# block 1

Block 1, signal wires on met1:
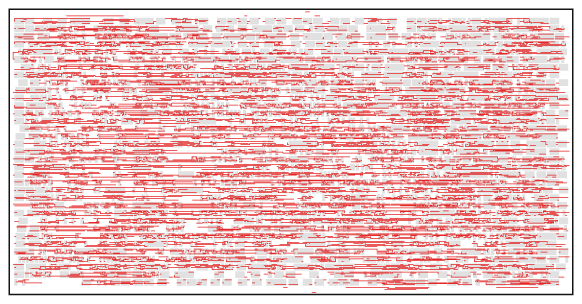
Block 1, signal wires on met2:
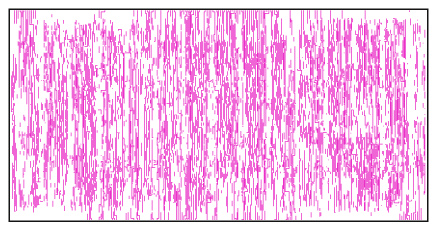
<file path="config.mk">
export PLATFORM = sky130hd
export DESIGN_NAME = rf_copy_engine
export DESIGN_NICKNAME = d
export VERILOG_FILES = /design/src/rtl/rf_copy_engine.sv
export SDC_FILE = /design/constraint.sdc
export NUM_CORES = 1
export LEC_CHECK = 0
export ABC_AREA = 1
export ABC_CLOCK_PERIOD_IN_PS = 4200
export CORE_ASPECT_RATIO = 0.5
export CORE_UTILIZATION = 57
export CTS_BUF_LIST = sky130_fd_sc_hd__clkbuf_16
export DETAILED_ROUTE_END_ITERATION = 6
export MAX_ROUTING_LAYER = met4
export PLACE_DENSITY = 0.88
export SLEW_MARGIN = 25
export SYNTH_ARGS = -nofsm -noshare
export SYNTH_HDL_FRONTEND = slang
export SYNTH_SLANG_ARGS = --single-unit
</file>
<file path="constraint.sdc">
create_clock -name clk -period 4.2 [get_ports clk]
set_clock_uncertainty 0.05 [all_clocks]
set_input_delay 0.84 -clock clk [delete_from_list [all_inputs] [get_ports clk]]
set_output_delay 0.84 -clock clk [all_outputs]
set_load 0.01 [all_outputs]
</file>
<file path="src/rtl/rf_copy_engine.sv">
// Register-file sequencer: block copy or element-wise add, one element per two cycles.
// Outputs are registered; rf_load alone is also gated combinationally by rst.
module rf_copy_engine (
  input  logic        clk,
  input  logic        rst,
  input  logic        start,
  input  logic        mode,
  input  logic [4:0]  src_a,
  input  logic [4:0]  src_b,
  input  logic [4:0]  dst,
  input  logic [5:0]  count,
  output logic        busy,
  output logic        done,
  output logic        rf_load,
  output logic [63:0] rf_din,
  output logic [4:0]  rf_Rw,
  output logic [4:0]  rf_Ra,
  output logic [4:0]  rf_Rb,
  output logic [4:0]  rf_offset,
  input  logic [63:0] rf_doutA,
  input  logic [63:0] rf_doutB
);

  typedef enum logic [1:0] {IDLE, READ, WRITE, FIN} state_t;

  state_t      state;
  logic        mode_q;
  logic [4:0]  sa_q;
  logic [4:0]  sb_q;
  logic [4:0]  dst_q;
  logic [5:0]  cnt_q;
  logic [5:0]  idx;
  logic        busy_q;
  logic        done_q;
  logic        load_q;
  logic [63:0] din_q;
  logic [4:0]  rw_q;
  logic [4:0]  ra_q;
  logic [4:0]  rb_q;
  logic [5:0]  cnt_clamp;
  logic [4:0]  idx_next;

  assign cnt_clamp = (count > 6'd32) ? 6'd32 : count;
  assign idx_next  = idx[4:0] + 5'd1;

  always_ff @(posedge clk) begin
    if (rst) begin
      state  <= IDLE;
      mode_q <= 1'b0;
      sa_q   <= '0;
      sb_q   <= '0;
      dst_q  <= '0;
      cnt_q  <= '0;
      idx    <= '0;
      busy_q <= 1'b0;
      done_q <= 1'b0;
      load_q <= 1'b0;
      din_q  <= '0;
      rw_q   <= '0;
      ra_q   <= '0;
      rb_q   <= '0;
    end else begin
      done_q <= 1'b0;
      load_q <= 1'b0;
      case (state)
        IDLE: begin
          if (start) begin
            mode_q <= mode;
            sa_q   <= src_a;
            sb_q   <= src_b;
            dst_q  <= dst;
            cnt_q  <= cnt_clamp;
            idx    <= '0;
            if (cnt_clamp == 6'd0) begin
              state  <= FIN;
              done_q <= 1'b1;
            end else begin
              state  <= READ;
              busy_q <= 1'b1;
              ra_q   <= src_a;
              rb_q   <= src_b;
            end
          end
        end
        READ: begin
          // Read data is combinational from ra_q/rb_q, so the result is ready this cycle.
          din_q  <= mode_q ? (rf_doutA + rf_doutB) : rf_doutA;
          rw_q   <= dst_q + idx[4:0];
          load_q <= 1'b1;
          state  <= WRITE;
        end
        WRITE: begin
          idx <= idx + 6'd1;
          if ((idx + 6'd1) == cnt_q) begin
            state  <= FIN;
            busy_q <= 1'b0;
            done_q <= 1'b1;
          end else begin
            state <= READ;
            ra_q  <= sa_q + idx_next;
            rb_q  <= sb_q + idx_next;
          end
        end
        FIN: begin
          state <= IDLE;
        end
        default: state <= IDLE;
      endcase
    end
  end

  assign busy      = busy_q;
  assign done      = done_q;
  assign rf_load   = load_q & ~rst;
  assign rf_din    = din_q;
  assign rf_Rw     = rw_q;
  assign rf_Ra     = ra_q;
  assign rf_Rb     = rb_q;
  assign rf_offset = 5'd0;

endmodule

</file>
==> out/metrics.yaml <==
yosys:
  async_flop_share: 0
  area_leaders: "nand2_1 25%, dfxtp_1 20%, inv_1 12%, ha_1 8.6%, nor2_1 8.2%"
  yosys_warnings: 0
run:
  tool_warnings: 26
clock_network:
  cts_tree: "yes"
  worstSkewPairLatency_ns: 0.38
  clk_pin_slew_ns: 0.09
final_timing:
  fmax_mhz: 321
  fin_crit_ns: 3.12
pwr:
  maxPowerGroup: "combinational logic"
  switchingPower_uw: 1490
worst_setup_path:
  cp.required_ns: 4.39
  critPathArrivalTime_ns: 3.31
  crit_family: "simple AND/OR/NAND/NOR gates"
  crit_start: "rf_doutA[0]"
  cp_cell_sequence: "clkdlybuf4s50_1 > ha_1 > fa_1 > nand3_1 > nand3_2 > nand2_1 > nand2_2 > nand2_1 > nand2_1 > nand2_1 > nand2_2 > nand2_1 > nand2_1 > nand2_1 > nand3_1 > nand2_1 > a21oi_1"
drt:
  ant_nets: 0
grt:
  antenna_found_initial: 0
  grt_max_degree: 94
  grt_overflow: 0
finish:
  design_area_sq_mm: 0.0139
placed_design:
  pre_cts_slack_ns: 0.759
  placed_area_sq_mm: 0.0136
status:
  status: "completed"
About 'signal wires on met1' of block 1:
- main direction: horizontal
- longest straight run: 43.2 um
- nets with wire on the layer: 2327
met1 Track Usage GR: 0.504
Routed WL: 38.1 mm

About 'signal wires on met2' of block 1:
- longest straight run: 51.0 um
- wire length on this layer: 17100 um
- share of all routed wire: 45%
grt met2 use: 0.632
Vias: 13000

[area by class of cell]
class	count	area (sq um)
clock buffers	9	225
clock inverters	7	91.3
fillers	1660	4820
inverters	355	1330
multi-input cells	1497	7280
flip-flops and latches	112	2250
well taps	259	324
repair buffers	240	2380
[stage by stage]
step           utilization  hold slack, ns
2_1_floorplan            -           0.397
3_3_place_gp         0.725           0.399
3_5_place_dp         0.725           0.406
4_1_cts              0.742           0.418
5_1_grt              0.742           0.438
6_report             0.742           0.417
[cells in the final DEF (no fill, tap or decap), drive strengths merged]
master         netlist  layout
or2                  1       1
o21bai               2       2
nor3                17      17
buf                 15       7
a22oi                3       3
nand3               83      83
a21o                 5       5
clkbuf              37       9
o21ai               61      61
o211a                1       1
a211oi               3       3
dfxtp              112     112
xor2                25      25
nand4               13      13
nand2              757     757
nor2               255     255
a31oi                2       2
o211ai              15      15
nor4                 2       2
xnor2               21      21
o221ai               1       1
inv                351     353
fa                   4       4
and3                 1       1
ha                  76      76
conb                 1       5
clkdlybuf4s50        0     233
clkinv               4       9
a21oi              144     144

# block 2

Block 2, signal wires on met1:
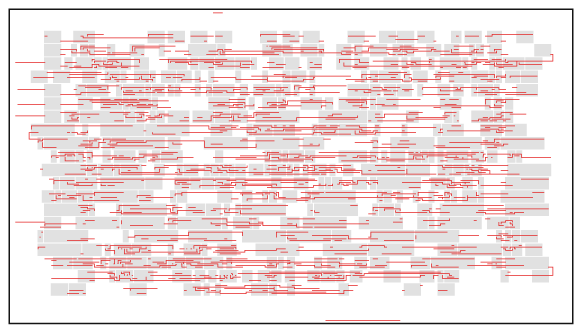
$ cat src/rtl/led_seq_pkg.sv
// Shared types for the LED pattern sequencer: pattern modes, FSM states, bounce direction.
package led_seq_pkg;

    typedef enum logic [1:0] {
        MODE_ROL    = 2'b00,
        MODE_ROR    = 2'b01,
        MODE_BOUNCE = 2'b10,
        MODE_FILL   = 2'b11
    } mode_t;

    typedef enum logic [1:0] {
        ST_IDLE   = 2'b00,
        ST_RUN    = 2'b01,
        ST_PAUSED = 2'b10
    } state_t;

    typedef enum logic {
        DIR_LEFT  = 1'b0,
        DIR_RIGHT = 1'b1
    } dir_t;

endpackage

$ cat src/rtl/led_seq_timer.sv
// Step prescaler: counts while enabled and flags the cycle in which a pattern step is due.
module led_seq_timer #(
    parameter int CNT_W = 27
) (
    input  logic             clk,
    input  logic             rst,
    input  logic             enable,
    input  logic [CNT_W-1:0] period,
    output logic             step
);

    localparam logic [CNT_W-1:0] ONE = CNT_W'(1);

    logic [CNT_W-1:0] cnt;
    logic [CNT_W-1:0] last;

    // Compare with >= so a period shrunk below cnt fires at once instead of wrapping.
    always_comb begin
        last = (period == '0) ? '0 : period - ONE;
        step = enable && (cnt >= last);
    end

    always_ff @(posedge clk or posedge rst) begin
        if (rst) begin
            cnt <= '0;
        end else if (enable) begin
            cnt <= step ? '0 : cnt + ONE;
        end
    end

endmodule

$ cat src/rtl/led_pattern_sequencer.sv
// LED pattern sequencer top: run/pause FSM and pattern generator (rotate, bounce, fill).
// Define LED_SEQ_BUTTON_SYNC_EN to treat start/stop as raw buttons (synchronised, edge-detected).
module led_pattern_sequencer
    import led_seq_pkg::*;
#(
    parameter int N_LED = 8,
    parameter int CNT_W = 27
) (
    input  logic             clk,
    input  logic             rst,
    input  logic             start,
    input  logic             stop,
    input  logic [1:0]       mode,
    input  logic [CNT_W-1:0] period,
    output logic [N_LED-1:0] led,
    output logic             running,
    output logic             step
);

    localparam logic [N_LED-1:0] LED_INIT = N_LED'(1);

    logic   start_req;
    logic   stop_req;
    state_t state;
    mode_t  mode_q;
    mode_t  mode_in;
    dir_t   dir;
    dir_t   next_dir;
    logic   [N_LED-1:0] next_led;
    logic   [N_LED-1:0] shifted;
    logic   enable;
    logic   tick;

`ifdef LED_SEQ_BUTTON_SYNC_EN
    logic [2:0] start_sync;
    logic [2:0] stop_sync;

    always_ff @(posedge clk or posedge rst) begin
        if (rst) begin
            start_sync <= '0;
            stop_sync  <= '0;
        end else begin
            start_sync <= {start_sync[1:0], start};
            stop_sync  <= {stop_sync[1:0], stop};
        end
    end

    assign start_req = start_sync[1] & ~start_sync[2];
    assign stop_req  = stop_sync[1] & ~stop_sync[2];
`else
    assign start_req = start;
    assign stop_req  = stop;
`endif

    assign mode_in = mode_t'(mode);
    // Gating with stop freezes the prescaler in the very cycle the pause is requested.
    assign enable  = (state == ST_RUN) && !stop_req;

    led_seq_timer #(
        .CNT_W (CNT_W)
    ) u_timer (
        .clk    (clk),
        .rst    (rst),
        .enable (enable),
        .period (period),
        .step   (tick)
    );

    always_ff @(posedge clk or posedge rst) begin
        if (rst) begin
            state   <= ST_IDLE;
            running <= 1'b0;
        end else begin
            case (state)
                ST_IDLE: begin
                    if (start_req && !stop_req) begin
                        state   <= ST_RUN;
                        running <= 1'b1;
                    end
                end
                ST_RUN: begin
                    if (stop_req) begin
                        state   <= ST_PAUSED;
                        running <= 1'b0;
                    end
                end
                ST_PAUSED: begin
                    if (start_req && !stop_req) begin
                        state   <= ST_RUN;
                        running <= 1'b1;
                    end
                end
                default: begin
                    state   <= ST_IDLE;
                    running <= 1'b0;
                end
            endcase
        end
    end

    always_comb begin
        next_led = led;
        next_dir = dir;
        shifted  = '0;
        case (mode_q)
            MODE_ROL:  next_led = {led[N_LED-2:0], led[N_LED-1]};
            MODE_ROR:  next_led = {led[0], led[N_LED-1:1]};
            MODE_BOUNCE: begin
                if (dir == DIR_LEFT) begin
                    shifted  = led << 1;
                    next_dir = shifted[N_LED-1] ? DIR_RIGHT : DIR_LEFT;
                end else begin
                    shifted  = led >> 1;
                    next_dir = shifted[0] ? DIR_LEFT : DIR_RIGHT;
                end
                next_led = shifted;
                if (shifted == '0) begin
                    next_led = LED_INIT;
                    next_dir = DIR_LEFT;
                end
            end
            MODE_FILL: next_led = (&led) ? LED_INIT : {led[N_LED-2:0], 1'b1};
            default:   next_led = LED_INIT;
        endcase
    end

    always_ff @(posedge clk or posedge rst) begin
        if (rst) begin
            led    <= LED_INIT;
            dir    <= DIR_LEFT;
            mode_q <= MODE_ROL;
            step   <= 1'b0;
        end else begin
            step <= tick;
            if (tick) begin
                mode_q <= mode_in;
                if (mode_in != mode_q) begin
                    led <= LED_INIT;
                    dir <= DIR_LEFT;
                end else begin
                    led <= next_led;
                    dir <= next_dir;
                end
            end
        end
    end

endmodule

$ cat config.mk
export PLATFORM = sky130hd
export DESIGN_NAME = led_pattern_sequencer
export DESIGN_NICKNAME = d
export VERILOG_FILES = /design/src/rtl/led_seq_pkg.sv /design/src/rtl/led_seq_timer.sv /design/src/rtl/led_pattern_sequencer.sv
export SDC_FILE = /design/constraint.sdc
export NUM_CORES = 1
export LEC_CHECK = 0
export CAP_MARGIN = 20
export CORE_AREA = 4 4 111 60
export DETAILED_ROUTE_END_ITERATION = 6
export DIE_AREA = 0 0 115 64
export PLACE_DENSITY_LB_ADDON = 0.05
export SLEW_MARGIN = 20
export SYNTH_ARGS = -nofsm -noshare
export SYNTH_HDL_FRONTEND = slang
export SYNTH_SLANG_ARGS = --single-unit
$ cat constraint.sdc
create_clock -name clk -period 7.7 [get_ports clk]
set_clock_uncertainty 0.15 [all_clocks]
set_input_delay 1.54 -clock clk [delete_from_list [all_inputs] [get_ports clk]]
set_output_delay 1.54 -clock clk [all_outputs]
set_load 0.005 [all_outputs]
==> out/metrics.yaml <==
finish:
  largestClassByArea: "multi-input combinational cells"
yosys:
  syn_area_per_cell_sq_um: 8.86
  yosys_warnings: 0
drt:
  wl_per_cell_um: 15.2
  drt-vias-per-instance: 5.85
  ant_nets: 0
die:
  chipWidth_um: 115
  die-area_sq_mm: 0.00736
worst_hold_path:
  hold_end: "u_timer.cnt[0]"
worst_setup_path:
  crit_start: "period[2]"
  worst_r2r_startpoint: "u_timer.cnt[25]"
pwr:
  combinationalPowerShare: 0.175
grt:
  globalRouteMet3Util: 0.0577
run:
  max-cap-violations: 0
placed_design:
  dp_hpwl_mm: 6.02
  place_congestion: 0.832
status:
  status: "completed"
clock_network:
  cts_resized: 0
## Picture notes: 'signal wires on met1' of block 2
- wire length on this layer: 3900 um
- share of all routed wire: 51%
Vias: 2930
Routed WL: 7.63 mm
met1 Track Usage GR: 0.346

## worst reg2reg max path: stages, from the launching register on
cell	delay, ns
dfrtp_1	0.42
ha_1	0.34
nand4_1	0.18
nand4bb_1	0.31
o41ai_2	0.53
a2111oi_4	0.11
a21oi_4	0.62
mux2_2	0.42
## cells in the mapped netlist, types with 2 or more instances
cell type,count,share of area
nand2b_1,5,0.0092
nand3b_1,2,0.0044
buf_2,2,0.0030
or2_2,3,0.0055
clkbuf_1,4,0.0044
mux2_2,14,0.047
o21bai_1,2,0.0044
nor2b_1,5,0.0092
or3_1,2,0.0037
a211oi_1,3,0.0067
inv_1,9,0.010
xor2_1,26,0.067
o21ai_0,8,0.012
dfrtp_1,40,0.30
nand2_1,49,0.054
nor4_1,6,0.011
xnor2_1,22,0.057
a222oi_1,6,0.018
buf_4,2,0.0044
a21oi_1,14,0.021
and4_1,3,0.0078
o31ai_1,2,0.0044
nand3_1,14,0.021
ha_1,29,0.11
nor3b_2,2,0.0074
and3_1,2,0.0037
nand4_1,12,0.022
nor2_1,53,0.059
mux2_1,3,0.010
nor4_2,2,0.0074
nor3_1,8,0.012
and2_1,2,0.0037
nand4b_1,3,0.0078
or3_4,2,0.0067

# block 3

--- src/rtl/half_duplex_xcvr.sv ---
// -----------------------------------------------------------------------------
// half_duplex_xcvr
//
// Half-duplex serial transceiver sharing one line through an external bidir
// buffer. One bit per clk cycle. Frame: start 0, 8 data bits LSB first,
// optional even parity, stop 1. The line is released for GUARD cycles on
// every change of direction.
//
// Optional feature: define HDX_PARITY_EN to add an even-parity bit after the
// data bits (11-bit frame); a parity mismatch on receive gives rx_err.
// Without it the frame is 10 bits and only a bad stop bit gives rx_err.
//
// Parameters:
//   GUARD     bus turnaround length in clk cycles (1..15)
// Ports:
//   clk       clock, rising edge
//   rst_n     asynchronous active-low reset
//   tx_valid  byte offered for transmit
//   tx_data   byte to transmit
//   tx_ready  one-cycle accept pulse
//   rx_data   last good received byte, held until the next good frame
//   rx_valid  one-cycle pulse, good frame received
//   rx_err    one-cycle pulse, bad frame received
//   line_out  serial bit to the buffer drive side (idle 1)
//   line_in   serial bit from the buffer receive side
//   cfg       buffer direction: 00 released, 10 drive, 01 receive
//   busy      high whenever the FSM is not listening
// -----------------------------------------------------------------------------
module half_duplex_xcvr #(
    parameter int unsigned GUARD = 2
) (
    input  logic       clk,
    input  logic       rst_n,
    input  logic       tx_valid,
    input  logic [7:0] tx_data,
    output logic       tx_ready,
    output logic [7:0] rx_data,
    output logic       rx_valid,
    output logic       rx_err,
    output logic       line_out,
    input  logic       line_in,
    output logic [1:0] cfg,
    output logic       busy
);

    localparam logic [3:0] GuardLast = 4'(GUARD - 1);
`ifdef HDX_PARITY_EN
    localparam logic [3:0] FrameLast = 4'd10;
`else
    localparam logic [3:0] FrameLast = 4'd9;
`endif

    typedef enum logic [2:0] {
        StListen,
        StRx,
        StGuardTx,
        StTx,
        StGuardRx
    } state_e;

    state_e      state_q, state_d;
    logic [3:0]  cnt_q, cnt_d;
    logic [7:0]  tx_data_q, tx_data_d;
    logic [7:0]  rx_shift_q, rx_shift_d;
    logic [7:0]  rx_data_q, rx_data_d;
    logic        tx_ready_q, tx_ready_d;
    logic        rx_valid_q, rx_valid_d;
    logic        rx_err_q, rx_err_d;
    logic        line_out_q, line_out_d;
    logic [1:0]  cfg_q, cfg_d;
    logic        busy_q, busy_d;
    logic [10:0] tx_frame;
`ifdef HDX_PARITY_EN
    logic        par_ok_q, par_ok_d;
`endif

    // Frame bits indexed by TX bit counter; bit 0 is the start bit.
`ifdef HDX_PARITY_EN
    assign tx_frame = {1'b1, ^tx_data_q, tx_data_q, 1'b0};
`else
    assign tx_frame = {1'b1, 1'b1, tx_data_q, 1'b0};
`endif

    always_comb begin
        state_d    = state_q;
        cnt_d      = cnt_q;
        tx_data_d  = tx_data_q;
        rx_shift_d = rx_shift_q;
        rx_data_d  = rx_data_q;
        tx_ready_d = 1'b0;
        rx_valid_d = 1'b0;
        rx_err_d   = 1'b0;
`ifdef HDX_PARITY_EN
        par_ok_d   = par_ok_q;
`endif

        unique case (state_q)
            StListen: begin
                // A start bit beats a pending transmit; tx_valid stays held.
                if (!line_in) begin
                    state_d = StRx;
                    cnt_d   = 4'd0;
                end else if (tx_valid) begin
                    tx_ready_d = 1'b1;
                    tx_data_d  = tx_data;
                    state_d    = StGuardTx;
                    cnt_d      = 4'd0;
                end
            end
            StRx: begin
                if (cnt_q < 4'd8) begin
                    rx_shift_d = {line_in, rx_shift_q[7:1]};
                    cnt_d      = cnt_q + 4'd1;
`ifdef HDX_PARITY_EN
                end else if (cnt_q == 4'd8) begin
                    par_ok_d = ~(^rx_shift_q ^ line_in);
                    cnt_d    = cnt_q + 4'd1;
`endif
                end else begin
                    // Stop bit sample: result shows up on the next cycle.
                    state_d = StListen;
                    cnt_d   = 4'd0;
`ifdef HDX_PARITY_EN
                    if (line_in && par_ok_q) begin
`else
                    if (line_in) begin
`endif
                        rx_data_d  = rx_shift_q;
                        rx_valid_d = 1'b1;
                    end else begin
                        rx_err_d = 1'b1;
                    end
                end
            end
            StGuardTx: begin
                if (cnt_q == GuardLast) begin
                    state_d = StTx;
                    cnt_d   = 4'd0;
                end else begin
                    cnt_d = cnt_q + 4'd1;
                end
            end
            StTx: begin
                if (cnt_q == FrameLast) begin
                    state_d = StGuardRx;
                    cnt_d   = 4'd0;
                end else begin
                    cnt_d = cnt_q + 4'd1;
                end
            end
            StGuardRx: begin
                if (cnt_q == GuardLast) begin
                    state_d = StListen;
                    cnt_d   = 4'd0;
                end else begin
                    cnt_d = cnt_q + 4'd1;
                end
            end
            default: begin
                state_d = StGuardRx;
                cnt_d   = 4'd0;
            end
        endcase

        // Outputs are registered and follow the state being entered.
        cfg_d = 2'b00;
        if (state_d == StListen || state_d == StRx) begin
            cfg_d = 2'b01;
        end else if (state_d == StTx) begin
            cfg_d = 2'b10;
        end
        line_out_d = (state_d == StTx) ? tx_frame[cnt_d] : 1'b1;
        busy_d     = (state_d != StListen);
    end

    always_ff @(posedge clk or negedge rst_n) begin
        if (!rst_n) begin
            state_q    <= StGuardRx;
            cnt_q      <= 4'd0;
            tx_data_q  <= 8'd0;
            rx_shift_q <= 8'd0;
            rx_data_q  <= 8'd0;
            tx_ready_q <= 1'b0;
            rx_valid_q <= 1'b0;
            rx_err_q   <= 1'b0;
            line_out_q <= 1'b1;
            cfg_q      <= 2'b00;
            busy_q     <= 1'b1;
`ifdef HDX_PARITY_EN
            par_ok_q   <= 1'b0;
`endif
        end else begin
            state_q    <= state_d;
            cnt_q      <= cnt_d;
            tx_data_q  <= tx_data_d;
            rx_shift_q <= rx_shift_d;
            rx_data_q  <= rx_data_d;
            tx_ready_q <= tx_ready_d;
            rx_valid_q <= rx_valid_d;
            rx_err_q   <= rx_err_d;
            line_out_q <= line_out_d;
            cfg_q      <= cfg_d;
            busy_q     <= busy_d;
`ifdef HDX_PARITY_EN
            par_ok_q   <= par_ok_d;
`endif
        end
    end

    assign tx_ready = tx_ready_q;
    assign rx_data  = rx_data_q;
    assign rx_valid = rx_valid_q;
    assign rx_err   = rx_err_q;
    assign line_out = line_out_q;
    assign cfg      = cfg_q;
    assign busy     = busy_q;

endmodule

--- config.mk ---
export PLATFORM = sky130hd
export DESIGN_NAME = half_duplex_xcvr
export DESIGN_NICKNAME = d
export VERILOG_FILES = /design/src/rtl/half_duplex_xcvr.sv
export SDC_FILE = /design/constraint.sdc
export NUM_CORES = 1
export LEC_CHECK = 0
export ABC_AREA = 1
export CORE_AREA = 10 10 89 72
export CTS_BUF_LIST = sky130_fd_sc_hd__clkbuf_4 sky130_fd_sc_hd__clkbuf_8
export CTS_CLUSTER_SIZE = 12
export DETAILED_ROUTE_END_ITERATION = 16
export DIE_AREA = 0 0 99 82
export SETUP_SLACK_MARGIN = 0.15
export SYNTH_ARGS = -nofsm -noshare
export SYNTH_HDL_FRONTEND = slang
export SYNTH_SLANG_ARGS = --single-unit
--- constraint.sdc ---
create_clock -name clk -period 3.3 [get_ports clk]
set_clock_uncertainty 0.05 [all_clocks]
set_input_delay 0.66 -clock clk [delete_from_list [all_inputs] [get_ports clk]]
set_output_delay 0.66 -clock clk [all_outputs]
set_load 0.05 [all_outputs]
==> out/metrics.yaml <==
yosys:
  compound_area_frac: 0.0639
  yosys_warnings: 0
  synth_nets: 225
  synth-edff-count: 0
  synth_cell_type_count: 25
drt:
  ant_nets: 0
  drtPass1Iterations: 4
  drt-vias-per-instance: 4.75
clock_network:
  clk_pin_slew_ns: 0.08
worst_setup_path:
  crit_family: "buffers and inverters"
  max_stage_delay_ns: 0.80
placed_design:
  place_congestion: 0.866
  dp.cells: 294
finish:
  antennaDiodeCount: 0
  area_delta_synth_final_pct: 23.0
  final_common_cell: "nand2_1"
pwr:
  p_int_uw: 1170
  power_frac_seq: 0.354
grt:
  grt_overflow: 0
status:
  status: "completed"
die:
  coreArea_sq_mm: 0.00471
-- final cells by class --
cell class | count | area, sq um | area share
Sequential cell | 38 | 955 | 0.426
Multi-Input combinational cell | 144 | 758 | 0.339
Timing Repair Buffer | 26 | 255 | 0.114
Inverter | 26 | 100 | 0.0447
Clock buffer | 6 | 82.6 | 0.0369
Tap cell | 60 | 75.1 | 0.0335
Clock inverter | 2 | 12.5 | 0.00559
-- worst paths after layout --
check | to | slack (ns) | depth (start not counted)
min | rx_data[5] | 0.41 | 1
min in group clk | tx_data_q[4] | 0.42 | 2
max reg2reg | line_out | 1.50 | 12
max in group asynchronous | tx_data_q[7] | 2.25 | 1
max | line_out | 0.97 | 1
min reg2reg | tx_data_q[4] | 0.42 | 2
-- power groups by stage --
stage          clock, uW  sequential (uW)  combinational (uW)
2_1_floorplan          0              949                 602
3_3_place_gp           0              778                1070
3_5_place_dp           0              779                1070
4_1_cts              347              770                1070
5_1_grt              365              791                1200
6_report             334              768                1070
-- metal layers --
layer / track usage / wire [um]
met5: 0 / 0
met1: 0.146 / 2050
met3: 0.0403 / 275
met2: 0.142 / 1580
met4: 0.0457 / 72
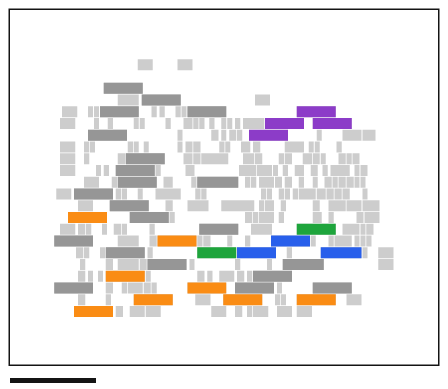
Block 3: sequential cells grouped by signal name
Scale bar: 20 um.
- purple: cnt_q (sequential cells 4)
- blue: state_q (sequential cells 3)
- green: cfg (sequential cells 2)
- orange: rx_data (sequential cells 8)
- not coloured: 21
sequential group power: 768 uW
register area: 955 sq um
Seq area share: 0.426

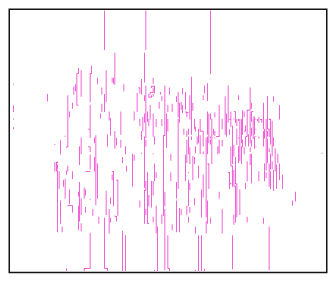
Block 3: signal wires on met2
- main direction: vertical
- share of all routed wire: 40%
- nets with wire on the layer: 193
Vias: 1435
Routed WL: 3.98 mm
grt met2 use: 0.142

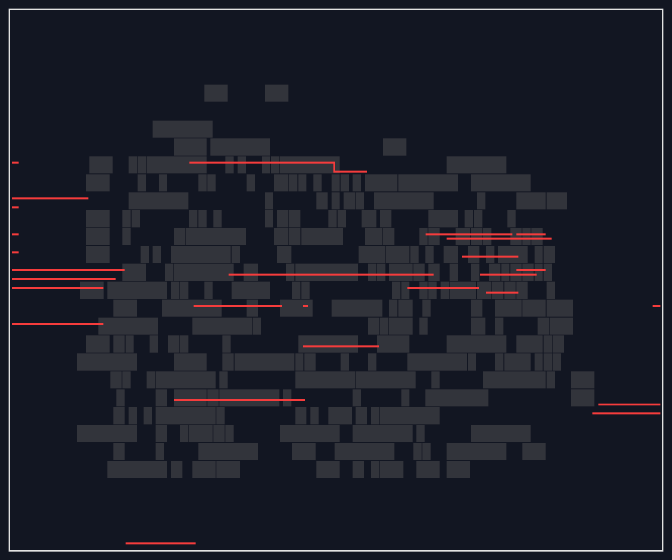
Block 3: metal 3
- nets with wire on the layer: 23
- longest straight run: 30.8 um
GR Util met3: 0.0403


# block 4

Block 4, signal wires on met1:
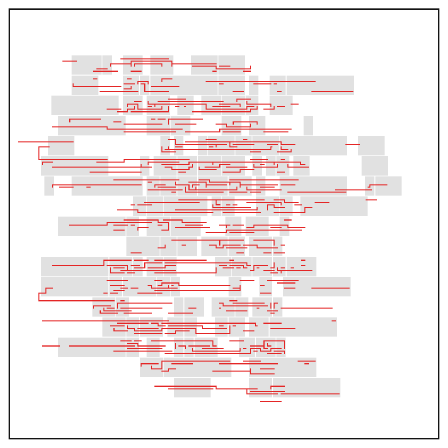
Block 4, signal wires on met2:
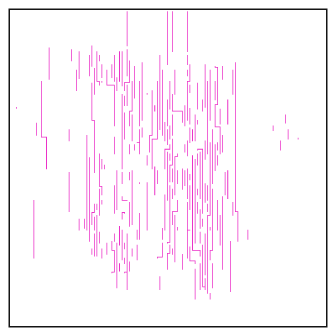
### src/rtl/coax_line_arbiter.sv
// -----------------------------------------------------------------------------
// coax_line_arbiter
//
// Half-duplex ownership controller for the single coax conductor shared by the
// transmitter and the coax_rx receive path. It grants the transmitter, masks
// the receiver while transmitting and during turnaround, opens a bounded
// response window after a transmission that expects a reply, and reports
// response timeouts.
//
// Ports:
//   clk             in   system clock
//   reset           in   asynchronous, active-high reset
//   tx_request      in   host wants to transmit (level, held until tx_grant)
//   tx_done         in   one-clock pulse at the end of the transmitted frame
//   expect_response in   sampled with tx_done; 1 opens a response window
//   rx_active       in   receiver is currently receiving a frame (level)
//   stats_clear     in   (stats build only) synchronous clear of timeout_count
//   tx_grant        out  transmitter may drive the line
//   rx_enable       out  receiver may accept frames
//   busy            out  arbiter is not idle
//   timeout_count   out  (stats build only) saturating count of rx_timeout
//   rx_timeout      out  one-clock pulse when the response window expires
//
// Optional feature: define COAX_LINE_ARBITER_STATS_EN to add the timeout
// statistics counter and its clear input.
//
// Every output is registered. Level outputs are decoded from the current
// state register, so they follow a state change by one clock. rx_timeout is
// registered from the expiry event itself, so it is high for the single clock
// after the edge on which RESP_WAIT hands back to IDLE.
// -----------------------------------------------------------------------------
module coax_line_arbiter #(
   parameter int CLOCKS_PER_BIT        = 8,
   parameter int TURNAROUND_BITS       = 4,
   parameter int RESPONSE_TIMEOUT_BITS = 64
) (
   input  logic       clk,
   input  logic       reset,
   input  logic       tx_request,
   input  logic       tx_done,
   input  logic       expect_response,
   input  logic       rx_active,
`ifdef COAX_LINE_ARBITER_STATS_EN
   input  logic       stats_clear,
   output logic [7:0] timeout_count,
`endif
   output logic       tx_grant,
   output logic       rx_enable,
   output logic       busy,
   output logic       rx_timeout
);

   localparam int MAX_BITS = (TURNAROUND_BITS > RESPONSE_TIMEOUT_BITS) ?
                             TURNAROUND_BITS : RESPONSE_TIMEOUT_BITS;
   localparam int CNT_W    = $clog2(MAX_BITS * CLOCKS_PER_BIT + 1);

   // Load values are N*CLOCKS_PER_BIT-1 so a timed state lasts exactly
   // N*CLOCKS_PER_BIT clocks including the terminal zero cycle.
   localparam logic [CNT_W-1:0] GAP_LOAD  = CNT_W'(TURNAROUND_BITS * CLOCKS_PER_BIT - 1);
   localparam logic [CNT_W-1:0] RESP_LOAD = CNT_W'(RESPONSE_TIMEOUT_BITS * CLOCKS_PER_BIT - 1);
   localparam logic [CNT_W-1:0] CNT_ZERO  = CNT_W'(0);
   localparam logic [CNT_W-1:0] CNT_ONE   = CNT_W'(1);

   typedef enum logic [2:0] {
      ST_IDLE      = 3'd0,
      ST_TX        = 3'd1,
      ST_TX_GAP    = 3'd2,
      ST_RESP_WAIT = 3'd3,
      ST_RX        = 3'd4,
      ST_RX_GAP    = 3'd5
   } state_t;

   state_t           state_q,  state_d;
   logic [CNT_W-1:0] cnt_q,    cnt_d;
   logic             expect_q, expect_d;
   logic             timeout_d;
   logic             tx_grant_q, rx_enable_q, busy_q, rx_timeout_q;
   logic             tx_grant_d, rx_enable_d, busy_d;

   // Next-state, down-counter and output decode for the line FSM.
   always_comb begin
      state_d   = state_q;
      cnt_d     = cnt_q;
      expect_d  = expect_q;
      timeout_d = 1'b0;
      case (state_q)
         ST_IDLE: begin
            cnt_d = CNT_ZERO;
            // Receiver wins when both sides want the line in the same cycle.
            if (rx_active) begin
               state_d = ST_RX;
            end else if (tx_request) begin
               state_d = ST_TX;
            end else begin
               state_d = ST_IDLE;
            end
         end
         ST_TX: begin
            if (tx_done) begin
               state_d  = ST_TX_GAP;
               cnt_d    = GAP_LOAD;
               expect_d = expect_response;
            end else begin
               state_d  = ST_TX;
            end
         end
         ST_TX_GAP: begin
            if (cnt_q == CNT_ZERO) begin
               if (expect_q) begin
                  state_d = ST_RESP_WAIT;
                  cnt_d   = RESP_LOAD;
               end else begin
                  state_d = ST_IDLE;
                  cnt_d   = CNT_ZERO;
               end
            end else begin
               cnt_d = cnt_q - CNT_ONE;
            end
         end
         ST_RESP_WAIT: begin
            // A response arriving on the terminal cycle still counts.
            if (rx_active) begin
               state_d = ST_RX;
               cnt_d   = CNT_ZERO;
            end else if (cnt_q == CNT_ZERO) begin
               state_d   = ST_IDLE;
               timeout_d = 1'b1;
            end else begin
               cnt_d = cnt_q - CNT_ONE;
            end
         end
         ST_RX: begin
            if (!rx_active) begin
               state_d = ST_RX_GAP;
               cnt_d   = GAP_LOAD;
            end else begin
               state_d = ST_RX;
            end
         end
         ST_RX_GAP: begin
            // A new frame cancels the quiet gap; tx_request is not looked at.
            if (rx_active) begin
               state_d = ST_RX;
               cnt_d   = CNT_ZERO;
            end else if (cnt_q == CNT_ZERO) begin
               state_d = ST_IDLE;
            end else begin
               cnt_d = cnt_q - CNT_ONE;
            end
         end
         default: begin
            state_d = ST_IDLE;
            cnt_d   = CNT_ZERO;
         end
      endcase

      tx_grant_d  = (state_q == ST_TX);
      rx_enable_d = !((state_q == ST_TX) || (state_q == ST_TX_GAP));
      busy_d      = (state_q != ST_IDLE);
   end

   // State, counter and registered outputs; reset drops tx_grant immediately.
   always_ff @(posedge clk or posedge reset) begin
      if (reset) begin
         state_q      <= ST_IDLE;
         cnt_q        <= CNT_ZERO;
         expect_q     <= 1'b0;
         tx_grant_q   <= 1'b0;
         rx_enable_q  <= 1'b1;
         busy_q       <= 1'b0;
         rx_timeout_q <= 1'b0;
      end else begin
         state_q      <= state_d;
         cnt_q        <= cnt_d;
         expect_q     <= expect_d;
         tx_grant_q   <= tx_grant_d;
         rx_enable_q  <= rx_enable_d;
         busy_q       <= busy_d;
         rx_timeout_q <= timeout_d;
      end
   end

   assign tx_grant   = tx_grant_q;
   assign rx_enable  = rx_enable_q;
   assign busy       = busy_q;
   assign rx_timeout = rx_timeout_q;

`ifdef COAX_LINE_ARBITER_STATS_EN
   logic [7:0] timeout_count_q, timeout_count_d;

   // Saturating timeout counter; clear beats a same-cycle increment.
   always_comb begin
      if (stats_clear) begin
         timeout_count_d = 8'd0;
      end else if (timeout_d && (timeout_count_q != 8'd255)) begin
         timeout_count_d = timeout_count_q + 8'd1;
      end else begin
         timeout_count_d = timeout_count_q;
      end
   end

   // Timeout statistics register.
   always_ff @(posedge clk or posedge reset) begin
      if (reset) begin
         timeout_count_q <= 8'd0;
      end else begin
         timeout_count_q <= timeout_count_d;
      end
   end

   assign timeout_count = timeout_count_q;
`endif

endmodule

### config.mk
export PLATFORM = sky130hd
export DESIGN_NAME = coax_line_arbiter
export DESIGN_NICKNAME = d
export VERILOG_FILES = /design/src/rtl/coax_line_arbiter.sv
export SDC_FILE = /design/constraint.sdc
export NUM_CORES = 1
export LEC_CHECK = 0
export CAP_MARGIN = 20
export CORE_MARGIN = 4
export CORE_UTILIZATION = 45
export CTS_CLUSTER_SIZE = 12
export DETAILED_ROUTE_END_ITERATION = 10
export GPL_TIMING_DRIVEN = 0
export MAX_ROUTING_LAYER = met4
export PLACE_DENSITY_LB_ADDON = 0.3
export RECOVER_POWER = 100
export SYNTH_ARGS = -nofsm -noshare
export SYNTH_HDL_FRONTEND = slang
export SYNTH_SLANG_ARGS = --single-unit
### constraint.sdc
create_clock -name clk -period 2.55 [get_ports clk]
set_clock_uncertainty 0.15 [all_clocks]
set_input_delay 0.51 -clock clk [delete_from_list [all_inputs] [get_ports clk]]
set_output_delay 0.51 -clock clk [all_outputs]
set_load 0.1 [all_outputs]
==> out/metrics.yaml <==
status:
  status: "completed"
yosys:
  synth_flops: 18
  ys_sh_xor: 0.0472
  yosys_cells: 118
  synth_cell_type_count: 44
  common_cells: "17 x dfrtp_1, 7 x a21oi_1, 7 x nand2_1, 7 x nor2_1"
  synth-edff-count: 0
  compound_area_frac: 0.221
  yosysChipArea_sq_mm: 0.00111
  syn_area_sq_mm: 0.00111
  ys_sh_mux: 0.0101
  simple_gate_share: 0.266
  synth_cells: 118
  yosys_warnings: 0
  top_logic_kind: "simple AND/OR/NAND/NOR gates"
  synth_nets: 126
die:
  coreArea_sq_mm: 0.00228
  num_rows: 17
  die_y_um: 57.7
  fp_util: 0.489
worst_setup_path:
  crit_start: "cnt_q[5]"
  criticalPathCategory: "reg2reg"
  cp-end-kind: "flop"
  worst_setup_path_start_kind: "flop"
  cp_max_fo: 9
pwr:
  powerClk_uw: 178
  maxPowerGroup: "combinational logic"
  power.leakage_uw: 0.000505
  p_seq_uw: 479
  p_per_area_mw_per_mm2: 1170
  totalPowerFinal_uw: 1480
placed_design:
  portBuffers: 9
  dp_hpwl_mm: 1.70
final_timing:
  layout_setup_ws_ns: 0.0585
  slew-limit-headroom: 0.231
  setup_tns_ns: 0
  tightest_slew_ns: 1.16
  rsz0062_at_grt: "no"
grt:
  antenna_found_initial: 0
  top_usage_layer: "met1"
  grt_first_pass_wirelength_mm: 4.10
  grt_pass1_vias: 899
  track_usage: 0.161
worst_hold_path:
  hp-start: "cnt_q[9]"
clock_network:
  clk_pin_slew_ns: 0.11
  numCtsBuffers: 3
  clock-sinks: 18
  postCtsSetupBuffers: 0
  htree_levels: 1
  cts_hold_buf: 0
finish:
  utilization: 0.559
  fillerInstances: 189
  top_regs: "cnt_q x10, state_q x3"
  area_delta_synth_final_pct: 14.3
  regArea_sq_um: 452
  drive_gt1_frac: 0.0992
  nNetsFinal: 140
drt:
  drc_errors: 0
  drt-vias-per-instance: 5.94
  ant_nets: 0
run:
  max-cap-violations: 0
  tool_warnings: 27
About 'signal wires on met1' of block 4:
- nets with wire on the layer: 126
- main direction: horizontal
- longest straight run: 17.0 um
met1 Track Usage GR: 0.234
Routed WL: 2.30 mm
Vias: 944

About 'signal wires on met2' of block 4:
- nets with wire on the layer: 112
- longest straight run: 27.2 um
grt met2 use: 0.218

path summary, 6_finish.rpt:
check | slack [ns] | endpoint | cells past startpoint
min in group asynchronous | 0.60 | cnt_q[8] | 2
max in group asynchronous | 1.22 | cnt_q[9] | 2
hold reg to reg | 0.34 | cnt_q[9] | 1
setup reg to reg | 0.06 | cnt_q[3] | 5
hold / removal | 0.34 | cnt_q[9] | 1
setup / recovery | 0.06 | cnt_q[3] | 5
critical path: stages (launching register included):
cell	delay (ns)
dfrtp_1	0.46
or4_4	0.61
or4_4	0.55
a21oi_4	0.29
o21ai_1	0.11
a22o_1	0.22
cell type report:
class | count | share of cell area
multi-input cells | 92 | 0.500
flip-flops and latches | 18 | 0.355
repair buffers | 9 | 0.0659
clock buffers | 4 | 0.0285
well taps | 28 | 0.0275
plain buffers | 5 | 0.0147
inverters | 3 | 0.00885
layer usage:
metal | part of all wire | vias to the layer above
met1 | 0.51 | 447
met2 | 0.44 | 20
li1 | - | 471
met5 | 0 | -
met3 | 0.035 | 6
met4 | 0.021 | 0
repair_timing:
action                     CTS  global route
resized                      1             1
hold endpoints to repair     0             0
setup endpoints to repair    1             5

# block 5

Block 5, signal wires on met1:
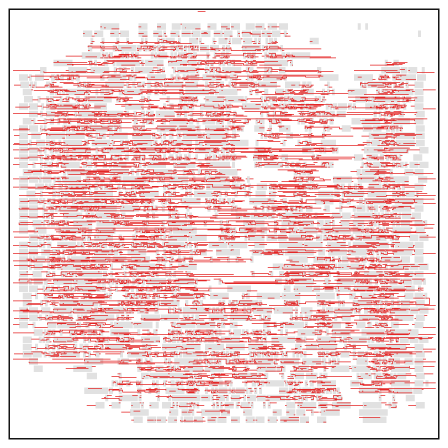
## src/rtl/turfio_trig_pkg.sv

```systemverilog
// turfio_trig_pkg: shared sizes and output field layout for the TURFIO trigger merge
package turfio_trig_pkg;
  localparam int NLANE_DEF = 8;
  localparam int WORD_WIDTH_DEF = 16;
  localparam int CNT_WIDTH_DEF = 8;
  localparam int LANE_W = $clog2(NLANE_DEF);
  localparam int TDATA_WORD_LSB = 0;
  localparam int TDATA_LANE_LSB = 16;
  localparam int TDATA_WIDTH = 24;
endpackage

```

## src/rtl/trig_rr_arbiter.sv

```systemverilog
// trig_rr_arbiter: picks the first requesting lane at or after the round-robin pointer
module trig_rr_arbiter import turfio_trig_pkg::*; #(
  parameter int N = NLANE_DEF,
  localparam int W = $clog2(N)
) (
  input  logic [N-1:0] req_i,
  input  logic [W-1:0] ptr_i,
  output logic [W-1:0] gnt_o,
  output logic         any_o
);
  always_comb begin
    gnt_o = ptr_i;
    for (int i = N - 1; i >= 0; i--)
      if (req_i[ptr_i + W'(i)]) gnt_o = ptr_i + W'(i);
  end
  assign any_o = |req_i;
endmodule

```

## src/rtl/turfio_trig_merge.sv

```systemverilog
// turfio_trig_merge: buffers per-lane trigger words and serialises them round-robin onto one valid/ready stream
module turfio_trig_merge import turfio_trig_pkg::*; #(
  parameter int NLANE = NLANE_DEF,
  parameter int WORD_WIDTH = WORD_WIDTH_DEF,
  parameter int CNT_WIDTH = CNT_WIDTH_DEF
) (
  input  logic                        clk_i,
  input  logic                        rst_n_i,
  input  logic [NLANE*WORD_WIDTH-1:0] trig_i,
  input  logic [NLANE-1:0]            trig_valid_i,
  input  logic [NLANE-1:0]            lane_mask_i,
  input  logic                        ovf_clr_i,
  output logic [TDATA_WIDTH-1:0]      m_tdata_o,
  output logic                        m_tvalid_o,
  input  logic                        m_tready_i,
  output logic [NLANE-1:0]            pending_o,
  output logic [NLANE*CNT_WIDTH-1:0]  ovf_count_o
);
  localparam int LW = $clog2(NLANE);
  logic [WORD_WIDTH-1:0] pend_data_q [NLANE];
  logic [WORD_WIDTH-1:0] pend_data_d [NLANE];
  logic [CNT_WIDTH-1:0] ovf_q [NLANE];
  logic [CNT_WIDTH-1:0] ovf_d [NLANE];
  logic [NLANE-1:0] pending_q, pending_d, cap, keep;
  logic [TDATA_WIDTH-1:0] tdata_q, tdata_d;
  logic tvalid_q, tvalid_d, load_en, any, grant_en;
  logic [LW-1:0] rr_q, rr_d, gnt;
  trig_rr_arbiter #(.N(NLANE)) u_arb (
    .req_i (pending_q),
    .ptr_i (rr_q),
    .gnt_o (gnt),
    .any_o (any)
  );
  always_comb begin
    load_en = !tvalid_q || m_tready_i;
    grant_en = load_en && any;
    cap = trig_valid_i & lane_mask_i;
    keep = '0;
    pending_d = '0;
    for (int j = 0; j < NLANE; j++) begin
      keep[j] = pending_q[j] && !(grant_en && gnt == LW'(j));
      pending_d[j] = keep[j] || cap[j];
      pend_data_d[j] = cap[j] && !keep[j] ? trig_i[WORD_WIDTH*j +: WORD_WIDTH] : pend_data_q[j];
      ovf_d[j] = ovf_clr_i ? CNT_WIDTH'(cap[j] && keep[j])
                           : ovf_q[j] + CNT_WIDTH'(cap[j] && keep[j] && ovf_q[j] != '1);
    end
    tdata_d = tdata_q;
    if (grant_en) begin
      tdata_d = '0;
      tdata_d[TDATA_LANE_LSB +: LW] = gnt;
      tdata_d[TDATA_WORD_LSB +: WORD_WIDTH] = pend_data_q[gnt];
    end
    tvalid_d = load_en ? any : tvalid_q;
    rr_d = grant_en ? gnt + LW'(1) : rr_q;
  end
  always_ff @(posedge clk_i) begin
    if (!rst_n_i) begin
      pending_q <= '0;
      pend_data_q <= '{default: '0};
      ovf_q <= '{default: '0};
      tdata_q <= '0;
      tvalid_q <= 1'b0;
      rr_q <= '0;
    end else begin
      pending_q <= pending_d;
      pend_data_q <= pend_data_d;
      ovf_q <= ovf_d;
      tdata_q <= tdata_d;
      tvalid_q <= tvalid_d;
      rr_q <= rr_d;
    end
  end
  assign m_tdata_o = tdata_q;
  assign m_tvalid_o = tvalid_q;
  assign pending_o = pending_q;
  for (genvar k = 0; k < NLANE; k++) assign ovf_count_o[CNT_WIDTH*k +: CNT_WIDTH] = ovf_q[k];
endmodule

```

## config.mk

```make
export PLATFORM = sky130hd
export DESIGN_NAME = turfio_trig_merge
export DESIGN_NICKNAME = d
export VERILOG_FILES = /design/src/rtl/turfio_trig_pkg.sv /design/src/rtl/trig_rr_arbiter.sv /design/src/rtl/turfio_trig_merge.sv
export SDC_FILE = /design/constraint.sdc
export NUM_CORES = 1
export LEC_CHECK = 0
export ABC_AREA = 1
export CAP_MARGIN = 20
export CORE_MARGIN = 3
export CORE_UTILIZATION = 50
export DETAILED_ROUTE_END_ITERATION = 8
export HOLD_SLACK_MARGIN = 0.15
export PLACE_DENSITY = 0.87
export REMOVE_ABC_BUFFERS = 1
export SLEW_MARGIN = 20
export SYNTH_ARGS = -nofsm -noshare
export SYNTH_HDL_FRONTEND = slang
export SYNTH_SLANG_ARGS = --single-unit
```

## constraint.sdc

```tcl
create_clock -name clk_i -period 4.4 [get_ports clk_i]
set_input_delay 1.1 -clock clk_i [delete_from_list [all_inputs] [get_ports clk_i]]
set_output_delay 1.1 -clock clk_i [all_outputs]
set_load 0.02 [all_outputs]
```

==> out/metrics.yaml <==
drt:
  drt_iter0_markers: 1224
  drt-vias-per-instance: 5.34
status:
  status: "completed"
worst_setup_path:
  critPathArrivalTime_ns: 4.21
  cp_max_fo: 23
  reg2reg_to: "ovf_count_o[15]"
  criticalPathCategory: "reg2reg"
  worst_r2r_startpoint: "rr_q[1]"
  critical_path_depth: 27
pwr:
  p_per_area_mw_per_mm2: 625
  ir_drop_v: 0.000646
final_timing:
  setup_tns_ns: 0
finish:
  area_delta_synth_final_pct: 27.4
  utilization: 0.658
  fillerInstances: 2002
yosys:
  yosysChipArea_sq_mm: 0.0118
  top_logic_kind: "simple AND/OR/NAND/NOR gates"
  flop_cell: "dfxtp_1"
  synth-edff-count: 0
clock_network:
  clock-sinks: 223
  numCtsBuffers: 24
die:
  die-area_sq_mm: 0.0255
  num_rows: 55
grt:
  grt_pass1_vias: 11700
worst_hold_path:
  hp-start: "ovf_count_o[60]"
  hold_end: "ovf_count_o[60]"
placed_design:
  dp_hpwl_mm: 25.6
## Picture notes: 'signal wires on met1' of block 5
- share of all routed wire: 41%
- nets with wire on the layer: 2018
- main direction: horizontal
- longest straight run: 46.0 um
- wire length on this layer: 15100 um
met1 Track Usage GR: 0.355
Vias: 12500

-- report_power, final --
part,switching [uW],internal [uW]
combinational,3540,1390
sequential,144,2230
clock,824,1300
-- area by class of cell --
cell class | count | share of cell area
Tap cell | 313 | 0.0260
Clock buffer | 33 | 0.0468
Clock inverter | 9 | 0.00855
Timing Repair Buffer | 266 | 0.173
Inverter | 219 | 0.0547
Sequential cell | 223 | 0.296
Multi-Input combinational cell | 1282 | 0.395
-- per-layer routing --
layer / global-route usage / wire length [um] / up-vias
met5: 0 / 0 / -
met4: 0.104 / 1300 / 0
met3: 0.0433 / 2950 / 84
met2: 0.464 / 17300 / 631
met1: 0.355 / 15100 / 5673
li1: - / - / 6130
-- per-stage QoR --
stage / cell area (sq um) / cells
6_report: 15100 / 2345
5_1_grt: 15100 / 2345
4_1_cts: 15000 / 2343
3_5_place_dp: 14200 / 2301
3_3_place_gp: 14200 / 2301
2_1_floorplan: 11200 / 1724
-- state kept, by name (all words and copies together) (netlist names) --
signal,flops
pending_o,8
rr_q,3
m_tdata_o,19
ovf_count_o,64
pend_data_q,128
m_tvalid_o,1

# block 6

<file path="config.mk">
export PLATFORM = sky130hd
export DESIGN_NAME = cmos_stream_flat
export DESIGN_NICKNAME = d
export VERILOG_FILES = /design/src/rtl/cmos_stream_if.sv /design/src/rtl/cmos_stream.sv /design/src/flat_wrapper.sv
export SDC_FILE = /design/constraint.sdc
export NUM_CORES = 1
export LEC_CHECK = 0
export ABC_CLOCK_PERIOD_IN_PS = 1900
export CAP_MARGIN = 20
export CORE_ASPECT_RATIO = 1.5
export CORE_MARGIN = 2
export CORE_UTILIZATION = 45
export DETAILED_ROUTE_END_ITERATION = 10
export PLACE_DENSITY = 0.71
export SYNTH_ARGS = -nofsm -noshare
export SYNTH_HDL_FRONTEND = slang
export SYNTH_SLANG_ARGS = --single-unit
</file>
<file path="constraint.sdc">
create_clock -name clk -period 1.9 [get_ports clk]
set_clock_uncertainty 0.15 [all_clocks]
set_input_delay 0.38 -clock clk [delete_from_list [all_inputs] [get_ports clk]]
set_output_delay 0.38 -clock clk [all_outputs]
set_load 0.05 [all_outputs]
</file>
<file path="src/rtl/cmos_stream_if.sv">
// Bundle of the CMOS RAM initiator port plus the dump (tx) and load (rx) byte streams.
interface cmos_stream_if #(
  parameter int unsigned DEPTH = 1024
);
  localparam int unsigned AW = $clog2(DEPTH);

  // RAM port (engine is the initiator)
  logic          ram_cs;
  logic          ram_we;
  logic [AW-1:0] ram_addr;
  logic [3:0]    ram_wdata;
  logic [3:0]    ram_rdata;

  // Dump byte stream
  logic [7:0]    tx_data;
  logic          tx_valid;
  logic          tx_ready;

  // Load byte stream
  logic [7:0]    rx_data;
  logic          rx_valid;
  logic          rx_ready;

  modport master (
    output ram_cs, ram_we, ram_addr, ram_wdata,
    input  ram_rdata,
    output tx_data, tx_valid,
    input  tx_ready,
    input  rx_data, rx_valid,
    output rx_ready
  );

  modport slave (
    input  ram_cs, ram_we, ram_addr, ram_wdata,
    output ram_rdata,
    input  tx_data, tx_valid,
    output tx_ready,
    output rx_data, rx_valid,
    input  rx_ready
  );
endinterface

</file>
<file path="src/rtl/cmos_stream.sv">
// Bulk dump/load engine for the nibble-wide CMOS RAM: packs nibble pairs into bytes
// (low nibble at the even address) and streams the whole RAM in or out.
module cmos_stream #(
  parameter int unsigned DEPTH = 1024
) (
  input  logic          clk,
  input  logic          reset_n,
  input  logic          start_dump,
  input  logic          start_load,
  input  logic          abort,
  output logic          busy,
  output logic          done,
  cmos_stream_if.master bus
);

  localparam int unsigned AW = $clog2(DEPTH);
  localparam int unsigned KW = AW - 1;
  localparam logic [KW-1:0] K_LAST = KW'(DEPTH / 2 - 1);

  typedef enum logic [3:0] {
    S_IDLE,
    S_RD_LO,
    S_RD_HI,
    S_CAP,
    S_SEND,
    S_RX_WAIT,
    S_WR_LO,
    S_WR_HI,
    S_DONE
  } state_e;

  state_e        state_q, state_d;
  logic [KW-1:0] k_q, k_d;
  logic [3:0]    lo_q, lo_d;
  logic [7:0]    rx_byte_q, rx_byte_d;

  logic          busy_q, busy_d;
  logic          done_q, done_d;
  logic          cs_q, cs_d;
  logic          we_q, we_d;
  logic [AW-1:0] addr_q, addr_d;
  logic [3:0]    wdata_q, wdata_d;
  logic [7:0]    tx_data_q, tx_data_d;
  logic          tx_valid_q, tx_valid_d;
  logic          rx_ready_q, rx_ready_d;

  // Next-state, datapath and next-output decode; outputs are registered from state_d
  always_comb begin
    state_d   = state_q;
    k_d       = k_q;
    lo_d      = lo_q;
    rx_byte_d = rx_byte_q;
    tx_data_d = tx_data_q;
    wdata_d   = wdata_q;

    unique case (state_q)
      S_IDLE: begin
        if (start_dump) begin
          state_d = S_RD_LO;
          k_d     = '0;
        end else if (start_load) begin
          state_d = S_RX_WAIT;
          k_d     = '0;
        end
      end
      S_RD_LO: state_d = S_RD_HI;
      S_RD_HI: begin
        // read data of the even address arrives during this state
        lo_d    = bus.ram_rdata;
        state_d = S_CAP;
      end
      S_CAP: begin
        tx_data_d = {bus.ram_rdata, lo_q};
        state_d   = S_SEND;
      end
      S_SEND: begin
        if (bus.tx_ready) begin
          if (k_q == K_LAST) begin
            state_d = S_DONE;
          end else begin
            k_d     = k_q + KW'(1);
            state_d = S_RD_LO;
          end
        end
      end
      S_RX_WAIT: begin
        if (bus.rx_valid) begin
          rx_byte_d = bus.rx_data;
          state_d   = S_WR_LO;
        end
      end
      S_WR_LO: state_d = S_WR_HI;
      S_WR_HI: begin
        if (k_q == K_LAST) begin
          state_d = S_DONE;
        end else begin
          k_d     = k_q + KW'(1);
          state_d = S_RX_WAIT;
        end
      end
      S_DONE:  state_d = S_IDLE;
      default: state_d = S_IDLE;
    endcase

    // abort overrides every transition; a write in flight this cycle still commits
    if (abort) begin
      state_d = S_IDLE;
    end

    busy_d     = (state_d != S_IDLE);
    done_d     = (state_d == S_DONE);
    cs_d       = (state_d == S_RD_LO) || (state_d == S_RD_HI) ||
                 (state_d == S_WR_LO) || (state_d == S_WR_HI);
    we_d       = (state_d == S_WR_LO) || (state_d == S_WR_HI);
    addr_d     = {k_d, (state_d == S_RD_HI) || (state_d == S_WR_HI)};
    tx_valid_d = (state_d == S_SEND);
    rx_ready_d = (state_d == S_RX_WAIT);

    if (state_d == S_WR_LO) begin
      wdata_d = rx_byte_d[3:0];
    end else if (state_d == S_WR_HI) begin
      wdata_d = rx_byte_d[7:4];
    end
  end

  // State, datapath and output registers
  always_ff @(posedge clk or negedge reset_n) begin
    if (!reset_n) begin
      state_q    <= S_IDLE;
      k_q        <= '0;
      lo_q       <= '0;
      rx_byte_q  <= '0;
      busy_q     <= 1'b0;
      done_q     <= 1'b0;
      cs_q       <= 1'b0;
      we_q       <= 1'b0;
      addr_q     <= '0;
      wdata_q    <= '0;
      tx_data_q  <= '0;
      tx_valid_q <= 1'b0;
      rx_ready_q <= 1'b0;
    end else begin
      state_q    <= state_d;
      k_q        <= k_d;
      lo_q       <= lo_d;
      rx_byte_q  <= rx_byte_d;
      busy_q     <= busy_d;
      done_q     <= done_d;
      cs_q       <= cs_d;
      we_q       <= we_d;
      addr_q     <= addr_d;
      wdata_q    <= wdata_d;
      tx_data_q  <= tx_data_d;
      tx_valid_q <= tx_valid_d;
      rx_ready_q <= rx_ready_d;
    end
  end

  assign busy          = busy_q;
  assign done          = done_q;
  assign bus.ram_cs    = cs_q;
  assign bus.ram_we    = we_q;
  assign bus.ram_addr  = addr_q;
  assign bus.ram_wdata = wdata_q;
  assign bus.tx_data   = tx_data_q;
  assign bus.tx_valid  = tx_valid_q;
  assign bus.rx_ready  = rx_ready_q;

endmodule
</file>
<file path="src/flat_wrapper.sv">
// flat-port wrapper written by rule: the top's interface ports become plain ports
module cmos_stream_flat 
#(
  parameter int unsigned DEPTH = 1024
)
  (clk, reset_n, start_dump, start_load, abort, busy, done, bus_ram_cs, bus_ram_we, bus_ram_addr, bus_ram_wdata, bus_ram_rdata, bus_tx_data, bus_tx_valid, bus_tx_ready, bus_rx_data, bus_rx_valid, bus_rx_ready);
  cmos_stream_if #(.DEPTH(DEPTH)) bus_i ();
  input  logic clk;
  input  logic reset_n;
  input  logic start_dump;
  input  logic start_load;
  input  logic abort;
  output logic busy;
  output logic done;
  output wire logic [$bits(bus_i.ram_cs)-1:0] bus_ram_cs;
  output wire logic [$bits(bus_i.ram_we)-1:0] bus_ram_we;
  output wire logic [$bits(bus_i.ram_addr)-1:0] bus_ram_addr;
  output wire logic [$bits(bus_i.ram_wdata)-1:0] bus_ram_wdata;
  input wire logic [$bits(bus_i.ram_rdata)-1:0] bus_ram_rdata;
  output wire logic [$bits(bus_i.tx_data)-1:0] bus_tx_data;
  output wire logic [$bits(bus_i.tx_valid)-1:0] bus_tx_valid;
  input wire logic [$bits(bus_i.tx_ready)-1:0] bus_tx_ready;
  input wire logic [$bits(bus_i.rx_data)-1:0] bus_rx_data;
  input wire logic [$bits(bus_i.rx_valid)-1:0] bus_rx_valid;
  output wire logic [$bits(bus_i.rx_ready)-1:0] bus_rx_ready;
  assign bus_ram_cs = bus_i.ram_cs;
  assign bus_ram_we = bus_i.ram_we;
  assign bus_ram_addr = bus_i.ram_addr;
  assign bus_ram_wdata = bus_i.ram_wdata;
  assign bus_i.ram_rdata = bus_ram_rdata;
  assign bus_tx_data = bus_i.tx_data;
  assign bus_tx_valid = bus_i.tx_valid;
  assign bus_i.tx_ready = bus_tx_ready;
  assign bus_i.rx_data = bus_rx_data;
  assign bus_i.rx_valid = bus_rx_valid;
  assign bus_rx_ready = bus_i.rx_ready;
  cmos_stream #(.DEPTH(DEPTH)) u_core (.clk(clk), .reset_n(reset_n), .start_dump(start_dump), .start_load(start_load), .abort(abort), .busy(busy), .done(done), .bus(bus_i));
endmodule
</file>
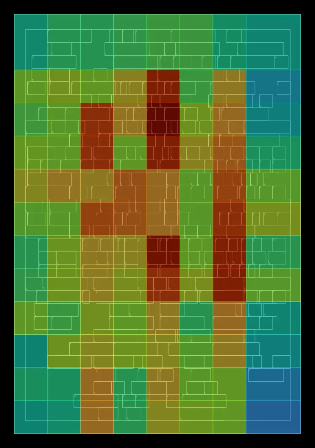
Block 6: track usage over the die
met1 Track Usage GR: 0.226
Routed WL per cell: 16.1 um
final core utilization: 0.685

==> out/metrics.yaml <==
grt:
  grt_first_pass_wirelength_mm: 8.45
  grt_max_degree: 45
  track_usage: 0.214
  top_usage_layer: "met2"
clock_network:
  worstSkewPairLatency_ns: 0.29
  clock-sinks: 44
  cts_tree: "yes"
  htree_levels: 2
yosys:
  synth-edff-count: 0
  top_logic_kind: "multiplexers"
  async_flop_share: 1.00
worst_hold_path:
  min_path_type: "reg2reg"
  min_path_cells: 1
  hp-start: "u_core.rx_byte_q[2]"
worst_setup_path:
  reg2reg_to: "u_core.bus.ram_wdata[0]"
  crit_start: "u_core.state_q[0]"
  critical_path_depth: 5
final_timing:
  setup_viol: 15
  layout_setup_ws_ns: -0.239
  fmax_mhz: 467
  rsz0062_at_grt: "yes"
  tightest_slew_ns: 0.321
pwr:
  powerClk_uw: 589
  ir_drop_v: 0.000789
  totalPowerFinal_uw: 3620
die:
  fp_util: 0.464
  num_rows: 30
status:
  violations: "setup timing"
  status: "finished, violations left"
finish:
  drive_gt1_frac: 0.543
  area_delta_synth_final_pct: 47.4
  instances_no_fill: 315
  nNetsFinal: 286
  fillerInstances: 331
drt:
  dr_wl_met2_mm: 2.90
  drt_iter0_markers: 113
run:
  max-cap-violations: 0
placed_design:
  portBuffers: 46
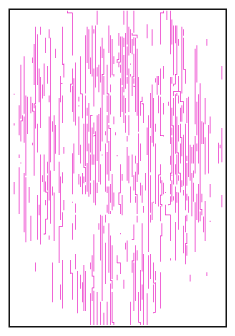
Block 6: signal wires on met2
- main direction: vertical
- share of all routed wire: 57%
- longest straight run: 37.7 um
- nets with wire on the layer: 263
Vias: 1732
Routed WL: 5.06 mm
grt met2 use: 0.401

## through the flow
| stage | utilization | cell area [sq um] | setup TNS, ns | setup WS (ns) |
|---|---|---|---|---|
| final | 0.685 | 3080 | -2.01 | -0.239 |
| after detailed placement | 0.636 | 2870 | -8.36 | -0.607 |
| after global placement | 0.636 | 2870 | -7.98 | -0.558 |
| after floorplan | - | 2130 | -1.49 | -0.280 |
| after CTS | 0.679 | 3060 | -2.03 | -0.255 |
| after global routing | 0.685 | 3080 | -3.08 | -0.302 |
## cells in the mapped netlist, types with 2 or more instances
cell type	instances
dfrtp_1	44
nor3b_1	3
or3_1	2
nor2_1	8
mux2_2	25
o211ai_1	3
nand2_1	5
nand4_1	3
inv_1	5
or2_2	3
nand2b_1	3
a31oi_1	3
and2b_1	2
o31ai_1	2
a21oi_1	3
buf_4	2
o221ai_1	2
o21ai_0	9
nor3_1	5
mux2_4	4
o21ai_1	2
## layout make-up
cell class	instances	area (sq um)	share of cell area
multi-input cells	115	1020	0.330
well taps	48	60.1	0.0195
flip-flops and latches	44	1110	0.361
inverters	5	18.8	0.00609
clock buffers	8	90.1	0.0292
repair buffers	95	785	0.254

# block 7

Block 7, signal wires on met1:
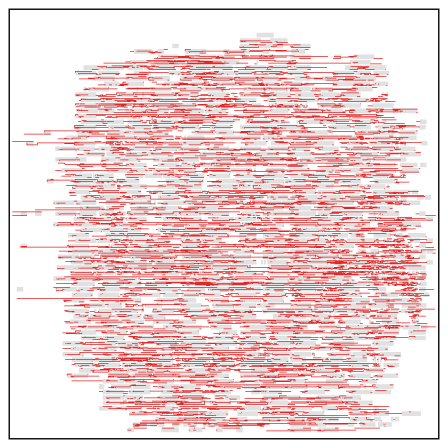
Block 7, signal wires on met2:
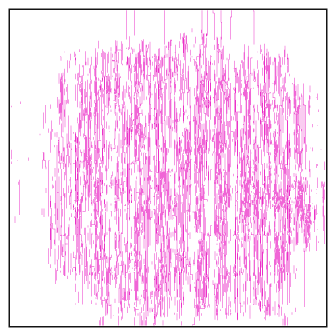
File: src/rtl/audio_sample_buffer_pkg.sv
// Shared types and constants for the audio sample buffer.
// FSM encoding plus sample/frame widths.
package audio_pkg;

  typedef enum logic [1:0] {
    ST_IDLE     = 2'd0,
    ST_PLAYING  = 2'd1,
    ST_DRAINING = 2'd2
  } state_t;

  localparam int SAMPLE_W = 16;
  localparam int FRAME_W  = 32;

endpackage

File: src/rtl/audio_sample_buffer_if.sv
// Op-strobe inputs and DAC-side outputs of the audio sample buffer.
// master = decoder/DAC side, slave = the buffer.
interface audio_sample_buffer_if #(
  parameter int AW = 4
);
  import audio_pkg::*;

  logic                is_audio_sample;
  logic                audio_starts;
  logic                end_audio_sample;
  logic                audio_22khz;
  logic [SAMPLE_W-1:0] sample_data;
  logic                sample_tick;
  logic [SAMPLE_W-1:0] sample_left;
  logic [SAMPLE_W-1:0] sample_right;
  logic                sample_valid;
  logic                playing;
  logic                audio_req;
  logic                underrun;
  logic                overflow;
  logic [AW:0]         level;

  modport master (
    output is_audio_sample,
    output audio_starts,
    output end_audio_sample,
    output audio_22khz,
    output sample_data,
    output sample_tick,
    input  sample_left,
    input  sample_right,
    input  sample_valid,
    input  playing,
    input  audio_req,
    input  underrun,
    input  overflow,
    input  level
  );

  modport slave (
    input  is_audio_sample,
    input  audio_starts,
    input  end_audio_sample,
    input  audio_22khz,
    input  sample_data,
    input  sample_tick,
    output sample_left,
    output sample_right,
    output sample_valid,
    output playing,
    output audio_req,
    output underrun,
    output overflow,
    output level
  );

endinterface

File: src/rtl/audio_sample_buffer_fifo.sv
// Show-ahead stereo frame FIFO with extra-bit pointers.
// A write into a full FIFO is accepted when a read happens the same cycle.
module sample_frame_fifo
  import audio_pkg::*;
#(
  parameter int DEPTH = 16,
  parameter int AW    = 4
) (
  input  logic               clk,
  input  logic               reset,
  input  logic               wr_en,
  input  logic [FRAME_W-1:0] wr_data,
  input  logic               rd_en,
  output logic [FRAME_W-1:0] rd_data,
  output logic               full,
  output logic               empty,
  output logic [AW:0]        level
);

  logic [FRAME_W-1:0] mem [DEPTH];
  logic [AW:0]        wr_ptr;
  logic [AW:0]        rd_ptr;
  logic               do_rd;
  logic               do_wr;

  assign level   = wr_ptr - rd_ptr;
  assign empty   = (level == '0);
  assign full    = (level == (AW+1)'(DEPTH));
  assign do_rd   = rd_en && !empty;
  assign do_wr   = wr_en && (!full || do_rd);
  assign rd_data = mem[rd_ptr[AW-1:0]];

  always_ff @(posedge clk or posedge reset) begin
    if (reset) begin
      wr_ptr <= '0;
      rd_ptr <= '0;
    end else begin
      if (do_wr) wr_ptr <= wr_ptr + 1'b1;
      if (do_rd) rd_ptr <= rd_ptr + 1'b1;
    end
  end

  always_ff @(posedge clk) begin
    if (do_wr) mem[wr_ptr[AW-1:0]] <= wr_data;
  end

endmodule

File: src/rtl/audio_sample_buffer.sv
// Pairs sample words into stereo frames, buffers them and plays them
// out at the frame tick, with 22 kHz frame repeat and flow flags.
module audio_sample_buffer
  import audio_pkg::*;
#(
  parameter int DEPTH = 16,
  parameter int AW    = 4
) (
  input  logic                   clk,
  input  logic                   reset,
  audio_sample_buffer_if.slave   bus
);

  localparam logic [AW:0] HALF = (AW+1)'(DEPTH/2);

  state_t              state;
  state_t              state_nx;
  logic                pair_pending;
  logic                rate_22k;
  logic                repeat_phase;
  logic [SAMPLE_W-1:0] left_hold;

  logic                pop;
  logic                replay;
  logic                silence;
  logic                drain_done;
  logic                frame_done;
  logic                rate_latch;
  logic                go_play;

  logic [FRAME_W-1:0]  rd_data;
  logic                full;
  logic                empty;
  logic [AW:0]         level;

  assign frame_done = bus.is_audio_sample && pair_pending;

  sample_frame_fifo #(
    .DEPTH (DEPTH),
    .AW    (AW)
  ) u_fifo (
    .clk     (clk),
    .reset   (reset),
    .wr_en   (frame_done),
    .wr_data ({left_hold, bus.sample_data}),
    .rd_en   (pop),
    .rd_data (rd_data),
    .full    (full),
    .empty   (empty),
    .level   (level)
  );

  always_ff @(posedge clk or posedge reset) begin
    if (reset) state <= ST_IDLE;
    else       state <= state_nx;
  end

  always_comb begin
    state_nx   = state;
    pop        = 1'b0;
    replay     = 1'b0;
    silence    = 1'b0;
    drain_done = 1'b0;
    if (bus.sample_tick && state != ST_IDLE) begin
      if (rate_22k && repeat_phase)   replay     = 1'b1;
      else if (!empty)                pop        = 1'b1;
      else if (state == ST_PLAYING)   silence    = 1'b1;
      else                            drain_done = 1'b1;
    end
    unique case (state)
      ST_IDLE: begin
        if (bus.audio_starts && !bus.end_audio_sample)
          state_nx = ST_PLAYING;
      end
      ST_PLAYING: begin
        if (bus.end_audio_sample) state_nx = ST_DRAINING;
      end
      ST_DRAINING: begin
        if (drain_done) state_nx = ST_IDLE;
      end
      default: state_nx = ST_IDLE;
    endcase
  end

  // end_audio_sample beats a simultaneous start; DRAINING ignores starts
  assign rate_latch = bus.audio_starts && !bus.end_audio_sample &&
                      state != ST_DRAINING;
  assign go_play    = rate_latch && state == ST_IDLE;

  always_ff @(posedge clk or posedge reset) begin
    if (reset) begin
      pair_pending <= 1'b0;
      left_hold    <= '0;
      rate_22k     <= 1'b0;
      repeat_phase <= 1'b0;
    end else begin
      if (drain_done) begin
        pair_pending <= 1'b0;
      end else if (bus.is_audio_sample) begin
        pair_pending <= !pair_pending;
        if (!pair_pending) left_hold <= bus.sample_data;
      end
      if (rate_latch) rate_22k <= bus.audio_22khz;
      if (go_play)     repeat_phase <= 1'b0;
      else if (pop)    repeat_phase <= rate_22k;
      else if (replay) repeat_phase <= 1'b0;
    end
  end

  always_ff @(posedge clk or posedge reset) begin
    if (reset) begin
      bus.sample_left  <= '0;
      bus.sample_right <= '0;
      bus.sample_valid <= 1'b0;
      bus.underrun     <= 1'b0;
      bus.overflow     <= 1'b0;
    end else begin
      bus.sample_valid <= pop || replay || silence;
      bus.underrun     <= silence;
      bus.overflow     <= frame_done && full && !pop;
      if (pop) begin
        bus.sample_left  <= rd_data[FRAME_W-1:SAMPLE_W];
        bus.sample_right <= rd_data[SAMPLE_W-1:0];
      end else if (silence) begin
        bus.sample_left  <= '0;
        bus.sample_right <= '0;
      end
    end
  end

  assign bus.playing   = (state != ST_IDLE);
  assign bus.audio_req = (state == ST_PLAYING) && (level <= HALF);
  assign bus.level     = level;

endmodule

File: src/flat_wrapper.sv
// flat-port wrapper written by rule: the top's interface ports become plain ports
module audio_sample_buffer_flat import audio_pkg::*;
#(
  parameter int DEPTH = 16,
  parameter int AW    = 4
)
  (clk, reset, bus_is_audio_sample, bus_audio_starts, bus_end_audio_sample, bus_audio_22khz, bus_sample_data, bus_sample_tick, bus_sample_left, bus_sample_right, bus_sample_valid, bus_playing, bus_audio_req, bus_underrun, bus_overflow, bus_level);
  audio_sample_buffer_if #(.AW(AW)) bus_i ();
  input  logic clk;
  input  logic reset;
  input wire logic [$bits(bus_i.is_audio_sample)-1:0] bus_is_audio_sample;
  input wire logic [$bits(bus_i.audio_starts)-1:0] bus_audio_starts;
  input wire logic [$bits(bus_i.end_audio_sample)-1:0] bus_end_audio_sample;
  input wire logic [$bits(bus_i.audio_22khz)-1:0] bus_audio_22khz;
  input wire logic [$bits(bus_i.sample_data)-1:0] bus_sample_data;
  input wire logic [$bits(bus_i.sample_tick)-1:0] bus_sample_tick;
  output wire logic [$bits(bus_i.sample_left)-1:0] bus_sample_left;
  output wire logic [$bits(bus_i.sample_right)-1:0] bus_sample_right;
  output wire logic [$bits(bus_i.sample_valid)-1:0] bus_sample_valid;
  output wire logic [$bits(bus_i.playing)-1:0] bus_playing;
  output wire logic [$bits(bus_i.audio_req)-1:0] bus_audio_req;
  output wire logic [$bits(bus_i.underrun)-1:0] bus_underrun;
  output wire logic [$bits(bus_i.overflow)-1:0] bus_overflow;
  output wire logic [$bits(bus_i.level)-1:0] bus_level;
  assign bus_i.is_audio_sample = bus_is_audio_sample;
  assign bus_i.audio_starts = bus_audio_starts;
  assign bus_i.end_audio_sample = bus_end_audio_sample;
  assign bus_i.audio_22khz = bus_audio_22khz;
  assign bus_i.sample_data = bus_sample_data;
  assign bus_i.sample_tick = bus_sample_tick;
  assign bus_sample_left = bus_i.sample_left;
  assign bus_sample_right = bus_i.sample_right;
  assign bus_sample_valid = bus_i.sample_valid;
  assign bus_playing = bus_i.playing;
  assign bus_audio_req = bus_i.audio_req;
  assign bus_underrun = bus_i.underrun;
  assign bus_overflow = bus_i.overflow;
  assign bus_level = bus_i.level;
  audio_sample_buffer #(.DEPTH(DEPTH), .AW(AW)) u_core (.clk(clk), .reset(reset), .bus(bus_i));
endmodule
File: config.mk
export PLATFORM = sky130hd
export DESIGN_NAME = audio_sample_buffer_flat
export DESIGN_NICKNAME = d
export VERILOG_FILES = /design/src/rtl/audio_sample_buffer_pkg.sv /design/src/rtl/audio_sample_buffer_if.sv /design/src/rtl/audio_sample_buffer_fifo.sv /design/src/rtl/audio_sample_buffer.sv /design/src/flat_wrapper.sv
export SDC_FILE = /design/constraint.sdc
export NUM_CORES = 1
export LEC_CHECK = 0
export CAP_MARGIN = 20
export CORE_MARGIN = 2
export CORE_UTILIZATION = 50
export DETAILED_ROUTE_END_ITERATION = 16
export PLACE_DENSITY = 0.78
export SYNTH_ARGS = -nofsm -noshare
export SYNTH_HDL_FRONTEND = slang
export SYNTH_SLANG_ARGS = --single-unit
File: constraint.sdc
create_clock -name clk -period 8.7 [get_ports clk]
set_input_delay 1.74 -clock clk [delete_from_list [all_inputs] [get_ports clk]]
set_output_delay 1.74 -clock clk [all_outputs]
set_load 0.01 [all_outputs]
==> out/metrics.yaml <==
drt:
  top_layer_used: "met4"
  ant_nets: 0
  wl_per_cell_um: 26.2
  wl_met1_mm: 19.7
worst_hold_path:
  hold_end: "u_core.bus.sample_right[13]"
  hp-start: "u_core.bus.sample_right[13]"
worst_setup_path:
  cp_max_fo: 66
  critPathArrivalTime_ns: 3.59
  cp-end-kind: "output port"
  crit_slowest_cell: "buf_4"
  worst_r2r_startpoint: "u_core.u_fifo.rd_ptr[3]"
final_timing:
  slew-limit-headroom: 0.228
  fin_crit_ns: 5.33
  hold_viol_final: 0
  setup_tns_ns: 0
  rsz0062_at_grt: "no"
  layout_worst_path_cycle_share: 0.613
  setup_viol: 0
placed_design:
  dp_hpwl_mm: 24.6
  place_congestion: 0.820
  dp.cells: 1757
yosys:
  common_cells: "512 x edfxtp_1, 165 x nand2_1, 128 x mux4_2"
  synth_nets: 1180
  most_common_cell: "edfxtp_1"
  flop_cell: "edfxtp_1"
  synth_flops: 578
  ys_seq_frac: 0.763
  top_logic_kind: "multiplexers"
  synth_cell_type_count: 44
  yosys_warnings: 0
  ys_sh_mux: 0.139
  syn_area_sq_mm: 0.0223
  compound_area_frac: 0.0344
  synth.cellmix.adderShare: 0.00594
  area_leaders: "edfxtp_1 69%, mux4_2 13%, dfrtp_1 7.4%, nand2_1 2.8%, a21oi_1 1.6%"
pwr:
  power.leakage_uw: 0.00843
  powerClk_uw: 2300
  p_comb_uw: 2490
  maxPowerGroup: "registers"
  ir_drop_v: 0.000348
  clock_power_share: 0.264
  p_seq_uw: 3920
  power_frac_seq: 0.450
  combinationalPowerShare: 0.286
die:
  die_y_um: 215
  fp_util: 0.506
  die-area_sq_mm: 0.0464
clock_network:
  clock-sinks: 578
  clock_tree.root_cell: "clkbuf_16"
  cts_tree: "yes"
  cts_buffer_depth: 3
  cts_resized: 0
finish:
  buffers: 81
  n_clock_buffer: 74
  comb_area_sq_mm: 0.00507
  regArea_sq_mm: 0.0170
  clkCellAreaFrac: 0.0684
  seq_cells: 578
run:
  tool_warnings: 29
status:
  status: "completed"
grt:
  antenna_found_initial: 0
Notes on 'signal wires on met1' of block 7 above:
- longest straight run: 57.5 um
- nets with wire on the layer: 1198
met1 Track Usage GR: 0.294
Routed WL: 48.7 mm
Vias: 11300

Notes on 'signal wires on met2' of block 7 above:
- nets with wire on the layer: 1126
- share of all routed wire: 50%
- main direction: vertical
- longest straight run: 111 um
- wire length on this layer: 24.4 mm
grt met2 use: 0.352

-- through the flow --
| step | hold slack, ns | setup slack, ns |
|---|---|---|
| after CTS | 0.493 | 3.41 |
| after floorplan | 0.460 | 4.29 |
| after global routing | 0.497 | 3.19 |
| after detailed placement | 0.476 | 4.07 |
| final | 0.486 | 3.37 |
| after global placement | 0.474 | 4.17 |
-- critical path: cells and delay by family, from the launching register on --
kind | cells | cell delay, ns
fa+ha+maj | 1 | 0.37
simple gates | 1 | 0.05
xor+xnor | 1 | 0.37
flops | 1 | 0.34
compound gates | 2 | 0.44
buf+inv | 3 | 1.43
-- registers in the layout, indices dropped and copies added (netlist names) --
name,cells
u_core.left_hold,16
u_core.u_fifo.mem,512
u_core.bus.sample_right,16
u_core.bus.sample_left,16
u_core.u_fifo.rd_ptr,5
u_core.bus.overflow,1
u_core.repeat_phase,1
u_core.rate_22k,1
u_core.pair_pending,1
u_core.bus.underrun,1
u_core.bus.sample_valid,1
u_core.state,2
u_core.u_fifo.wr_ptr,5

# block 8

`config.mk`:
```
export PLATFORM = sky130hd
export DESIGN_NAME = seq_mul
export DESIGN_NICKNAME = d
export VERILOG_FILES = /design/src/rtl/seq_mul_pkg.sv /design/src/rtl/mul_digit_pp.sv /design/src/rtl/seq_mul.sv
export SDC_FILE = /design/constraint.sdc
export NUM_CORES = 1
export LEC_CHECK = 0
export CAP_MARGIN = 20
export CORE_UTILIZATION = 65
export DETAILED_ROUTE_END_ITERATION = 10
export DONT_BUFFER_PORTS = 1
export MAX_ROUTING_LAYER = met4
export PLACE_DENSITY = 0.81
export SKIP_LAST_GASP = 1
export SLEW_MARGIN = 40
export SYNTH_ARGS = -nofsm -noshare
export SYNTH_HDL_FRONTEND = slang
export SYNTH_SLANG_ARGS = --single-unit
```
`constraint.sdc`:
```
create_clock -name clk -period 4.95 [get_ports clk]
set_clock_uncertainty 0.05 [all_clocks]
set_input_delay 1.2375 -clock clk [delete_from_list [all_inputs] [get_ports clk]]
set_output_delay 1.2375 -clock clk [all_outputs]
set_load 0.02 [all_outputs]
```
`src/rtl/seq_mul_pkg.sv`:
```
`default_nettype none
// ============================================================================
// Module      : seq_mul_pkg
// Description : Shared types and helpers for the iterative multiplier.
//               - stateType : controller states (IDLE, RUN, FIX)
//               - MODE_*    : operand signedness encodings
//               - cntWidth  : width of the iteration counter
// Revision    : 1.0 - initial release
// ============================================================================
package seq_mul_pkg;

    typedef enum logic [1:0] {
        IDLE = 2'd0,
        RUN  = 2'd1,
        FIX  = 2'd2
    } stateType;

    localparam logic [1:0] MODE_UU = 2'b00;
    localparam logic [1:0] MODE_SU = 2'b01;
    localparam logic [1:0] MODE_SS = 2'b11;

    // Counter must hold the value WIDTH/DIGIT itself, hence the +1.
    function automatic int cntWidth(input int width, input int digit);
        return $clog2(width / digit + 1);
    endfunction

endpackage
`default_nettype wire

```
`src/rtl/mul_digit_pp.sv`:
```
`default_nettype none
// ============================================================================
// Module      : mul_digit_pp
// Description : Combinational unsigned WIDTH x DIGIT partial-product generator.
// Ports       : multiplicand   in  WIDTH        unsigned multiplicand
//               digit          in  DIGIT        multiplier digit
//               partialProduct out WIDTH+DIGIT  multiplicand * digit
// Revision    : 1.0 - initial release
// ============================================================================
module mul_digit_pp
    import seq_mul_pkg::*;
#(
    parameter int WIDTH = 32,
    parameter int DIGIT = 2
) (
    input  logic [WIDTH-1:0]       multiplicand,
    input  logic [DIGIT-1:0]       digit,
    output logic [WIDTH+DIGIT-1:0] partialProduct
);

    // Both operands are widened to the result width; the true product
    // never exceeds WIDTH+DIGIT bits so nothing is lost in truncation.
    always_comb begin
        partialProduct = {{DIGIT{1'b0}}, multiplicand} * {{WIDTH{1'b0}}, digit};
    end

endmodule
`default_nettype wire

```
`src/rtl/seq_mul.sv`:
```
`default_nettype none
// ============================================================================
// Module      : seq_mul
// Description : Iterative multiplier retiring DIGIT multiplier bits per cycle,
//               producing the full 2*WIDTH-bit product with signed/unsigned
//               operand modes and a start/busy/done handshake.
// Ports       : clk       in  1      clock, rising edge
//               rst_n     in  1      asynchronous active-low reset
//               start     in  1      launch request (sampled in IDLE only)
//               mode      in  2      00 UxU, 01 SxU, 11 SxS, 10 as 00
//               a         in  WIDTH  multiplicand
//               b         in  WIDTH  multiplier
//               busy      out 1      operation in progress
//               done      out 1      one-cycle pulse when result is written
//               res_high  out WIDTH  upper half of product
//               res_low   out WIDTH  lower half of product
// Revision    : 1.0 - initial release
// ============================================================================
module seq_mul
    import seq_mul_pkg::*;
#(
    parameter int WIDTH = 32,
    parameter int DIGIT = 2
) (
    input  logic             clk,
    input  logic             rst_n,
    input  logic             start,
    input  logic [1:0]       mode,
    input  logic [WIDTH-1:0] a,
    input  logic [WIDTH-1:0] b,
    output logic             busy,
    output logic             done,
    output logic [WIDTH-1:0] res_high,
    output logic [WIDTH-1:0] res_low
);

    localparam int                c_numIter = WIDTH / DIGIT;
    localparam int                c_cntW    = cntWidth(WIDTH, DIGIT);
    localparam logic [c_cntW-1:0] c_cntLoad = c_cntW'(c_numIter);

    if (!((DIGIT == 1) || (DIGIT == 2) || (DIGIT == 4)) ||
        ((WIDTH % DIGIT) != 0) || (WIDTH < 4)) begin : g_badParams
        $error("seq_mul: DIGIT must be 1, 2 or 4 and divide WIDTH (WIDTH >= 4)");
    end

    stateType               r_state;
    stateType               w_nextState;
    logic [WIDTH-1:0]       r_aMag;
    logic [WIDTH-1:0]       r_bWork;
    logic                   r_neg;
    logic [2*WIDTH-1:0]     r_acc;
    logic [c_cntW-1:0]      r_cnt;
    logic [WIDTH-1:0]       r_resHigh;
    logic [WIDTH-1:0]       r_resLow;
    logic                   r_done;

    logic                   w_aNeg;
    logic                   w_bNeg;
    logic [WIDTH-1:0]       w_aMag;
    logic [WIDTH-1:0]       w_bMag;
    logic [WIDTH+DIGIT-1:0] w_pp;
    logic [WIDTH+DIGIT-1:0] w_sum;
    logic [2*WIDTH+DIGIT-1:0] w_accShift;
    logic [2*WIDTH-1:0]     w_accNext;
    logic [2*WIDTH-1:0]     w_product;
    logic                   w_lastIter;

    // Operand conditioning: mode 10 decodes as unsigned on both sides.
    assign w_aNeg = ((mode == MODE_SU) || (mode == MODE_SS)) && a[WIDTH-1];
    assign w_bNeg = (mode == MODE_SS) && b[WIDTH-1];
    assign w_aMag = w_aNeg ? (~a + 1'b1) : a;
    assign w_bMag = w_bNeg ? (~b + 1'b1) : b;

    mul_digit_pp #(
        .WIDTH (WIDTH),
        .DIGIT (DIGIT)
    ) u_pp (
        .multiplicand   (r_aMag),
        .digit          (r_bWork[DIGIT-1:0]),
        .partialProduct (w_pp)
    );

    // Shift-right accumulation: the partial product is added into the upper
    // half and the whole accumulator moves down by DIGIT each iteration, so
    // after N iterations every digit has landed at its proper weight. The
    // sum of the upper half and a partial product always fits WIDTH+DIGIT bits.
    assign w_sum      = {{DIGIT{1'b0}}, r_acc[2*WIDTH-1:WIDTH]} + w_pp;
    assign w_accShift = {w_sum, r_acc[WIDTH-1:0]};
    assign w_accNext  = w_accShift[2*WIDTH+DIGIT-1:DIGIT];

    assign w_product  = r_neg ? (~r_acc + 1'b1) : r_acc;
    assign w_lastIter = (r_cnt == c_cntW'(1));

    always_ff @(posedge clk or negedge rst_n) begin
        if (!rst_n) begin
            r_state <= IDLE;
        end else begin
            r_state <= w_nextState;
        end
    end

    always_comb begin
        w_nextState = r_state;
        busy        = 1'b1;
        case (r_state)
            IDLE: begin
                busy = 1'b0;
                if (start) begin
                    w_nextState = RUN;
                end
            end
            RUN: begin
                if (w_lastIter) begin
                    w_nextState = FIX;
                end
            end
            FIX: begin
                w_nextState = IDLE;
            end
            default: begin
                w_nextState = IDLE;
                busy        = 1'b0;
            end
        endcase
    end

    always_ff @(posedge clk or negedge rst_n) begin
        if (!rst_n) begin
            r_aMag    <= '0;
            r_bWork   <= '0;
            r_neg     <= 1'b0;
            r_acc     <= '0;
            r_cnt     <= '0;
            r_resHigh <= '0;
            r_resLow  <= '0;
            r_done    <= 1'b0;
        end else begin
            r_done <= 1'b0;
            case (r_state)
                IDLE: begin
                    if (start) begin
                        r_aMag  <= w_aMag;
                        r_bWork <= w_bMag;
                        r_neg   <= w_aNeg ^ w_bNeg;
                        r_acc   <= '0;
                        r_cnt   <= c_cntLoad;
                    end
                end
                RUN: begin
                    r_acc   <= w_accNext;
                    r_bWork <= r_bWork >> DIGIT;
                    r_cnt   <= r_cnt - 1'b1;
                end
                FIX: begin
                    r_resHigh <= w_product[2*WIDTH-1:WIDTH];
                    r_resLow  <= w_product[WIDTH-1:0];
                    r_done    <= 1'b1;
                end
                default: begin
                end
            endcase
        end
    end

    assign done     = r_done;
    assign res_high = r_resHigh;
    assign res_low  = r_resLow;

endmodule
`default_nettype wire

```
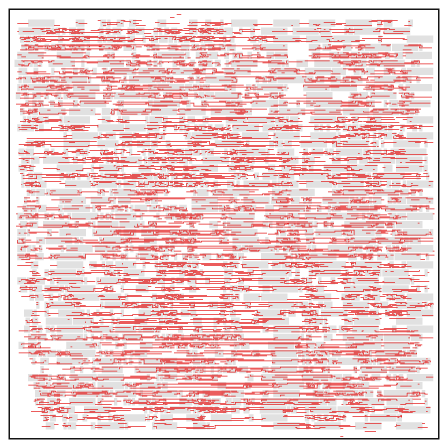
Block 8: signal wires on met1
- longest straight run: 60.7 um
- wire length on this layer: 14700 um
Vias: 10800
Routed WL: 31.4 mm
met1 Track Usage GR: 0.456

==> out/metrics.yaml <==
status:
  status: "completed"
finish:
  largest-register: "r_acc"
  seq_cells: 201
  n_clock_buffer: 35
  buf_share: 0.00625
  nNetsFinal: 1636
  final_common_cell: "dfrtp_1"
  comb_area_sq_mm: 0.00745
  area_delta_synth_final_pct: 6.16
  utilization: 0.713
  drive_gt1_frac: 0.0464
  comb_share: 0.532
  design_area_sq_mm: 0.0140
  final_cell_mix: "200 x dfrtp_1, 193 x nand2_1, 149 x a21oi_1"
grt:
  track_usage: 0.315
  grt_pass1_vias: 10200
  grt_overflow: 0
clock_network:
  cts_hold_buf: 0
  clock-sinks: 201
  worstSkewPairLatency_ns: 0.52
  cts_tree: "yes"
  postCtsSetupBuffers: 0
  htree_levels: 1
run:
  tool_warnings: 31
yosys:
  synth-edff-count: 0
  compound_area_frac: 0.200
  ys_seq_frac: 0.381
  synth_cell_type_count: 61
  top_cell_area_share: 0.381
  area_leaders: "dfrtp_1 38%, a21oi_1 5.6%, nand2_1 5.5%, xnor2_1 5.4%, fa_1 4.9%"
  flop_cell: "dfrtp_1"
  synthDominantAreaCellType: "dfrtp_1"
  most_common_cell: "dfrtp_1"
  ys_sh_mux: 0.00967
  common_cells: "201 x dfrtp_1, 194 x nand2_1, 149 x a21oi_1"
  synth_flops: 201
  simple_gate_share: 0.172
worst_setup_path:
  crit_slowest_cell: "dfrtp_1"
  cp.required_ns: 5.29
  criticalPathCategory: "reg2reg"
  r2r_slack_ns: 1.10
  crit_family: "simple AND/OR/NAND/NOR gates"
  path_common_cell: "nand2_1"
  cp_cell_sequence: "buf_4 > nand2_1 > fa_1 > inv_1 > ha_1 > and2_1 > nand3_1 > nor3_1 > or3b_2 > a21boi_0 > mux2i_1 > nand2_1"
  worst_setup_path_start_kind: "flop"
  cp_max_fo: 19
final_timing:
  slew_violations: 0
  setup_tns_ns: 0
  rsz0062_at_grt: "no"
  tightest_slew_ns: 0.812
  layout_worst_path_cycle_share: 0.778
  fin_crit_ns: 3.85
die:
  coreArea_sq_mm: 0.0197
  io_pins: 135
  die-area_sq_mm: 0.0209
  tap_cells: 265
  fp_util: 0.672
placed_design:
  placed_area_sq_mm: 0.0133
  portBuffers: 0
  place_congestion: 0.972
drt:
  drt-vias-per-instance: 6.09
  drc_errors: 0
  drt_iter0_markers: 754
  drtPass1Iterations: 5
pwr:
  swShare: 0.493
  power.leakage_uw: 0.00621
  p_int_uw: 5240
  clock_power_share: 0.150
  totalPowerFinal_uw: 10300
worst_hold_path:
  min_path_type: "in2async"
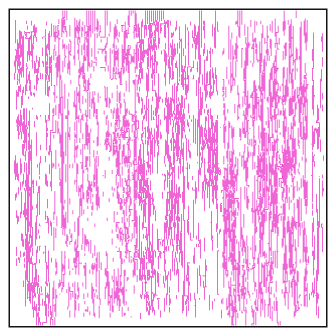
Block 8: signal wires on met2
- longest straight run: 59.5 um
- share of all routed wire: 45%
- main direction: vertical
- wire length on this layer: 14000 um
- nets with wire on the layer: 1299
grt met2 use: 0.472

## power by group through the flow
stage	Clock [uW]	Sequential (uW)	Combinational [uW]
after global routing	1640	3370	6150
final	1550	3260	5530
after CTS	1570	3250	5470
after global placement	0	3240	5290
after detailed placement	0	3270	5400
after floorplan	0	3000	4290
## layer usage
layer	GRT usage	routed length (um)
met1	0.456	14700
met2	0.472	14000
met3	0.0513	2360
met4	0.0554	330
met5	-	0
## worst paths after layout
path                             start          end  cells after the start
setup / recovery            r_bWork[1]    r_acc[58]                     12
hold / removal                   rst_n  res_high[1]                      0
max in group asynchronous        rst_n    r_aMag[3]                      0
min in group clk           r_bWork[15]  r_bWork[15]                      2
hold reg to reg            r_bWork[15]  r_bWork[15]                      2
setup reg to reg            r_bWork[1]    r_acc[58]                     12
## metrics by stage
step / cells / hold slack, ns / setup slack (ns)
floorplan: 1544 / 0.392 / 1.43
CTS: 1774 / 0.363 / 1.13
finish: 1774 / 0.381 / 1.10
global placement: 1735 / 0.409 / 1.21
detailed placement: 1735 / 0.417 / 1.13
global route: 1774 / 0.355 / 0.718

# block 9

Block 9, signal wires on met1:
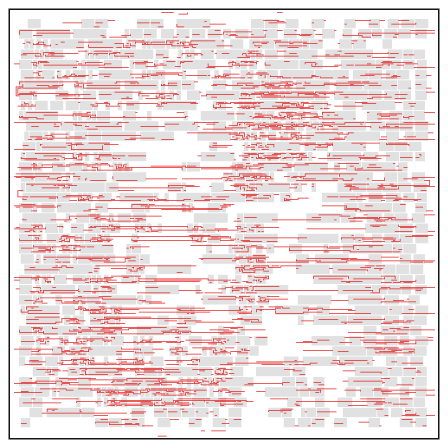
Block 9, signal wires on met2:
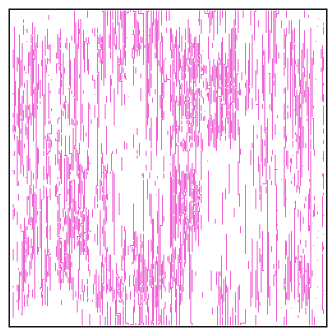
**src/rtl/inst_mem_pkg.sv**
```systemverilog
// Shared types and defaults for the instruction-memory arbiter.
// Optional build macro used by the arbiter: INST_MEM_CHECKSUM_EN.
package inst_mem_pkg;

  localparam int ADDR_W_DEF = 17;
  localparam int DATA_W_DEF = 32;
  localparam int DEPTH_DEF  = 131072;

  // Owner of the BRAM port and core start-up phase.
  typedef enum logic [2:0] {
    LOAD,
    DRAIN,
    RUN,
    DBG_ISSUE,
    DBG_WAIT,
    HALT
  } state_e;

endpackage

```
**src/rtl/inst_mem_arbiter_load_writer.sv**
```systemverilog
// Loader write path: registers each accepted word into a BRAM write,
// range-checks the address, counts written words and, when
// INST_MEM_CHECKSUM_EN is defined, keeps a wrapping sum of them.
module load_writer
  import inst_mem_pkg::*;
#(
  parameter int ADDR_W = ADDR_W_DEF,
  parameter int DATA_W = DATA_W_DEF,
  parameter int DEPTH  = DEPTH_DEF
) (
  input  logic              clk,
  input  logic              rstn,
  input  logic              hs,
  input  logic              clear,
  input  logic [ADDR_W-1:0] addr,
  input  logic [DATA_W-1:0] data,
  output logic              wr_en,
  output logic [ADDR_W-1:0] wr_addr,
  output logic [DATA_W-1:0] wr_data,
  output logic              load_err,
  output logic [ADDR_W:0]   load_count
`ifdef INST_MEM_CHECKSUM_EN
  ,
  output logic [DATA_W-1:0] load_sum
`endif
);

  localparam logic [ADDR_W:0] DEPTH_C = (ADDR_W+1)'(DEPTH);
  localparam logic [ADDR_W:0] ONE_C   = (ADDR_W+1)'(1);

  logic              in_range;
  logic              wr_en_d, wr_en_q;
  logic [ADDR_W-1:0] wr_addr_d, wr_addr_q;
  logic [DATA_W-1:0] wr_data_d, wr_data_q;
  logic              err_d, err_q;
  logic [ADDR_W:0]   count_d, count_q;
`ifdef INST_MEM_CHECKSUM_EN
  logic [DATA_W-1:0] sum_d, sum_q;
`endif

  assign in_range = ({1'b0, addr} < DEPTH_C);

  // Next-state for the write register, error flag, counter and checksum.
  always_comb begin
    // NOTE: every signal gets a default first so no path leaves it unassigned (no latch).
    wr_en_d   = hs && in_range;
    wr_addr_d = wr_addr_q;
    wr_data_d = wr_data_q;
    err_d     = err_q | (hs && !in_range);
    count_d   = count_q;
    if (hs) begin
      wr_addr_d = addr;
      wr_data_d = data;
    end
    if (clear) begin
      count_d = '0;
    end else if (wr_en_d && (count_q != DEPTH_C)) begin
      count_d = count_q + ONE_C;
    end
`ifdef INST_MEM_CHECKSUM_EN
    sum_d = sum_q;
    if (clear) begin
      sum_d = '0;
    end else if (wr_en_d) begin
      sum_d = sum_q + data;
    end
`endif
  end

  // Registers; an asynchronous reset drops any in-flight write.
  always_ff @(posedge clk or negedge rstn) begin
    if (!rstn) begin
      wr_en_q   <= 1'b0;
      wr_addr_q <= '0;
      wr_data_q <= '0;
      err_q     <= 1'b0;
      count_q   <= '0;
`ifdef INST_MEM_CHECKSUM_EN
      sum_q     <= '0;
`endif
    end else begin
      // NOTE: non-blocking assignments so every flop samples pre-edge values.
      wr_en_q   <= wr_en_d;
      wr_addr_q <= wr_addr_d;
      wr_data_q <= wr_data_d;
      err_q     <= err_d;
      count_q   <= count_d;
`ifdef INST_MEM_CHECKSUM_EN
      sum_q     <= sum_d;
`endif
    end
  end

  assign wr_en      = wr_en_q;
  assign wr_addr    = wr_addr_q;
  assign wr_data    = wr_data_q;
  assign load_err   = err_q;
  assign load_count = count_q;
`ifdef INST_MEM_CHECKSUM_EN
  assign load_sum   = sum_q;
`endif

endmodule

```
**src/rtl/inst_mem_arbiter.sv**
```systemverilog
// Instruction BRAM port arbiter: loader during start-up, then fetch,
// with debug reads while the core is stalled or halted.
// Optional build macro INST_MEM_CHECKSUM_EN adds the load_sum output.
module inst_mem_arbiter
  import inst_mem_pkg::*;
#(
  parameter int ADDR_W = ADDR_W_DEF,
  parameter int DATA_W = DATA_W_DEF,
  parameter int DEPTH  = DEPTH_DEF
) (
  input  logic              clk,
  input  logic              rstn,
  input  logic              ld_valid,
  output logic              ld_ready,
  input  logic [ADDR_W-1:0] ld_addr,
  input  logic [DATA_W-1:0] ld_data,
  input  logic              ld_done,
  input  logic              ld_start,
  input  logic [ADDR_W-1:0] fetch_addr,
  output logic [DATA_W-1:0] fetch_data,
  output logic              core_run,
  input  logic              core_stall,
  input  logic              halt_req,
  input  logic              dbg_req,
  input  logic [ADDR_W-1:0] dbg_addr,
  output logic              dbg_ack,
  output logic [DATA_W-1:0] dbg_data,
  output logic              load_err,
  output logic [ADDR_W:0]   load_count,
`ifdef INST_MEM_CHECKSUM_EN
  output logic [DATA_W-1:0] load_sum,
`endif
  output logic [ADDR_W-1:0] bram_addr,
  output logic [DATA_W-1:0] bram_din,
  output logic              bram_we,
  input  logic [DATA_W-1:0] bram_dout
);

  state_e            state_d, state_q;
  logic              ret_halt_d, ret_halt_q;
  logic              ld_ready_d, ld_ready_q;
  logic              core_run_d, core_run_q;
  logic              dbg_ack_d, dbg_ack_q;
  logic [DATA_W-1:0] dbg_data_d, dbg_data_q;
  logic              hs, clear;
  logic              wr_en;
  logic [ADDR_W-1:0] wr_addr;
  logic [DATA_W-1:0] wr_data;

  // ld_ready is only ever high in LOAD, so it alone qualifies the handshake.
  assign hs    = ld_valid && ld_ready_q;
  assign clear = (state_q == HALT) && ld_start;

  load_writer #(
    .ADDR_W(ADDR_W),
    .DATA_W(DATA_W),
    .DEPTH (DEPTH)
  ) u_load_writer (
    .clk       (clk),
    .rstn      (rstn),
    .hs        (hs),
    .clear     (clear),
    .addr      (ld_addr),
    .data      (ld_data),
    .wr_en     (wr_en),
    .wr_addr   (wr_addr),
    .wr_data   (wr_data),
    .load_err  (load_err),
`ifdef INST_MEM_CHECKSUM_EN
    .load_sum  (load_sum),
`endif
    .load_count(load_count)
  );

  // Arbitration FSM: next state plus next values of the registered outputs.
  // A debug read returns to whichever of RUN/HALT granted it, so a read
  // from a halted core does not restart it.
  always_comb begin
    state_d    = state_q;
    ret_halt_d = ret_halt_q;
    unique case (state_q)
      LOAD:      if (ld_done) state_d = DRAIN;
      DRAIN:     state_d = RUN;
      RUN: begin
        if (halt_req) begin
          state_d = HALT;
        end else if (dbg_req && core_stall) begin
          state_d    = DBG_ISSUE;
          ret_halt_d = 1'b0;
        end
      end
      DBG_ISSUE: state_d = DBG_WAIT;
      DBG_WAIT:  state_d = ret_halt_q ? HALT : RUN;
      HALT: begin
        if (ld_start) begin
          state_d = LOAD;
        end else if (dbg_req) begin
          state_d    = DBG_ISSUE;
          ret_halt_d = 1'b1;
        end
      end
      default:   state_d = LOAD;
    endcase
    ld_ready_d = (state_d == LOAD);
    core_run_d = (state_d == RUN) ||
                 (((state_d == DBG_ISSUE) || (state_d == DBG_WAIT)) && !ret_halt_d);
    dbg_ack_d  = (state_q == DBG_WAIT);
    dbg_data_d = (state_q == DBG_WAIT) ? bram_dout : dbg_data_q;
  end

  // FSM state and registered outputs.
  always_ff @(posedge clk or negedge rstn) begin
    if (!rstn) begin
      state_q    <= LOAD;
      ret_halt_q <= 1'b0;
      ld_ready_q <= 1'b0;
      core_run_q <= 1'b0;
      dbg_ack_q  <= 1'b0;
      dbg_data_q <= '0;
    end else begin
      state_q    <= state_d;
      ret_halt_q <= ret_halt_d;
      ld_ready_q <= ld_ready_d;
      core_run_q <= core_run_d;
      dbg_ack_q  <= dbg_ack_d;
      dbg_data_q <= dbg_data_d;
    end
  end

  // BRAM address mux: fetch in RUN, debug while reading or halted, loader otherwise.
  always_comb begin
    bram_addr = wr_addr;
    unique case (state_q)
      RUN:                       bram_addr = fetch_addr;
      DBG_ISSUE, DBG_WAIT, HALT: bram_addr = dbg_addr;
      default:                   bram_addr = wr_addr;
    endcase
  end

  assign bram_we    = wr_en;
  assign bram_din   = wr_data;
  assign fetch_data = bram_dout;
  assign ld_ready   = ld_ready_q;
  assign core_run   = core_run_q;
  assign dbg_ack    = dbg_ack_q;
  assign dbg_data   = dbg_data_q;

endmodule

```
**config.mk**
```make
export PLATFORM = sky130hd
export DESIGN_NAME = inst_mem_arbiter
export DESIGN_NICKNAME = d
export VERILOG_FILES = /design/src/rtl/inst_mem_pkg.sv /design/src/rtl/inst_mem_arbiter_load_writer.sv /design/src/rtl/inst_mem_arbiter.sv
export SDC_FILE = /design/constraint.sdc
export NUM_CORES = 1
export LEC_CHECK = 0
export CORE_MARGIN = 2
export CORE_UTILIZATION = 45
export DETAILED_ROUTE_END_ITERATION = 8
export GPL_TIMING_DRIVEN = 0
export PLACE_DENSITY = 0.88
export RECOVER_POWER = 100
export SYNTH_ARGS = -nofsm -noshare
export SYNTH_HDL_FRONTEND = slang
export SYNTH_SLANG_ARGS = --single-unit
```
**constraint.sdc**
```tcl
create_clock -name clk -period 3 [get_ports clk]
set_clock_uncertainty 0.05 [all_clocks]
set_input_delay 0.9 -clock clk [delete_from_list [all_inputs] [get_ports clk]]
set_output_delay 0.9 -clock clk [all_outputs]
set_load 0.02 [all_outputs]
```
==> out/metrics.yaml <==
status:
  status: "completed"
yosys:
  synth-edff-count: 0
  top_logic_kind: "simple AND/OR/NAND/NOR gates"
  synth.cellmix.adderShare: 0.00461
  ys_sh_xor: 0.0145
  synth_cells: 572
  most_common_cell: "nand2_1"
  synth_nets: 697
  async_flop_share: 1.00
  ys_seq_frac: 0.494
  syn_area_per_cell_sq_um: 9.48
  yosys_cells: 572
  synthDominantAreaCellType: "dfrtp_1"
  compound_area_frac: 0.0549
grt:
  antenna_found_initial: 0
  globalRouteMet3Util: 0.0776
  track_usage: 0.267
  grt_pass1_vias: 5325
  grt_max_degree: 58
drt:
  drtPass1Iterations: 5
  top_layer_used: "met4"
  ant_nets: 0
  wl_met3_mm: 1.66
worst_setup_path:
  cp_cell_sequence: "clkdlybuf4s50_1 > mux2i_1 > o21ai_1 > nand2_1 > o21ai_2 > buf_6"
  critPathArrivalTime_ns: 2.02
  cp-end-kind: "output port"
finish:
  seq_share: 0.319
  fillerInstances: 905
  buf_share: 0.340
  antennaDiodeCount: 0
  comb_area_sq_mm: 0.00236
  final_common_cell: "clkdlybuf4s50_1"
  buffers: 322
  seq_cells: 107
final_timing:
  fmax_mhz: 337
  layout_worst_path_cycle_share: 0.988
  slew-limit-headroom: 0.146
  slew_violations: 0
  hold_viol_final: 0
  layout_setup_ws_ns: 0.0348
die:
  tap_cells: 147
  num_rows: 40
  io_pins: 259
  coreArea_sq_mm: 0.0119
  die-area_sq_mm: 0.0129
placed_design:
  dp_hpwl_mm: 13.4
  portBuffers: 257
  place_congestion: 0.847
  pre_cts_slack_ns: -0.521
clock_network:
  numCtsBuffers: 9
  clock_tree.root_cell: "clkbuf_16"
  htree_levels: 3
  worstSkewPairLatency_ns: 0.34
  cts_buffer_depth: 2
pwr:
  p_int_uw: 4650
  ir_drop_v: 0.000558
  switchingPower_uw: 3290
  power_frac_seq: 0.311
  p_per_area_mw_per_mm2: 946
  combinationalPowerShare: 0.534
run:
  max-cap-violations: 0
Notes on 'signal wires on met1' of block 9 above:
- share of all routed wire: 36%
- main direction: horizontal
- longest straight run: 34.0 um
- nets with wire on the layer: 819
Routed WL: 17.3 mm
met1 Track Usage GR: 0.296
Vias: 5227

Notes on 'signal wires on met2' of block 9 above:
- main direction: vertical
- wire length on this layer: 8890 um
- longest straight run: 52.2 um
- share of all routed wire: 51%
- nets with wire on the layer: 844
grt met2 use: 0.484

## power by group through the flow
stage / registers [uW] / clock network [uW] / logic [uW]
2_1_floorplan: 2990 / 0 / 1760
3_5_place_dp: 2490 / 0 / 4390
3_3_place_gp: 2440 / 0 / 4260
5_1_grt: 2550 / 1310 / 4550
6_report: 2470 / 1230 / 4240
4_1_cts: 2460 / 1260 / 4260
## through the flow
step	util	setup TNS (ns)	cell area, sq um	hold slack, ns	total power [uW]
floorplan	-	0	5420	0.417	4760
global placement	0.690	-329.16	8180	0.409	6700
detailed placement	0.692	-7.82	8200	0.411	6870
CTS	0.711	0	8430	0.428	7980
global route	0.708	-0.00448	8390	0.440	8410
finish	0.708	0	8390	0.428	7940
## worst paths after layout
path                                            from                           end  depth (start not counted)
min                        u_load_writer.wr_data[27]     u_load_writer.wr_data[27]                          2
min reg2reg                u_load_writer.wr_data[27]     u_load_writer.wr_data[27]                          2
min in group asynchronous                       rstn      u_load_writer.wr_data[0]                          1
max reg2reg                               state_q[1]                  dbg_data[25]                          4
max                                    fetch_addr[0]                  bram_addr[0]                          6
max in group asynchronous                       rstn  u_load_writer.load_count[12]                          2

# block 10

### config.mk
export PLATFORM = sky130hd
export DESIGN_NAME = seg7_io
export DESIGN_NICKNAME = d
export VERILOG_FILES = /design/src/rtl/seg7_io.sv
export SDC_FILE = /design/constraint.sdc
export NUM_CORES = 1
export LEC_CHECK = 0
export CAP_MARGIN = 20
export CELL_PAD_IN_SITES_DETAIL_PLACEMENT = 1
export CELL_PAD_IN_SITES_GLOBAL_PLACEMENT = 2
export CORE_MARGIN = 2
export CORE_UTILIZATION = 32
export CTS_BUF_LIST = sky130_fd_sc_hd__clkbuf_4
export DETAILED_ROUTE_END_ITERATION = 16
export PLACE_DENSITY_LB_ADDON = 0.1
export SETUP_SLACK_MARGIN = 0.3
export SLEW_MARGIN = 0
export SYNTH_ARGS = -nofsm -noshare
export SYNTH_HDL_FRONTEND = slang
export SYNTH_SLANG_ARGS = --single-unit
### constraint.sdc
create_clock -name clk -period 2 [get_ports clk]
set_input_delay 0.3 -clock clk [delete_from_list [all_inputs] [get_ports clk]]
set_output_delay 0.3 -clock clk [all_outputs]
set_load 0.005 [all_outputs]
### src/rtl/seg7_io.sv
// Front-panel peripheral: multiplexed 7-segment display plus synchronised/debounced push-buttons on the 8-bit register bus.
// Latency: rd_data one cycle after addr; display outputs load on scan ticks; buttons reach STATE after 2 sync cycles (+DEB_TICKS scan ticks when debounced).
// Backpressure: none; the bus slave accepts a write every cycle and reads are side-effect free.
// Optional debouncer compiled in with `define SEG7_IO_DEBOUNCE_EN.
module seg7_io #(
  parameter int DIGITS      = 3,
  parameter int BUTTONS     = 5,
  parameter int SCAN_CYCLES = 50000,
  parameter int DEB_TICKS   = 4
) (
  input  logic               clk,
  input  logic               reset_n,
  input  logic [BUTTONS-1:0] buttons,
  output logic [7:0]         lcd_segment,
  output logic [DIGITS-1:0]  lcd_digit,
  input  logic [3:0]         addr,
  input  logic [7:0]         wr_data,
  input  logic               wr_en,
  output logic [7:0]         rd_data
);

  localparam int CW = $clog2(SCAN_CYCLES);
  localparam int IW = (DIGITS > 1) ? $clog2(DIGITS) : 1;
  localparam logic [CW-1:0] CNT_LAST = CW'(SCAN_CYCLES - 1);
  localparam logic [IW-1:0] IDX_LAST = IW'(DIGITS - 1);

  // Digit register layout; the reserved bits are never written and read back as 0.
  typedef struct packed {
    logic       blank;
    logic [1:0] rsvd;
    logic       dp;
    logic [3:0] hex;
  } digit_t;

  localparam digit_t DIGIT_RST = '{blank: 1'b1, rsvd: 2'b00, dp: 1'b0, hex: 4'h0};

  // Elaboration-time parameter range checks.
  if (DIGITS < 1 || DIGITS > 8) begin : g_bad_digits
    $error("seg7_io: DIGITS must be 1..8");
  end
  if (BUTTONS < 1 || BUTTONS > 8) begin : g_bad_buttons
    $error("seg7_io: BUTTONS must be 1..8");
  end
  if (SCAN_CYCLES < 2) begin : g_bad_scan
    $error("seg7_io: SCAN_CYCLES must be at least 2");
  end
  if (DEB_TICKS < 1 || DEB_TICKS > 15) begin : g_bad_deb
    $error("seg7_io: DEB_TICKS must be 1..15");
  end

  // Active-low segment pattern for one digit register, blank overriding the decimal point.
  function automatic logic [7:0] seg_decode(input digit_t d);
    logic [7:0] s;
    case (d.hex)
      4'h0: s = 8'hC0;
      4'h1: s = 8'hF9;
      4'h2: s = 8'hA4;
      4'h3: s = 8'hB0;
      4'h4: s = 8'h99;
      4'h5: s = 8'h92;
      4'h6: s = 8'h82;
      4'h7: s = 8'hF8;
      4'h8: s = 8'h80;
      4'h9: s = 8'h90;
      4'hA: s = 8'h88;
      4'hB: s = 8'h83;
      4'hC: s = 8'hC6;
      4'hD: s = 8'hA1;
      4'hE: s = 8'h86;
      default: s = 8'h8E;
    endcase
    if (d.dp) s[7] = 1'b0;
    if (d.blank) s = 8'hFF;
    return s;
  endfunction

  logic [CW-1:0]      cnt;
  logic [IW-1:0]      idx;
  logic [IW-1:0]      idx_next;
  logic               scan_tick;
  logic               ctrl_en;
  digit_t             digit_q [DIGITS];
  digit_t             slot_dig;
  logic [DIGITS-1:0]  slot_sel;

  logic [BUTTONS-1:0] sync1;
  logic [BUTTONS-1:0] sync2;
  logic [BUTTONS-1:0] state;
  logic [BUTTONS-1:0] state_next;
  logic [BUTTONS-1:0] pressed;
  logic [BUTTONS-1:0] pressed_clr;
  logic [7:0]         rd_next;

  assign scan_tick = (cnt == CNT_LAST);
  assign idx_next  = (idx == IDX_LAST) ? '0 : idx + IW'(1);

  // Select and register contents of the slot that becomes visible at the next scan tick.
  always_comb begin
    slot_dig = DIGIT_RST;
    slot_sel = '0;
    for (int i = 0; i < DIGITS; i++) begin
      if (idx_next == IW'(i)) begin
        slot_dig    = digit_q[i];
        slot_sel[i] = 1'b1;
      end
    end
  end

  // Scan counter and registered display outputs; select and segments load together so they never disagree.
  always_ff @(posedge clk) begin
    if (!reset_n) begin
      cnt         <= '0;
      idx         <= IDX_LAST;
      lcd_digit   <= '0;
      lcd_segment <= 8'hFF;
    end else begin
      if (scan_tick) begin
        cnt <= '0;
        idx <= idx_next;
      end else begin
        cnt <= cnt + CW'(1);
      end
      if (!ctrl_en) begin
        lcd_digit   <= '0;
        lcd_segment <= 8'hFF;
      end else if (scan_tick) begin
        lcd_digit   <= slot_sel;
        lcd_segment <= seg_decode(slot_dig);
      end
    end
  end

  // CTRL and DIGIT register writes; reserved digit bits are masked off on the way in.
  always_ff @(posedge clk) begin
    if (!reset_n) begin
      ctrl_en <= 1'b1;
      for (int i = 0; i < DIGITS; i++) digit_q[i] <= DIGIT_RST;
    end else if (wr_en) begin
      if (addr == 4'h2) ctrl_en <= wr_data[0];
      for (int i = 0; i < DIGITS; i++) begin
        if (addr == 4'(8 + i)) digit_q[i] <= digit_t'(wr_data & 8'h9F);
      end
    end
  end

  // Two-flop synchroniser; idles high because the pins are active-low.
  always_ff @(posedge clk) begin
    if (!reset_n) begin
      sync1 <= '1;
      sync2 <= '1;
    end else begin
      sync1 <= buttons;
      sync2 <= sync1;
    end
  end

`ifdef SEG7_IO_DEBOUNCE_EN
  logic [BUTTONS-1:0] state_q;
  logic [BUTTONS-1:0] sample;
  logic [3:0]         deb_cnt [BUTTONS];

  assign sample = ~sync2;
  assign state  = state_q;

  // A button toggles once DEB_TICKS consecutive scan-tick samples disagree with its current state.
  always_comb begin
    state_next = state_q;
    for (int b = 0; b < BUTTONS; b++) begin
      if (scan_tick && (sample[b] != state_q[b]) && (deb_cnt[b] == 4'(DEB_TICKS - 1)))
        state_next[b] = ~state_q[b];
    end
  end

  // Debounced state and per-button run-length counters; an agreeing sample restarts the run.
  always_ff @(posedge clk) begin
    if (!reset_n) begin
      state_q <= '0;
      for (int b = 0; b < BUTTONS; b++) deb_cnt[b] <= '0;
    end else begin
      state_q <= state_next;
      for (int b = 0; b < BUTTONS; b++) begin
        if (scan_tick) begin
          if ((sample[b] == state_q[b]) || (deb_cnt[b] == 4'(DEB_TICKS - 1)))
            deb_cnt[b] <= '0;
          else
            deb_cnt[b] <= deb_cnt[b] + 4'd1;
        end
      end
    end
  end
`else
  // Without debounce the second synchroniser flop is STATE, so its next value is the first flop.
  assign state      = ~sync2;
  assign state_next = ~sync1;
`endif

  // W1C mask for PRESSED, only during a write to its address.
  always_comb begin
    pressed_clr = '0;
    if (wr_en && (addr == 4'h1)) pressed_clr = wr_data[BUTTONS-1:0];
  end

  // Sticky press latches; a rising edge on the same edge as a clear wins.
  always_ff @(posedge clk) begin
    if (!reset_n) pressed <= '0;
    else          pressed <= (pressed & ~pressed_clr) | (state_next & ~state);
  end

  // Read multiplexer; unmapped addresses return zero.
  always_comb begin
    rd_next = '0;
    case (addr)
      4'h0: rd_next[BUTTONS-1:0] = state;
      4'h1: rd_next[BUTTONS-1:0] = pressed;
      4'h2: rd_next[0]           = ctrl_en;
      default: begin
        for (int i = 0; i < DIGITS; i++) begin
          if (addr == 4'(8 + i)) rd_next = digit_q[i];
        end
      end
    endcase
  end

  // Registered read data, refreshed every cycle.
  always_ff @(posedge clk) begin
    if (!reset_n) rd_data <= '0;
    else          rd_data <= rd_next;
  end

endmodule

==> out/metrics.yaml <==
status:
  status: "completed"
finish:
  buffers: 90
  largestClassByArea: "multi-input combinational cells"
  n_clock_buffer: 9
  clkCellAreaFrac: 0.0346
  comb.multi_input.count: 255
  top_regs: "digit_q x18, cnt x16, lcd_segment x8"
  final_common_cell: "buf_4"
  antennaDiodeCount: 0
  largest_register_ffs: 18
  area_delta_synth_final_pct: 39.3
  final_cell_mix: "51 x buf_4, 42 x dfxtp_1, 34 x clkdlybuf4s50_1"
grt:
  grt_pass1_vias: 2884
  grt_first_pass_wirelength_mm: 14.4
  grt_max_degree: 24
  globalRouteMet3Util: 0.0337
yosys:
  synth_cell_type_count: 52
  yosys_cells: 351
  synth_cells: 351
  synth_flops: 69
  yosysChipArea_sq_mm: 0.00327
  synth-edff-count: 18
  syn_area_per_cell_sq_um: 9.31
  common_cells: "51 x dfxtp_1, 35 x nand2_1, 32 x nor2_1"
  async_flop_share: 0
  most_common_cell: "dfxtp_1"
  syn_area_sq_mm: 0.00327
pwr:
  combinationalPowerShare: 0.119
  swShare: 0.255
  power.leakage_uw: 0.00171
  ir_drop_v: 0.000324
drt:
  drtPass1Iterations: 4
  wl_met1_mm: 4.15
  drt_iter0_markers: 82
  drt-vias-per-instance: 4.80
  wl_met3_um: 172
  drc_errors: 0
clock_network:
  clock_tree.root_cell: "clkbuf_4"
  numCtsBuffers: 9
worst_hold_path:
  min_path_type: "in2reg"
  hold_end: "sync1[4]"
  min_path_cells: 2
die:
  fp_util: 0.331
  chipWidth_um: 105
  coreArea_sq_mm: 0.00986
  tap_cells: 133
final_timing:
  fmax_mhz: 506
  fin_crit_ns: 1.98
  slew_violations: 0
  rsz0062_at_grt: "yes"
run:
  tool_warnings: 37
  max-cap-violations: 0
worst_setup_path:
  r2r_slack_ns: 0.02
  cp.required_ns: 2.30
  criticalPathCategory: "reg2reg"
  critPathArrivalTime_ns: 2.28
  endpoint: "cnt[12]"
placed_design:
  portBuffers: 34
  placed_area_sq_mm: 0.00401
  dp_hpwl_mm: 6.21
==> power by group through the flow <==
| stage | Combinational (uW) | Sequential, uW | Clock [uW] |
|---|---|---|---|
| finish | 344 | 1520 | 1030 |
| global route | 383 | 1520 | 1130 |
| CTS | 327 | 1520 | 1070 |
| detailed placement | 315 | 1550 | 0 |
| global placement | 311 | 1550 | 0 |
| floorplan | 177 | 1530 | 0 |
==> through the flow <==
step / util / setup slack (ns) / setup TNS, ns / total power, uW
final: 0.461 / 0.0233 / 0 / 2890
after global routing: 0.461 / -0.0690 / -0.321 / 3040
after CTS: 0.442 / 0.0957 / 0 / 2910
after detailed placement: 0.407 / 0.0428 / 0 / 1860
after global placement: 0.407 / 0.0518 / 0 / 1860
after floorplan: - / 0.122 / 0 / 1710
==> timing repair <==
item                                    in CTS  in global routing
endpoints found under the setup margin      29                 29
buffers inserted                             8                  7
gates cloned                                 3                  0
resized                                     33                 32
pin swaps                                   22                  8
==> critical path, stage by stage (launching register included) <==
cell and delay (ns):
dfxtp_2 0.35, or4b_4 0.57, or4_4 0.64, buf_12 0.17, nand2_8 0.09, a21oi_2 0.05
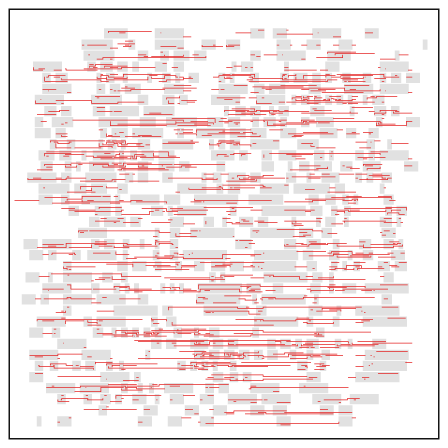
Block 10: signal wires on met1
- nets with wire on the layer: 433
- wire length on this layer: 4150 um
- main direction: horizontal
- share of all routed wire: 47%
- longest straight run: 38.2 um
met1 Track Usage GR: 0.216
Routed WL: 8.77 mm

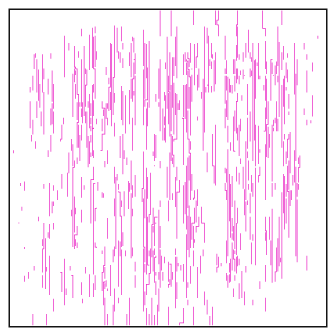
Block 10: signal wires on met2
- wire length on this layer: 4350 um
- longest straight run: 39.1 um
grt met2 use: 0.279
Vias: 2755


# block 11

Block 11, signal wires on met1:
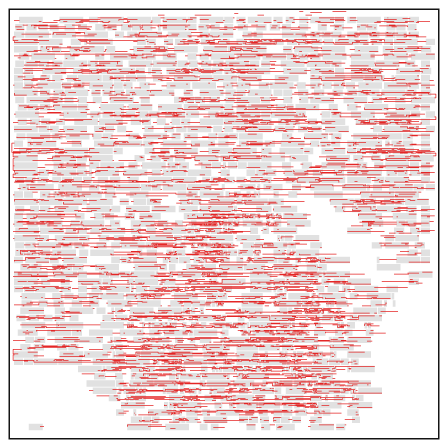
Block 11, signal wires on met2:
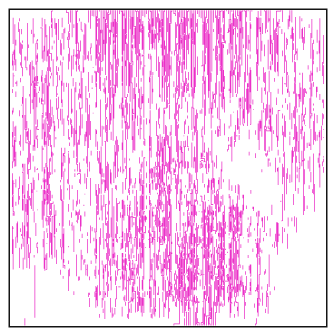
Block 11, metal 3:
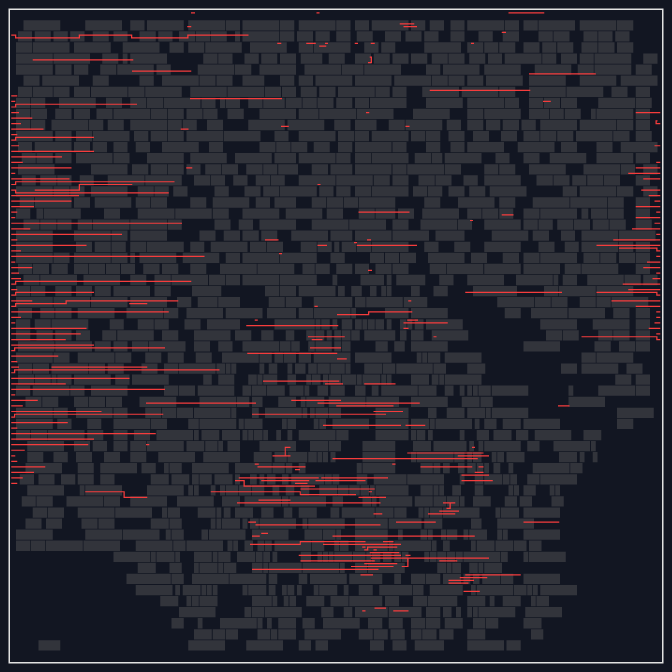
--- config.mk ---
export PLATFORM = sky130hd
export DESIGN_NAME = regfile_wb_arbiter
export DESIGN_NICKNAME = d
export VERILOG_FILES = /design/src/rtl/regfile_wb_arbiter.sv
export SDC_FILE = /design/constraint.sdc
export NUM_CORES = 1
export LEC_CHECK = 0
export CORE_UTILIZATION = 55
export CTS_CLUSTER_SIZE = 24
export DETAILED_ROUTE_END_ITERATION = 8
export HOLD_SLACK_MARGIN = 0.08
export PLACE_DENSITY = 0.82
export SYNTH_ARGS = -nofsm -noshare
export SYNTH_HDL_FRONTEND = slang
export SYNTH_SLANG_ARGS = --single-unit
--- constraint.sdc ---
create_clock -name clk -period 4.3 [get_ports clk]
set_input_delay 0.645 -clock clk [delete_from_list [all_inputs] [get_ports clk]]
set_output_delay 0.645 -clock clk [all_outputs]
set_load 0.05 [all_outputs]
--- src/rtl/regfile_wb_arbiter.sv ---
// regfile_wb_arbiter: arbitrates two writeback sources onto one register-file write port and tracks pending writes per register.
// Ports:
//   clk, rst_n                         clock, asynchronous active-low reset
//   a_valid/a_rd/a_data/a_ready        ALU writeback request (one-entry buffer)
//   b_valid/b_rd/b_data/b_ready        load-unit writeback request (one-entry buffer)
//   mark_valid/mark_rd/mark_ready      issue-stage pending-write mark
//   rs1/rs2 -> busy1/busy2             combinational hazard query
//   w/wd/write_control                 registered register-file write port
module regfile_wb_arbiter #(
  parameter int NREG = 32,
  parameter int DW = 64,
  localparam int AW = $clog2(NREG)
) (
  input  logic          clk,
  input  logic          rst_n,
  input  logic          a_valid,
  input  logic [AW-1:0] a_rd,
  input  logic [DW-1:0] a_data,
  output logic          a_ready,
  input  logic          b_valid,
  input  logic [AW-1:0] b_rd,
  input  logic [DW-1:0] b_data,
  output logic          b_ready,
  input  logic          mark_valid,
  input  logic [AW-1:0] mark_rd,
  output logic          mark_ready,
  input  logic [AW-1:0] rs1,
  input  logic [AW-1:0] rs2,
  output logic          busy1,
  output logic          busy2,
  output logic [AW-1:0] w,
  output logic [DW-1:0] wd,
  output logic          write_control
);
  logic          a_v, b_v, a_older, rr_a;
  logic [AW-1:0] a_rd_q, b_rd_q, g_rd;
  logic [DW-1:0] a_d, b_d, g_data;
  logic [1:0]    pend [NREG];
  logic          grant_a, grant_b, a_acc, b_acc, mark_acc, do_wr;

  // Same destination must retire in arrival order; otherwise alternate via rr_a.
  always_comb begin
    grant_a = a_v & (!b_v | ((a_rd_q == b_rd_q) ? a_older : rr_a));
    grant_b = b_v & !grant_a;
    g_rd    = grant_a ? a_rd_q : b_rd_q;
    g_data  = grant_a ? a_d : b_d;
    do_wr   = (grant_a | grant_b) & (g_rd != '0);
  end

  assign a_ready    = !a_v | grant_a;
  assign b_ready    = !b_v | grant_b;
  assign a_acc      = a_valid & a_ready;
  assign b_acc      = b_valid & b_ready;
  assign mark_ready = (pend[mark_rd] != 2'd3) | (mark_rd == '0);
  assign mark_acc   = mark_valid & mark_ready & (mark_rd != '0);
  assign busy1      = pend[rs1] != 2'd0;
  assign busy2      = pend[rs2] != 2'd0;

  always_ff @(posedge clk or negedge rst_n)
    if (!rst_n) begin
      a_v           <= 1'b0;
      b_v           <= 1'b0;
      a_rd_q        <= '0;
      b_rd_q        <= '0;
      a_d           <= '0;
      b_d           <= '0;
      a_older       <= 1'b0;
      rr_a          <= 1'b1;
      w             <= '0;
      wd            <= '0;
      write_control <= 1'b0;
    end else begin
      a_v <= a_acc | (a_v & !grant_a);
      b_v <= b_acc | (b_v & !grant_b);
      if (a_acc) begin
        a_rd_q <= a_rd;
        a_d    <= a_data;
      end
      if (b_acc) begin
        b_rd_q <= b_rd;
        b_d    <= b_data;
      end
      // A new entry is older only if the other buffer is not left holding an entry.
      a_older <= a_acc ? (b_acc | !(b_v & !grant_b)) : b_acc ? (a_v & !grant_a) : a_older;
      if (grant_a | grant_b) rr_a <= grant_b;
      write_control <= do_wr;
      if (do_wr) begin
        w  <= g_rd;
        wd <= g_data;
      end
    end

  // Decrement is suppressed at zero so a stray write cannot wrap the count.
  always_ff @(posedge clk or negedge rst_n)
    if (!rst_n)
      for (int r = 0; r < NREG; r++) pend[r] <= 2'd0;
    else
      for (int r = 0; r < NREG; r++)
        pend[r] <= pend[r] + 2'(mark_acc && mark_rd == AW'(r))
                           - 2'(do_wr && g_rd == AW'(r) && pend[r] != 2'd0);
endmodule
==> out/metrics.yaml <==
status:
  status: "completed"
final_timing:
  layout_worst_path_cycle_share: 0.837
  skew_ns: 0.0235
  fin_crit_ns: 3.60
  setup_tns_ns: 0
  rsz0062_at_grt: "no"
  slew_violations: 0
  slew-limit-headroom: 0.307
  tightest_slew_ns: 1.04
  hold_viol_final: 0
  fmax_mhz: 278
finish:
  drive_gt1_frac: 0.296
  area_delta_synth_final_pct: 26.5
  final_common_cell: "dfrtp_1"
yosys:
  yosys_cells: 1033
  synth_cell_type_count: 47
  yosysChipArea_sq_mm: 0.0138
  most_common_cell: "dfrtp_1"
  flop_cell: "dfrtp_1"
  synth_cells: 1033
  ys_seq_frac: 0.502
  compound_area_frac: 0.0190
  yosys_warnings: 0
  synth_flops: 276
  ys_sh_xor: 0.0439
  ys_sh_mux: 0.275
pwr:
  p_per_area_mw_per_mm2: 753
  p_int_uw: 8060
  swShare: 0.385
  powerClk_uw: 2570
  p_comb_uw: 6040
  maxPowerGroup: "combinational logic"
  power.leakage_uw: 0.00739
  switchingPower_uw: 5040
worst_setup_path:
  crit_start: "mark_rd[1]"
  r2r_cells: 12
  endpoint: "mark_ready"
  crit_family: "buffers and inverters"
  cp.required_ns: 3.65
  criticalPathCategory: "in2out"
  crit_slowest_cell: "clkdlybuf4s50_1"
  cp_max_fo: 26
  worst_setup_path_start_kind: "primary input"
  cp_cell_sequence: "clkdlybuf4s50_1 > buf_12 > nand3_1 > o21ai_0 > mux4_2 > nand2_1 > a21oi_1 > a21oi_1 > buf_12"
  r2r_slack_ns: 0.89
die:
  fp_util: 0.562
  num_rows: 57
  die-area_sq_mm: 0.0257
  io_pins: 233
  die_y_um: 160
grt:
  track_usage: 0.254
  grt_pass1_vias: 9684
  antenna_found_initial: 8
  grt_overflow: 0
clock_network:
  cts_resized: 0
  clock_tree.root_cell: "clkbuf_16"
  numCtsBuffers: 30
  cts_tree: "yes"
  cts_buffer_depth: 3
drt:
  drt_iter0_markers: 534
  ant_nets: 0
  drtPass1Iterations: 5
  drt-vias-per-instance: 5.60
placed_design:
  dp_hpwl_mm: 22.4
  place_congestion: 0.904
worst_hold_path:
  min_path_type: "in2async"
About 'signal wires on met1' of block 11:
- share of all routed wire: 40%
- main direction: horizontal
- nets with wire on the layer: 1340
met1 Track Usage GR: 0.319
Routed WL: 32.0 mm
Vias: 9064

About 'signal wires on met2' of block 11:
- main direction: vertical
- longest straight run: 49.5 um
- wire length on this layer: 15700 um
- share of all routed wire: 49%
grt met2 use: 0.420

About 'metal 3' of block 11:
- longest straight run: 50.1 um
- nets with wire on the layer: 184
- wire length on this layer: 2400 um
- share of all routed wire: 7.5%
- main direction: horizontal
GR Util met3: 0.0621

## area by class of cell
class,instances,area (sq um)
well taps,324,405
diodes,7,17.5
clock buffers,47,895
repair buffers,251,2540
inverters,38,143
multi-input cells,670,6400
flip-flops and latches,276,6910
clock inverters,7,100
fillers,1658,7060
## layer usage
metal  part of all wire  global-route usage  vias up
met3              0.075              0.0621       65
met2               0.49               0.420      324
li1                   -                   -     4121
met5                  0                   0        -
met1               0.40               0.319     4554
met4              0.034               0.104        0
## metrics by stage
step	utilization	cells	instance area [sq um]	power [uW]	worst slack, ns
after floorplan	-	1033	13800	8740	0.795
after global placement	0.670	1559	16400	10300	0.557
after detailed placement	0.670	1559	16400	10600	0.524
after CTS	0.711	1613	17400	13200	0.722
after global routing	0.712	1620	17400	13700	0.536
final	0.712	1620	17400	13100	0.702
## worst register-to-register path, cell delays in order, from the launching register on
cell and delay [ns]:
dfrtp_1 0.47, xnor2_1 0.25, and2_1 0.24, a31oi_4 0.13, a21boi_1 0.22, buf_4 0.25
mux2i_1 0.76, nor4_1 0.16, ha_1 0.33, inv_1 0.04, ha_1 0.18, xnor2_1 0.17
xnor2_1 0.13

# block 12

<file path="src/rtl/dtack_wait_controller.sv">
// DTACK / wait-state controller for a 68k-style bus. An address-strobe cycle
// is steered to one decoder channel, which either counts a fixed number of
// wait states or waits on the device's own dtack with a bus-error timeout.
// Sticky status records timeouts and overlapping decoder selects.
module dtack_wait_controller #(
  parameter int NUM_CH  = 4,
  parameter int WAIT_W  = 4,
  parameter int TIMEOUT = 255
) (
  input  logic                       clk_i,
  input  logic                       reset_h_i,
  input  logic                       as_l_i,
  input  logic [NUM_CH-1:0]          select_h_i,
  input  logic [NUM_CH-1:0]          ext_mode_h_i,
  input  logic [NUM_CH-1:0]          ext_dtack_l_i,
  input  logic [NUM_CH*WAIT_W-1:0]   wait_count_i,
  input  logic                       clear_status_h_i,
  output logic                       dtack_out_l_o,
  output logic                       berr_l_o,
  output logic                       timeout_flag_h_o,
  output logic [2:0]                 timeout_ch_o,
  output logic                       multi_sel_flag_h_o
);

  typedef enum logic [2:0] {
    S_IDLE = 3'd0,
    S_WAIT = 3'd1,
    S_EXT  = 3'd2,
    S_ACK  = 3'd3,
    S_BERR = 3'd4
  } state_t;

  state_t              state_q, state_d;
  logic                armed_q, armed_d;      // AS_L seen high since the last cycle start
  logic [2:0]          ch_q, ch_d;            // channel latched at cycle start
  logic [WAIT_W-1:0]   wait_cnt_q, wait_cnt_d;
  logic [15:0]         to_cnt_q, to_cnt_d;
  logic                dtack_q, dtack_d;
  logic                berr_q, berr_d;
  logic                to_flag_q, to_flag_d;
  logic [2:0]          to_ch_q, to_ch_d;
  logic                ms_flag_q, ms_flag_d;

  logic                sel_any;
  logic [2:0]          sel_idx;
  logic                sel_ext;
  logic [WAIT_W-1:0]   sel_wait;
  logic                ext_dtack_sel;
  logic                to_set;
  logic                ms_set;

  // Priority-decode the selects: scanning downward lets the lowest set bit win.
  always_comb begin
    sel_any  = 1'b0;
    sel_idx  = 3'd0;
    sel_ext  = 1'b0;
    sel_wait = '0;
    for (int i = NUM_CH - 1; i >= 0; i--) begin
      if (select_h_i[i]) begin
        sel_any  = 1'b1;
        sel_idx  = 3'(i);
        sel_ext  = ext_mode_h_i[i];
        sel_wait = wait_count_i[i*WAIT_W +: WAIT_W];
      end
    end
  end

  // Pick the device dtack of the channel latched for the current cycle.
  always_comb begin
    ext_dtack_sel = 1'b1;
    for (int i = 0; i < NUM_CH; i++) begin
      if (ch_q == 3'(i)) begin
        ext_dtack_sel = ext_dtack_l_i[i];
      end
    end
  end

  // Next-state, counter and status logic; outputs are derived from the next state.
  always_comb begin
    state_d    = state_q;
    armed_d    = armed_q | as_l_i;
    ch_d       = ch_q;
    wait_cnt_d = wait_cnt_q;
    to_cnt_d   = to_cnt_q;
    to_ch_d    = to_ch_q;
    to_set     = 1'b0;
    ms_set     = 1'b0;

    case (state_q)
      S_IDLE: begin
        if (!as_l_i && armed_q) begin
          armed_d = 1'b0;
          ch_d    = sel_idx;
          ms_set  = ($countones(select_h_i) > 1);
          if (!sel_any) begin
            state_d = S_ACK;
          end else if (sel_ext) begin
            state_d  = S_EXT;
            to_cnt_d = '0;
          end else if (sel_wait == '0) begin
            state_d = S_ACK;
          end else begin
            state_d    = S_WAIT;
            wait_cnt_d = sel_wait;
          end
        end
      end
      S_WAIT: begin
        if (as_l_i) begin
          state_d = S_IDLE;
        end else if (wait_cnt_q == WAIT_W'(1)) begin
          state_d    = S_ACK;
          wait_cnt_d = '0;
        end else begin
          wait_cnt_d = wait_cnt_q - WAIT_W'(1);
        end
      end
      S_EXT: begin
        // Device dtack is checked before the timeout so a late dtack still wins.
        if (as_l_i) begin
          state_d = S_IDLE;
        end else if (!ext_dtack_sel) begin
          state_d = S_ACK;
        end else if (to_cnt_q == 16'(TIMEOUT - 1)) begin
          state_d = S_BERR;
          to_set  = 1'b1;
          to_ch_d = ch_q;
        end else begin
          to_cnt_d = to_cnt_q + 16'd1;
        end
      end
      S_ACK, S_BERR: begin
        if (as_l_i) begin
          state_d = S_IDLE;
        end
      end
      default: state_d = S_IDLE;
    endcase

    dtack_d   = (state_d != S_ACK);
    berr_d    = (state_d != S_BERR);
    to_flag_d = to_set | (to_flag_q & ~clear_status_h_i);
    ms_flag_d = ms_set | (ms_flag_q & ~clear_status_h_i);
  end

  // State, counters, latches and registered outputs.
  always_ff @(posedge clk_i) begin
    if (reset_h_i) begin
      state_q    <= S_IDLE;
      armed_q    <= 1'b0;
      ch_q       <= 3'd0;
      wait_cnt_q <= '0;
      to_cnt_q   <= '0;
      dtack_q    <= 1'b1;
      berr_q     <= 1'b1;
      to_flag_q  <= 1'b0;
      to_ch_q    <= 3'd0;
      ms_flag_q  <= 1'b0;
    end else begin
      state_q    <= state_d;
      armed_q    <= armed_d;
      ch_q       <= ch_d;
      wait_cnt_q <= wait_cnt_d;
      to_cnt_q   <= to_cnt_d;
      dtack_q    <= dtack_d;
      berr_q     <= berr_d;
      to_flag_q  <= to_flag_d;
      to_ch_q    <= to_ch_d;
      ms_flag_q  <= ms_flag_d;
    end
  end

  assign dtack_out_l_o      = dtack_q;
  assign berr_l_o           = berr_q;
  assign timeout_flag_h_o   = to_flag_q;
  assign timeout_ch_o       = to_ch_q;
  assign multi_sel_flag_h_o = ms_flag_q;

endmodule

</file>
<file path="config.mk">
export PLATFORM = sky130hd
export DESIGN_NAME = dtack_wait_controller
export DESIGN_NICKNAME = d
export VERILOG_FILES = /design/src/rtl/dtack_wait_controller.sv
export SDC_FILE = /design/constraint.sdc
export NUM_CORES = 1
export LEC_CHECK = 0
export ABC_AREA = 1
export CORE_MARGIN = 2
export CORE_UTILIZATION = 48
export DETAILED_ROUTE_END_ITERATION = 8
export GPL_TIMING_DRIVEN = 0
export HOLD_SLACK_MARGIN = 0.02
export PLACE_DENSITY = 0.89
export SYNTH_ARGS = -nofsm -noshare
export SYNTH_HDL_FRONTEND = slang
export SYNTH_SLANG_ARGS = --single-unit
</file>
<file path="constraint.sdc">
create_clock -name clk_i -period 1.4 [get_ports clk_i]
set_input_delay 0.35 -clock clk_i [delete_from_list [all_inputs] [get_ports clk_i]]
set_output_delay 0.35 -clock clk_i [all_outputs]
set_load 0.005 [all_outputs]
</file>
==> out/metrics.yaml <==
status:
  status: "finished, violations left"
  violations: "setup timing"
final_timing:
  fmax_mhz: 622
  layout_setup_ws_ns: -0.207
  tightest_slew_ns: 0.774
  rsz0062_at_grt: "yes"
  skew_ns: 0.00791
  layout_worst_path_cycle_share: 1.15
  setup_viol: 24
finish:
  antennaDiodeCount: 0
  utilization: 0.778
  instances_no_fill: 482
  area_delta_synth_final_pct: 56.1
  buffers: 72
yosys:
  syn_area_sq_mm: 0.00218
  top_cell_area_share: 0.293
  area_leaders: "dfxtp_1 29%, nand2_1 21%, nor2_1 10%, a21oi_1 7.8%, inv_1 4.5%"
  synthDominantAreaCellType: "dfxtp_1"
  synth_nets: 394
  async_flop_share: 0
  synth_flops: 32
  synth_cells: 357
grt:
  grt_first_pass_wirelength_mm: 11.8
  grt_pass1_vias: 2582
  globalRouteMet3Util: 0.0408
  grt_max_degree: 13
  antenna_found_initial: 0
clock_network:
  cts_resized: 111
  worstSkewPairLatency_ns: 0.30
  numCtsBuffers: 5
placed_design:
  pre_cts_slack_ns: -0.859
  placed_area_sq_mm: 0.00263
worst_setup_path:
  r2r_cells: 8
  criticalPathCategory: "reg2reg"
  cp_max_fo: 10
worst_hold_path:
  min_path_type: "in2reg"
  min_path_cells: 4
pwr:
  p_comb_uw: 584
die:
  coreArea_sq_mm: 0.00438
  num_rows: 24
  die_y_um: 71.5
drt:
  dr_wl_met2_mm: 3.85
  ant_nets: 0
  drt_iter0_markers: 493
-- cell families after synthesis --
kind of cell               after synthesis  synth area share
buffers and inverters                   39            0.0790
adders and majority gates                5            0.0321
DFF                                     32             0.293
and+or+nand+nor                        213             0.404
AOI/OAI and AO/OA                       54             0.138
other                                    1           0.00172
xor gates and xnor gates                13            0.0521
-- worst max-delay path: stages (launching register included) --
cell      delay [ns]
dfxtp_2         0.36
inv_2           0.08
nand2_4         0.08
nor2_4          0.20
inv_2           0.14
clkbuf_4        0.22
nor2_1          0.17
nand2_1         0.13
a21oi_2         0.15
-- how the worst max path moves through the flow --
| stage | from | slack (ns) | end |
|---|---|---|---|
| 6_report | state_q[0] | -0.21 | to_cnt_q[2] |
| 5_1_grt | to_cnt_q[0] | -0.25 | to_cnt_q[10] |
| 4_1_cts | to_cnt_q[0] | -0.06 | to_cnt_q[9] |
| 3_5_place_dp | select_h_i[0] | -0.86 | to_cnt_q[15] |
| 3_3_place_gp | select_h_i[0] | -0.83 | to_cnt_q[11] |
| 2_1_floorplan | to_cnt_q[0] | 0.001 | to_cnt_q[14] |
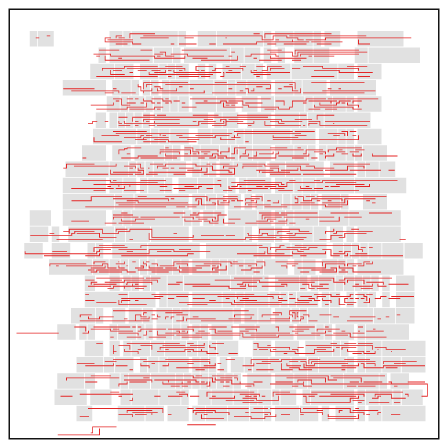
Block 12: signal wires on met1
- nets with wire on the layer: 441
- longest straight run: 22.5 um
Vias: 2852
Routed WL: 8.49 mm


# block 13

===== src/rtl/hazard_sequencer.sv =====
// Purpose : pipeline control sequencer - load-use stalls, branch squash, halt drain, stall counter.
// Latency : control outputs are combinational from registered state plus current inputs (same cycle).
// Backpressure: hold_p1 freezes PC and p1->p2; kill_p2/kill_p3 inject NOPs; no handshake of its own.
//
// Ports:
//   clock, reset                      single clock, synchronous active-high reset
//   read_addr_from_p2_A/B, use_A/B_p2 sources read by the instruction in p2
//   write_addr_from_p3/p4, load_p3/p4 destinations and load flags of p3 / p4
//   branch_taken_p3, halt_p2, resume  branch resolution, HALT in p2, leave halted state
//   hold_p1, kill_p2, kill_p3         pipeline register hold / NOP-insert controls
//   pc_redirect, halted               PC loads branch target; pipeline halted
//   stall_cycles                      saturating count of load-use stall cycles
module hazard_sequencer #(
    parameter int DRAIN_CYCLES = 3
) (
    input  logic        clock,
    input  logic        reset,
    input  logic [2:0]  read_addr_from_p2_A,
    input  logic [2:0]  read_addr_from_p2_B,
    input  logic        use_A_p2,
    input  logic        use_B_p2,
    input  logic [2:0]  write_addr_from_p3,
    input  logic [2:0]  write_addr_from_p4,
    input  logic        load_p3,
    input  logic        load_p4,
    input  logic        branch_taken_p3,
    input  logic        halt_p2,
    input  logic        resume,
    output logic        hold_p1,
    output logic        kill_p2,
    output logic        kill_p3,
    output logic        pc_redirect,
    output logic        halted,
    output logic [15:0] stall_cycles
);

    typedef enum logic [1:0] {
        RUN        = 2'd0,
        LOAD_STALL = 2'd1,
        DRAIN      = 2'd2,
        HALTED     = 2'd3
    } state_t;

    state_t      state_q, state_d;
    logic [1:0]  dcnt_q, dcnt_d;
    logic [15:0] cnt_q;
    logic        stall_inc;
    logic        hz3, hz4;

    // Load data only exists from p5, so a consumer in p2 behind a load in
    // p3 needs two bubbles and behind a load in p4 needs one. No r0 exemption.
    assign hz3 = load_p3 & ((use_A_p2 & (read_addr_from_p2_A == write_addr_from_p3)) |
                            (use_B_p2 & (read_addr_from_p2_B == write_addr_from_p3)));
    assign hz4 = load_p4 & ((use_A_p2 & (read_addr_from_p2_A == write_addr_from_p4)) |
                            (use_B_p2 & (read_addr_from_p2_B == write_addr_from_p4)));

    always_comb begin
        state_d     = state_q;
        dcnt_d      = dcnt_q;
        stall_inc   = 1'b0;
        hold_p1     = 1'b0;
        kill_p2     = 1'b0;
        kill_p3     = 1'b0;
        pc_redirect = 1'b0;
        halted      = 1'b0;

        case (state_q)
            RUN: begin
                if (branch_taken_p3) begin
                    kill_p2     = 1'b1;
                    kill_p3     = 1'b1;
                    pc_redirect = 1'b1;
                end else if (hz3) begin
                    hold_p1   = 1'b1;
                    kill_p3   = 1'b1;
                    stall_inc = 1'b1;
                    state_d   = LOAD_STALL;
                end else if (hz4) begin
                    hold_p1   = 1'b1;
                    kill_p3   = 1'b1;
                    stall_inc = 1'b1;
                end else if (halt_p2) begin
                    // HALT itself moves on to p3; everything behind it is frozen.
                    hold_p1 = 1'b1;
                    kill_p2 = 1'b1;
                    dcnt_d  = 2'(DRAIN_CYCLES - 1);
                    state_d = DRAIN;
                end
            end
            LOAD_STALL: begin
                // Second bubble of a p3 load-use; a taken branch squashes the
                // consumer anyway, so it wins and no stall is charged.
                if (branch_taken_p3) begin
                    kill_p2     = 1'b1;
                    kill_p3     = 1'b1;
                    pc_redirect = 1'b1;
                end else begin
                    hold_p1   = 1'b1;
                    kill_p3   = 1'b1;
                    stall_inc = 1'b1;
                end
                state_d = RUN;
            end
            DRAIN: begin
                hold_p1 = 1'b1;
                kill_p2 = 1'b1;
                kill_p3 = 1'b1;
                if (dcnt_q == 2'd0) begin
                    state_d = HALTED;
                end else begin
                    dcnt_d = dcnt_q - 2'd1;
                end
            end
            HALTED: begin
                halted  = 1'b1;
                hold_p1 = 1'b1;
                kill_p2 = 1'b1;
                kill_p3 = 1'b1;
                if (resume) begin
                    state_d = RUN;
                end
            end
            default: state_d = RUN;
        endcase

        // Reset forces every control low in the cycle it is asserted.
        if (reset) begin
            hold_p1     = 1'b0;
            kill_p2     = 1'b0;
            kill_p3     = 1'b0;
            pc_redirect = 1'b0;
            halted      = 1'b0;
            stall_inc   = 1'b0;
        end
    end

    assign stall_cycles = reset ? 16'd0 : cnt_q;

    always_ff @(posedge clock) begin
        if (reset) begin
            state_q <= RUN;
            dcnt_q  <= 2'd0;
            cnt_q   <= 16'd0;
        end else begin
            state_q <= state_d;
            dcnt_q  <= dcnt_d;
            if (stall_inc && (cnt_q != 16'hFFFF)) begin
                cnt_q <= cnt_q + 16'd1;
            end
        end
    end

endmodule


===== config.mk =====
export PLATFORM = sky130hd
export DESIGN_NAME = hazard_sequencer
export DESIGN_NICKNAME = d
export VERILOG_FILES = /design/src/rtl/hazard_sequencer.sv
export SDC_FILE = /design/constraint.sdc
export NUM_CORES = 1
export LEC_CHECK = 0
export CORE_MARGIN = 2
export CORE_UTILIZATION = 50
export DETAILED_ROUTE_END_ITERATION = 12
export GPL_TIMING_DRIVEN = 0
export PLACE_DENSITY = 0.86
export RECOVER_POWER = 25
export SYNTH_ARGS = -nofsm -noshare
export SYNTH_HDL_FRONTEND = slang
export SYNTH_SLANG_ARGS = --single-unit

===== constraint.sdc =====
create_clock -name clock -period 2.6 [get_ports clock]
set_clock_uncertainty 0.1 [all_clocks]
set_input_delay 0.26 -clock clock [delete_from_list [all_inputs] [get_ports clock]]
set_output_delay 0.26 -clock clock [all_outputs]
set_load 0.02 [all_outputs]

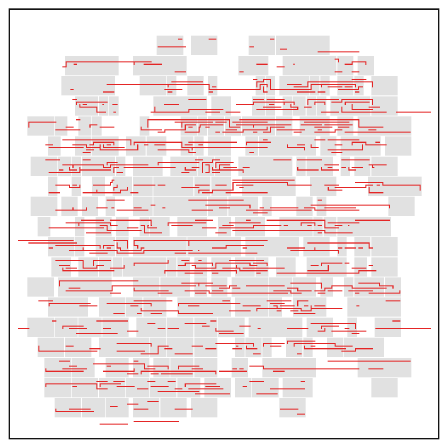
Block 13: signal wires on met1
- share of all routed wire: 42%
- nets with wire on the layer: 217
- main direction: horizontal
Routed WL: 3.56 mm
Vias: 1392
met1 Track Usage GR: 0.255

critical path, stage by stage:
cell and delay [ns]:
clkdlybuf4s50_1 0.52, xnor2_1 0.14, nand4_1 0.17, a21boi_4 0.23, nor3_4 0.07, buf_6 0.17
buf_6 0.14, a21oi_1 0.12, clkdlybuf4s15_1 0.32
registers in the layout, summed over array words and instances (netlist names):
| name | cells |
|---|---|
| cnt_q | 16 |
| dcnt_q | 2 |
| state_q | 2 |
stage by stage:
stage	setup slack, ns	hold slack (ns)	setup TNS (ns)	utilization	std cells
2_1_floorplan	0.570	0.346	0	-	168
3_3_place_gp	-0.320	0.372	-0.945	0.688	240
3_5_place_dp	-0.383	0.378	-1.09	0.688	240
4_1_cts	-0.0422	0.399	-0.0422	0.702	244
5_1_grt	0.00185	0.413	0	0.712	246
6_report	0.0984	0.393	0	0.712	246
where the power goes:
part / internal, uW / total, uW / switching (uW)
Combinational: 88.9 / 186 / 97.4
Sequential: 313 / 316 / 2.80
Clock: 85.5 / 191 / 106
layer usage:
layer  global-route usage  up-vias
met4               0.0764        0
met1                0.255      648
li1                     -      697
met3               0.0313        9
met5                    0        -
met2                0.419       38
==> out/metrics.yaml <==
grt:
  track_usage: 0.223
finish:
  buf_share: 0.247
  final_common_cell: "clkdlybuf4s50_1"
  seq_share: 0.204
  area_delta_synth_final_pct: 35.6
die:
  num_rows: 19
  chipWidth_um: 57.8
  die_y_um: 57.8
worst_setup_path:
  cp_max_fo: 10
clock_network:
  numCtsBuffers: 3
  htree_levels: 1
status:
  status: "completed"
drt:
  wl_per_cell_um: 14.5
worst_hold_path:
  min_path_type: "reg2reg"
placed_design:
  placed_area_sq_mm: 0.00190
yosys:
  top_cell_area_share: 0.276
  top_logic_kind: "simple AND/OR/NAND/NOR gates"
  async_flop_share: 0
  ys_seq_frac: 0.276
run:
  max-cap-violations: 0
final_timing:
  tightest_slew_ns: 0.560

# block 14

Block 14, signal wires on met1:
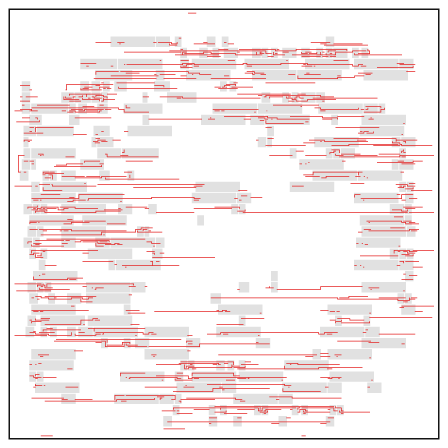
[src/rtl/ifu_itcm_fetch_rsp.sv]
// ifu_itcm_fetch_rsp: IFU fetch responder in front of a synchronous ITCM SRAM.
// Ports: clk/rst_n; ifu_req_* fetch request; ifu_rsp_* in-order response;
//        ram_cs/ram_addr/ram_dout SRAM read port; busy = work in flight.
module ifu_itcm_fetch_rsp #(
    parameter int                  PC_SIZE    = 32,
    parameter int                  INSTR_SIZE = 32,
    parameter int                  ITCM_AW    = 16,
    parameter logic [PC_SIZE-1:0]  ITCM_BASE  = 32'h8000_0000,
    parameter int                  OUTS_DEPTH = 2
) (
    input  logic                  clk,
    input  logic                  rst_n,
    input  logic                  ifu_req_valid,
    output logic                  ifu_req_ready,
    input  logic [PC_SIZE-1:0]    ifu_req_pc,
    output logic                  ifu_rsp_valid,
    input  logic                  ifu_rsp_ready,
    output logic                  ifu_rsp_err,
    output logic [INSTR_SIZE-1:0] ifu_rsp_instr,
    output logic                  ram_cs,
    output logic [ITCM_AW-3:0]    ram_addr,
    input  logic [INSTR_SIZE-1:0] ram_dout,
    output logic                  busy
);

    localparam int CW = $clog2(OUTS_DEPTH) + 1;
    localparam int PW = $clog2(OUTS_DEPTH);
    localparam int EW = INSTR_SIZE + 1;

    logic [EW-1:0] r_mem [OUTS_DEPTH];
    logic [CW-1:0] r_cnt;
    logic [PW-1:0] r_wptr;
    logic [PW-1:0] r_rptr;
    logic          r_rd_pending;
    logic          r_rd_err;

    logic          w_req_hs;
    logic          w_in_win;
    logic          w_mis;
    logic          w_err;
    logic          w_fifo_ne;
    logic [EW-1:0] w_slot;
    logic [EW-1:0] w_head;
    logic          w_pop;
    logic          w_bypass;
    logic          w_push;
    logic [CW:0]   w_occ;

    // Ready only looks at registered occupancy so it never depends on rsp_ready.
    assign w_occ = {1'b0, r_cnt} + {{CW{1'b0}}, r_rd_pending};
    assign ifu_req_ready = (w_occ < (CW+1)'(OUTS_DEPTH));

    assign w_req_hs = ifu_req_valid & ifu_req_ready;
    assign w_in_win = (ifu_req_pc[PC_SIZE-1:ITCM_AW] ==
                       ITCM_BASE[PC_SIZE-1:ITCM_AW]);
    assign w_mis    = |ifu_req_pc[1:0];
    assign w_err    = ~w_in_win | w_mis;

    assign ram_cs   = w_req_hs & ~w_err;
    assign ram_addr = ifu_req_pc[ITCM_AW-1:2];

    assign w_fifo_ne = (r_cnt != '0);
    assign w_slot    = r_rd_err ? {1'b1, {INSTR_SIZE{1'b0}}}
                                : {1'b0, ram_dout};
    assign w_head    = r_mem[r_rptr];

    assign ifu_rsp_valid = w_fifo_ne | r_rd_pending;

    always_comb begin
        ifu_rsp_err   = 1'b0;
        ifu_rsp_instr = '0;
        if (w_fifo_ne) begin
            ifu_rsp_err   = w_head[INSTR_SIZE];
            ifu_rsp_instr = w_head[INSTR_SIZE-1:0];
        end else if (r_rd_pending) begin
            ifu_rsp_err   = w_slot[INSTR_SIZE];
            ifu_rsp_instr = w_slot[INSTR_SIZE-1:0];
        end
    end

    // The pending slot either leaves directly (bypass) or is parked in the
    // FIFO right away, so ram_dout is never needed past its first cycle.
    assign w_pop    = w_fifo_ne & ifu_rsp_ready;
    assign w_bypass = r_rd_pending & ~w_fifo_ne & ifu_rsp_ready;
    assign w_push   = r_rd_pending & ~w_bypass;

    assign busy = r_rd_pending | w_fifo_ne;

    always_ff @(posedge clk or negedge rst_n) begin
        if (!rst_n) begin
            r_rd_pending <= 1'b0;
            r_rd_err     <= 1'b0;
        end else begin
            r_rd_pending <= w_req_hs;
            if (w_req_hs) begin
                r_rd_err <= w_err;
            end
        end
    end

    always_ff @(posedge clk or negedge rst_n) begin
        if (!rst_n) begin
            r_cnt  <= '0;
            r_wptr <= '0;
            r_rptr <= '0;
        end else begin
            if (w_push) begin
                r_wptr <= (r_wptr == PW'(OUTS_DEPTH-1)) ? '0 : r_wptr + 1'b1;
            end
            if (w_pop) begin
                r_rptr <= (r_rptr == PW'(OUTS_DEPTH-1)) ? '0 : r_rptr + 1'b1;
            end
            if (w_push && !w_pop) begin
                r_cnt <= r_cnt + 1'b1;
            end else if (w_pop && !w_push) begin
                r_cnt <= r_cnt - 1'b1;
            end
        end
    end

    // Storage needs no reset: entries are only read while counted valid.
    always_ff @(posedge clk) begin
        if (w_push) begin
            r_mem[r_wptr] <= w_slot;
        end
    end

endmodule

[config.mk]
export PLATFORM = sky130hd
export DESIGN_NAME = ifu_itcm_fetch_rsp
export DESIGN_NICKNAME = d
export VERILOG_FILES = /design/src/rtl/ifu_itcm_fetch_rsp.sv
export SDC_FILE = /design/constraint.sdc
export NUM_CORES = 1
export LEC_CHECK = 0
export CAP_MARGIN = 20
export CORE_MARGIN = 2
export CORE_UTILIZATION = 34
export CTS_BUF_LIST = sky130_fd_sc_hd__clkbuf_2
export DETAILED_ROUTE_END_ITERATION = 10
export DONT_BUFFER_PORTS = 1
export HOLD_SLACK_MARGIN = 0.15
export PLACE_DENSITY = 0.55
export SYNTH_ARGS = -nofsm -noshare
export SYNTH_HDL_FRONTEND = slang
export SYNTH_SLANG_ARGS = --single-unit
[constraint.sdc]
create_clock -name clk -period 6.54 [get_ports clk]
set_input_delay 1.962 -clock clk [delete_from_list [all_inputs] [get_ports clk]]
set_output_delay 1.962 -clock clk [all_outputs]
set_load 0.01 [all_outputs]
==> out/metrics.yaml <==
worst_setup_path:
  cp_cell_sequence: "nor4b_1 > nand4_1 > nor2_1"
  reg2reg_to: "r_mem[0][27]"
  criticalPathCategory: "in2out"
  cp-end-kind: "output port"
  worst_r2r_startpoint: "r_cnt[1]"
  crit_slowest_cell: "nor4b_1"
  critPathArrivalTime_ns: 2.65
  cp.required_ns: 4.58
  cp_max_fo: 2
  max_stage_delay_ns: 0.30
clock_network:
  clock-sinks: 72
  cts_resized: 0
status:
  status: "completed"
yosys:
  area_leaders: "edfxtp_1 58%, mux2i_1 9.4%, nor2b_1 6.6%, nand3_1 4.8%, buf_4 4.4%"
  yosysChipArea_sq_mm: 0.00342
  synth_cell_type_count: 29
  syn_area_sq_mm: 0.00342
pwr:
  ir_drop_v: 0.000223
  p_per_area_mw_per_mm2: 421
drt:
  drt_iter0_markers: 81
  ant_nets: 0
  drtPass1Iterations: 4
  drc_errors: 0
die:
  die-area_sq_mm: 0.0109
  io_pins: 119
  fp_util: 0.350
final_timing:
  fin_crit_ns: 4.61
  layout_worst_path_cycle_share: 0.705
  holdWs_ns: 0.594
  skew_ns: 0.0199
  setup_tns_ns: 0
  tightest_slew_ns: 1.07
  rsz0062_at_grt: "no"
worst_hold_path:
  min_path_cells: 1
finish:
  design_area_sq_mm: 0.00358
  nNetsFinal: 315
  final_common_cell: "edfxtp_1"
grt:
  antenna_found_initial: 1
  grt_pass1_vias: 2054
placed_design:
  pre_cts_slack_ns: 1.92
  place_congestion: 0.662
  dp_hpwl_mm: 3.93
run:
  tool_warnings: 26
Notes on 'signal wires on met1' of block 14 above:
- longest straight run: 40.0 um
- nets with wire on the layer: 261
- share of all routed wire: 46%
- main direction: horizontal
Vias: 1932
Routed WL: 6.63 mm

==> flip-flops by register name, summed over array words and instances (netlist names) <==
name / flops
r_mem: 66
r_cnt: 2
r_rd_err: 1
r_wptr: 1
r_rptr: 1
r_rd_pending: 1
==> cells by family after synthesis <==
logic type	count (synthesis)	synth area share
DFF	72	0.623
AOI/OAI and AO/OA	41	0.0677
and+or+nand+nor	84	0.139
buffers and inverters	34	0.0684
xor gates and xnor gates	2	0.00732
muxes	32	0.0937
==> report_power, final <==
| group | internal, uW | leakage [uW] | switching, uW | total [uW] |
|---|---|---|---|---|
| Sequential | 617 | 0.000689 | 67.6 | 685 |
| Combinational | 155 | 0.000387 | 349 | 504 |
| Clock | 162 | 0.0000870 | 156 | 318 |
==> layout make-up <==
class                   count  area, sq um
fillers                   972         6200
flip-flops and latches     72         2130
multi-input cells         159         1070
well taps                 133          166
clock inverters             7          110
clock buffers               9         45.0
repair buffers              4         42.5
inverters                   1         3.75
diodes                      1         2.50
==> metal layers <==
layer | vias to the layer above | GRT usage | wire (um)
met5 | - | 0 | 0
met2 | 71 | 0.199 | 3100
met4 | 0 | 0.0415 | 54
met1 | 926 | 0.161 | 3040
met3 | 7 | 0.0382 | 432
li1 | 928 | - | -

# block 15

Block 15, signal wires on met4:
Scale bar: 200 um.
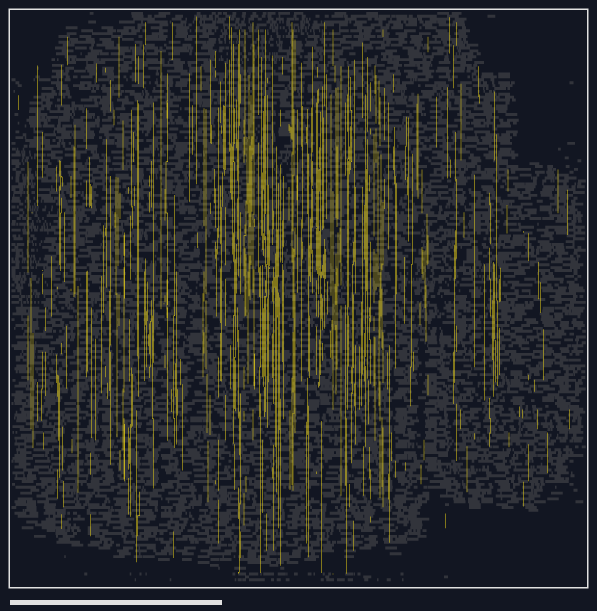
### config.mk
export PLATFORM = sky130hd
export DESIGN_NAME = cache_assoc
export DESIGN_NICKNAME = d
export VERILOG_FILES = /design/src/rtl/cache_assoc.sv
export SDC_FILE = /design/constraint.sdc
export NUM_CORES = 2
export LEC_CHECK = 0
export CAP_MARGIN = 10
export CORE_MARGIN = 1
export CORE_UTILIZATION = 40
export CTS_CLUSTER_DIAMETER = 50
export DETAILED_ROUTE_END_ITERATION = 12
export PLACE_DENSITY_LB_ADDON = 0.1
export RECOVER_POWER = 100
export SYNTH_ARGS = -nofsm -noshare
export SYNTH_HDL_FRONTEND = slang
export SYNTH_SLANG_ARGS = --single-unit
### constraint.sdc
create_clock -name clk -period 9 [get_ports clk]
set_input_delay 1.8 -clock clk [delete_from_list [all_inputs] [get_ports clk]]
set_output_delay 1.8 -clock clk [all_outputs]
set_load 0.05 [all_outputs]
### src/rtl/cache_assoc.sv
// Set-associative (1- or 2-way) processor cache with a four-word block and a
// single-ported block memory interface; write-back or write-through, write-allocate.
module cache_assoc #(
    parameter int unsigned SETS       = 8,
    parameter int unsigned WAYS       = 2,
    parameter int unsigned WRITE_BACK = 1
) (
    input  logic         clk,
    input  logic         proc_reset,
    input  logic         proc_read,
    input  logic         proc_write,
    input  logic [29:0]  proc_addr,
    input  logic [31:0]  proc_wdata,
    output logic [31:0]  proc_rdata,
    output logic         proc_stall,
    output logic         mem_read,
    output logic         mem_write,
    output logic [27:0]  mem_addr,
    output logic [127:0] mem_wdata,
    input  logic [127:0] mem_rdata,
    input  logic         mem_ready
);

    localparam int unsigned IDX_W = $clog2(SETS);
    localparam int unsigned TAG_W = 28 - IDX_W;

    typedef enum logic [1:0] {
        S_COMPARE   = 2'd0,
        S_WRITEBACK = 2'd1,
        S_ALLOCATE  = 2'd2,
        S_WTHROUGH  = 2'd3
    } state_t;

    state_t             r_state;
    state_t             w_next;

    logic               r_valid [WAYS][SETS];
    logic               r_dirty [WAYS][SETS];
    logic [TAG_W-1:0]   r_tag   [WAYS][SETS];
    logic [127:0]       r_data  [WAYS][SETS];
    logic               r_way;

    logic [IDX_W-1:0]   w_idx;
    logic [TAG_W-1:0]   w_tag;
    logic [1:0]         w_word;
    logic               w_req;
    logic               w_hit;
    logic               w_hit_way;
    logic               w_victim;
    logic               w_lru_bit;
    logic               w_touch;
    logic               w_wr_word;
    logic               w_fill;

    assign w_idx  = proc_addr[IDX_W+1:2];
    assign w_tag  = proc_addr[29:IDX_W+2];
    assign w_word = proc_addr[1:0];
    assign w_req  = proc_read | proc_write;

    // Tag compare across all ways of the addressed set
    always_comb begin
        w_hit     = 1'b0;
        w_hit_way = 1'b0;
        for (int w = 0; w < WAYS; w++) begin
            if (r_valid[w][w_idx] && (r_tag[w][w_idx] == w_tag)) begin
                w_hit     = 1'b1;
                w_hit_way = 1'(w);
            end
        end
    end

    // Victim: first invalid way (way 0 preferred), else the LRU way
    always_comb begin
        if (!r_valid[0][w_idx]) begin
            w_victim = 1'b0;
        end else if ((WAYS == 2) && !r_valid[WAYS-1][w_idx]) begin
            w_victim = 1'b1;
        end else begin
            w_victim = w_lru_bit;
        end
    end

    generate
        if (WAYS == 2) begin : g_lru
            logic [SETS-1:0] r_lru;
            // LRU bit names the way that was not touched most recently
            always_ff @(posedge clk) begin
                if (proc_reset) begin
                    r_lru <= '0;
                end else if (w_touch) begin
                    r_lru[w_idx] <= ~w_hit_way;
                end
            end
            assign w_lru_bit = r_lru[w_idx];
        end else begin : g_no_lru
            assign w_lru_bit = 1'b0;
        end
    endgenerate

    // Next-state and memory/processor handshake outputs
    always_comb begin
        w_next     = r_state;
        proc_stall = 1'b0;
        mem_read   = 1'b0;
        mem_write  = 1'b0;
        mem_addr   = {w_tag, w_idx};
        w_touch    = 1'b0;
        w_wr_word  = 1'b0;
        w_fill     = 1'b0;
        case (r_state)
            S_COMPARE: begin
                if (w_req) begin
                    if (w_hit) begin
                        w_touch = 1'b1;
                        if (proc_write) begin
                            w_wr_word = 1'b1;
                            if (WRITE_BACK == 0) begin
                                proc_stall = 1'b1;
                                w_next     = S_WTHROUGH;
                            end
                        end
                    end else begin
                        proc_stall = 1'b1;
                        if ((WRITE_BACK != 0) && r_valid[w_victim][w_idx] && r_dirty[w_victim][w_idx]) begin
                            w_next = S_WRITEBACK;
                        end else begin
                            w_next = S_ALLOCATE;
                        end
                    end
                end
            end
            S_WRITEBACK: begin
                proc_stall = 1'b1;
                mem_write  = 1'b1;
                mem_addr   = {r_tag[r_way][w_idx], w_idx};
                if (mem_ready) begin
                    w_next = S_ALLOCATE;
                end
            end
            S_ALLOCATE: begin
                proc_stall = 1'b1;
                mem_read   = 1'b1;
                if (mem_ready) begin
                    w_fill = 1'b1;
                    w_next = S_COMPARE;
                end
            end
            S_WTHROUGH: begin
                mem_write  = 1'b1;
                proc_stall = ~mem_ready;
                if (mem_ready) begin
                    w_next = S_COMPARE;
                end
            end
            default: w_next = S_COMPARE;
        endcase
        // Reset abandons any transaction without touching memory or storage
        if (proc_reset) begin
            w_next     = S_COMPARE;
            proc_stall = 1'b0;
            mem_read   = 1'b0;
            mem_write  = 1'b0;
            w_touch    = 1'b0;
            w_wr_word  = 1'b0;
            w_fill     = 1'b0;
        end
    end

    // Victim block during write-back, freshly written block during write-through
    assign mem_wdata = r_data[r_way][w_idx];

    assign proc_rdata = (proc_read && w_hit && (r_state == S_COMPARE) && !proc_reset)
                        ? r_data[w_hit_way][w_idx][{w_word, 5'b0} +: 32] : 32'h0;

    always_ff @(posedge clk) begin
        if (proc_reset) begin
            r_state <= S_COMPARE;
            r_way   <= 1'b0;
            for (int w = 0; w < WAYS; w++) begin
                for (int s = 0; s < SETS; s++) begin
                    r_valid[w][s] <= 1'b0;
                    r_dirty[w][s] <= 1'b0;
                end
            end
        end else begin
            r_state <= w_next;
            if ((r_state == S_COMPARE) && w_req) begin
                r_way <= w_hit ? w_hit_way : w_victim;
            end
            if (w_fill) begin
                r_valid[r_way][w_idx] <= 1'b1;
                r_dirty[r_way][w_idx] <= 1'b0;
            end else if (w_wr_word && (WRITE_BACK != 0)) begin
                r_dirty[w_hit_way][w_idx] <= 1'b1;
            end
        end
    end

    // Tag and block storage; enables already exclude reset cycles
    always_ff @(posedge clk) begin
        if (w_fill) begin
            r_data[r_way][w_idx] <= mem_rdata;
            r_tag[r_way][w_idx]  <= w_tag;
        end else if (w_wr_word) begin
            r_data[w_hit_way][w_idx][{w_word, 5'b0} +: 32] <= proc_wdata;
        end
    end

endmodule

==> out/metrics.yaml <==
status:
  status: "finished, violations left"
  violations: "capacitance limit, slew limit, setup timing"
grt:
  globalRouteMet3Util: 0.0625
  met2_usage: 0.547
  grt_first_pass_wirelength_mm: 685
  top_usage_layer: "met2"
  antenna_found_initial: 39
  grt_pass1_vias: 77700
  grt_max_degree: 131
yosys:
  simple_gate_share: 0.0409
  yosys_warnings: 0
  ys_seq_frac: 0.638
  synth_cell_type_count: 81
  synthDominantAreaCellType: "edfxtp_1"
  common_cells: "2480 x edfxtp_1, 905 x mux2i_1, 735 x mux4_2"
  synth-edff-count: 2480
  area_leaders: "edfxtp_1 64%, mux4_2 14%, mux2i_1 7.7%, nand2_1 2.2%, o22ai_1 1.9%"
  synth_cells: 7128
  yosysChipArea_sq_mm: 0.117
  flop_cell: "edfxtp_1"
  synth_nets: 7333
  most_common_cell: "edfxtp_1"
finish:
  n_all_inverters: 13
  drive_gt1_frac: 0.249
  comb.multi_input.count: 4063
  final_cell_mix: "2480 x edfxtp_1, 904 x mux2i_1, 735 x mux4_2"
  instances_no_fill: 12200
  area_delta_synth_final_pct: 19.9
  comb_share: 0.287
  nNetsFinal: 8147
  buf_share: 0.0638
  utilization: 0.482
  regArea_sq_mm: 0.0747
final_timing:
  hold_viol_final: 0
  fin_crit_ns: 9.30
  setup_viol: 339
  layout_worst_path_cycle_share: 1.03
  slew_violations: 1858
  layout_setup_ws_ns: -0.303
  rsz0062_at_grt: "no"
die:
  num_rows: 198
  tap_cells: 3900
  coreArea_sq_mm: 0.291
  chipWidth_um: 543
worst_setup_path:
  cp-end-kind: "flop"
  r2r_slack_ns: 0.98
  criticalPathCategory: "in2reg"
run:
  max-cap-violations: 98
  tool_warnings: 46
clock_network:
  clk_pin_slew_ns: 0.05
  cts_tree: "yes"
  htree_levels: 5
placed_design:
  placed_area_sq_mm: 0.130
  place_congestion: 0.874
  pre_cts_slack_ns: -0.721
worst_hold_path:
  hp-start: "g_lru.r_lru[2]"
  min_path_type: "reg2reg"
  hold_end: "g_lru.r_lru[2]"
  min_path_cells: 2
drt:
  drtPass1Iterations: 6
  drt-vias-per-instance: 6.62
  wl_per_cell_um: 42.6
pwr:
  ir_drop_v: 0.000160
About 'signal wires on met4' of block 15:
- nets with wire on the layer: 303
- main direction: vertical
- wire length on this layer: 34.0 mm
Vias: 80400
Routed WL: 518 mm

[report_power, final]
part	internal, uW	switching [uW]
clock network	8230	5470
logic	1220	2330
registers	12800	51.6
total	22300	7850
[registers in the layout, summed over array words and instances, names as in the netlist, named ones only]
signal and cells:
g_lru.r_lru 8, r_data 2048, r_dirty 16, r_state 2
r_tag 400, r_valid 16, r_way 1
[what timing repair did]
item / in CTS / in global routing
cloned: 1 / 0
pin swaps: 4 / 3
endpoints found under the setup margin: 25 / 8
resized: 21 / 11
setup buffers: 2 / 0
endpoints found under the hold margin: 0 / 0
[metal layers]
layer  vias up  share of wire
met5         -        0.00018
met4        14          0.066
met3      1183          0.097
met2      5341           0.46
met1     42800           0.38
li1      31100              -
[worst max-delay path, stage by stage]
cell and delay (ns):
buf_8 0.21, inv_6 0.36, buf_4 0.47, clkbuf_1 1.40, nor2_1 0.14, o221ai_1 0.27, a41o_4 0.26, clkbuf_1 2.05
nor2_2 0.16, a21oi_1 1.31, nor2_2 0.63, clkbuf_2 0.63

# block 16

[src/rtl/reg_port_arbiter_pkg.sv]
// Shared definitions for the deskew register bank access port:
// requester ownership, issue selection codes and default geometry.
package deskew_reg_pkg;

   localparam int DEF_ADDR_WIDTH   = 32;
   localparam int DEF_DATA_WIDTH   = 32;
   localparam int DEF_STARVE_LIMIT = 8;

   // Who a bank read belongs to, carried alongside the access until data returns.
   typedef enum logic [1:0] {
      OWN_NONE = 2'd0,
      OWN_HOST = 2'd1,
      OWN_ENG  = 2'd2
   } owner_e;

   typedef enum logic [1:0] {
      SEL_NONE    = 2'd0,
      SEL_HOST_WR = 2'd1,
      SEL_HOST_RD = 2'd2,
      SEL_ENG     = 2'd3
   } sel_e;

   // Width of a counter that must hold values 0..limit inclusive.
   function automatic int cnt_width(input int limit);
      return (limit < 1) ? 1 : $clog2(limit + 1);
   endfunction

endpackage

[src/rtl/reg_port_arbiter_if.sv]
// Bundle of host strobes, engine handshake and bank port around the arbiter.
// slave is the arbiter's view, master is the surrounding logic's view.
interface reg_port_arbiter_if #(
   parameter int ADDR_WIDTH = deskew_reg_pkg::DEF_ADDR_WIDTH,
   parameter int DATA_WIDTH = deskew_reg_pkg::DEF_DATA_WIDTH
);

   // Host (AXI-lite bridge) side
   logic                  write_reg;
   logic                  read_reg;
   logic [ADDR_WIDTH-1:0] reg_waddr;
   logic [DATA_WIDTH-1:0] reg_wdata;
   logic [ADDR_WIDTH-1:0] reg_raddr;
   logic [DATA_WIDTH-1:0] reg_rdata;
   logic                  host_ovf;

   // Calibration engine side
   logic                  eng_req;
   logic                  eng_we;
   logic [ADDR_WIDTH-1:0] eng_addr;
   logic [DATA_WIDTH-1:0] eng_wdata;
   logic                  eng_gnt;
   logic [DATA_WIDTH-1:0] eng_rdata;
   logic                  eng_rvalid;

   // Register bank port
   logic                  bank_en;
   logic                  bank_we;
   logic [ADDR_WIDTH-1:0] bank_addr;
   logic [DATA_WIDTH-1:0] bank_wdata;
   logic [DATA_WIDTH-1:0] bank_rdata;

   modport slave (
      input  write_reg,
      input  read_reg,
      input  reg_waddr,
      input  reg_wdata,
      input  reg_raddr,
      output reg_rdata,
      output host_ovf,
      input  eng_req,
      input  eng_we,
      input  eng_addr,
      input  eng_wdata,
      output eng_gnt,
      output eng_rdata,
      output eng_rvalid,
      output bank_en,
      output bank_we,
      output bank_addr,
      output bank_wdata,
      input  bank_rdata
   );

   modport master (
      output write_reg,
      output read_reg,
      output reg_waddr,
      output reg_wdata,
      output reg_raddr,
      input  reg_rdata,
      input  host_ovf,
      output eng_req,
      output eng_we,
      output eng_addr,
      output eng_wdata,
      input  eng_gnt,
      input  eng_rdata,
      input  eng_rvalid,
      input  bank_en,
      input  bank_we,
      input  bank_addr,
      input  bank_wdata,
      output bank_rdata
   );

endinterface

[src/rtl/reg_port_pending_slot.sv]
// One-entry capture register for a non-stallable host strobe, offering the
// access as a candidate in the strobe cycle and holding it until issued.
module reg_port_pending_slot #(
   parameter int WIDTH = 64
) (
   input  logic             axis_clk,
   input  logic             axis_rst_n,
   input  logic             strobe,
   input  logic [WIDTH-1:0] load_val,
   input  logic             issue,
   output logic             cand_valid,
   output logic [WIDTH-1:0] cand_val,
   output logic             overwrite
);

   logic             valid_q;
   logic [WIDTH-1:0] val_q;

   // A fresh strobe always wins: it replaces an unserved entry (latest wins)
   // and is the candidate offered this very cycle.
   assign cand_valid = valid_q | strobe;
   assign cand_val   = strobe ? load_val : val_q;
   assign overwrite  = strobe & valid_q;

   always_ff @(posedge axis_clk or negedge axis_rst_n) begin
      if (!axis_rst_n) begin
         valid_q <= 1'b0;
         // NOTE: the payload is reset along with the valid bit so nothing downstream ever sees X.
         val_q   <= '0;
      end else if (issue) begin
         valid_q <= 1'b0;
      end else if (strobe) begin
         valid_q <= 1'b1;
         val_q   <= load_val;
      end
   end

endmodule

[src/rtl/reg_port_arbiter.sv]
// Shares the deskew register bank port between host strobes and the
// calibration engine, with starvation protection and tagged read return.
module reg_port_arbiter
   import deskew_reg_pkg::*;
#(
   parameter int ADDR_WIDTH   = DEF_ADDR_WIDTH,
   parameter int DATA_WIDTH   = DEF_DATA_WIDTH,
   parameter int STARVE_LIMIT = DEF_STARVE_LIMIT
) (
   input logic               axis_clk,
   input logic               axis_rst_n,
   reg_port_arbiter_if.slave bus
);

   localparam int CNT_W = cnt_width(STARVE_LIMIT);
   localparam int WR_W  = ADDR_WIDTH + DATA_WIDTH;

   // Host pending slots
   logic                  wr_cand;
   logic [WR_W-1:0]       wr_val;
   logic                  wr_ovf;
   logic                  wr_issue;
   logic [ADDR_WIDTH-1:0] wr_addr;
   logic [DATA_WIDTH-1:0] wr_data;

   logic                  rd_cand;
   logic [ADDR_WIDTH-1:0] rd_addr;
   logic                  rd_ovf;
   logic                  rd_issue;

   // Selection and state
   sel_e                  sel;
   logic                  eng_req_eff;
   logic [CNT_W-1:0]      starve_cnt;
   owner_e                ret_tag_q;
   owner_e                ret_tag_d;

   // Output registers
   logic                  bank_en_q;
   logic                  bank_we_q;
   logic [ADDR_WIDTH-1:0] bank_addr_q;
   logic [DATA_WIDTH-1:0] bank_wdata_q;
   logic                  eng_gnt_q;
   logic [DATA_WIDTH-1:0] eng_rdata_q;
   logic                  eng_rvalid_q;
   logic [DATA_WIDTH-1:0] reg_rdata_q;
   logic                  host_ovf_q;

   reg_port_pending_slot #(
      .WIDTH (WR_W)
   ) u_wr_slot (
      .axis_clk   (axis_clk),
      .axis_rst_n (axis_rst_n),
      .strobe     (bus.write_reg),
      .load_val   ({bus.reg_waddr, bus.reg_wdata}),
      .issue      (wr_issue),
      .cand_valid (wr_cand),
      .cand_val   (wr_val),
      .overwrite  (wr_ovf)
   );

   reg_port_pending_slot #(
      .WIDTH (ADDR_WIDTH)
   ) u_rd_slot (
      .axis_clk   (axis_clk),
      .axis_rst_n (axis_rst_n),
      .strobe     (bus.read_reg),
      .load_val   (bus.reg_raddr),
      .issue      (rd_issue),
      .cand_valid (rd_cand),
      .cand_val   (rd_addr),
      .overwrite  (rd_ovf)
   );

   assign wr_addr = wr_val[WR_W-1:DATA_WIDTH];
   assign wr_data = wr_val[DATA_WIDTH-1:0];

   // The engine keeps eng_req up during its grant cycle, so that cycle's request is stale.
   assign eng_req_eff = bus.eng_req & ~eng_gnt_q;

   always_comb begin
      // NOTE: default first so every path assigns sel and no latch is inferred.
      sel = SEL_NONE;
      if (eng_req_eff && (starve_cnt == CNT_W'(STARVE_LIMIT))) begin
         sel = SEL_ENG;
      end else if (wr_cand) begin
         sel = SEL_HOST_WR;
      end else if (rd_cand) begin
         sel = SEL_HOST_RD;
      end else if (eng_req_eff) begin
         sel = SEL_ENG;
      end
   end

   assign wr_issue = (sel == SEL_HOST_WR);
   assign rd_issue = (sel == SEL_HOST_RD);

   always_ff @(posedge axis_clk or negedge axis_rst_n) begin
      if (!axis_rst_n) begin
         bank_en_q    <= 1'b0;
         bank_we_q    <= 1'b0;
         bank_addr_q  <= '0;
         bank_wdata_q <= '0;
         eng_gnt_q    <= 1'b0;
         eng_rdata_q  <= '0;
         eng_rvalid_q <= 1'b0;
         reg_rdata_q  <= '0;
         host_ovf_q   <= 1'b0;
         starve_cnt   <= '0;
         ret_tag_q    <= OWN_NONE;
         ret_tag_d    <= OWN_NONE;
      end else begin
         // NOTE: non-blocking throughout; later assignments below override these idle defaults.
         bank_en_q    <= (sel != SEL_NONE);
         bank_we_q    <= 1'b0;
         bank_addr_q  <= '0;
         bank_wdata_q <= '0;
         eng_gnt_q    <= 1'b0;
         ret_tag_q    <= OWN_NONE;

         case (sel)
            SEL_HOST_WR: begin
               bank_we_q    <= 1'b1;
               bank_addr_q  <= wr_addr;
               bank_wdata_q <= wr_data;
            end
            SEL_HOST_RD: begin
               bank_addr_q <= rd_addr;
               ret_tag_q   <= OWN_HOST;
            end
            SEL_ENG: begin
               bank_we_q    <= bus.eng_we;
               bank_addr_q  <= bus.eng_addr;
               bank_wdata_q <= bus.eng_wdata;
               eng_gnt_q    <= 1'b1;
               ret_tag_q    <= bus.eng_we ? OWN_NONE : OWN_ENG;
            end
            default: ;
         endcase

         // Tag follows the access by one more cycle to line up with bank_rdata.
         ret_tag_d    <= ret_tag_q;
         eng_rvalid_q <= (ret_tag_d == OWN_ENG);
         if (ret_tag_d == OWN_ENG) begin
            eng_rdata_q <= bus.bank_rdata;
         end
         if (ret_tag_d == OWN_HOST) begin
            reg_rdata_q <= bus.bank_rdata;
         end

         host_ovf_q <= host_ovf_q | wr_ovf | rd_ovf;

         if (!eng_req_eff || (sel == SEL_ENG)) begin
            starve_cnt <= '0;
         end else if (starve_cnt != CNT_W'(STARVE_LIMIT)) begin
            starve_cnt <= starve_cnt + 1'b1;
         end
      end
   end

   assign bus.bank_en    = bank_en_q;
   assign bus.bank_we    = bank_we_q;
   assign bus.bank_addr  = bank_addr_q;
   assign bus.bank_wdata = bank_wdata_q;
   assign bus.eng_gnt    = eng_gnt_q;
   assign bus.eng_rdata  = eng_rdata_q;
   assign bus.eng_rvalid = eng_rvalid_q;
   assign bus.reg_rdata  = reg_rdata_q;
   assign bus.host_ovf   = host_ovf_q;

endmodule

[src/flat_wrapper.sv]
// flat-port wrapper written by rule: the top's interface ports become plain ports
module reg_port_arbiter_flat import deskew_reg_pkg::*;
#(
   parameter int ADDR_WIDTH   = DEF_ADDR_WIDTH,
   parameter int DATA_WIDTH   = DEF_DATA_WIDTH,
   parameter int STARVE_LIMIT = DEF_STARVE_LIMIT
)
  (axis_clk, axis_rst_n, bus_write_reg, bus_read_reg, bus_reg_waddr, bus_reg_wdata, bus_reg_raddr, bus_reg_rdata, bus_host_ovf, bus_eng_req, bus_eng_we, bus_eng_addr, bus_eng_wdata, bus_eng_gnt, bus_eng_rdata, bus_eng_rvalid, bus_bank_en, bus_bank_we, bus_bank_addr, bus_bank_wdata, bus_bank_rdata);
  reg_port_arbiter_if #(.ADDR_WIDTH(ADDR_WIDTH), .DATA_WIDTH(DATA_WIDTH)) bus_i ();
  input logic axis_clk;
  input logic axis_rst_n;
  input wire logic [$bits(bus_i.write_reg)-1:0] bus_write_reg;
  input wire logic [$bits(bus_i.read_reg)-1:0] bus_read_reg;
  input wire logic [$bits(bus_i.reg_waddr)-1:0] bus_reg_waddr;
  input wire logic [$bits(bus_i.reg_wdata)-1:0] bus_reg_wdata;
  input wire logic [$bits(bus_i.reg_raddr)-1:0] bus_reg_raddr;
  output wire logic [$bits(bus_i.reg_rdata)-1:0] bus_reg_rdata;
  output wire logic [$bits(bus_i.host_ovf)-1:0] bus_host_ovf;
  input wire logic [$bits(bus_i.eng_req)-1:0] bus_eng_req;
  input wire logic [$bits(bus_i.eng_we)-1:0] bus_eng_we;
  input wire logic [$bits(bus_i.eng_addr)-1:0] bus_eng_addr;
  input wire logic [$bits(bus_i.eng_wdata)-1:0] bus_eng_wdata;
  output wire logic [$bits(bus_i.eng_gnt)-1:0] bus_eng_gnt;
  output wire logic [$bits(bus_i.eng_rdata)-1:0] bus_eng_rdata;
  output wire logic [$bits(bus_i.eng_rvalid)-1:0] bus_eng_rvalid;
  output wire logic [$bits(bus_i.bank_en)-1:0] bus_bank_en;
  output wire logic [$bits(bus_i.bank_we)-1:0] bus_bank_we;
  output wire logic [$bits(bus_i.bank_addr)-1:0] bus_bank_addr;
  output wire logic [$bits(bus_i.bank_wdata)-1:0] bus_bank_wdata;
  input wire logic [$bits(bus_i.bank_rdata)-1:0] bus_bank_rdata;
  assign bus_i.write_reg = bus_write_reg;
  assign bus_i.read_reg = bus_read_reg;
  assign bus_i.reg_waddr = bus_reg_waddr;
  assign bus_i.reg_wdata = bus_reg_wdata;
  assign bus_i.reg_raddr = bus_reg_raddr;
  assign bus_reg_rdata = bus_i.reg_rdata;
  assign bus_host_ovf = bus_i.host_ovf;
  assign bus_i.eng_req = bus_eng_req;
  assign bus_i.eng_we = bus_eng_we;
  assign bus_i.eng_addr = bus_eng_addr;
  assign bus_i.eng_wdata = bus_eng_wdata;
  assign bus_eng_gnt = bus_i.eng_gnt;
  assign bus_eng_rdata = bus_i.eng_rdata;
  assign bus_eng_rvalid = bus_i.eng_rvalid;
  assign bus_bank_en = bus_i.bank_en;
  assign bus_bank_we = bus_i.bank_we;
  assign bus_bank_addr = bus_i.bank_addr;
  assign bus_bank_wdata = bus_i.bank_wdata;
  assign bus_i.bank_rdata = bus_bank_rdata;
  reg_port_arbiter #(.ADDR_WIDTH(ADDR_WIDTH), .DATA_WIDTH(DATA_WIDTH), .STARVE_LIMIT(STARVE_LIMIT)) u_core (.axis_clk(axis_clk), .axis_rst_n(axis_rst_n), .bus(bus_i));
endmodule
[config.mk]
export PLATFORM = sky130hd
export DESIGN_NAME = reg_port_arbiter_flat
export DESIGN_NICKNAME = d
export VERILOG_FILES = /design/src/rtl/reg_port_arbiter_pkg.sv /design/src/rtl/reg_port_arbiter_if.sv /design/src/rtl/reg_port_pending_slot.sv /design/src/rtl/reg_port_arbiter.sv /design/src/flat_wrapper.sv
export SDC_FILE = /design/constraint.sdc
export NUM_CORES = 1
export LEC_CHECK = 0
export CORE_UTILIZATION = 42
export CTS_CLUSTER_DIAMETER = 200
export CTS_CLUSTER_SIZE = 24
export DETAILED_ROUTE_END_ITERATION = 6
export PLACE_DENSITY = 0.76
export REMOVE_ABC_BUFFERS = 1
export SLEW_MARGIN = 20
export SYNTH_ARGS = -nofsm -noshare
export SYNTH_HDL_FRONTEND = slang
export SYNTH_SLANG_ARGS = --single-unit
[constraint.sdc]
create_clock -name axis_clk -period 1.7 [get_ports axis_clk]
set_clock_uncertainty 0.15 [all_clocks]
set_input_delay 0.51 -clock axis_clk [delete_from_list [all_inputs] [get_ports axis_clk]]
set_output_delay 0.51 -clock axis_clk [all_outputs]
set_load 0.005 [all_outputs]
==> out/metrics.yaml <==
status:
  violations: "setup timing"
  status: "finished, violations left"
drt:
  drt_iter0_markers: 362
  wl_met1_mm: 12.6
  drtPass1Iterations: 4
  drt-vias-per-instance: 5.30
  drc_errors: 0
worst_setup_path:
  r2r_cells: 5
  reg2reg_to: "u_core.bus.bank_wdata[21]"
  cp_num_buf_inv: 2
  r2r_slack_ns: -0.09
die:
  chipWidth_um: 160
  fp_util: 0.429
  num_rows: 57
final_timing:
  setup_tns_ns: -8.82
  layout_setup_ws_ns: -0.0903
  setup_viol: 159
  layout_worst_path_cycle_share: 1.05
finish:
  comb.multi_input.count: 544
  fillerInstances: 1979
  comb_area_sq_mm: 0.00442
  antennaDiodeCount: 0
yosys:
  synthDominantAreaCellType: "dfrtp_1"
  syn_area_sq_mm: 0.0104
worst_hold_path:
  hold_end: "u_core.ret_tag_d[1]"
placed_design:
  pre_cts_slack_ns: -0.539
clock_network:
  clock_tree.root_cell: "clkbuf_16"
layout by cell type, fill, tap and decap left out, drive strengths merged:
master and instances:
xor2 1, xnor2 1, o221ai 32, dfrtp 239
inv 4, o21ai 32, mux2i 32, and3b 1
o2bb2ai 32, nand2b 35, o22ai 1, nand3 3
a21boi 1, dlygate4sd3 1, a21oi 1, nor3 4
clkbuf 19, or4 1, nor2 5, clkdlybuf4s50 194
ha 2, mux2 128, nand2 130, nand3b 1
a221o 1, o211ai 33, a32o 32, buf 236
nor2b 35
repair_timing:
item | in CTS | in global routing
setup buffers | 15 | 6
cloned | 0 | 8
hold endpoints to repair | 34 | 0
resized | 526 | 46
pin swaps | 1 | 33
setup endpoints to repair | 299 | 170
hold buffers | 1 | 0
report_power, final:
| part | internal, uW | switching (uW) |
|---|---|---|
| combinational | 1610 | 1120 |
| sequential | 6310 | 320 |
| clock | 1390 | 1760 |
| total | 9310 | 3200 |
cells in the mapped netlist (all sizes together), types with 32 or more instances:
cell type  count
o211ai        33
dfrtp        239
o2bb2ai       32
mux2         128
o221ai        32
a32o          32
clkbuf        41
o21ai         32
mux2i         32
nand2b        35
nor2b         35
nand2        130
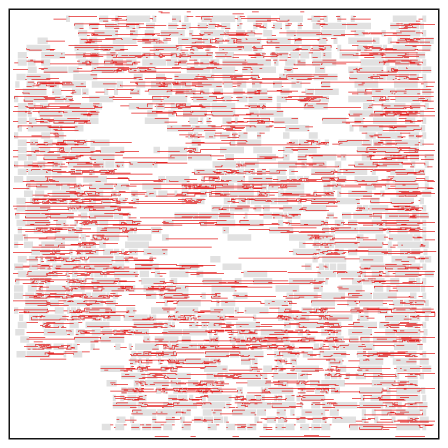
Block 16: signal wires on met1
- nets with wire on the layer: 1250
- share of all routed wire: 42%
Vias: 8271
met1 Track Usage GR: 0.293
Routed WL: 30.2 mm

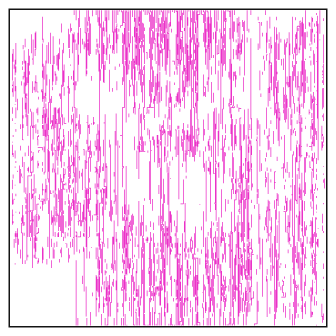
Block 16: signal wires on met2
- share of all routed wire: 50%
- nets with wire on the layer: 1298
- wire length on this layer: 15100 um
- longest straight run: 70.7 um
- main direction: vertical
grt met2 use: 0.390


# block 17

Block 17, signal wires on met1:
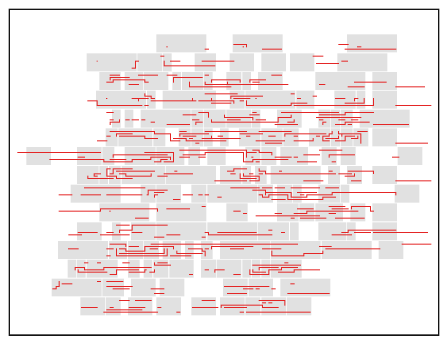
Block 17, signal wires on met2:
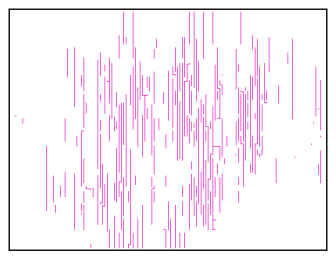
Block 17, metal 3:
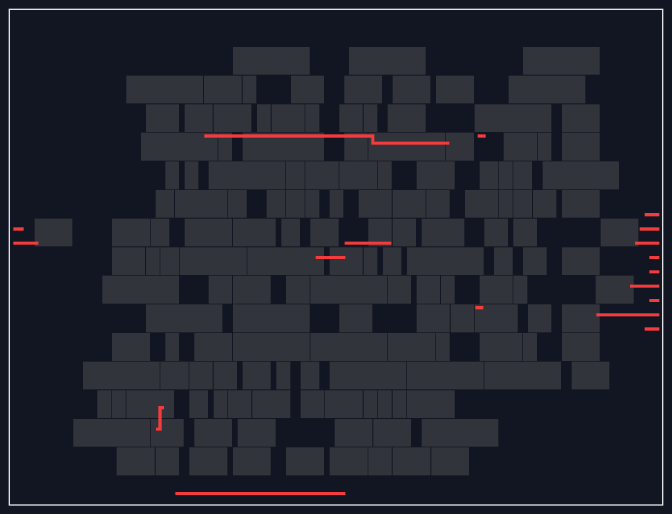
**config.mk**
```make
export PLATFORM = sky130hd
export DESIGN_NAME = conv_load_sched
export DESIGN_NICKNAME = d
export VERILOG_FILES = /design/src/rtl/conv_pkg.sv /design/src/rtl/load_chan_ctr.sv /design/src/rtl/conv_load_sched.sv
export SDC_FILE = /design/constraint.sdc
export NUM_CORES = 1
export LEC_CHECK = 0
export CAP_MARGIN = 20
export CORE_AREA = 2 2 60 45
export DETAILED_ROUTE_END_ITERATION = 6
export DIE_AREA = 0 0 62 47
export PLACE_DENSITY = 0.91
export SETUP_SLACK_MARGIN = 0.2
export SYNTH_ARGS = -nofsm -noshare
export SYNTH_HDL_FRONTEND = slang
export SYNTH_SLANG_ARGS = --single-unit
export TNS_END_PERCENT = 30
```
**constraint.sdc**
```tcl
create_clock -name clk -period 4.4 [get_ports clk]
set_input_delay 0.44 -clock clk [delete_from_list [all_inputs] [get_ports clk]]
set_output_delay 0.44 -clock clk [all_outputs]
set_load 0.01 [all_outputs]
```
**src/rtl/conv_pkg.sv**
```systemverilog
// conv_pkg: shared FSM state type and address-width check for the convolution load sequencer
package conv_pkg;
  typedef enum logic {S_LOAD, S_CONV} state_t;
  function automatic bit addr_fits(int size, int width);
    return (longint'(1) << width) >= longint'(size);
  endfunction
endpackage

```
**src/rtl/load_chan_ctr.sv**
```systemverilog
// load_chan_ctr: one load channel (clk/reset, clr_cnt/clr_full, s_valid/s_ready, wr_en/wr_addr, full) counting SIZE words into memory
module load_chan_ctr
  import conv_pkg::*;
#(
  parameter int SIZE       = 8,
  parameter int ADDR_WIDTH = 3
) (
  input  logic                  clk,
  input  logic                  reset,
  input  logic                  clr_cnt,
  input  logic                  clr_full,
  input  logic                  s_valid,
  output logic                  s_ready,
  output logic                  wr_en,
  output logic [ADDR_WIDTH-1:0] wr_addr,
  output logic                  full
);
  logic [ADDR_WIDTH-1:0] cnt;
  logic                  last;
  if (!addr_fits(SIZE, ADDR_WIDTH)) begin : g_bad_width
    $error("load_chan_ctr: ADDR_WIDTH too small for SIZE");
  end
  assign s_ready = !full;
  assign wr_en   = s_valid & s_ready;
  assign wr_addr = cnt;
  assign last    = cnt == ADDR_WIDTH'(SIZE - 1);
  always_ff @(posedge clk) begin
    if (reset) begin
      cnt  <= '0;
      full <= 1'b0;
    end else begin
      cnt  <= clr_cnt ? '0 : (wr_en && !last) ? cnt + 1'b1 : cnt;
      full <= clr_full ? 1'b0 : (full | (wr_en & last));
    end
  end
endmodule

```
**src/rtl/conv_load_sched.sv**
```systemverilog
// conv_load_sched: frame sequencer loading x/f memories via valid/ready, then holding conv_start until conv_done
module conv_load_sched
  import conv_pkg::*;
#(
  parameter int X_MEM_SIZE       = 8,
  parameter int F_MEM_SIZE       = 4,
  parameter int X_MEM_ADDR_WIDTH = 3,
  parameter int F_MEM_ADDR_WIDTH = 2,
  parameter int FRAME_CNT_WIDTH  = 16
) (
  input  logic                        clk,
  input  logic                        reset,
  input  logic                        s_valid_x,
  output logic                        s_ready_x,
  input  logic                        s_valid_f,
  output logic                        s_ready_f,
  output logic                        wr_en_x,
  output logic [X_MEM_ADDR_WIDTH-1:0] wr_addr_x,
  output logic                        wr_en_f,
  output logic [F_MEM_ADDR_WIDTH-1:0] wr_addr_f,
  input  logic                        conv_done,
  output logic                        conv_start,
  output logic                        busy,
  output logic [FRAME_CNT_WIDTH-1:0]  frames_done
);
  state_t state;
  logic   x_full, f_full, start_load, end_conv;
  assign start_load = state == S_LOAD && x_full && f_full;
  assign end_conv   = state == S_CONV && conv_done;
  load_chan_ctr #(.SIZE(X_MEM_SIZE), .ADDR_WIDTH(X_MEM_ADDR_WIDTH)) u_x (
    .clk(clk), .reset(reset), .clr_cnt(start_load), .clr_full(end_conv),
    .s_valid(s_valid_x), .s_ready(s_ready_x), .wr_en(wr_en_x), .wr_addr(wr_addr_x), .full(x_full)
  );
  load_chan_ctr #(.SIZE(F_MEM_SIZE), .ADDR_WIDTH(F_MEM_ADDR_WIDTH)) u_f (
    .clk(clk), .reset(reset), .clr_cnt(start_load), .clr_full(end_conv),
    .s_valid(s_valid_f), .s_ready(s_ready_f), .wr_en(wr_en_f), .wr_addr(wr_addr_f), .full(f_full)
  );
  always_ff @(posedge clk) begin
    if (reset) begin
      state       <= S_LOAD;
      conv_start  <= 1'b0;
      busy        <= 1'b0;
      frames_done <= '0;
    end else if (start_load) begin
      state      <= S_CONV;
      conv_start <= 1'b1;
      busy       <= 1'b1;
    end else if (end_conv) begin
      state       <= S_LOAD;
      conv_start  <= 1'b0;
      busy        <= 1'b0;
      frames_done <= frames_done + 1'b1;
    end
  end
endmodule

```
==> out/metrics.yaml <==
drt:
  wl_per_cell_um: 12.4
  drt_iter0_markers: 44
yosys:
  synth_cell_type_count: 29
  synth_cells: 121
  synth-edff-count: 0
  yosys_warnings: 0
finish:
  comb.multi_input.count: 90
  clkCellAreaFrac: 0.0244
  n_clock_buffer: 4
  buf_share: 0.208
worst_setup_path:
  r2r_slack_ns: 2.63
  worst_r2r_startpoint: "state"
  crit_start: "s_valid_f"
  reg2reg_to: "frames_done[11]"
die:
  num_rows: 15
  io_pins: 32
clock_network:
  cts_tree: "yes"
pwr:
  ir_drop_v: 0.000143
worst_hold_path:
  hold_end: "frames_done[1]"
placed_design:
  portBuffers: 31
  dp_hpwl_mm: 1.81
final_timing:
  fin_crit_ns: 2.10
  layout_setup_ws_ns: 2.30
  layout_worst_path_cycle_share: 0.478
  tightest_slew_ns: 0.826
status:
  status: "completed"
grt:
  grt_overflow: 0
## Picture notes: 'signal wires on met1' of block 17
- longest straight run: 21.2 um
- wire length on this layer: 988 um
- main direction: horizontal
- nets with wire on the layer: 148
- share of all routed wire: 43%
Vias: 946
Routed WL: 2.31 mm

## Picture notes: 'signal wires on met2' of block 17
- longest straight run: 21.4 um
- main direction: vertical
- nets with wire on the layer: 144
grt met2 use: 0.331

## Picture notes: 'metal 3' of block 17
- nets with wire on the layer: 16
- longest straight run: 15.9 um
- share of all routed wire: 2.9%
GR Util met3: 0.0496

==> registers in the layout, summed over array words and instances (netlist names) <==
register	count
frames_done	16
u_x.wr_addr	3
u_f.wr_addr	2
state	1
u_f.full	1
u_x.full	1
==> metrics by stage <==
step	area [sq um]	instances	utilization	hold slack (ns)
2_1_floorplan	1120	121	-	0.499
3_3_place_gp	1450	182	0.619	0.485
3_5_place_dp	1450	182	0.619	0.499
4_1_cts	1490	186	0.635	0.521
5_1_grt	1490	186	0.635	0.542
6_report	1490	186	0.635	0.513
==> tightest hold or removal path, stage by stage (launching register included) <==
cell and delay (ns):
dfxtp_1 0.35, nand2_1 0.06, a21oi_1 0.06
==> Yosys cell counts, types with 4 or more instances <==
cell type  instances  area, sq um
xnor2_1            4         35.0
xor2_1             7         61.3
nand4_1            4         25.0
a21oi_1            7         35.0
nor2b_1            7         43.8
nor2_1            18         67.6
ha_1               4         50.1
nand2_1            6         22.5
dfxtp_1           24          480
nand3_1            4         20.0
==> routing by layer <==
layer | part of all wire | up-vias | track usage
met2 | 0.53 | 22 | 0.331
met4 | 0.016 | 0 | 0.0766
met1 | 0.43 | 447 | 0.185
met3 | 0.029 | 4 | 0.0496
li1 | - | 473 | -
met5 | 0 | - | 0

# block 18

Block 18, signal wires on met1:
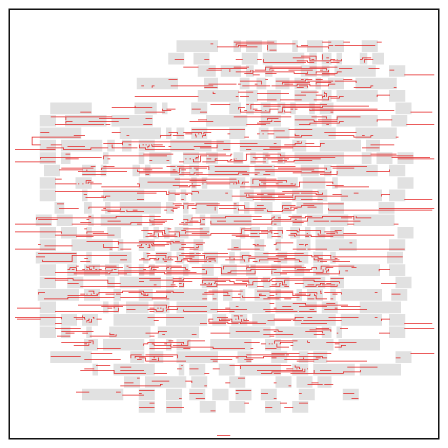
Block 18, signal wires on met2:
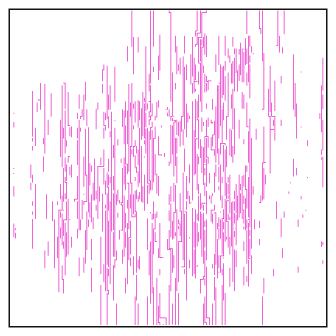
Block 18, metal 3:
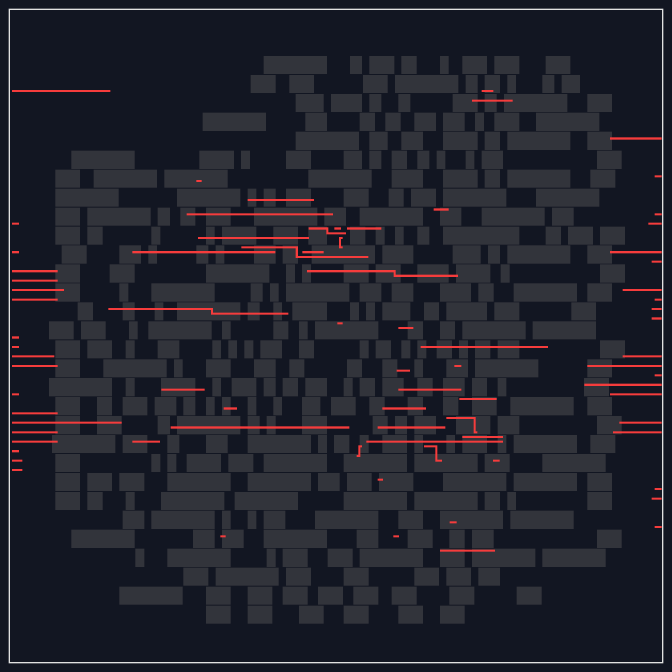
===== src/rtl/rackbus_pkg.sv =====
// RACKbus TX gearbox shared types and constants.
// The optional PRBS idle fill is enabled by defining RACKBUS_TX_PRBS_EN.
package rackbus_pkg;

    typedef logic [1:0] rb_phase_t;

    localparam int RB_TX_WORD_W       = 32;
    localparam int RB_TX_BEAT_W       = 24;
    localparam int RB_BEATS_PER_FRAME = 4;
    localparam int RB_WORDS_PER_FRAME = 3;

    // Last phase of a sync period, and last phase in which a word is taken.
    localparam rb_phase_t RB_LAST_PHASE      = rb_phase_t'(RB_BEATS_PER_FRAME - 1);
    localparam rb_phase_t RB_LAST_WORD_PHASE = rb_phase_t'(RB_WORDS_PER_FRAME - 1);

    // PRBS-15, polynomial x^15 + x^14 + 1.
    localparam int          RB_PRBS15_TAP_A = 14;
    localparam int          RB_PRBS15_TAP_B = 13;
    localparam logic [14:0] RB_PRBS15_SEED  = 15'h7FFF;

    function automatic logic [14:0] prbs15_next(input logic [14:0] state);
        return {state[13:0], state[RB_PRBS15_TAP_A] ^ state[RB_PRBS15_TAP_B]};
    endfunction

endpackage


===== src/rtl/rackbus_tx_gearbox_if.sv =====
// Stream interface of the RACKbus TX gearbox: 32-bit word input, 24-bit beat output.
interface rackbus_tx_gearbox_if;
    import rackbus_pkg::*;

    logic [RB_TX_WORD_W-1:0] din;
    logic                    din_valid;
    logic                    din_ready;
    logic [RB_TX_BEAT_W-1:0] dout;
    logic                    dout_valid;

    // Gearbox side.
    modport slave (
        input  din,
        input  din_valid,
        output din_ready,
        output dout,
        output dout_valid
    );

    // Source / serializer side.
    modport master (
        output din,
        output din_valid,
        input  din_ready,
        input  dout,
        input  dout_valid
    );
endinterface


===== src/rtl/rackbus_tx_phase_track.sv =====
// Phase tracker: 2-bit period-4 counter realigned by sync_i, lock flag and
// detection of sync pulses that arrive at an unexpected phase.
module rackbus_tx_phase_track
    import rackbus_pkg::*;
(
    input  logic      txclk,
    input  logic      rst_n,
    input  logic      sync_i,
    output rb_phase_t phase_o,      // phase of the current cycle
    output logic      locked_o,
    output logic      sync_err_o    // combinational, current cycle
);

    rb_phase_t phase_q, phase_d;
    logic      locked_q, locked_d;

    // Next phase / lock state; a sync pulse takes effect in its own cycle.
    always_comb begin
        phase_d    = phase_q + 2'd1;
        locked_d   = locked_q;
        sync_err_o = 1'b0;
        if (sync_i) begin
            phase_d    = 2'd0;
            locked_d   = 1'b1;
            sync_err_o = locked_q & (phase_q != RB_LAST_PHASE);
        end else begin
            phase_d    = phase_q + 2'd1;
        end
    end

    // Phase and lock registers.
    always_ff @(posedge txclk or negedge rst_n) begin
        if (!rst_n) begin
            phase_q  <= 2'd0;
            locked_q <= 1'b0;
        end else begin
            phase_q  <= phase_d;
            locked_q <= locked_d;
        end
    end

    assign phase_o  = phase_d;
    assign locked_o = locked_q;

endmodule


===== src/rtl/rackbus_tx_gearbox.sv =====
// RACKbus transmit 3:4 gearbox: three 32-bit words per sync period become
// four 24-bit beats. Optional macro RACKBUS_TX_PRBS_EN fills invalid beats
// with PRBS-15 instead of zero.
module rackbus_tx_gearbox
    import rackbus_pkg::*;
#(
    parameter logic [RB_TX_WORD_W-1:0] IDLE_WORD = 32'h0000_00BC,
    parameter int                      ERR_CNT_W = 8
) (
    input  logic                 txclk,
    input  logic                 rst_n,
    input  logic                 sync_i,
    rackbus_tx_gearbox_if.slave  bus,
    output logic                 locked_o,
    output logic                 sync_err_o,
    output logic                 underrun_o,
    output logic [ERR_CNT_W-1:0] err_cnt_o
);

    rb_phase_t               phase_s;
    logic                    locked_s;
    logic                    sync_err_s;
    logic                    accept_s;
    logic                    underrun_s;
    logic [RB_TX_WORD_W-1:0] word_s;
    logic [RB_TX_BEAT_W-1:0] beat_s;

    logic [RB_TX_BEAT_W-1:0] dout_q, dout_d;
    logic                    dout_valid_q, dout_valid_d;
    logic [RB_TX_BEAT_W-1:0] res_q, res_d;
    logic                    active_q, active_d;
    logic                    sync_err_q;
    logic                    underrun_q;
    logic [ERR_CNT_W-1:0]    err_cnt_q, err_cnt_d;
`ifdef RACKBUS_TX_PRBS_EN
    logic [14:0]             lfsr_q, lfsr_d;
`endif

    rackbus_tx_phase_track u_phase_track (
        .txclk      (txclk),
        .rst_n      (rst_n),
        .sync_i     (sync_i),
        .phase_o    (phase_s),
        .locked_o   (locked_s),
        .sync_err_o (sync_err_s)
    );

    // A misplaced sync aborts the frame, so nothing is taken in that cycle.
    assign bus.din_ready = locked_s & (phase_s != RB_LAST_PHASE)
                         & ((phase_s == 2'd0) | active_q) & ~sync_err_s;
    assign accept_s      = bus.din_ready & bus.din_valid;
    assign word_s        = bus.din_valid ? bus.din : IDLE_WORD;
    assign underrun_s    = active_q & ~bus.din_valid & ~sync_err_s
                         & (phase_s != 2'd0) & (phase_s <= RB_LAST_WORD_PHASE);

    // Beat packing, residual bookkeeping, frame tracking and idle fill.
    always_comb begin
        beat_s       = 24'h0;
        dout_valid_d = 1'b0;
        res_d        = res_q;
        active_d     = active_q;
        dout_d       = 24'h0;
`ifdef RACKBUS_TX_PRBS_EN
        lfsr_d       = lfsr_q;
`endif
        if (sync_err_s) begin
            active_d = 1'b0;
            res_d    = 24'h0;
        end else begin
            case (phase_s)
                2'd0: begin
                    if (accept_s) begin
                        active_d     = 1'b1;
                        dout_valid_d = 1'b1;
                        beat_s       = bus.din[23:0];
                        res_d        = {16'h0, bus.din[31:24]};
                    end else begin
                        active_d     = 1'b0;
                        res_d        = 24'h0;
                    end
                end
                2'd1: begin
                    if (active_q) begin
                        dout_valid_d = 1'b1;
                        beat_s       = {word_s[15:0], res_q[7:0]};
                        res_d        = {8'h0, word_s[31:16]};
                    end else begin
                        res_d        = 24'h0;
                    end
                end
                2'd2: begin
                    if (active_q) begin
                        dout_valid_d = 1'b1;
                        beat_s       = {word_s[7:0], res_q[15:0]};
                        res_d        = word_s[31:8];
                    end else begin
                        res_d        = 24'h0;
                    end
                end
                default: begin
                    dout_valid_d = active_q;
                    beat_s       = res_q;
                    res_d        = 24'h0;
                end
            endcase
        end

        if (dout_valid_d) begin
            dout_d = beat_s;
        end else begin
`ifdef RACKBUS_TX_PRBS_EN
            dout_d = {9'h0, lfsr_q};
            lfsr_d = prbs15_next(lfsr_q);
`else
            dout_d = 24'h0;
`endif
        end
    end

    // Saturating error counter; coincident events count once.
    always_comb begin
        err_cnt_d = err_cnt_q;
        if ((sync_err_s | underrun_s) && (err_cnt_q != {ERR_CNT_W{1'b1}})) begin
            err_cnt_d = err_cnt_q + {{(ERR_CNT_W-1){1'b0}}, 1'b1};
        end else begin
            err_cnt_d = err_cnt_q;
        end
    end

    // Output, residual and status registers.
    always_ff @(posedge txclk or negedge rst_n) begin
        if (!rst_n) begin
            dout_q       <= 24'h0;
            dout_valid_q <= 1'b0;
            res_q        <= 24'h0;
            active_q     <= 1'b0;
            sync_err_q   <= 1'b0;
            underrun_q   <= 1'b0;
            err_cnt_q    <= {ERR_CNT_W{1'b0}};
        end else begin
            dout_q       <= dout_d;
            dout_valid_q <= dout_valid_d;
            res_q        <= res_d;
            active_q     <= active_d;
            sync_err_q   <= sync_err_s;
            underrun_q   <= underrun_s;
            err_cnt_q    <= err_cnt_d;
        end
    end

`ifdef RACKBUS_TX_PRBS_EN
    // Idle-fill LFSR, advanced only on invalid beats.
    always_ff @(posedge txclk or negedge rst_n) begin
        if (!rst_n) begin
            lfsr_q <= RB_PRBS15_SEED;
        end else begin
            lfsr_q <= lfsr_d;
        end
    end
`endif

    assign bus.dout       = dout_q;
    assign bus.dout_valid = dout_valid_q;
    assign locked_o       = locked_s;
    assign sync_err_o     = sync_err_q;
    assign underrun_o     = underrun_q;
    assign err_cnt_o      = err_cnt_q;

endmodule


===== src/flat_wrapper.sv =====
// flat-port wrapper written by rule: the top's interface ports become plain ports
module rackbus_tx_gearbox_flat import rackbus_pkg::*;
#(
    parameter logic [RB_TX_WORD_W-1:0] IDLE_WORD = 32'h0000_00BC,
    parameter int                      ERR_CNT_W = 8
)
  (txclk, rst_n, sync_i, locked_o, sync_err_o, underrun_o, err_cnt_o, bus_din, bus_din_valid, bus_din_ready, bus_dout, bus_dout_valid);
  rackbus_tx_gearbox_if bus_i ();
  input  logic txclk;
  input  logic rst_n;
  input  logic sync_i;
  output logic locked_o;
  output logic sync_err_o;
  output logic underrun_o;
  output logic [ERR_CNT_W-1:0] err_cnt_o;
  input wire logic [$bits(bus_i.din)-1:0] bus_din;
  input wire logic [$bits(bus_i.din_valid)-1:0] bus_din_valid;
  output wire logic [$bits(bus_i.din_ready)-1:0] bus_din_ready;
  output wire logic [$bits(bus_i.dout)-1:0] bus_dout;
  output wire logic [$bits(bus_i.dout_valid)-1:0] bus_dout_valid;
  assign bus_i.din = bus_din;
  assign bus_i.din_valid = bus_din_valid;
  assign bus_din_ready = bus_i.din_ready;
  assign bus_dout = bus_i.dout;
  assign bus_dout_valid = bus_i.dout_valid;
  rackbus_tx_gearbox #(.IDLE_WORD(IDLE_WORD), .ERR_CNT_W(ERR_CNT_W)) u_core (.txclk(txclk), .rst_n(rst_n), .sync_i(sync_i), .bus(bus_i), .locked_o(locked_o), .sync_err_o(sync_err_o), .underrun_o(underrun_o), .err_cnt_o(err_cnt_o));
endmodule

===== config.mk =====
export PLATFORM = sky130hd
export DESIGN_NAME = rackbus_tx_gearbox_flat
export DESIGN_NICKNAME = d
export VERILOG_FILES = /design/src/rtl/rackbus_pkg.sv /design/src/rtl/rackbus_tx_gearbox_if.sv /design/src/rtl/rackbus_tx_phase_track.sv /design/src/rtl/rackbus_tx_gearbox.sv /design/src/flat_wrapper.sv
export SDC_FILE = /design/constraint.sdc
export NUM_CORES = 1
export LEC_CHECK = 0
export ABC_CLOCK_PERIOD_IN_PS = 5290
export CELL_PAD_IN_SITES_DETAIL_PLACEMENT = 1
export CELL_PAD_IN_SITES_GLOBAL_PLACEMENT = 1
export CORE_MARGIN = 5
export CORE_UTILIZATION = 41
export CTS_CLUSTER_SIZE = 16
export DETAILED_ROUTE_END_ITERATION = 12
export PLACE_DENSITY = 0.91
export SYNTH_ARGS = -nofsm -noshare
export SYNTH_HDL_FRONTEND = slang
export SYNTH_SLANG_ARGS = --single-unit

===== constraint.sdc =====
create_clock -name txclk -period 5.29 [get_ports txclk]
set_clock_uncertainty 0.05 [all_clocks]
set_input_delay 0.7935 -clock txclk [delete_from_list [all_inputs] [get_ports txclk]]
set_output_delay 0.7935 -clock txclk [all_outputs]
set_load 0.02 [all_outputs]

==> out/metrics.yaml <==
yosys:
  synth_flops: 63
  flop_cell: "dfrtp_1"
  most_common_cell: "dfrtp_1"
  async_flop_share: 1.00
  syn_area_sq_mm: 0.00286
  synth-edff-count: 0
worst_hold_path:
  min_path_type: "reg2reg"
  min_path_cells: 1
worst_setup_path:
  worst_setup_path_start_kind: "primary input"
  crit_slowest_cell: "clkdlybuf4s50_1"
  r2r_slack_ns: 2.53
  critPathArrivalTime_ns: 2.75
  reg2reg_to: "u_core.bus.dout[21]"
clock_network:
  worstSkewPairLatency_ns: 0.34
  cts_buffer_depth: 2
  clk_pin_slew_ns: 0.07
grt:
  grt_max_degree: 64
  grt_first_pass_wirelength_mm: 13.3
  antenna_found_initial: 0
pwr:
  totalPowerFinal_uw: 1270
placed_design:
  place_congestion: 0.902
  portBuffers: 72
finish:
  final_common_cell: "clkdlybuf4s50_1"
status:
  status: "completed"
final_timing:
  rsz0062_at_grt: "no"
About 'signal wires on met1' of block 18:
- main direction: horizontal
- wire length on this layer: 3580 um
- nets with wire on the layer: 330
- share of all routed wire: 43%
- longest straight run: 29.0 um
Routed WL: 8.37 mm
met1 Track Usage GR: 0.251
Vias: 2484

About 'signal wires on met2' of block 18:
- longest straight run: 38.1 um
- share of all routed wire: 50%
- nets with wire on the layer: 333
- wire length on this layer: 4150 um
- main direction: vertical
grt met2 use: 0.326

About 'metal 3' of block 18:
- main direction: horizontal
- share of all routed wire: 5.5%
- nets with wire on the layer: 63
- wire length on this layer: 460 um
GR Util met3: 0.0386

-- cell type report --
class                           count  area, sq um  share of cell area
Sequential cell                    63         1580               0.416
Clock inverter                      4         45.0              0.0119
Multi-Input combinational cell    161         1110               0.293
Clock buffer                       12          145              0.0383
Timing Repair Buffer               74          731               0.193
Tap cell                           96          120              0.0317
Inverter                           17         63.8              0.0168
-- through the flow --
step                      std cells  hold slack [ns]  setup WS [ns]  cell area [sq um]
after detailed placement        411            0.415           1.74               3600
final                           427            0.428           1.69               3790
after floorplan                 257            0.399           3.03               2860
after global routing            427            0.431           1.59               3790
after global placement          411            0.407           1.84               3600
after CTS                       427            0.429           1.71               3790
-- sequential cells by signal (all words and copies together) (netlist names) --
name                           cells
u_core.underrun_o                  1
u_core.res_q                      24
u_core.bus.dout                   24
u_core.u_phase_track.locked_o      1
u_core.sync_err_o                  1
u_core.active_q                    1
u_core.u_phase_track.phase_q       2
u_core.bus.dout_valid              1
u_core.err_cnt_o                   8
-- power breakdown --
| group | switching, uW | leakage [uW] | internal (uW) | total (uW) |
|---|---|---|---|---|
| registers | 46.2 | 0.000852 | 520 | 566 |
| clock network | 185 | 0.000100 | 229 | 414 |
| logic | 163 | 0.000745 | 131 | 294 |

# block 19

Block 19, sequential cells grouped by signal name:
Scale bar: 50 um.
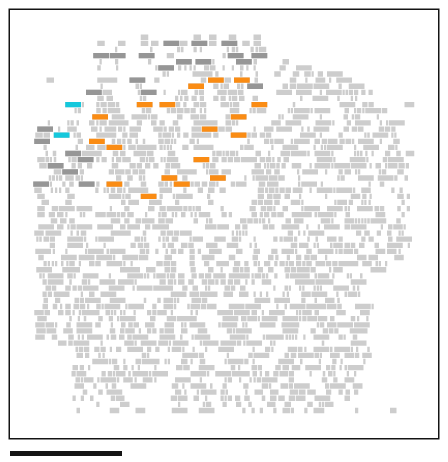
Block 19, metal 3:
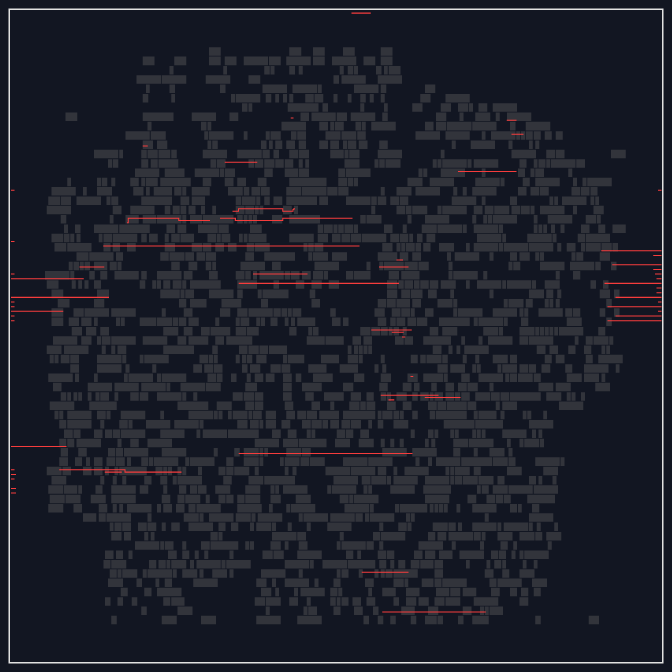
===== config.mk =====
export PLATFORM = sky130hd
export DESIGN_NAME = onehot_mac_unit_flat
export DESIGN_NICKNAME = d
export VERILOG_FILES = /design/src/rtl/nn_pkg.sv /design/src/rtl/onehot_mac_unit_if.sv /design/src/rtl/onehot_lane_select.sv /design/src/rtl/onehot_mac_unit.sv /design/src/flat_wrapper.sv
export SDC_FILE = /design/constraint.sdc
export NUM_CORES = 1
export LEC_CHECK = 0
export CAP_MARGIN = 20
export CORE_MARGIN = 10
export CORE_UTILIZATION = 35
export DETAILED_ROUTE_END_ITERATION = 8
export HOLD_SLACK_MARGIN = 0.08
export MAX_ROUTING_LAYER = met4
export PLACE_DENSITY_LB_ADDON = 0.12
export REMOVE_ABC_BUFFERS = 1
export SLEW_MARGIN = 0
export SYNTH_ARGS = -nofsm -noshare
export SYNTH_HDL_FRONTEND = slang
export SYNTH_SLANG_ARGS = --single-unit

===== constraint.sdc =====
create_clock -name clk -period 8 [get_ports clk]
set_input_delay 2.4 -clock clk [delete_from_list [all_inputs] [get_ports clk]]
set_output_delay 2.4 -clock clk [all_outputs]
set_load 0.02 [all_outputs]

===== src/rtl/nn_pkg.sv =====
// Shared neural-stage definitions: MAC FSM states and accumulator sizing.
package nn_pkg;

  typedef enum logic [1:0] {
    IDLE  = 2'd0,
    ACCUM = 2'd1,
    DONE  = 2'd2
  } state_t;

  // Product width plus growth bits for summing n lanes.
  function automatic int unsigned acc_width(int unsigned dw, int unsigned ww, int unsigned n);
    return dw + ww + 32'($clog2(n));
  endfunction

endpackage


===== src/rtl/onehot_mac_unit_if.sv =====
// Lane-select, operand and valid/ready result bundle of the one-hot MAC stage.
interface onehot_mac_unit_if #(
  parameter int unsigned N  = 3,
  parameter int unsigned DW = 8,
  parameter int unsigned WW = 8
);
  localparam int unsigned AW = nn_pkg::acc_width(DW, WW, N);

  logic [N-1:0]           sel;
  logic                   start;
  logic [N*DW-1:0]        x_flat;
  logic [N*WW-1:0]        w_flat;
  logic                   busy;
  logic                   out_valid;
  logic                   out_ready;
  logic signed [AW-1:0]   acc_out;
  logic                   sel_error;

  modport master (
    output sel, start, x_flat, w_flat, out_ready,
    input  busy, out_valid, acc_out, sel_error
  );

  modport slave (
    input  sel, start, x_flat, w_flat, out_ready,
    output busy, out_valid, acc_out, sel_error
  );

endinterface


===== src/rtl/onehot_lane_select.sv =====
// Combinational lane product picked by a one-hot select; a malformed select
// yields a zero product and raises not_onehot_c.
module onehot_lane_select #(
  parameter int unsigned N  = 3,
  parameter int unsigned DW = 8,
  parameter int unsigned WW = 8,
  parameter int unsigned AW = nn_pkg::acc_width(DW, WW, N)
) (
  input  logic [N-1:0]         sel,
  input  logic [N*DW-1:0]      x_flat,
  input  logic [N*WW-1:0]      w_flat,
  output logic signed [AW-1:0] product_c,
  output logic                 not_onehot_c
);

  localparam int unsigned PW = DW + WW;

  logic signed [AW-1:0] lane_prod [N];

  for (genvar i = 0; i < N; i++) begin : g_lane
    logic signed [DW-1:0] x_l;
    logic signed [WW-1:0] w_l;
    logic signed [PW-1:0] p;
    assign x_l          = x_flat[i*DW +: DW];
    assign w_l          = w_flat[i*WW +: WW];
    assign p            = PW'(x_l) * PW'(w_l);
    assign lane_prod[i] = AW'(p);
  end

  always_comb begin
    product_c    = '0;
    not_onehot_c = ($countones(sel) != 1);
    for (int i = 0; i < N; i++) begin
      if (sel[i] && !not_onehot_c) product_c = lane_prod[i];
    end
  end

endmodule


===== src/rtl/onehot_mac_unit.sv =====
// Ring-driven multiply-accumulate: one dot product of N lanes per ring
// rotation, presented on a valid/ready output.
module onehot_mac_unit
  import nn_pkg::*;
#(
  parameter int unsigned N  = 3,
  parameter int unsigned DW = 8,
  parameter int unsigned WW = 8
) (
  input logic              clk,
  input logic              reset,
  onehot_mac_unit_if.slave bus
);

  localparam int unsigned AW = acc_width(DW, WW, N);
  localparam int unsigned CW = $clog2(N + 1);

  state_t               state;
  logic [CW-1:0]        count;
  logic                 pending;
  logic signed [AW-1:0] acc;
  logic signed [AW-1:0] acc_out;
  logic                 busy;
  logic                 out_valid;
  logic                 sel_error;

  logic signed [AW-1:0] product_c;
  logic                 not_onehot_c;
  logic                 accept_c;
  logic signed [AW-1:0] acc_sum_c;

  onehot_lane_select #(
    .N (N),
    .DW(DW),
    .WW(WW),
    .AW(AW)
  ) u_lane_select (
    .sel         (bus.sel),
    .x_flat      (bus.x_flat),
    .w_flat      (bus.w_flat),
    .product_c   (product_c),
    .not_onehot_c(not_onehot_c)
  );

  // A run may only begin on the rotation-start position of the ring.
  assign accept_c  = (pending || bus.start) && (bus.sel == N'(1));
  assign acc_sum_c = acc + product_c;

  // Control FSM with registered status and result outputs.
  always_ff @(posedge clk) begin
    if (reset) begin
      state     <= IDLE;
      count     <= '0;
      pending   <= 1'b0;
      acc       <= '0;
      acc_out   <= '0;
      busy      <= 1'b0;
      out_valid <= 1'b0;
      sel_error <= 1'b0;
    end else begin
      if (bus.start) pending <= 1'b1;
      case (state)
        IDLE: begin
          if (accept_c) begin
            acc       <= product_c;
            count     <= CW'(1);
            sel_error <= 1'b0;
            pending   <= 1'b0;
            if (N == 1) begin
              state     <= DONE;
              out_valid <= 1'b1;
              acc_out   <= product_c;
            end else begin
              state <= ACCUM;
              busy  <= 1'b1;
            end
          end
        end
        ACCUM: begin
          acc   <= acc_sum_c;
          count <= count + CW'(1);
          if (not_onehot_c) sel_error <= 1'b1;
          if (count == CW'(N - 1)) begin
            state     <= DONE;
            busy      <= 1'b0;
            out_valid <= 1'b1;
            acc_out   <= acc_sum_c;
          end
        end
        DONE: begin
          if (bus.out_ready) begin
            state     <= IDLE;
            out_valid <= 1'b0;
          end
        end
        default: begin
          state     <= IDLE;
          busy      <= 1'b0;
          out_valid <= 1'b0;
        end
      endcase
    end
  end

  assign bus.busy      = busy;
  assign bus.out_valid = out_valid;
  assign bus.acc_out   = acc_out;
  assign bus.sel_error = sel_error;

endmodule


===== src/flat_wrapper.sv =====
// flat-port wrapper written by rule: the top's interface ports become plain ports
module onehot_mac_unit_flat import nn_pkg::*;
#(
  parameter int unsigned N  = 3,
  parameter int unsigned DW = 8,
  parameter int unsigned WW = 8
)
  (clk, reset, bus_sel, bus_start, bus_x_flat, bus_w_flat, bus_out_ready, bus_busy, bus_out_valid, bus_acc_out, bus_sel_error);
  onehot_mac_unit_if #(.N(N), .DW(DW), .WW(WW)) bus_i ();
  input logic clk;
  input logic reset;
  input wire logic [$bits(bus_i.sel)-1:0] bus_sel;
  input wire logic [$bits(bus_i.start)-1:0] bus_start;
  input wire logic [$bits(bus_i.x_flat)-1:0] bus_x_flat;
  input wire logic [$bits(bus_i.w_flat)-1:0] bus_w_flat;
  input wire logic [$bits(bus_i.out_ready)-1:0] bus_out_ready;
  output wire logic [$bits(bus_i.busy)-1:0] bus_busy;
  output wire logic [$bits(bus_i.out_valid)-1:0] bus_out_valid;
  output wire logic [$bits(bus_i.acc_out)-1:0] bus_acc_out;
  output wire logic [$bits(bus_i.sel_error)-1:0] bus_sel_error;
  assign bus_i.sel = bus_sel;
  assign bus_i.start = bus_start;
  assign bus_i.x_flat = bus_x_flat;
  assign bus_i.w_flat = bus_w_flat;
  assign bus_i.out_ready = bus_out_ready;
  assign bus_busy = bus_i.busy;
  assign bus_out_valid = bus_i.out_valid;
  assign bus_acc_out = bus_i.acc_out;
  assign bus_sel_error = bus_i.sel_error;
  onehot_mac_unit #(.N(N), .DW(DW), .WW(WW)) u_core (.clk(clk), .reset(reset), .bus(bus_i));
endmodule

==> out/metrics.yaml <==
yosys:
  synthDominantAreaCellType: "fa_1"
  synth_cells: 1191
  synth_cell_type_count: 61
  syn_area_sq_mm: 0.0101
  area_leaders: "fa_1 33%, ha_1 13%, inv_1 9.2%, dfxtp_1 8.7%, and2_1 6.9%"
placed_design:
  pre_cts_slack_ns: -0.732
  portBuffers: 75
finish:
  comb.multi_input.count: 878
  buffers: 276
  n_all_inverters: 250
final_timing:
  fin_crit_ns: 7.82
  tightest_slew_ns: 0.961
pwr:
  clock_power_share: 0.064
  power.leakage_uw: 0.00661
grt:
  grt_first_pass_wirelength_mm: 46.2
  antenna_found_initial: 0
  grt_pass1_vias: 9383
  grt_overflow: 0
run:
  tool_warnings: 25
status:
  status: "completed"
worst_setup_path:
  crit_family: "adder cells"
  cp.required_ns: 8.14
  worst_r2r_startpoint: "u_core.acc[0]"
clock_network:
  cts_tree: "yes"
  cts_hold_buf: 0
drt:
  drtPass1Iterations: 7
## Picture notes: 'sequential cells grouped by signal name' of block 19
- orange: u_core.acc (sequential cells 18)
- cyan: u_core.count (sequential cells 2)
Seq area share: 0.0653
register area: 881 sq um
final core utilization: 0.471
sequential group power: 239 uW

## Picture notes: 'metal 3' of block 19
- main direction: horizontal
- nets with wire on the layer: 53
Routed WL: 26.9 mm
Vias: 8561
GR Util met3: 0.0130

[cells in the mapped netlist (13+ instances only)]
master and instances:
a21oi_1 62, nor2_1 68, nand2b_1 14, a22oi_1 13, a221oi_1 13, and2_1 112
dfxtp_1 44, xnor2_1 38, o21ai_0 19, nor3_1 16, inv_1 250, nand2_1 121
a21o_1 13, fa_1 167, ha_1 105, xor2_1 21
[logic make-up after synthesis]
group	count (synthesis)	synth area share
DFF	44	0.0868
muxes	4	0.00407
AOI/OAI and AO/OA	183	0.124
xor gates and xnor gates	59	0.0509
buffers and inverters	269	0.101
adders and majority gates	272	0.459
and+or+nand+nor	360	0.174
[power groups by stage]
stage / Combinational [uW] / Sequential, uW / Clock (uW)
floorplan: 1750 / 242 / 0
finish: 3360 / 239 / 246
CTS: 3150 / 237 / 251
detailed placement: 2860 / 242 / 0
global route: 3750 / 240 / 257
global placement: 2870 / 242 / 0
[routing by layer]
layer,vias to the layer above,part of all wire,track usage
met4,0,0.0062,0.0179
li1,4280,-,-
met3,12,0.025,0.0130
met5,-,0,-
met2,81,0.49,0.268
met1,4188,0.48,0.207
[tightest hold or removal path: stages, from the launching register on]
cell and delay, ns:
dfxtp_1 0.31, nand2_1 0.05, a21oi_1 0.05

# block 20

Block 20, signal wires on met1:
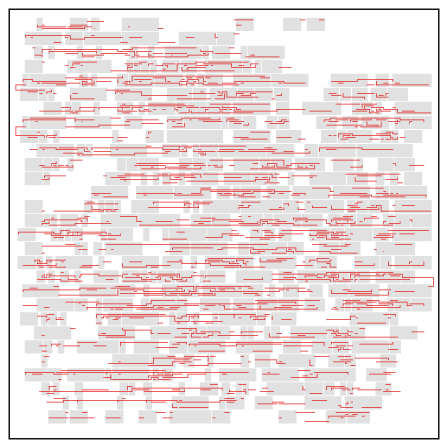
Block 20, signal wires on met2:
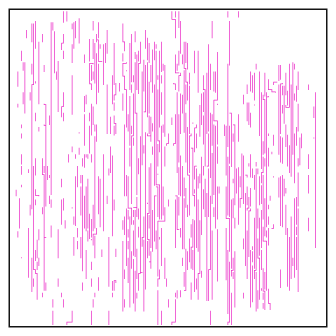
<file path="src/rtl/hetszegmens_pkg.sv">
// rtl/hetszegmens_pkg.sv - shared types and leading-zero helper for the seven-segment scanner
package hetszegmens_pkg;

    localparam int MAX_DIGITS = 8;

    typedef enum logic {
        ST_BLANK = 1'b0,
        ST_SHOW  = 1'b1
    } scan_state_e;

    // True when digit idx is a leading zero: every nibble from the top digit down to idx is zero.
    // Digit 0 is never reported, so an all-zero value still shows a single 0.
    function automatic logic lz_suppressed(input logic [4*MAX_DIGITS-1:0] data,
                                           input int digits, input int idx);
        logic all_zero;
        all_zero = (idx >= 1);
        for (int k = 0; k < MAX_DIGITS; k++) begin
            if (k >= idx && k < digits && data[4*k +: 4] != 4'h0)
                all_zero = 1'b0;
        end
        return all_zero;
    endfunction

endpackage

</file>
<file path="src/rtl/hetszegmens_scanner_if.sv">
// rtl/hetszegmens_scanner_if.sv - valid/ready load port carrying packed nibbles and decimal points
interface hetszegmens_scanner_if #(parameter int DIGITS = 4);

    logic                  load_valid;
    logic [4*DIGITS-1:0]   load_data;
    logic [DIGITS-1:0]     load_dp;
    logic                  load_ready;

    modport master (output load_valid, load_data, load_dp, input load_ready);
    modport slave  (input load_valid, load_data, load_dp, output load_ready);

endinterface

</file>
<file path="src/rtl/hetszegmens_lz_mask.sv">
// rtl/hetszegmens_lz_mask.sv - combinational per-digit leading-zero suppress mask
module hetszegmens_lz_mask
    import hetszegmens_pkg::*;
#(
    parameter int DIGITS = 4
) (
    input  logic [4*DIGITS-1:0] data_i,
    input  logic                lz_blank_en_i,
    output logic [DIGITS-1:0]   suppress_o
);

    logic [4*MAX_DIGITS-1:0] data_pad;

    always_comb begin
        data_pad                = '0;
        data_pad[4*DIGITS-1:0]  = data_i;
        suppress_o              = '0;
        for (int i = 0; i < DIGITS; i++)
            suppress_o[i] = lz_blank_en_i & lz_suppressed(data_pad, DIGITS, i);
    end

endmodule

</file>
<file path="src/rtl/hetszegmens_scanner.sv">
// rtl/hetszegmens_scanner.sv - double-buffered, blanked, time-multiplexed seven-segment digit scanner
module hetszegmens_scanner
    import hetszegmens_pkg::*;
#(
    parameter int DIGITS       = 4,
    parameter int SHOW_CYCLES  = 50000,
    parameter int BLANK_CYCLES = 500
) (
    input  logic                clk,
    input  logic                rst,
    hetszegmens_scanner_if.slave ld,
    input  logic                lz_blank_en,
    output logic [3:0]          digit_bin,
    output logic [DIGITS-1:0]   digit_en,
    output logic                dp_out
);

    localparam int MAXC = (SHOW_CYCLES > BLANK_CYCLES) ? SHOW_CYCLES : BLANK_CYCLES;
    localparam int CW   = $clog2(MAXC + 1);
    localparam int IW   = (DIGITS > 1) ? $clog2(DIGITS) : 1;

    localparam logic [CW-1:0] SHOW_LAST  = CW'(SHOW_CYCLES - 1);
    localparam logic [CW-1:0] BLANK_LAST = CW'(BLANK_CYCLES - 1);
    localparam logic [IW-1:0] IDX_LAST   = IW'(DIGITS - 1);

    scan_state_e          state_q, state_d;
    logic [CW-1:0]        cnt_q, cnt_d;
    logic [IW-1:0]        idx_q, idx_d;
    logic [4*DIGITS-1:0]  shadow_data_q, shadow_data_d;
    logic [DIGITS-1:0]    shadow_dp_q, shadow_dp_d;
    logic [4*DIGITS-1:0]  disp_data_q, disp_data_d;
    logic [DIGITS-1:0]    disp_dp_q, disp_dp_d;
    logic                 pending_q, pending_d;
    logic [3:0]           digit_bin_q, digit_bin_d;
    logic [DIGITS-1:0]    digit_en_q, digit_en_d;
    logic                 dp_q, dp_d;
    logic [DIGITS-1:0]    suppress;
    logic                 accept;
    logic                 boundary;

    always_comb begin
        state_d = state_q;
        cnt_d   = cnt_q + CW'(1);
        idx_d   = idx_q;
        case (state_q)
            ST_BLANK: begin
                if (cnt_q == BLANK_LAST) begin
                    state_d = ST_SHOW;
                    cnt_d   = '0;
                end
            end
            ST_SHOW: begin
                if (cnt_q == SHOW_LAST) begin
                    state_d = ST_BLANK;
                    cnt_d   = '0;
                    idx_d   = (idx_q == IDX_LAST) ? '0 : idx_q + IW'(1);
                end
            end
        endcase
    end

    // Shadow only moves to the display on the last SHOW cycle of the top digit,
    // so a frame is never torn; a load accepted on that same cycle waits a full frame.
    always_comb begin
        accept        = ld.load_valid & ~pending_q;
        boundary      = (state_q == ST_SHOW) && (idx_q == IDX_LAST) && (cnt_q == SHOW_LAST);
        shadow_data_d = shadow_data_q;
        shadow_dp_d   = shadow_dp_q;
        disp_data_d   = disp_data_q;
        disp_dp_d     = disp_dp_q;
        pending_d     = pending_q;
        if (boundary && pending_q) begin
            disp_data_d = shadow_data_q;
            disp_dp_d   = shadow_dp_q;
            pending_d   = 1'b0;
        end
        if (accept) begin
            shadow_data_d = ld.load_data;
            shadow_dp_d   = ld.load_dp;
            pending_d     = 1'b1;
        end
    end

    hetszegmens_lz_mask #(.DIGITS(DIGITS)) u_lz_mask (
        .data_i        (disp_data_d),
        .lz_blank_en_i (lz_blank_en),
        .suppress_o    (suppress)
    );

    // Outputs are computed from the next state so the registered pins line up with state_q.
    always_comb begin
        digit_en_d  = '0;
        digit_bin_d = '0;
        for (int i = 0; i < DIGITS; i++) begin
            if (idx_d == IW'(i)) begin
                digit_bin_d = disp_data_d[4*i +: 4];
                if (state_d == ST_SHOW && !suppress[i])
                    digit_en_d[i] = 1'b1;
            end
        end
        dp_d = |(digit_en_d & disp_dp_d);
    end

    always_ff @(posedge clk) begin
        if (rst) begin
            state_q       <= ST_BLANK;
            cnt_q         <= '0;
            idx_q         <= '0;
            shadow_data_q <= '0;
            shadow_dp_q   <= '0;
            disp_data_q   <= '0;
            disp_dp_q     <= '0;
            pending_q     <= 1'b0;
            digit_bin_q   <= '0;
            digit_en_q    <= '0;
            dp_q          <= 1'b0;
        end else begin
            state_q       <= state_d;
            cnt_q         <= cnt_d;
            idx_q         <= idx_d;
            shadow_data_q <= shadow_data_d;
            shadow_dp_q   <= shadow_dp_d;
            disp_data_q   <= disp_data_d;
            disp_dp_q     <= disp_dp_d;
            pending_q     <= pending_d;
            digit_bin_q   <= digit_bin_d;
            digit_en_q    <= digit_en_d;
            dp_q          <= dp_d;
        end
    end

    assign ld.load_ready = ~pending_q;
    assign digit_bin     = digit_bin_q;
    assign digit_en      = digit_en_q;
    assign dp_out        = dp_q;

endmodule

</file>
<file path="src/flat_wrapper.sv">
// flat-port wrapper written by rule: the top's interface ports become plain ports
module hetszegmens_scanner_flat import hetszegmens_pkg::*;
#(
    parameter int DIGITS       = 4,
    parameter int SHOW_CYCLES  = 50000,
    parameter int BLANK_CYCLES = 500
)
  (clk, rst, lz_blank_en, digit_bin, digit_en, dp_out, ld_load_valid, ld_load_data, ld_load_dp, ld_load_ready);
  hetszegmens_scanner_if #(.DIGITS(DIGITS)) ld_i ();
  input  logic clk;
  input  logic rst;
  input  logic lz_blank_en;
  output logic [3:0] digit_bin;
  output logic [DIGITS-1:0] digit_en;
  output logic dp_out;
  input wire logic [$bits(ld_i.load_valid)-1:0] ld_load_valid;
  input wire logic [$bits(ld_i.load_data)-1:0] ld_load_data;
  input wire logic [$bits(ld_i.load_dp)-1:0] ld_load_dp;
  output wire logic [$bits(ld_i.load_ready)-1:0] ld_load_ready;
  assign ld_i.load_valid = ld_load_valid;
  assign ld_i.load_data = ld_load_data;
  assign ld_i.load_dp = ld_load_dp;
  assign ld_load_ready = ld_i.load_ready;
  hetszegmens_scanner #(.DIGITS(DIGITS), .SHOW_CYCLES(SHOW_CYCLES), .BLANK_CYCLES(BLANK_CYCLES)) u_core (.clk(clk), .rst(rst), .ld(ld_i), .lz_blank_en(lz_blank_en), .digit_bin(digit_bin), .digit_en(digit_en), .dp_out(dp_out));
endmodule
</file>
<file path="config.mk">
export PLATFORM = sky130hd
export DESIGN_NAME = hetszegmens_scanner_flat
export DESIGN_NICKNAME = d
export VERILOG_FILES = /design/src/rtl/hetszegmens_pkg.sv /design/src/rtl/hetszegmens_scanner_if.sv /design/src/rtl/hetszegmens_lz_mask.sv /design/src/rtl/hetszegmens_scanner.sv /design/src/flat_wrapper.sv
export SDC_FILE = /design/constraint.sdc
export NUM_CORES = 1
export LEC_CHECK = 0
export CORE_UTILIZATION = 45
export DETAILED_ROUTE_END_ITERATION = 10
export GPL_TIMING_DRIVEN = 0
export PLACE_DENSITY_LB_ADDON = 0.08
export SETUP_SLACK_MARGIN = 0.5
export SLEW_MARGIN = 20
export SYNTH_ARGS = -nofsm -noshare
export SYNTH_HDL_FRONTEND = slang
export SYNTH_SLANG_ARGS = --single-unit
</file>
<file path="constraint.sdc">
create_clock -name clk -period 2.3 [get_ports clk]
set_input_delay 0.23 -clock clk [delete_from_list [all_inputs] [get_ports clk]]
set_output_delay 0.23 -clock clk [all_outputs]
set_load 0.005 [all_outputs]
</file>
==> out/metrics.yaml <==
status:
  status: "finished, violations left"
  violations: "setup timing"
clock_network:
  cts_buffer_depth: 2
  clock-sinks: 69
  clk_pin_slew_ns: 0.07
  htree_levels: 3
  numCtsBuffers: 9
  cts_hold_buf: 0
die:
  io_pins: 34
  chipWidth_um: 83.0
  coreArea_sq_mm: 0.00635
  die_y_um: 83.0
  die-area_sq_mm: 0.00689
worst_setup_path:
  crit_slowest_cell: "or4b_4"
  reg2reg_to: "u_core.digit_bin[0]"
  critical_path_depth: 8
  r2r_cells: 8
  crit_family: "simple AND/OR/NAND/NOR gates"
  cp_max_fo: 5
  worst_setup_path_start_kind: "flop"
  criticalPathCategory: "reg2reg"
  cp_cell_sequence: "or4b_4 > nor4_4 > mux2i_2 > buf_4 > buf_8 > mux2i_1 > mux2_4 > a21oi_2"
  cp-end-kind: "flop"
yosys:
  simple_gate_share: 0.256
  top_logic_kind: "simple AND/OR/NAND/NOR gates"
  most_common_cell: "nand2_1"
  syn_area_sq_mm: 0.00295
  synth_nets: 360
  synth-edff-count: 0
  yosys_warnings: 0
  syn_area_per_cell_sq_um: 8.84
  ys_seq_frac: 0.468
  synthDominantAreaCellType: "dfxtp_1"
  flop_cell: "dfxtp_1"
  top_cell_area_share: 0.468
  common_cells: "71 x nand2_1, 69 x dfxtp_1, 37 x a21oi_1"
  async_flop_share: 0
  synth_flops: 69
  compound_area_frac: 0.104
  synth.cellmix.adderShare: 0.00847
drt:
  drt_iter0_markers: 56
  dr_wl_met2_mm: 4.02
  wl_met1_mm: 3.28
  drt-vias-per-instance: 5.27
  wl_per_cell_um: 15.8
  top_layer_used: "met4"
  drtPass1Iterations: 4
  wl_met3_um: 246
grt:
  grt_first_pass_wirelength_mm: 12.0
  grt_overflow: 0
  grt_pass1_vias: 2570
  top_usage_layer: "met2"
final_timing:
  fmax_mhz: 408
  setup_viol: 7
  layout_setup_ws_ns: -0.153
placed_design:
  portBuffers: 33
finish:
  drive_gt1_frac: 0.309
  antennaDiodeCount: 0
  nNetsFinal: 435
run:
  tool_warnings: 29
pwr:
  power.leakage_uw: 0.00163
worst_hold_path:
  hold_end: "u_core.shadow_data_q[0]"
Notes on 'signal wires on met1' of block 20 above:
- nets with wire on the layer: 403
- share of all routed wire: 42%
- longest straight run: 37.3 um
- wire length on this layer: 3280 um
- main direction: horizontal
Vias: 2587
met1 Track Usage GR: 0.255
Routed WL: 7.78 mm

Notes on 'signal wires on met2' of block 20 above:
- wire length on this layer: 4020 um
- nets with wire on the layer: 373
- main direction: vertical
- share of all routed wire: 52%
grt met2 use: 0.384

## through the flow
step	hold WS (ns)	power, uW	area (sq um)	instances	TNS (ns)
floorplan	0.311	1340	3030	334	0
global placement	0.427	1400	3450	444	-0.843
detailed placement	0.434	1410	3450	444	-0.934
CTS	0.408	2480	4080	485	-0.691
global route	0.425	2570	4320	491	-1.74
finish	0.417	2480	4320	491	-0.715
## sequential cells by signal (all words and copies together), names as in the netlist
name	cells
u_core.cnt_q	16
u_core.digit_bin	4
u_core.digit_en	4
u_core.disp_data_q	16
u_core.disp_dp_q	4
u_core.dp_out	1
u_core.idx_q	2
u_core.pending_q	1
u_core.shadow_data_q	16
u_core.shadow_dp_q	4
u_core.state_q	1
## final cells by class
type                       count  area (sq um)
buffer                        15           105
sequential                    69          1390
fill                         518          2030
tap                           77          96.3
clock buffer                   9           124
clock inverter                 7          90.1
multi-input combinational    247          1860
timing repair buffer          63           633
inverter                       4          17.5
## repair_timing
action / in CTS / in global routing
gates cloned: 4 / 0
pin swaps: 11 / 18
resized: 43 / 56
setup endpoints to repair: 49 / 49
buffers inserted: 21 / 6
## where the power goes
part,internal [uW],switching [uW]
clock,604,462
sequential,1220,23.3
combinational,83.4,88.0
total,1910,573

# block 21

==> src/rtl/keypad_scanner.sv <==
//------------------------------------------------------------------------------
// Module   : keypad_scanner
// Function : 4x4 matrix keypad column scanner with press/release debouncing.
// Revision : 1.0
//------------------------------------------------------------------------------
`timescale 1ns/1ps
`default_nettype none

module keypad_scanner #(
    parameter int SCAN_DIV     = 1000,
    parameter int DEBOUNCE_CNT = 50000
) (
    input  logic       clk,
    input  logic       reset,
    input  logic [3:0] rows_in,
    output logic [3:0] col_drive,
    output logic [3:0] r,
    output logic [3:0] c,
    output logic       key_valid,
    output logic       key_held
);

    localparam int DIV_W = (SCAN_DIV > 1) ? $clog2(SCAN_DIV) : 1;
    localparam int DBC_W = $clog2(DEBOUNCE_CNT + 1);
    localparam logic [DIV_W-1:0] DIV_LAST = DIV_W'(SCAN_DIV - 1);
    localparam logic [DBC_W-1:0] DBC_TOP  = DBC_W'(DEBOUNCE_CNT);

    typedef enum logic [1:0] {
        ST_SCAN     = 2'd0,
        ST_DEBOUNCE = 2'd1,
        ST_HELD     = 2'd2,
        ST_RELEASE  = 2'd3
    } state_t;

    state_t           state_q, state_d;
    logic [3:0]       sync1_q, sync1_d;
    logic [3:0]       sync2_q, sync2_d;
    logic [DIV_W-1:0] div_q, div_d;
    logic [DBC_W-1:0] dbc_q, dbc_d;
    logic [3:0]       col_q, col_d;
    logic [3:0]       cand_row_q, cand_row_d;
    logic [3:0]       cand_col_q, cand_col_d;
    logic [3:0]       r_q, r_d;
    logic [3:0]       c_q, c_d;
    logic             key_valid_q, key_valid_d;
    logic             key_held_q, key_held_d;

    logic [3:0]       rows;
    logic             rows_onehot;
    logic [DBC_W-1:0] dbc_inc;

    assign rows        = sync2_q;
    assign rows_onehot = (rows != 4'b0000) && ((rows & (rows - 4'b0001)) == 4'b0000);
    assign dbc_inc     = dbc_q + 1'b1;

    always_comb begin
        state_d     = state_q;
        sync1_d     = rows_in;
        sync2_d     = sync1_q;
        div_d       = div_q;
        dbc_d       = dbc_q;
        col_d       = col_q;
        cand_row_d  = cand_row_q;
        cand_col_d  = cand_col_q;
        r_d         = r_q;
        c_d         = c_q;
        key_valid_d = 1'b0;
        key_held_d  = key_held_q;

        case (state_q)
            ST_SCAN: begin
                if (div_q == DIV_LAST) begin
                    div_d = '0;
                    if (rows_onehot) begin
                        cand_row_d = rows;
                        cand_col_d = col_q;
                        dbc_d      = '0;
                        state_d    = ST_DEBOUNCE;
                    end else begin
                        col_d = {col_q[2:0], col_q[3]};
                    end
                end else begin
                    div_d = div_q + 1'b1;
                end
            end

            ST_DEBOUNCE: begin
                if (rows == cand_row_q) begin
                    if (dbc_inc == DBC_TOP) begin
                        r_d         = cand_row_q;
                        c_d         = cand_col_q;
                        key_valid_d = 1'b1;
                        key_held_d  = 1'b1;
                        dbc_d       = '0;
                        state_d     = ST_HELD;
                    end else begin
                        dbc_d = dbc_inc;
                    end
                end else begin
                    dbc_d   = '0;
                    div_d   = '0;
                    state_d = ST_SCAN;
                end
            end

            // Only the accepted row is watched; other keys cannot disturb a held press.
            ST_HELD: begin
                if ((rows & cand_row_q) == 4'b0000) begin
                    dbc_d   = DBC_W'(1);
                    state_d = ST_RELEASE;
                end
            end

            ST_RELEASE: begin
                if ((rows & cand_row_q) != 4'b0000) begin
                    dbc_d   = '0;
                    state_d = ST_HELD;
                end else if ((dbc_inc == DBC_TOP) || (dbc_q >= DBC_TOP)) begin
                    key_held_d = 1'b0;
                    dbc_d      = '0;
                    div_d      = '0;
                    state_d    = ST_SCAN;
                end else begin
                    dbc_d = dbc_inc;
                end
            end

            default: begin
                state_d = ST_SCAN;
                div_d   = '0;
                dbc_d   = '0;
            end
        endcase
    end

    always_ff @(posedge clk) begin
        if (reset) begin
            state_q     <= ST_SCAN;
            sync1_q     <= 4'b0000;
            sync2_q     <= 4'b0000;
            div_q       <= '0;
            dbc_q       <= '0;
            col_q       <= 4'b0001;
            cand_row_q  <= 4'b0000;
            cand_col_q  <= 4'b0000;
            r_q         <= 4'b0000;
            c_q         <= 4'b0000;
            key_valid_q <= 1'b0;
            key_held_q  <= 1'b0;
        end else begin
            state_q     <= state_d;
            sync1_q     <= sync1_d;
            sync2_q     <= sync2_d;
            div_q       <= div_d;
            dbc_q       <= dbc_d;
            col_q       <= col_d;
            cand_row_q  <= cand_row_d;
            cand_col_q  <= cand_col_d;
            r_q         <= r_d;
            c_q         <= c_d;
            key_valid_q <= key_valid_d;
            key_held_q  <= key_held_d;
        end
    end

    assign col_drive = col_q;
    assign r         = r_q;
    assign c         = c_q;
    assign key_valid = key_valid_q;
    assign key_held  = key_held_q;

endmodule

`default_nettype wire

==> config.mk <==
export PLATFORM = sky130hd
export DESIGN_NAME = keypad_scanner
export DESIGN_NICKNAME = d
export VERILOG_FILES = /design/src/rtl/keypad_scanner.sv
export SDC_FILE = /design/constraint.sdc
export NUM_CORES = 1
export LEC_CHECK = 0
export CORE_MARGIN = 4
export CORE_UTILIZATION = 46
export DETAILED_ROUTE_END_ITERATION = 10
export SLEW_MARGIN = 10
export SYNTH_ARGS = -nofsm -noshare
export SYNTH_HDL_FRONTEND = slang
export SYNTH_SLANG_ARGS = --single-unit
==> constraint.sdc <==
create_clock -name clk -period 3.2 [get_ports clk]
set_input_delay 0.8 -clock clk [delete_from_list [all_inputs] [get_ports clk]]
set_output_delay 0.8 -clock clk [all_outputs]
set_load 0.05 [all_outputs]
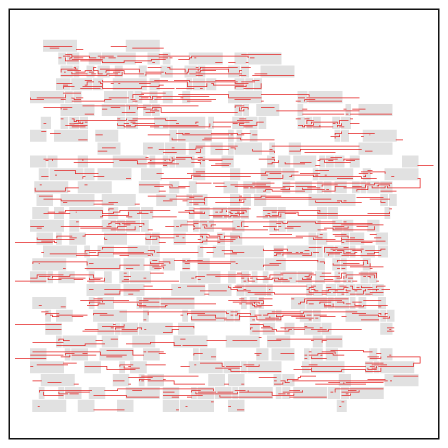
Block 21: signal wires on met1
- longest straight run: 26.7 um
- wire length on this layer: 3340 um
- share of all routed wire: 48%
Vias: 2655
met1 Track Usage GR: 0.229
Routed WL: 7.02 mm

cells by family after synthesis:
group           share of synthesized area
simple gates                        0.260
compound gates                      0.190
flops                               0.371
buf+inv                            0.0491
mux                                0.0739
fa+ha+maj                          0.0479
xor+xnor                          0.00839
worst max-delay path, stage by stage (launching register included):
cell	delay (ns)
dfxtp_1	0.40
ha_1	0.27
and3_1	0.32
nand2_2	0.12
a2111oi_4	0.44
and3b_1	0.36
a21oi_4	0.18
or4_1	0.49
a21oi_1	0.15
cell usage in the layout, fill, tap and decap left out, drive strengths merged, types with 10 or more instances in the layout:
cell type / Yosys / final
dfxtp: 58 / 58
nand2: 30 / 30
nor2: 27 / 27
mux2i: 22 / 22
nand3: 20 / 20
clkdlybuf4s50: 0 / 18
o21ai: 18 / 18
a21oi: 18 / 18
nor3: 15 / 15
ha: 12 / 12
clkbuf: 7 / 12
inv: 11 / 11
nor2b: 11 / 11
nand4: 10 / 10
path summary, 6_finish.rpt:
path,end,slack [ns],depth (start not counted)
max reg2reg,div_q[9],0.40,8
min,rows[1],0.43,1
max,div_q[9],0.40,8
min reg2reg,rows[1],0.43,1
==> out/metrics.yaml <==
status:
  status: "completed"
yosys:
  syn_area_sq_mm: 0.00313
  async_flop_share: 0
  common_cells: "58 x dfxtp_1, 29 x nand2_1, 26 x nor2_1"
  synth_cell_type_count: 61
  synth_cells: 361
  ys_seq_frac: 0.371
  yosysChipArea_sq_mm: 0.00313
final_timing:
  holdWs_ns: 0.427
  setup_viol: 0
  rsz0062_at_grt: "no"
  slew_violations: 0
  slew-limit-headroom: 0.529
  skew_ns: 0.00883
  fmax_mhz: 357
  layout_setup_ws_ns: 0.400
  layout_worst_path_cycle_share: 0.875
pwr:
  power.leakage_uw: 0.00128
  p_int_uw: 1130
  maxPowerGroup: "registers"
  p_seq_uw: 755
  p_comb_uw: 124
  powerClk_uw: 632
  clock_power_share: 0.418
die:
  num_rows: 29
  die_y_um: 90.5
  tap_cells: 77
  io_pins: 20
  die-area_sq_mm: 0.00819
drt:
  drtPass1Iterations: 4
  wl_met3_um: 199
  drt-vias-per-instance: 5.81
  wl_met1_mm: 3.34
  ant_nets: 0
grt:
  globalRouteMet3Util: 0.0367
  grt_first_pass_wirelength_mm: 11.8
  top_usage_layer: "met2"
  antenna_found_initial: 0
finish:
  n_clock_buffer: 12
  fillerInstances: 609
  comb.multi_input.count: 271
  buf_share: 0.0631
  drive_gt1_frac: 0.0895
  clkCellAreaFrac: 0.0539
  utilization: 0.543
  nNetsFinal: 393
  largest-register: "dbc_q"
  seq_share: 0.329
  comb_share: 0.515
  seq_cells: 58
  regArea_sq_mm: 0.00116
clock_network:
  numCtsBuffers: 9
  cts_tree: "yes"
  clock_tree.root_cell: "clkbuf_8"
  clk_pin_slew_ns: 0.07
worst_hold_path:
  hp-start: "sync1_q[1]"
worst_setup_path:
  worst_r2r_startpoint: "dbc_q[1]"
  critPathArrivalTime_ns: 3.06
  worst_setup_path_start_kind: "flop"
  cp_max_fo: 17
  crit_start: "dbc_q[1]"
placed_design:
  dp_hpwl_mm: 4.90
  placed_area_sq_mm: 0.00334

# block 22

Block 22, signal wires on met1:
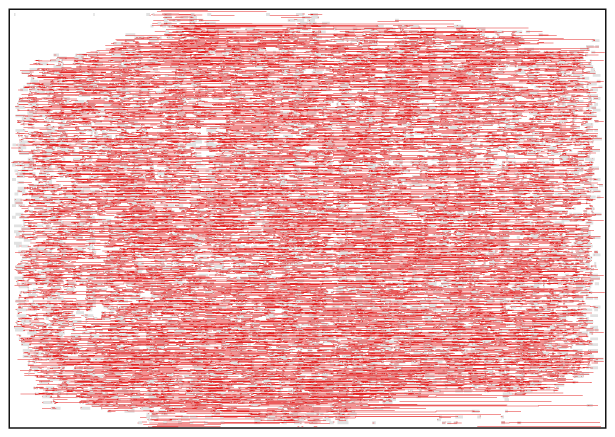
Block 22, signal wires on met2:
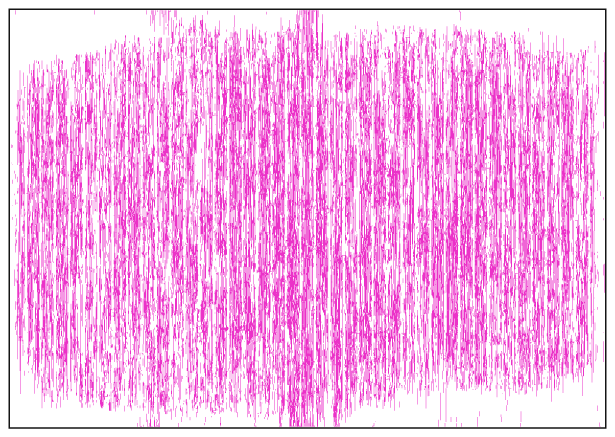
## config.mk

```make
export PLATFORM = sky130hd
export DESIGN_NAME = register_bank_mp
export DESIGN_NICKNAME = d
export VERILOG_FILES = /design/src/rtl/register_bank_mp.sv
export SDC_FILE = /design/constraint.sdc
export NUM_CORES = 2
export LEC_CHECK = 0
export CELL_PAD_IN_SITES_DETAIL_PLACEMENT = 1
export CELL_PAD_IN_SITES_GLOBAL_PLACEMENT = 2
export CORE_ASPECT_RATIO = 0.7
export CORE_UTILIZATION = 30
export DETAILED_ROUTE_END_ITERATION = 16
export PLACE_DENSITY_LB_ADDON = 0.1
export SYNTH_ARGS = -nofsm -noshare
export SYNTH_HDL_FRONTEND = slang
export SYNTH_SLANG_ARGS = --single-unit
```

## constraint.sdc

```tcl
create_clock -name clk -period 2.5 [get_ports clk]
set_clock_uncertainty 0.05 [all_clocks]
set_input_delay 0.5 -clock clk [delete_from_list [all_inputs] [get_ports clk]]
set_output_delay 0.5 -clock clk [all_outputs]
set_load 0.1 [all_outputs]
```

## src/rtl/register_bank_mp.sv

```systemverilog
// register_bank_mp: multi-port RV32 register file with x0, write bypass and an optional pending scoreboard.
// Define REGFILE_SCOREBOARD_EN to build the pending bits and rd_busy; otherwise rd_busy is tied low.
module register_bank_mp #(
    parameter int WORD_SIZE = 32,
    parameter int BANK_SIZE = 32,
    parameter int ADDR_W    = $clog2(BANK_SIZE),
    parameter int NUM_RD    = 2,
    parameter int ZERO_REG  = 1
) (
    input  logic                        clk,
    input  logic                        rstn,
    input  logic [NUM_RD*ADDR_W-1:0]    rd_addr,
    output logic [NUM_RD*WORD_SIZE-1:0] rd_data,
    input  logic                        we0,
    input  logic [ADDR_W-1:0]           wa0,
    input  logic [WORD_SIZE-1:0]        wd0,
    input  logic                        we1,
    input  logic [ADDR_W-1:0]           wa1,
    input  logic [WORD_SIZE-1:0]        wd1,
    input  logic                        iss_valid,
    input  logic [ADDR_W-1:0]           iss_rd,
    input  logic                        flush,
    output logic [NUM_RD-1:0]           rd_busy
);
    logic [WORD_SIZE-1:0] regs [BANK_SIZE];
    logic wok0, wok1;
    assign wok0 = we0 && !(ZERO_REG != 0 && wa0 == '0);
    assign wok1 = we1 && !(ZERO_REG != 0 && wa1 == '0);
    // Port 1 is assigned last so it wins a same-address collision.
    always_ff @(posedge clk or negedge rstn) begin
        if (!rstn) begin
            for (int i = 0; i < BANK_SIZE; i++) regs[i] <= '0;
        end else begin
            if (wok0) regs[wa0] <= wd0;
            if (wok1) regs[wa1] <= wd1;
        end
    end
`ifdef REGFILE_SCOREBOARD_EN
    logic [BANK_SIZE-1:0] pending, pending_nxt;
    // Set after clear so a newly issued producer supersedes a retiring one; flush overrides all.
    always_comb begin
        pending_nxt = pending;
        if (we0) pending_nxt[wa0] = 1'b0;
        if (we1) pending_nxt[wa1] = 1'b0;
        if (iss_valid && !(ZERO_REG != 0 && iss_rd == '0)) pending_nxt[iss_rd] = 1'b1;
        if (flush) pending_nxt = '0;
    end
    always_ff @(posedge clk or negedge rstn) begin
        if (!rstn) pending <= '0;
        else pending <= pending_nxt;
    end
`else
    logic unused_sb;
    assign unused_sb = ^{iss_valid, iss_rd, flush};
`endif
    for (genvar k = 0; k < NUM_RD; k++) begin : g_rd
        logic [ADDR_W-1:0] a;
        logic z, h0, h1;
        assign a  = rd_addr[k*ADDR_W +: ADDR_W];
        assign z  = ZERO_REG != 0 && a == '0;
        assign h0 = we0 && wa0 == a;
        assign h1 = we1 && wa1 == a;
        assign rd_data[k*WORD_SIZE +: WORD_SIZE] = (!rstn || z) ? '0 : h1 ? wd1 : h0 ? wd0 : regs[a];
`ifdef REGFILE_SCOREBOARD_EN
        assign rd_busy[k] = pending[a] && !h0 && !h1 && !z;
`else
        assign rd_busy[k] = 1'b0;
`endif
    end
endmodule

```

==> out/metrics.yaml <==
final_timing:
  setup_viol: 64
  layout_worst_path_cycle_share: 1.42
  holdWs_ns: 0.0779
  rsz0062_at_grt: "yes"
  layout_setup_ws_ns: -1.05
finish:
  n_clock_buffer: 182
  comb_area_sq_mm: 0.0405
  largest_register_ffs: 1024
  design_area_sq_mm: 0.0932
  buf_share: 0.209
  nNetsFinal: 7481
  drive_gt1_frac: 0.372
  instances_no_fill: 10400
  buffers: 1701
  utilization: 0.434
placed_design:
  portBuffers: 151
  dp_hpwl_mm: 279
  placed_area_sq_mm: 0.0837
  dp.cells: 9995
clock_network:
  clk_pin_slew_ns: 0.07
  cts_resized: 524
  cts_tree: "yes"
  clock_tree.root_cell: "clkbuf_16"
  clock-sinks: 1024
yosys:
  ys_sh_mux: 0.314
  async_flop_share: 1.00
  simple_gate_share: 0.0784
  syn_area_sq_mm: 0.0651
  top_cell_area_share: 0.393
  flop_cell: "dfrtp_1"
  ys_sh_xor: 0.00269
  yosysChipArea_sq_mm: 0.0651
  syn_area_per_cell_sq_um: 10.2
  synthDominantAreaCellType: "dfrtp_1"
worst_setup_path:
  endpoint: "rd_data[6]"
  critical_path_depth: 6
  cp-end-kind: "output port"
  cp_cell_sequence: "mux4_2 > o211ai_1 > a221oi_2 > nor3_4 > nor2_4 > buf_12"
  cp.required_ns: 1.95
  reg2reg_to: "regs[540]"
  r2r_cells: 4
  worst_setup_path_start_kind: "flop"
drt:
  wl_met3_mm: 34.2
  drt-vias-per-instance: 6.04
  wl_per_cell_um: 38.6
pwr:
  p_comb_uw: 25100
  clock_power_share: 0.277
  p_seq_uw: 24400
  ir_drop_v: 0.000578
  power_frac_seq: 0.356
  p_int_uw: 44300
  maxPowerGroup: "combinational logic"
die:
  num_rows: 142
  coreArea_sq_mm: 0.215
  io_pins: 161
  chipWidth_um: 559
  die_y_um: 392
status:
  violations: "setup timing"
  status: "finished, violations left"
worst_hold_path:
  min_path_type: "in2async"
run:
  max-cap-violations: 0
grt:
  track_usage: 0.360
## Picture notes: 'signal wires on met1' of block 22
- wire length on this layer: 180 mm
- share of all routed wire: 45%
- main direction: horizontal
- longest straight run: 176 um
Vias: 62600
Routed WL: 401 mm
met1 Track Usage GR: 0.515

## Picture notes: 'signal wires on met2' of block 22
- longest straight run: 144 um
- share of all routed wire: 43%
grt met2 use: 0.531

per-stage QoR:
| stage | TNS [ns] | worst slack (ns) |
|---|---|---|
| after detailed placement | -535.55 | -1.32 |
| after floorplan | -24.92 | -0.542 |
| after global routing | -52.27 | -1.06 |
| final | -50.22 | -1.05 |
| after global placement | -515.04 | -1.35 |
| after CTS | -51.18 | -1.02 |
cell usage in the layout, fill, tap and decap left out, types with 21 or more instances in the layout:
cell type        Yosys  layout
buf_16               0      25
clkdlybuf4s50_1      0      62
dfrtp_1           1024    1022
o22ai_2              0      40
o21ai_0            344     339
clkbuf_8             0      38
o221ai_4             0      32
o22ai_1             85      31
mux2i_1           1184    1150
a32oi_1            145     145
nor2_4               1      43
o221ai_2             0      70
a211oi_2             0      26
mux4_2             367     367
mux2i_2              0      22
clkinv_2             0      23
buf_12               1     425
buf_4               59    1041
buf_6               13     103
nand2_1            466     422
a22oi_2              0      35
o21ai_4              0      32
a21oi_4              0      23
o221ai_1           154      52
nor2_1             695     658
a21oi_1            711     658
clkbuf_1           574      22
a21oi_2              0      30
buf_8                3      21
nand2_4              0      23
clkbuf_16            0     128


==> layout pictures side by side <==
Signal wires on met2.
panel A
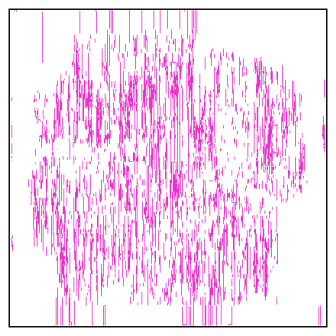
panel B
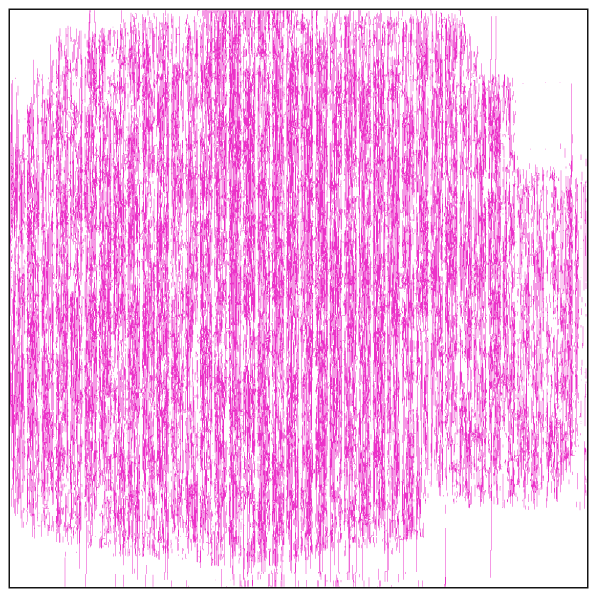
panel C
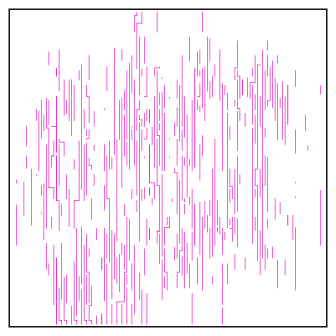
panel D
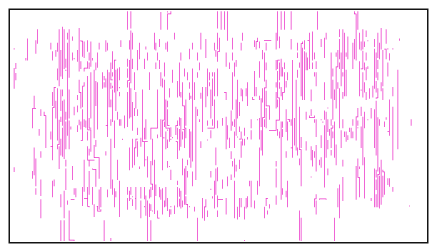
panel E
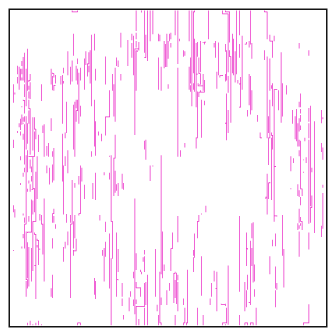
panel F
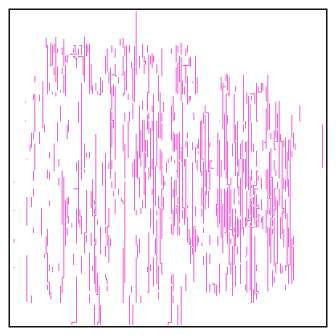
Block 13 is panel C.
Block 21 is panel F.
Block 15 is panel B.
Block 14 is panel E.
Block 2 is panel D.
Block 19 is panel A.


==> notes/layouts.md <==
Pictures saved along the way, in no particular order.

Sequential cells grouped by signal name.
Scale bar: 20 um.
image #1
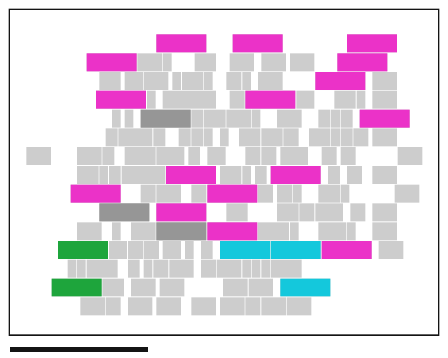
image #2
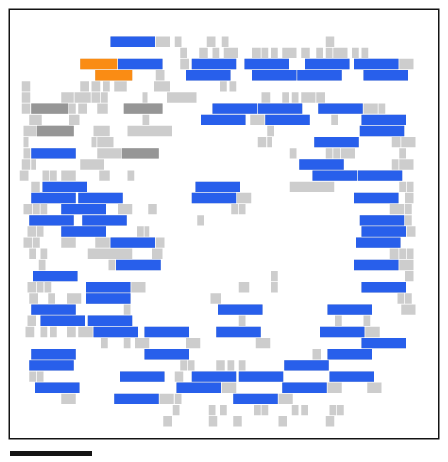
image #3
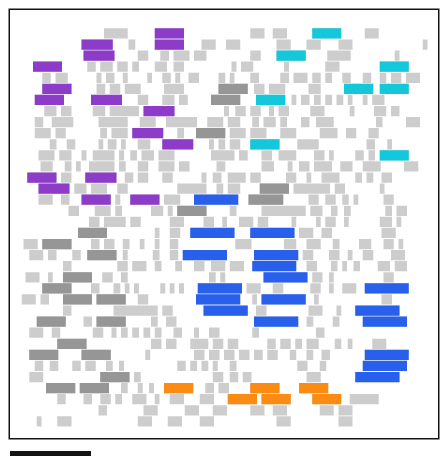
image #4
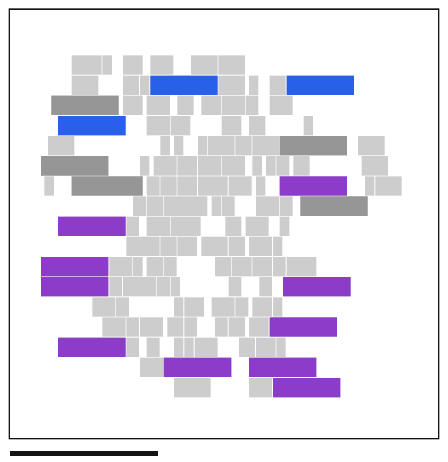
image #5
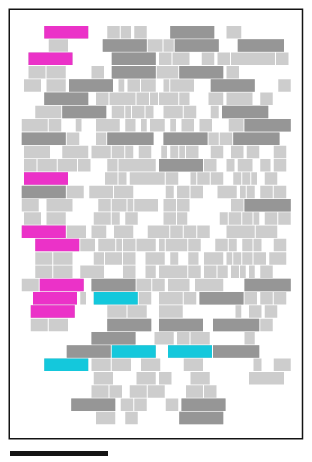
image #6
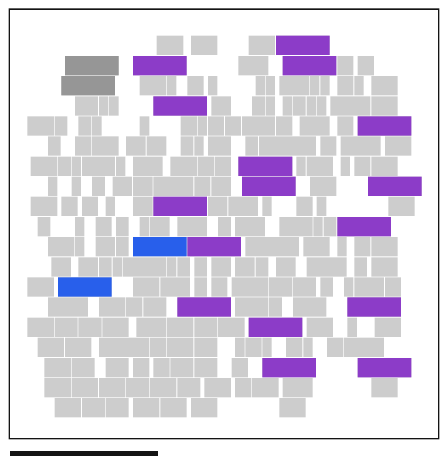
The one with the fewest cells is image #4.
The one with the most cells is image #3.
- block 13 = image #6
- block 6 = image #5
- block 14 = image #2
- block 10 = image #3
- block 17 = image #1
- block 4 = image #4

No activity file was given, so power comes from the tool's default toggle rates.
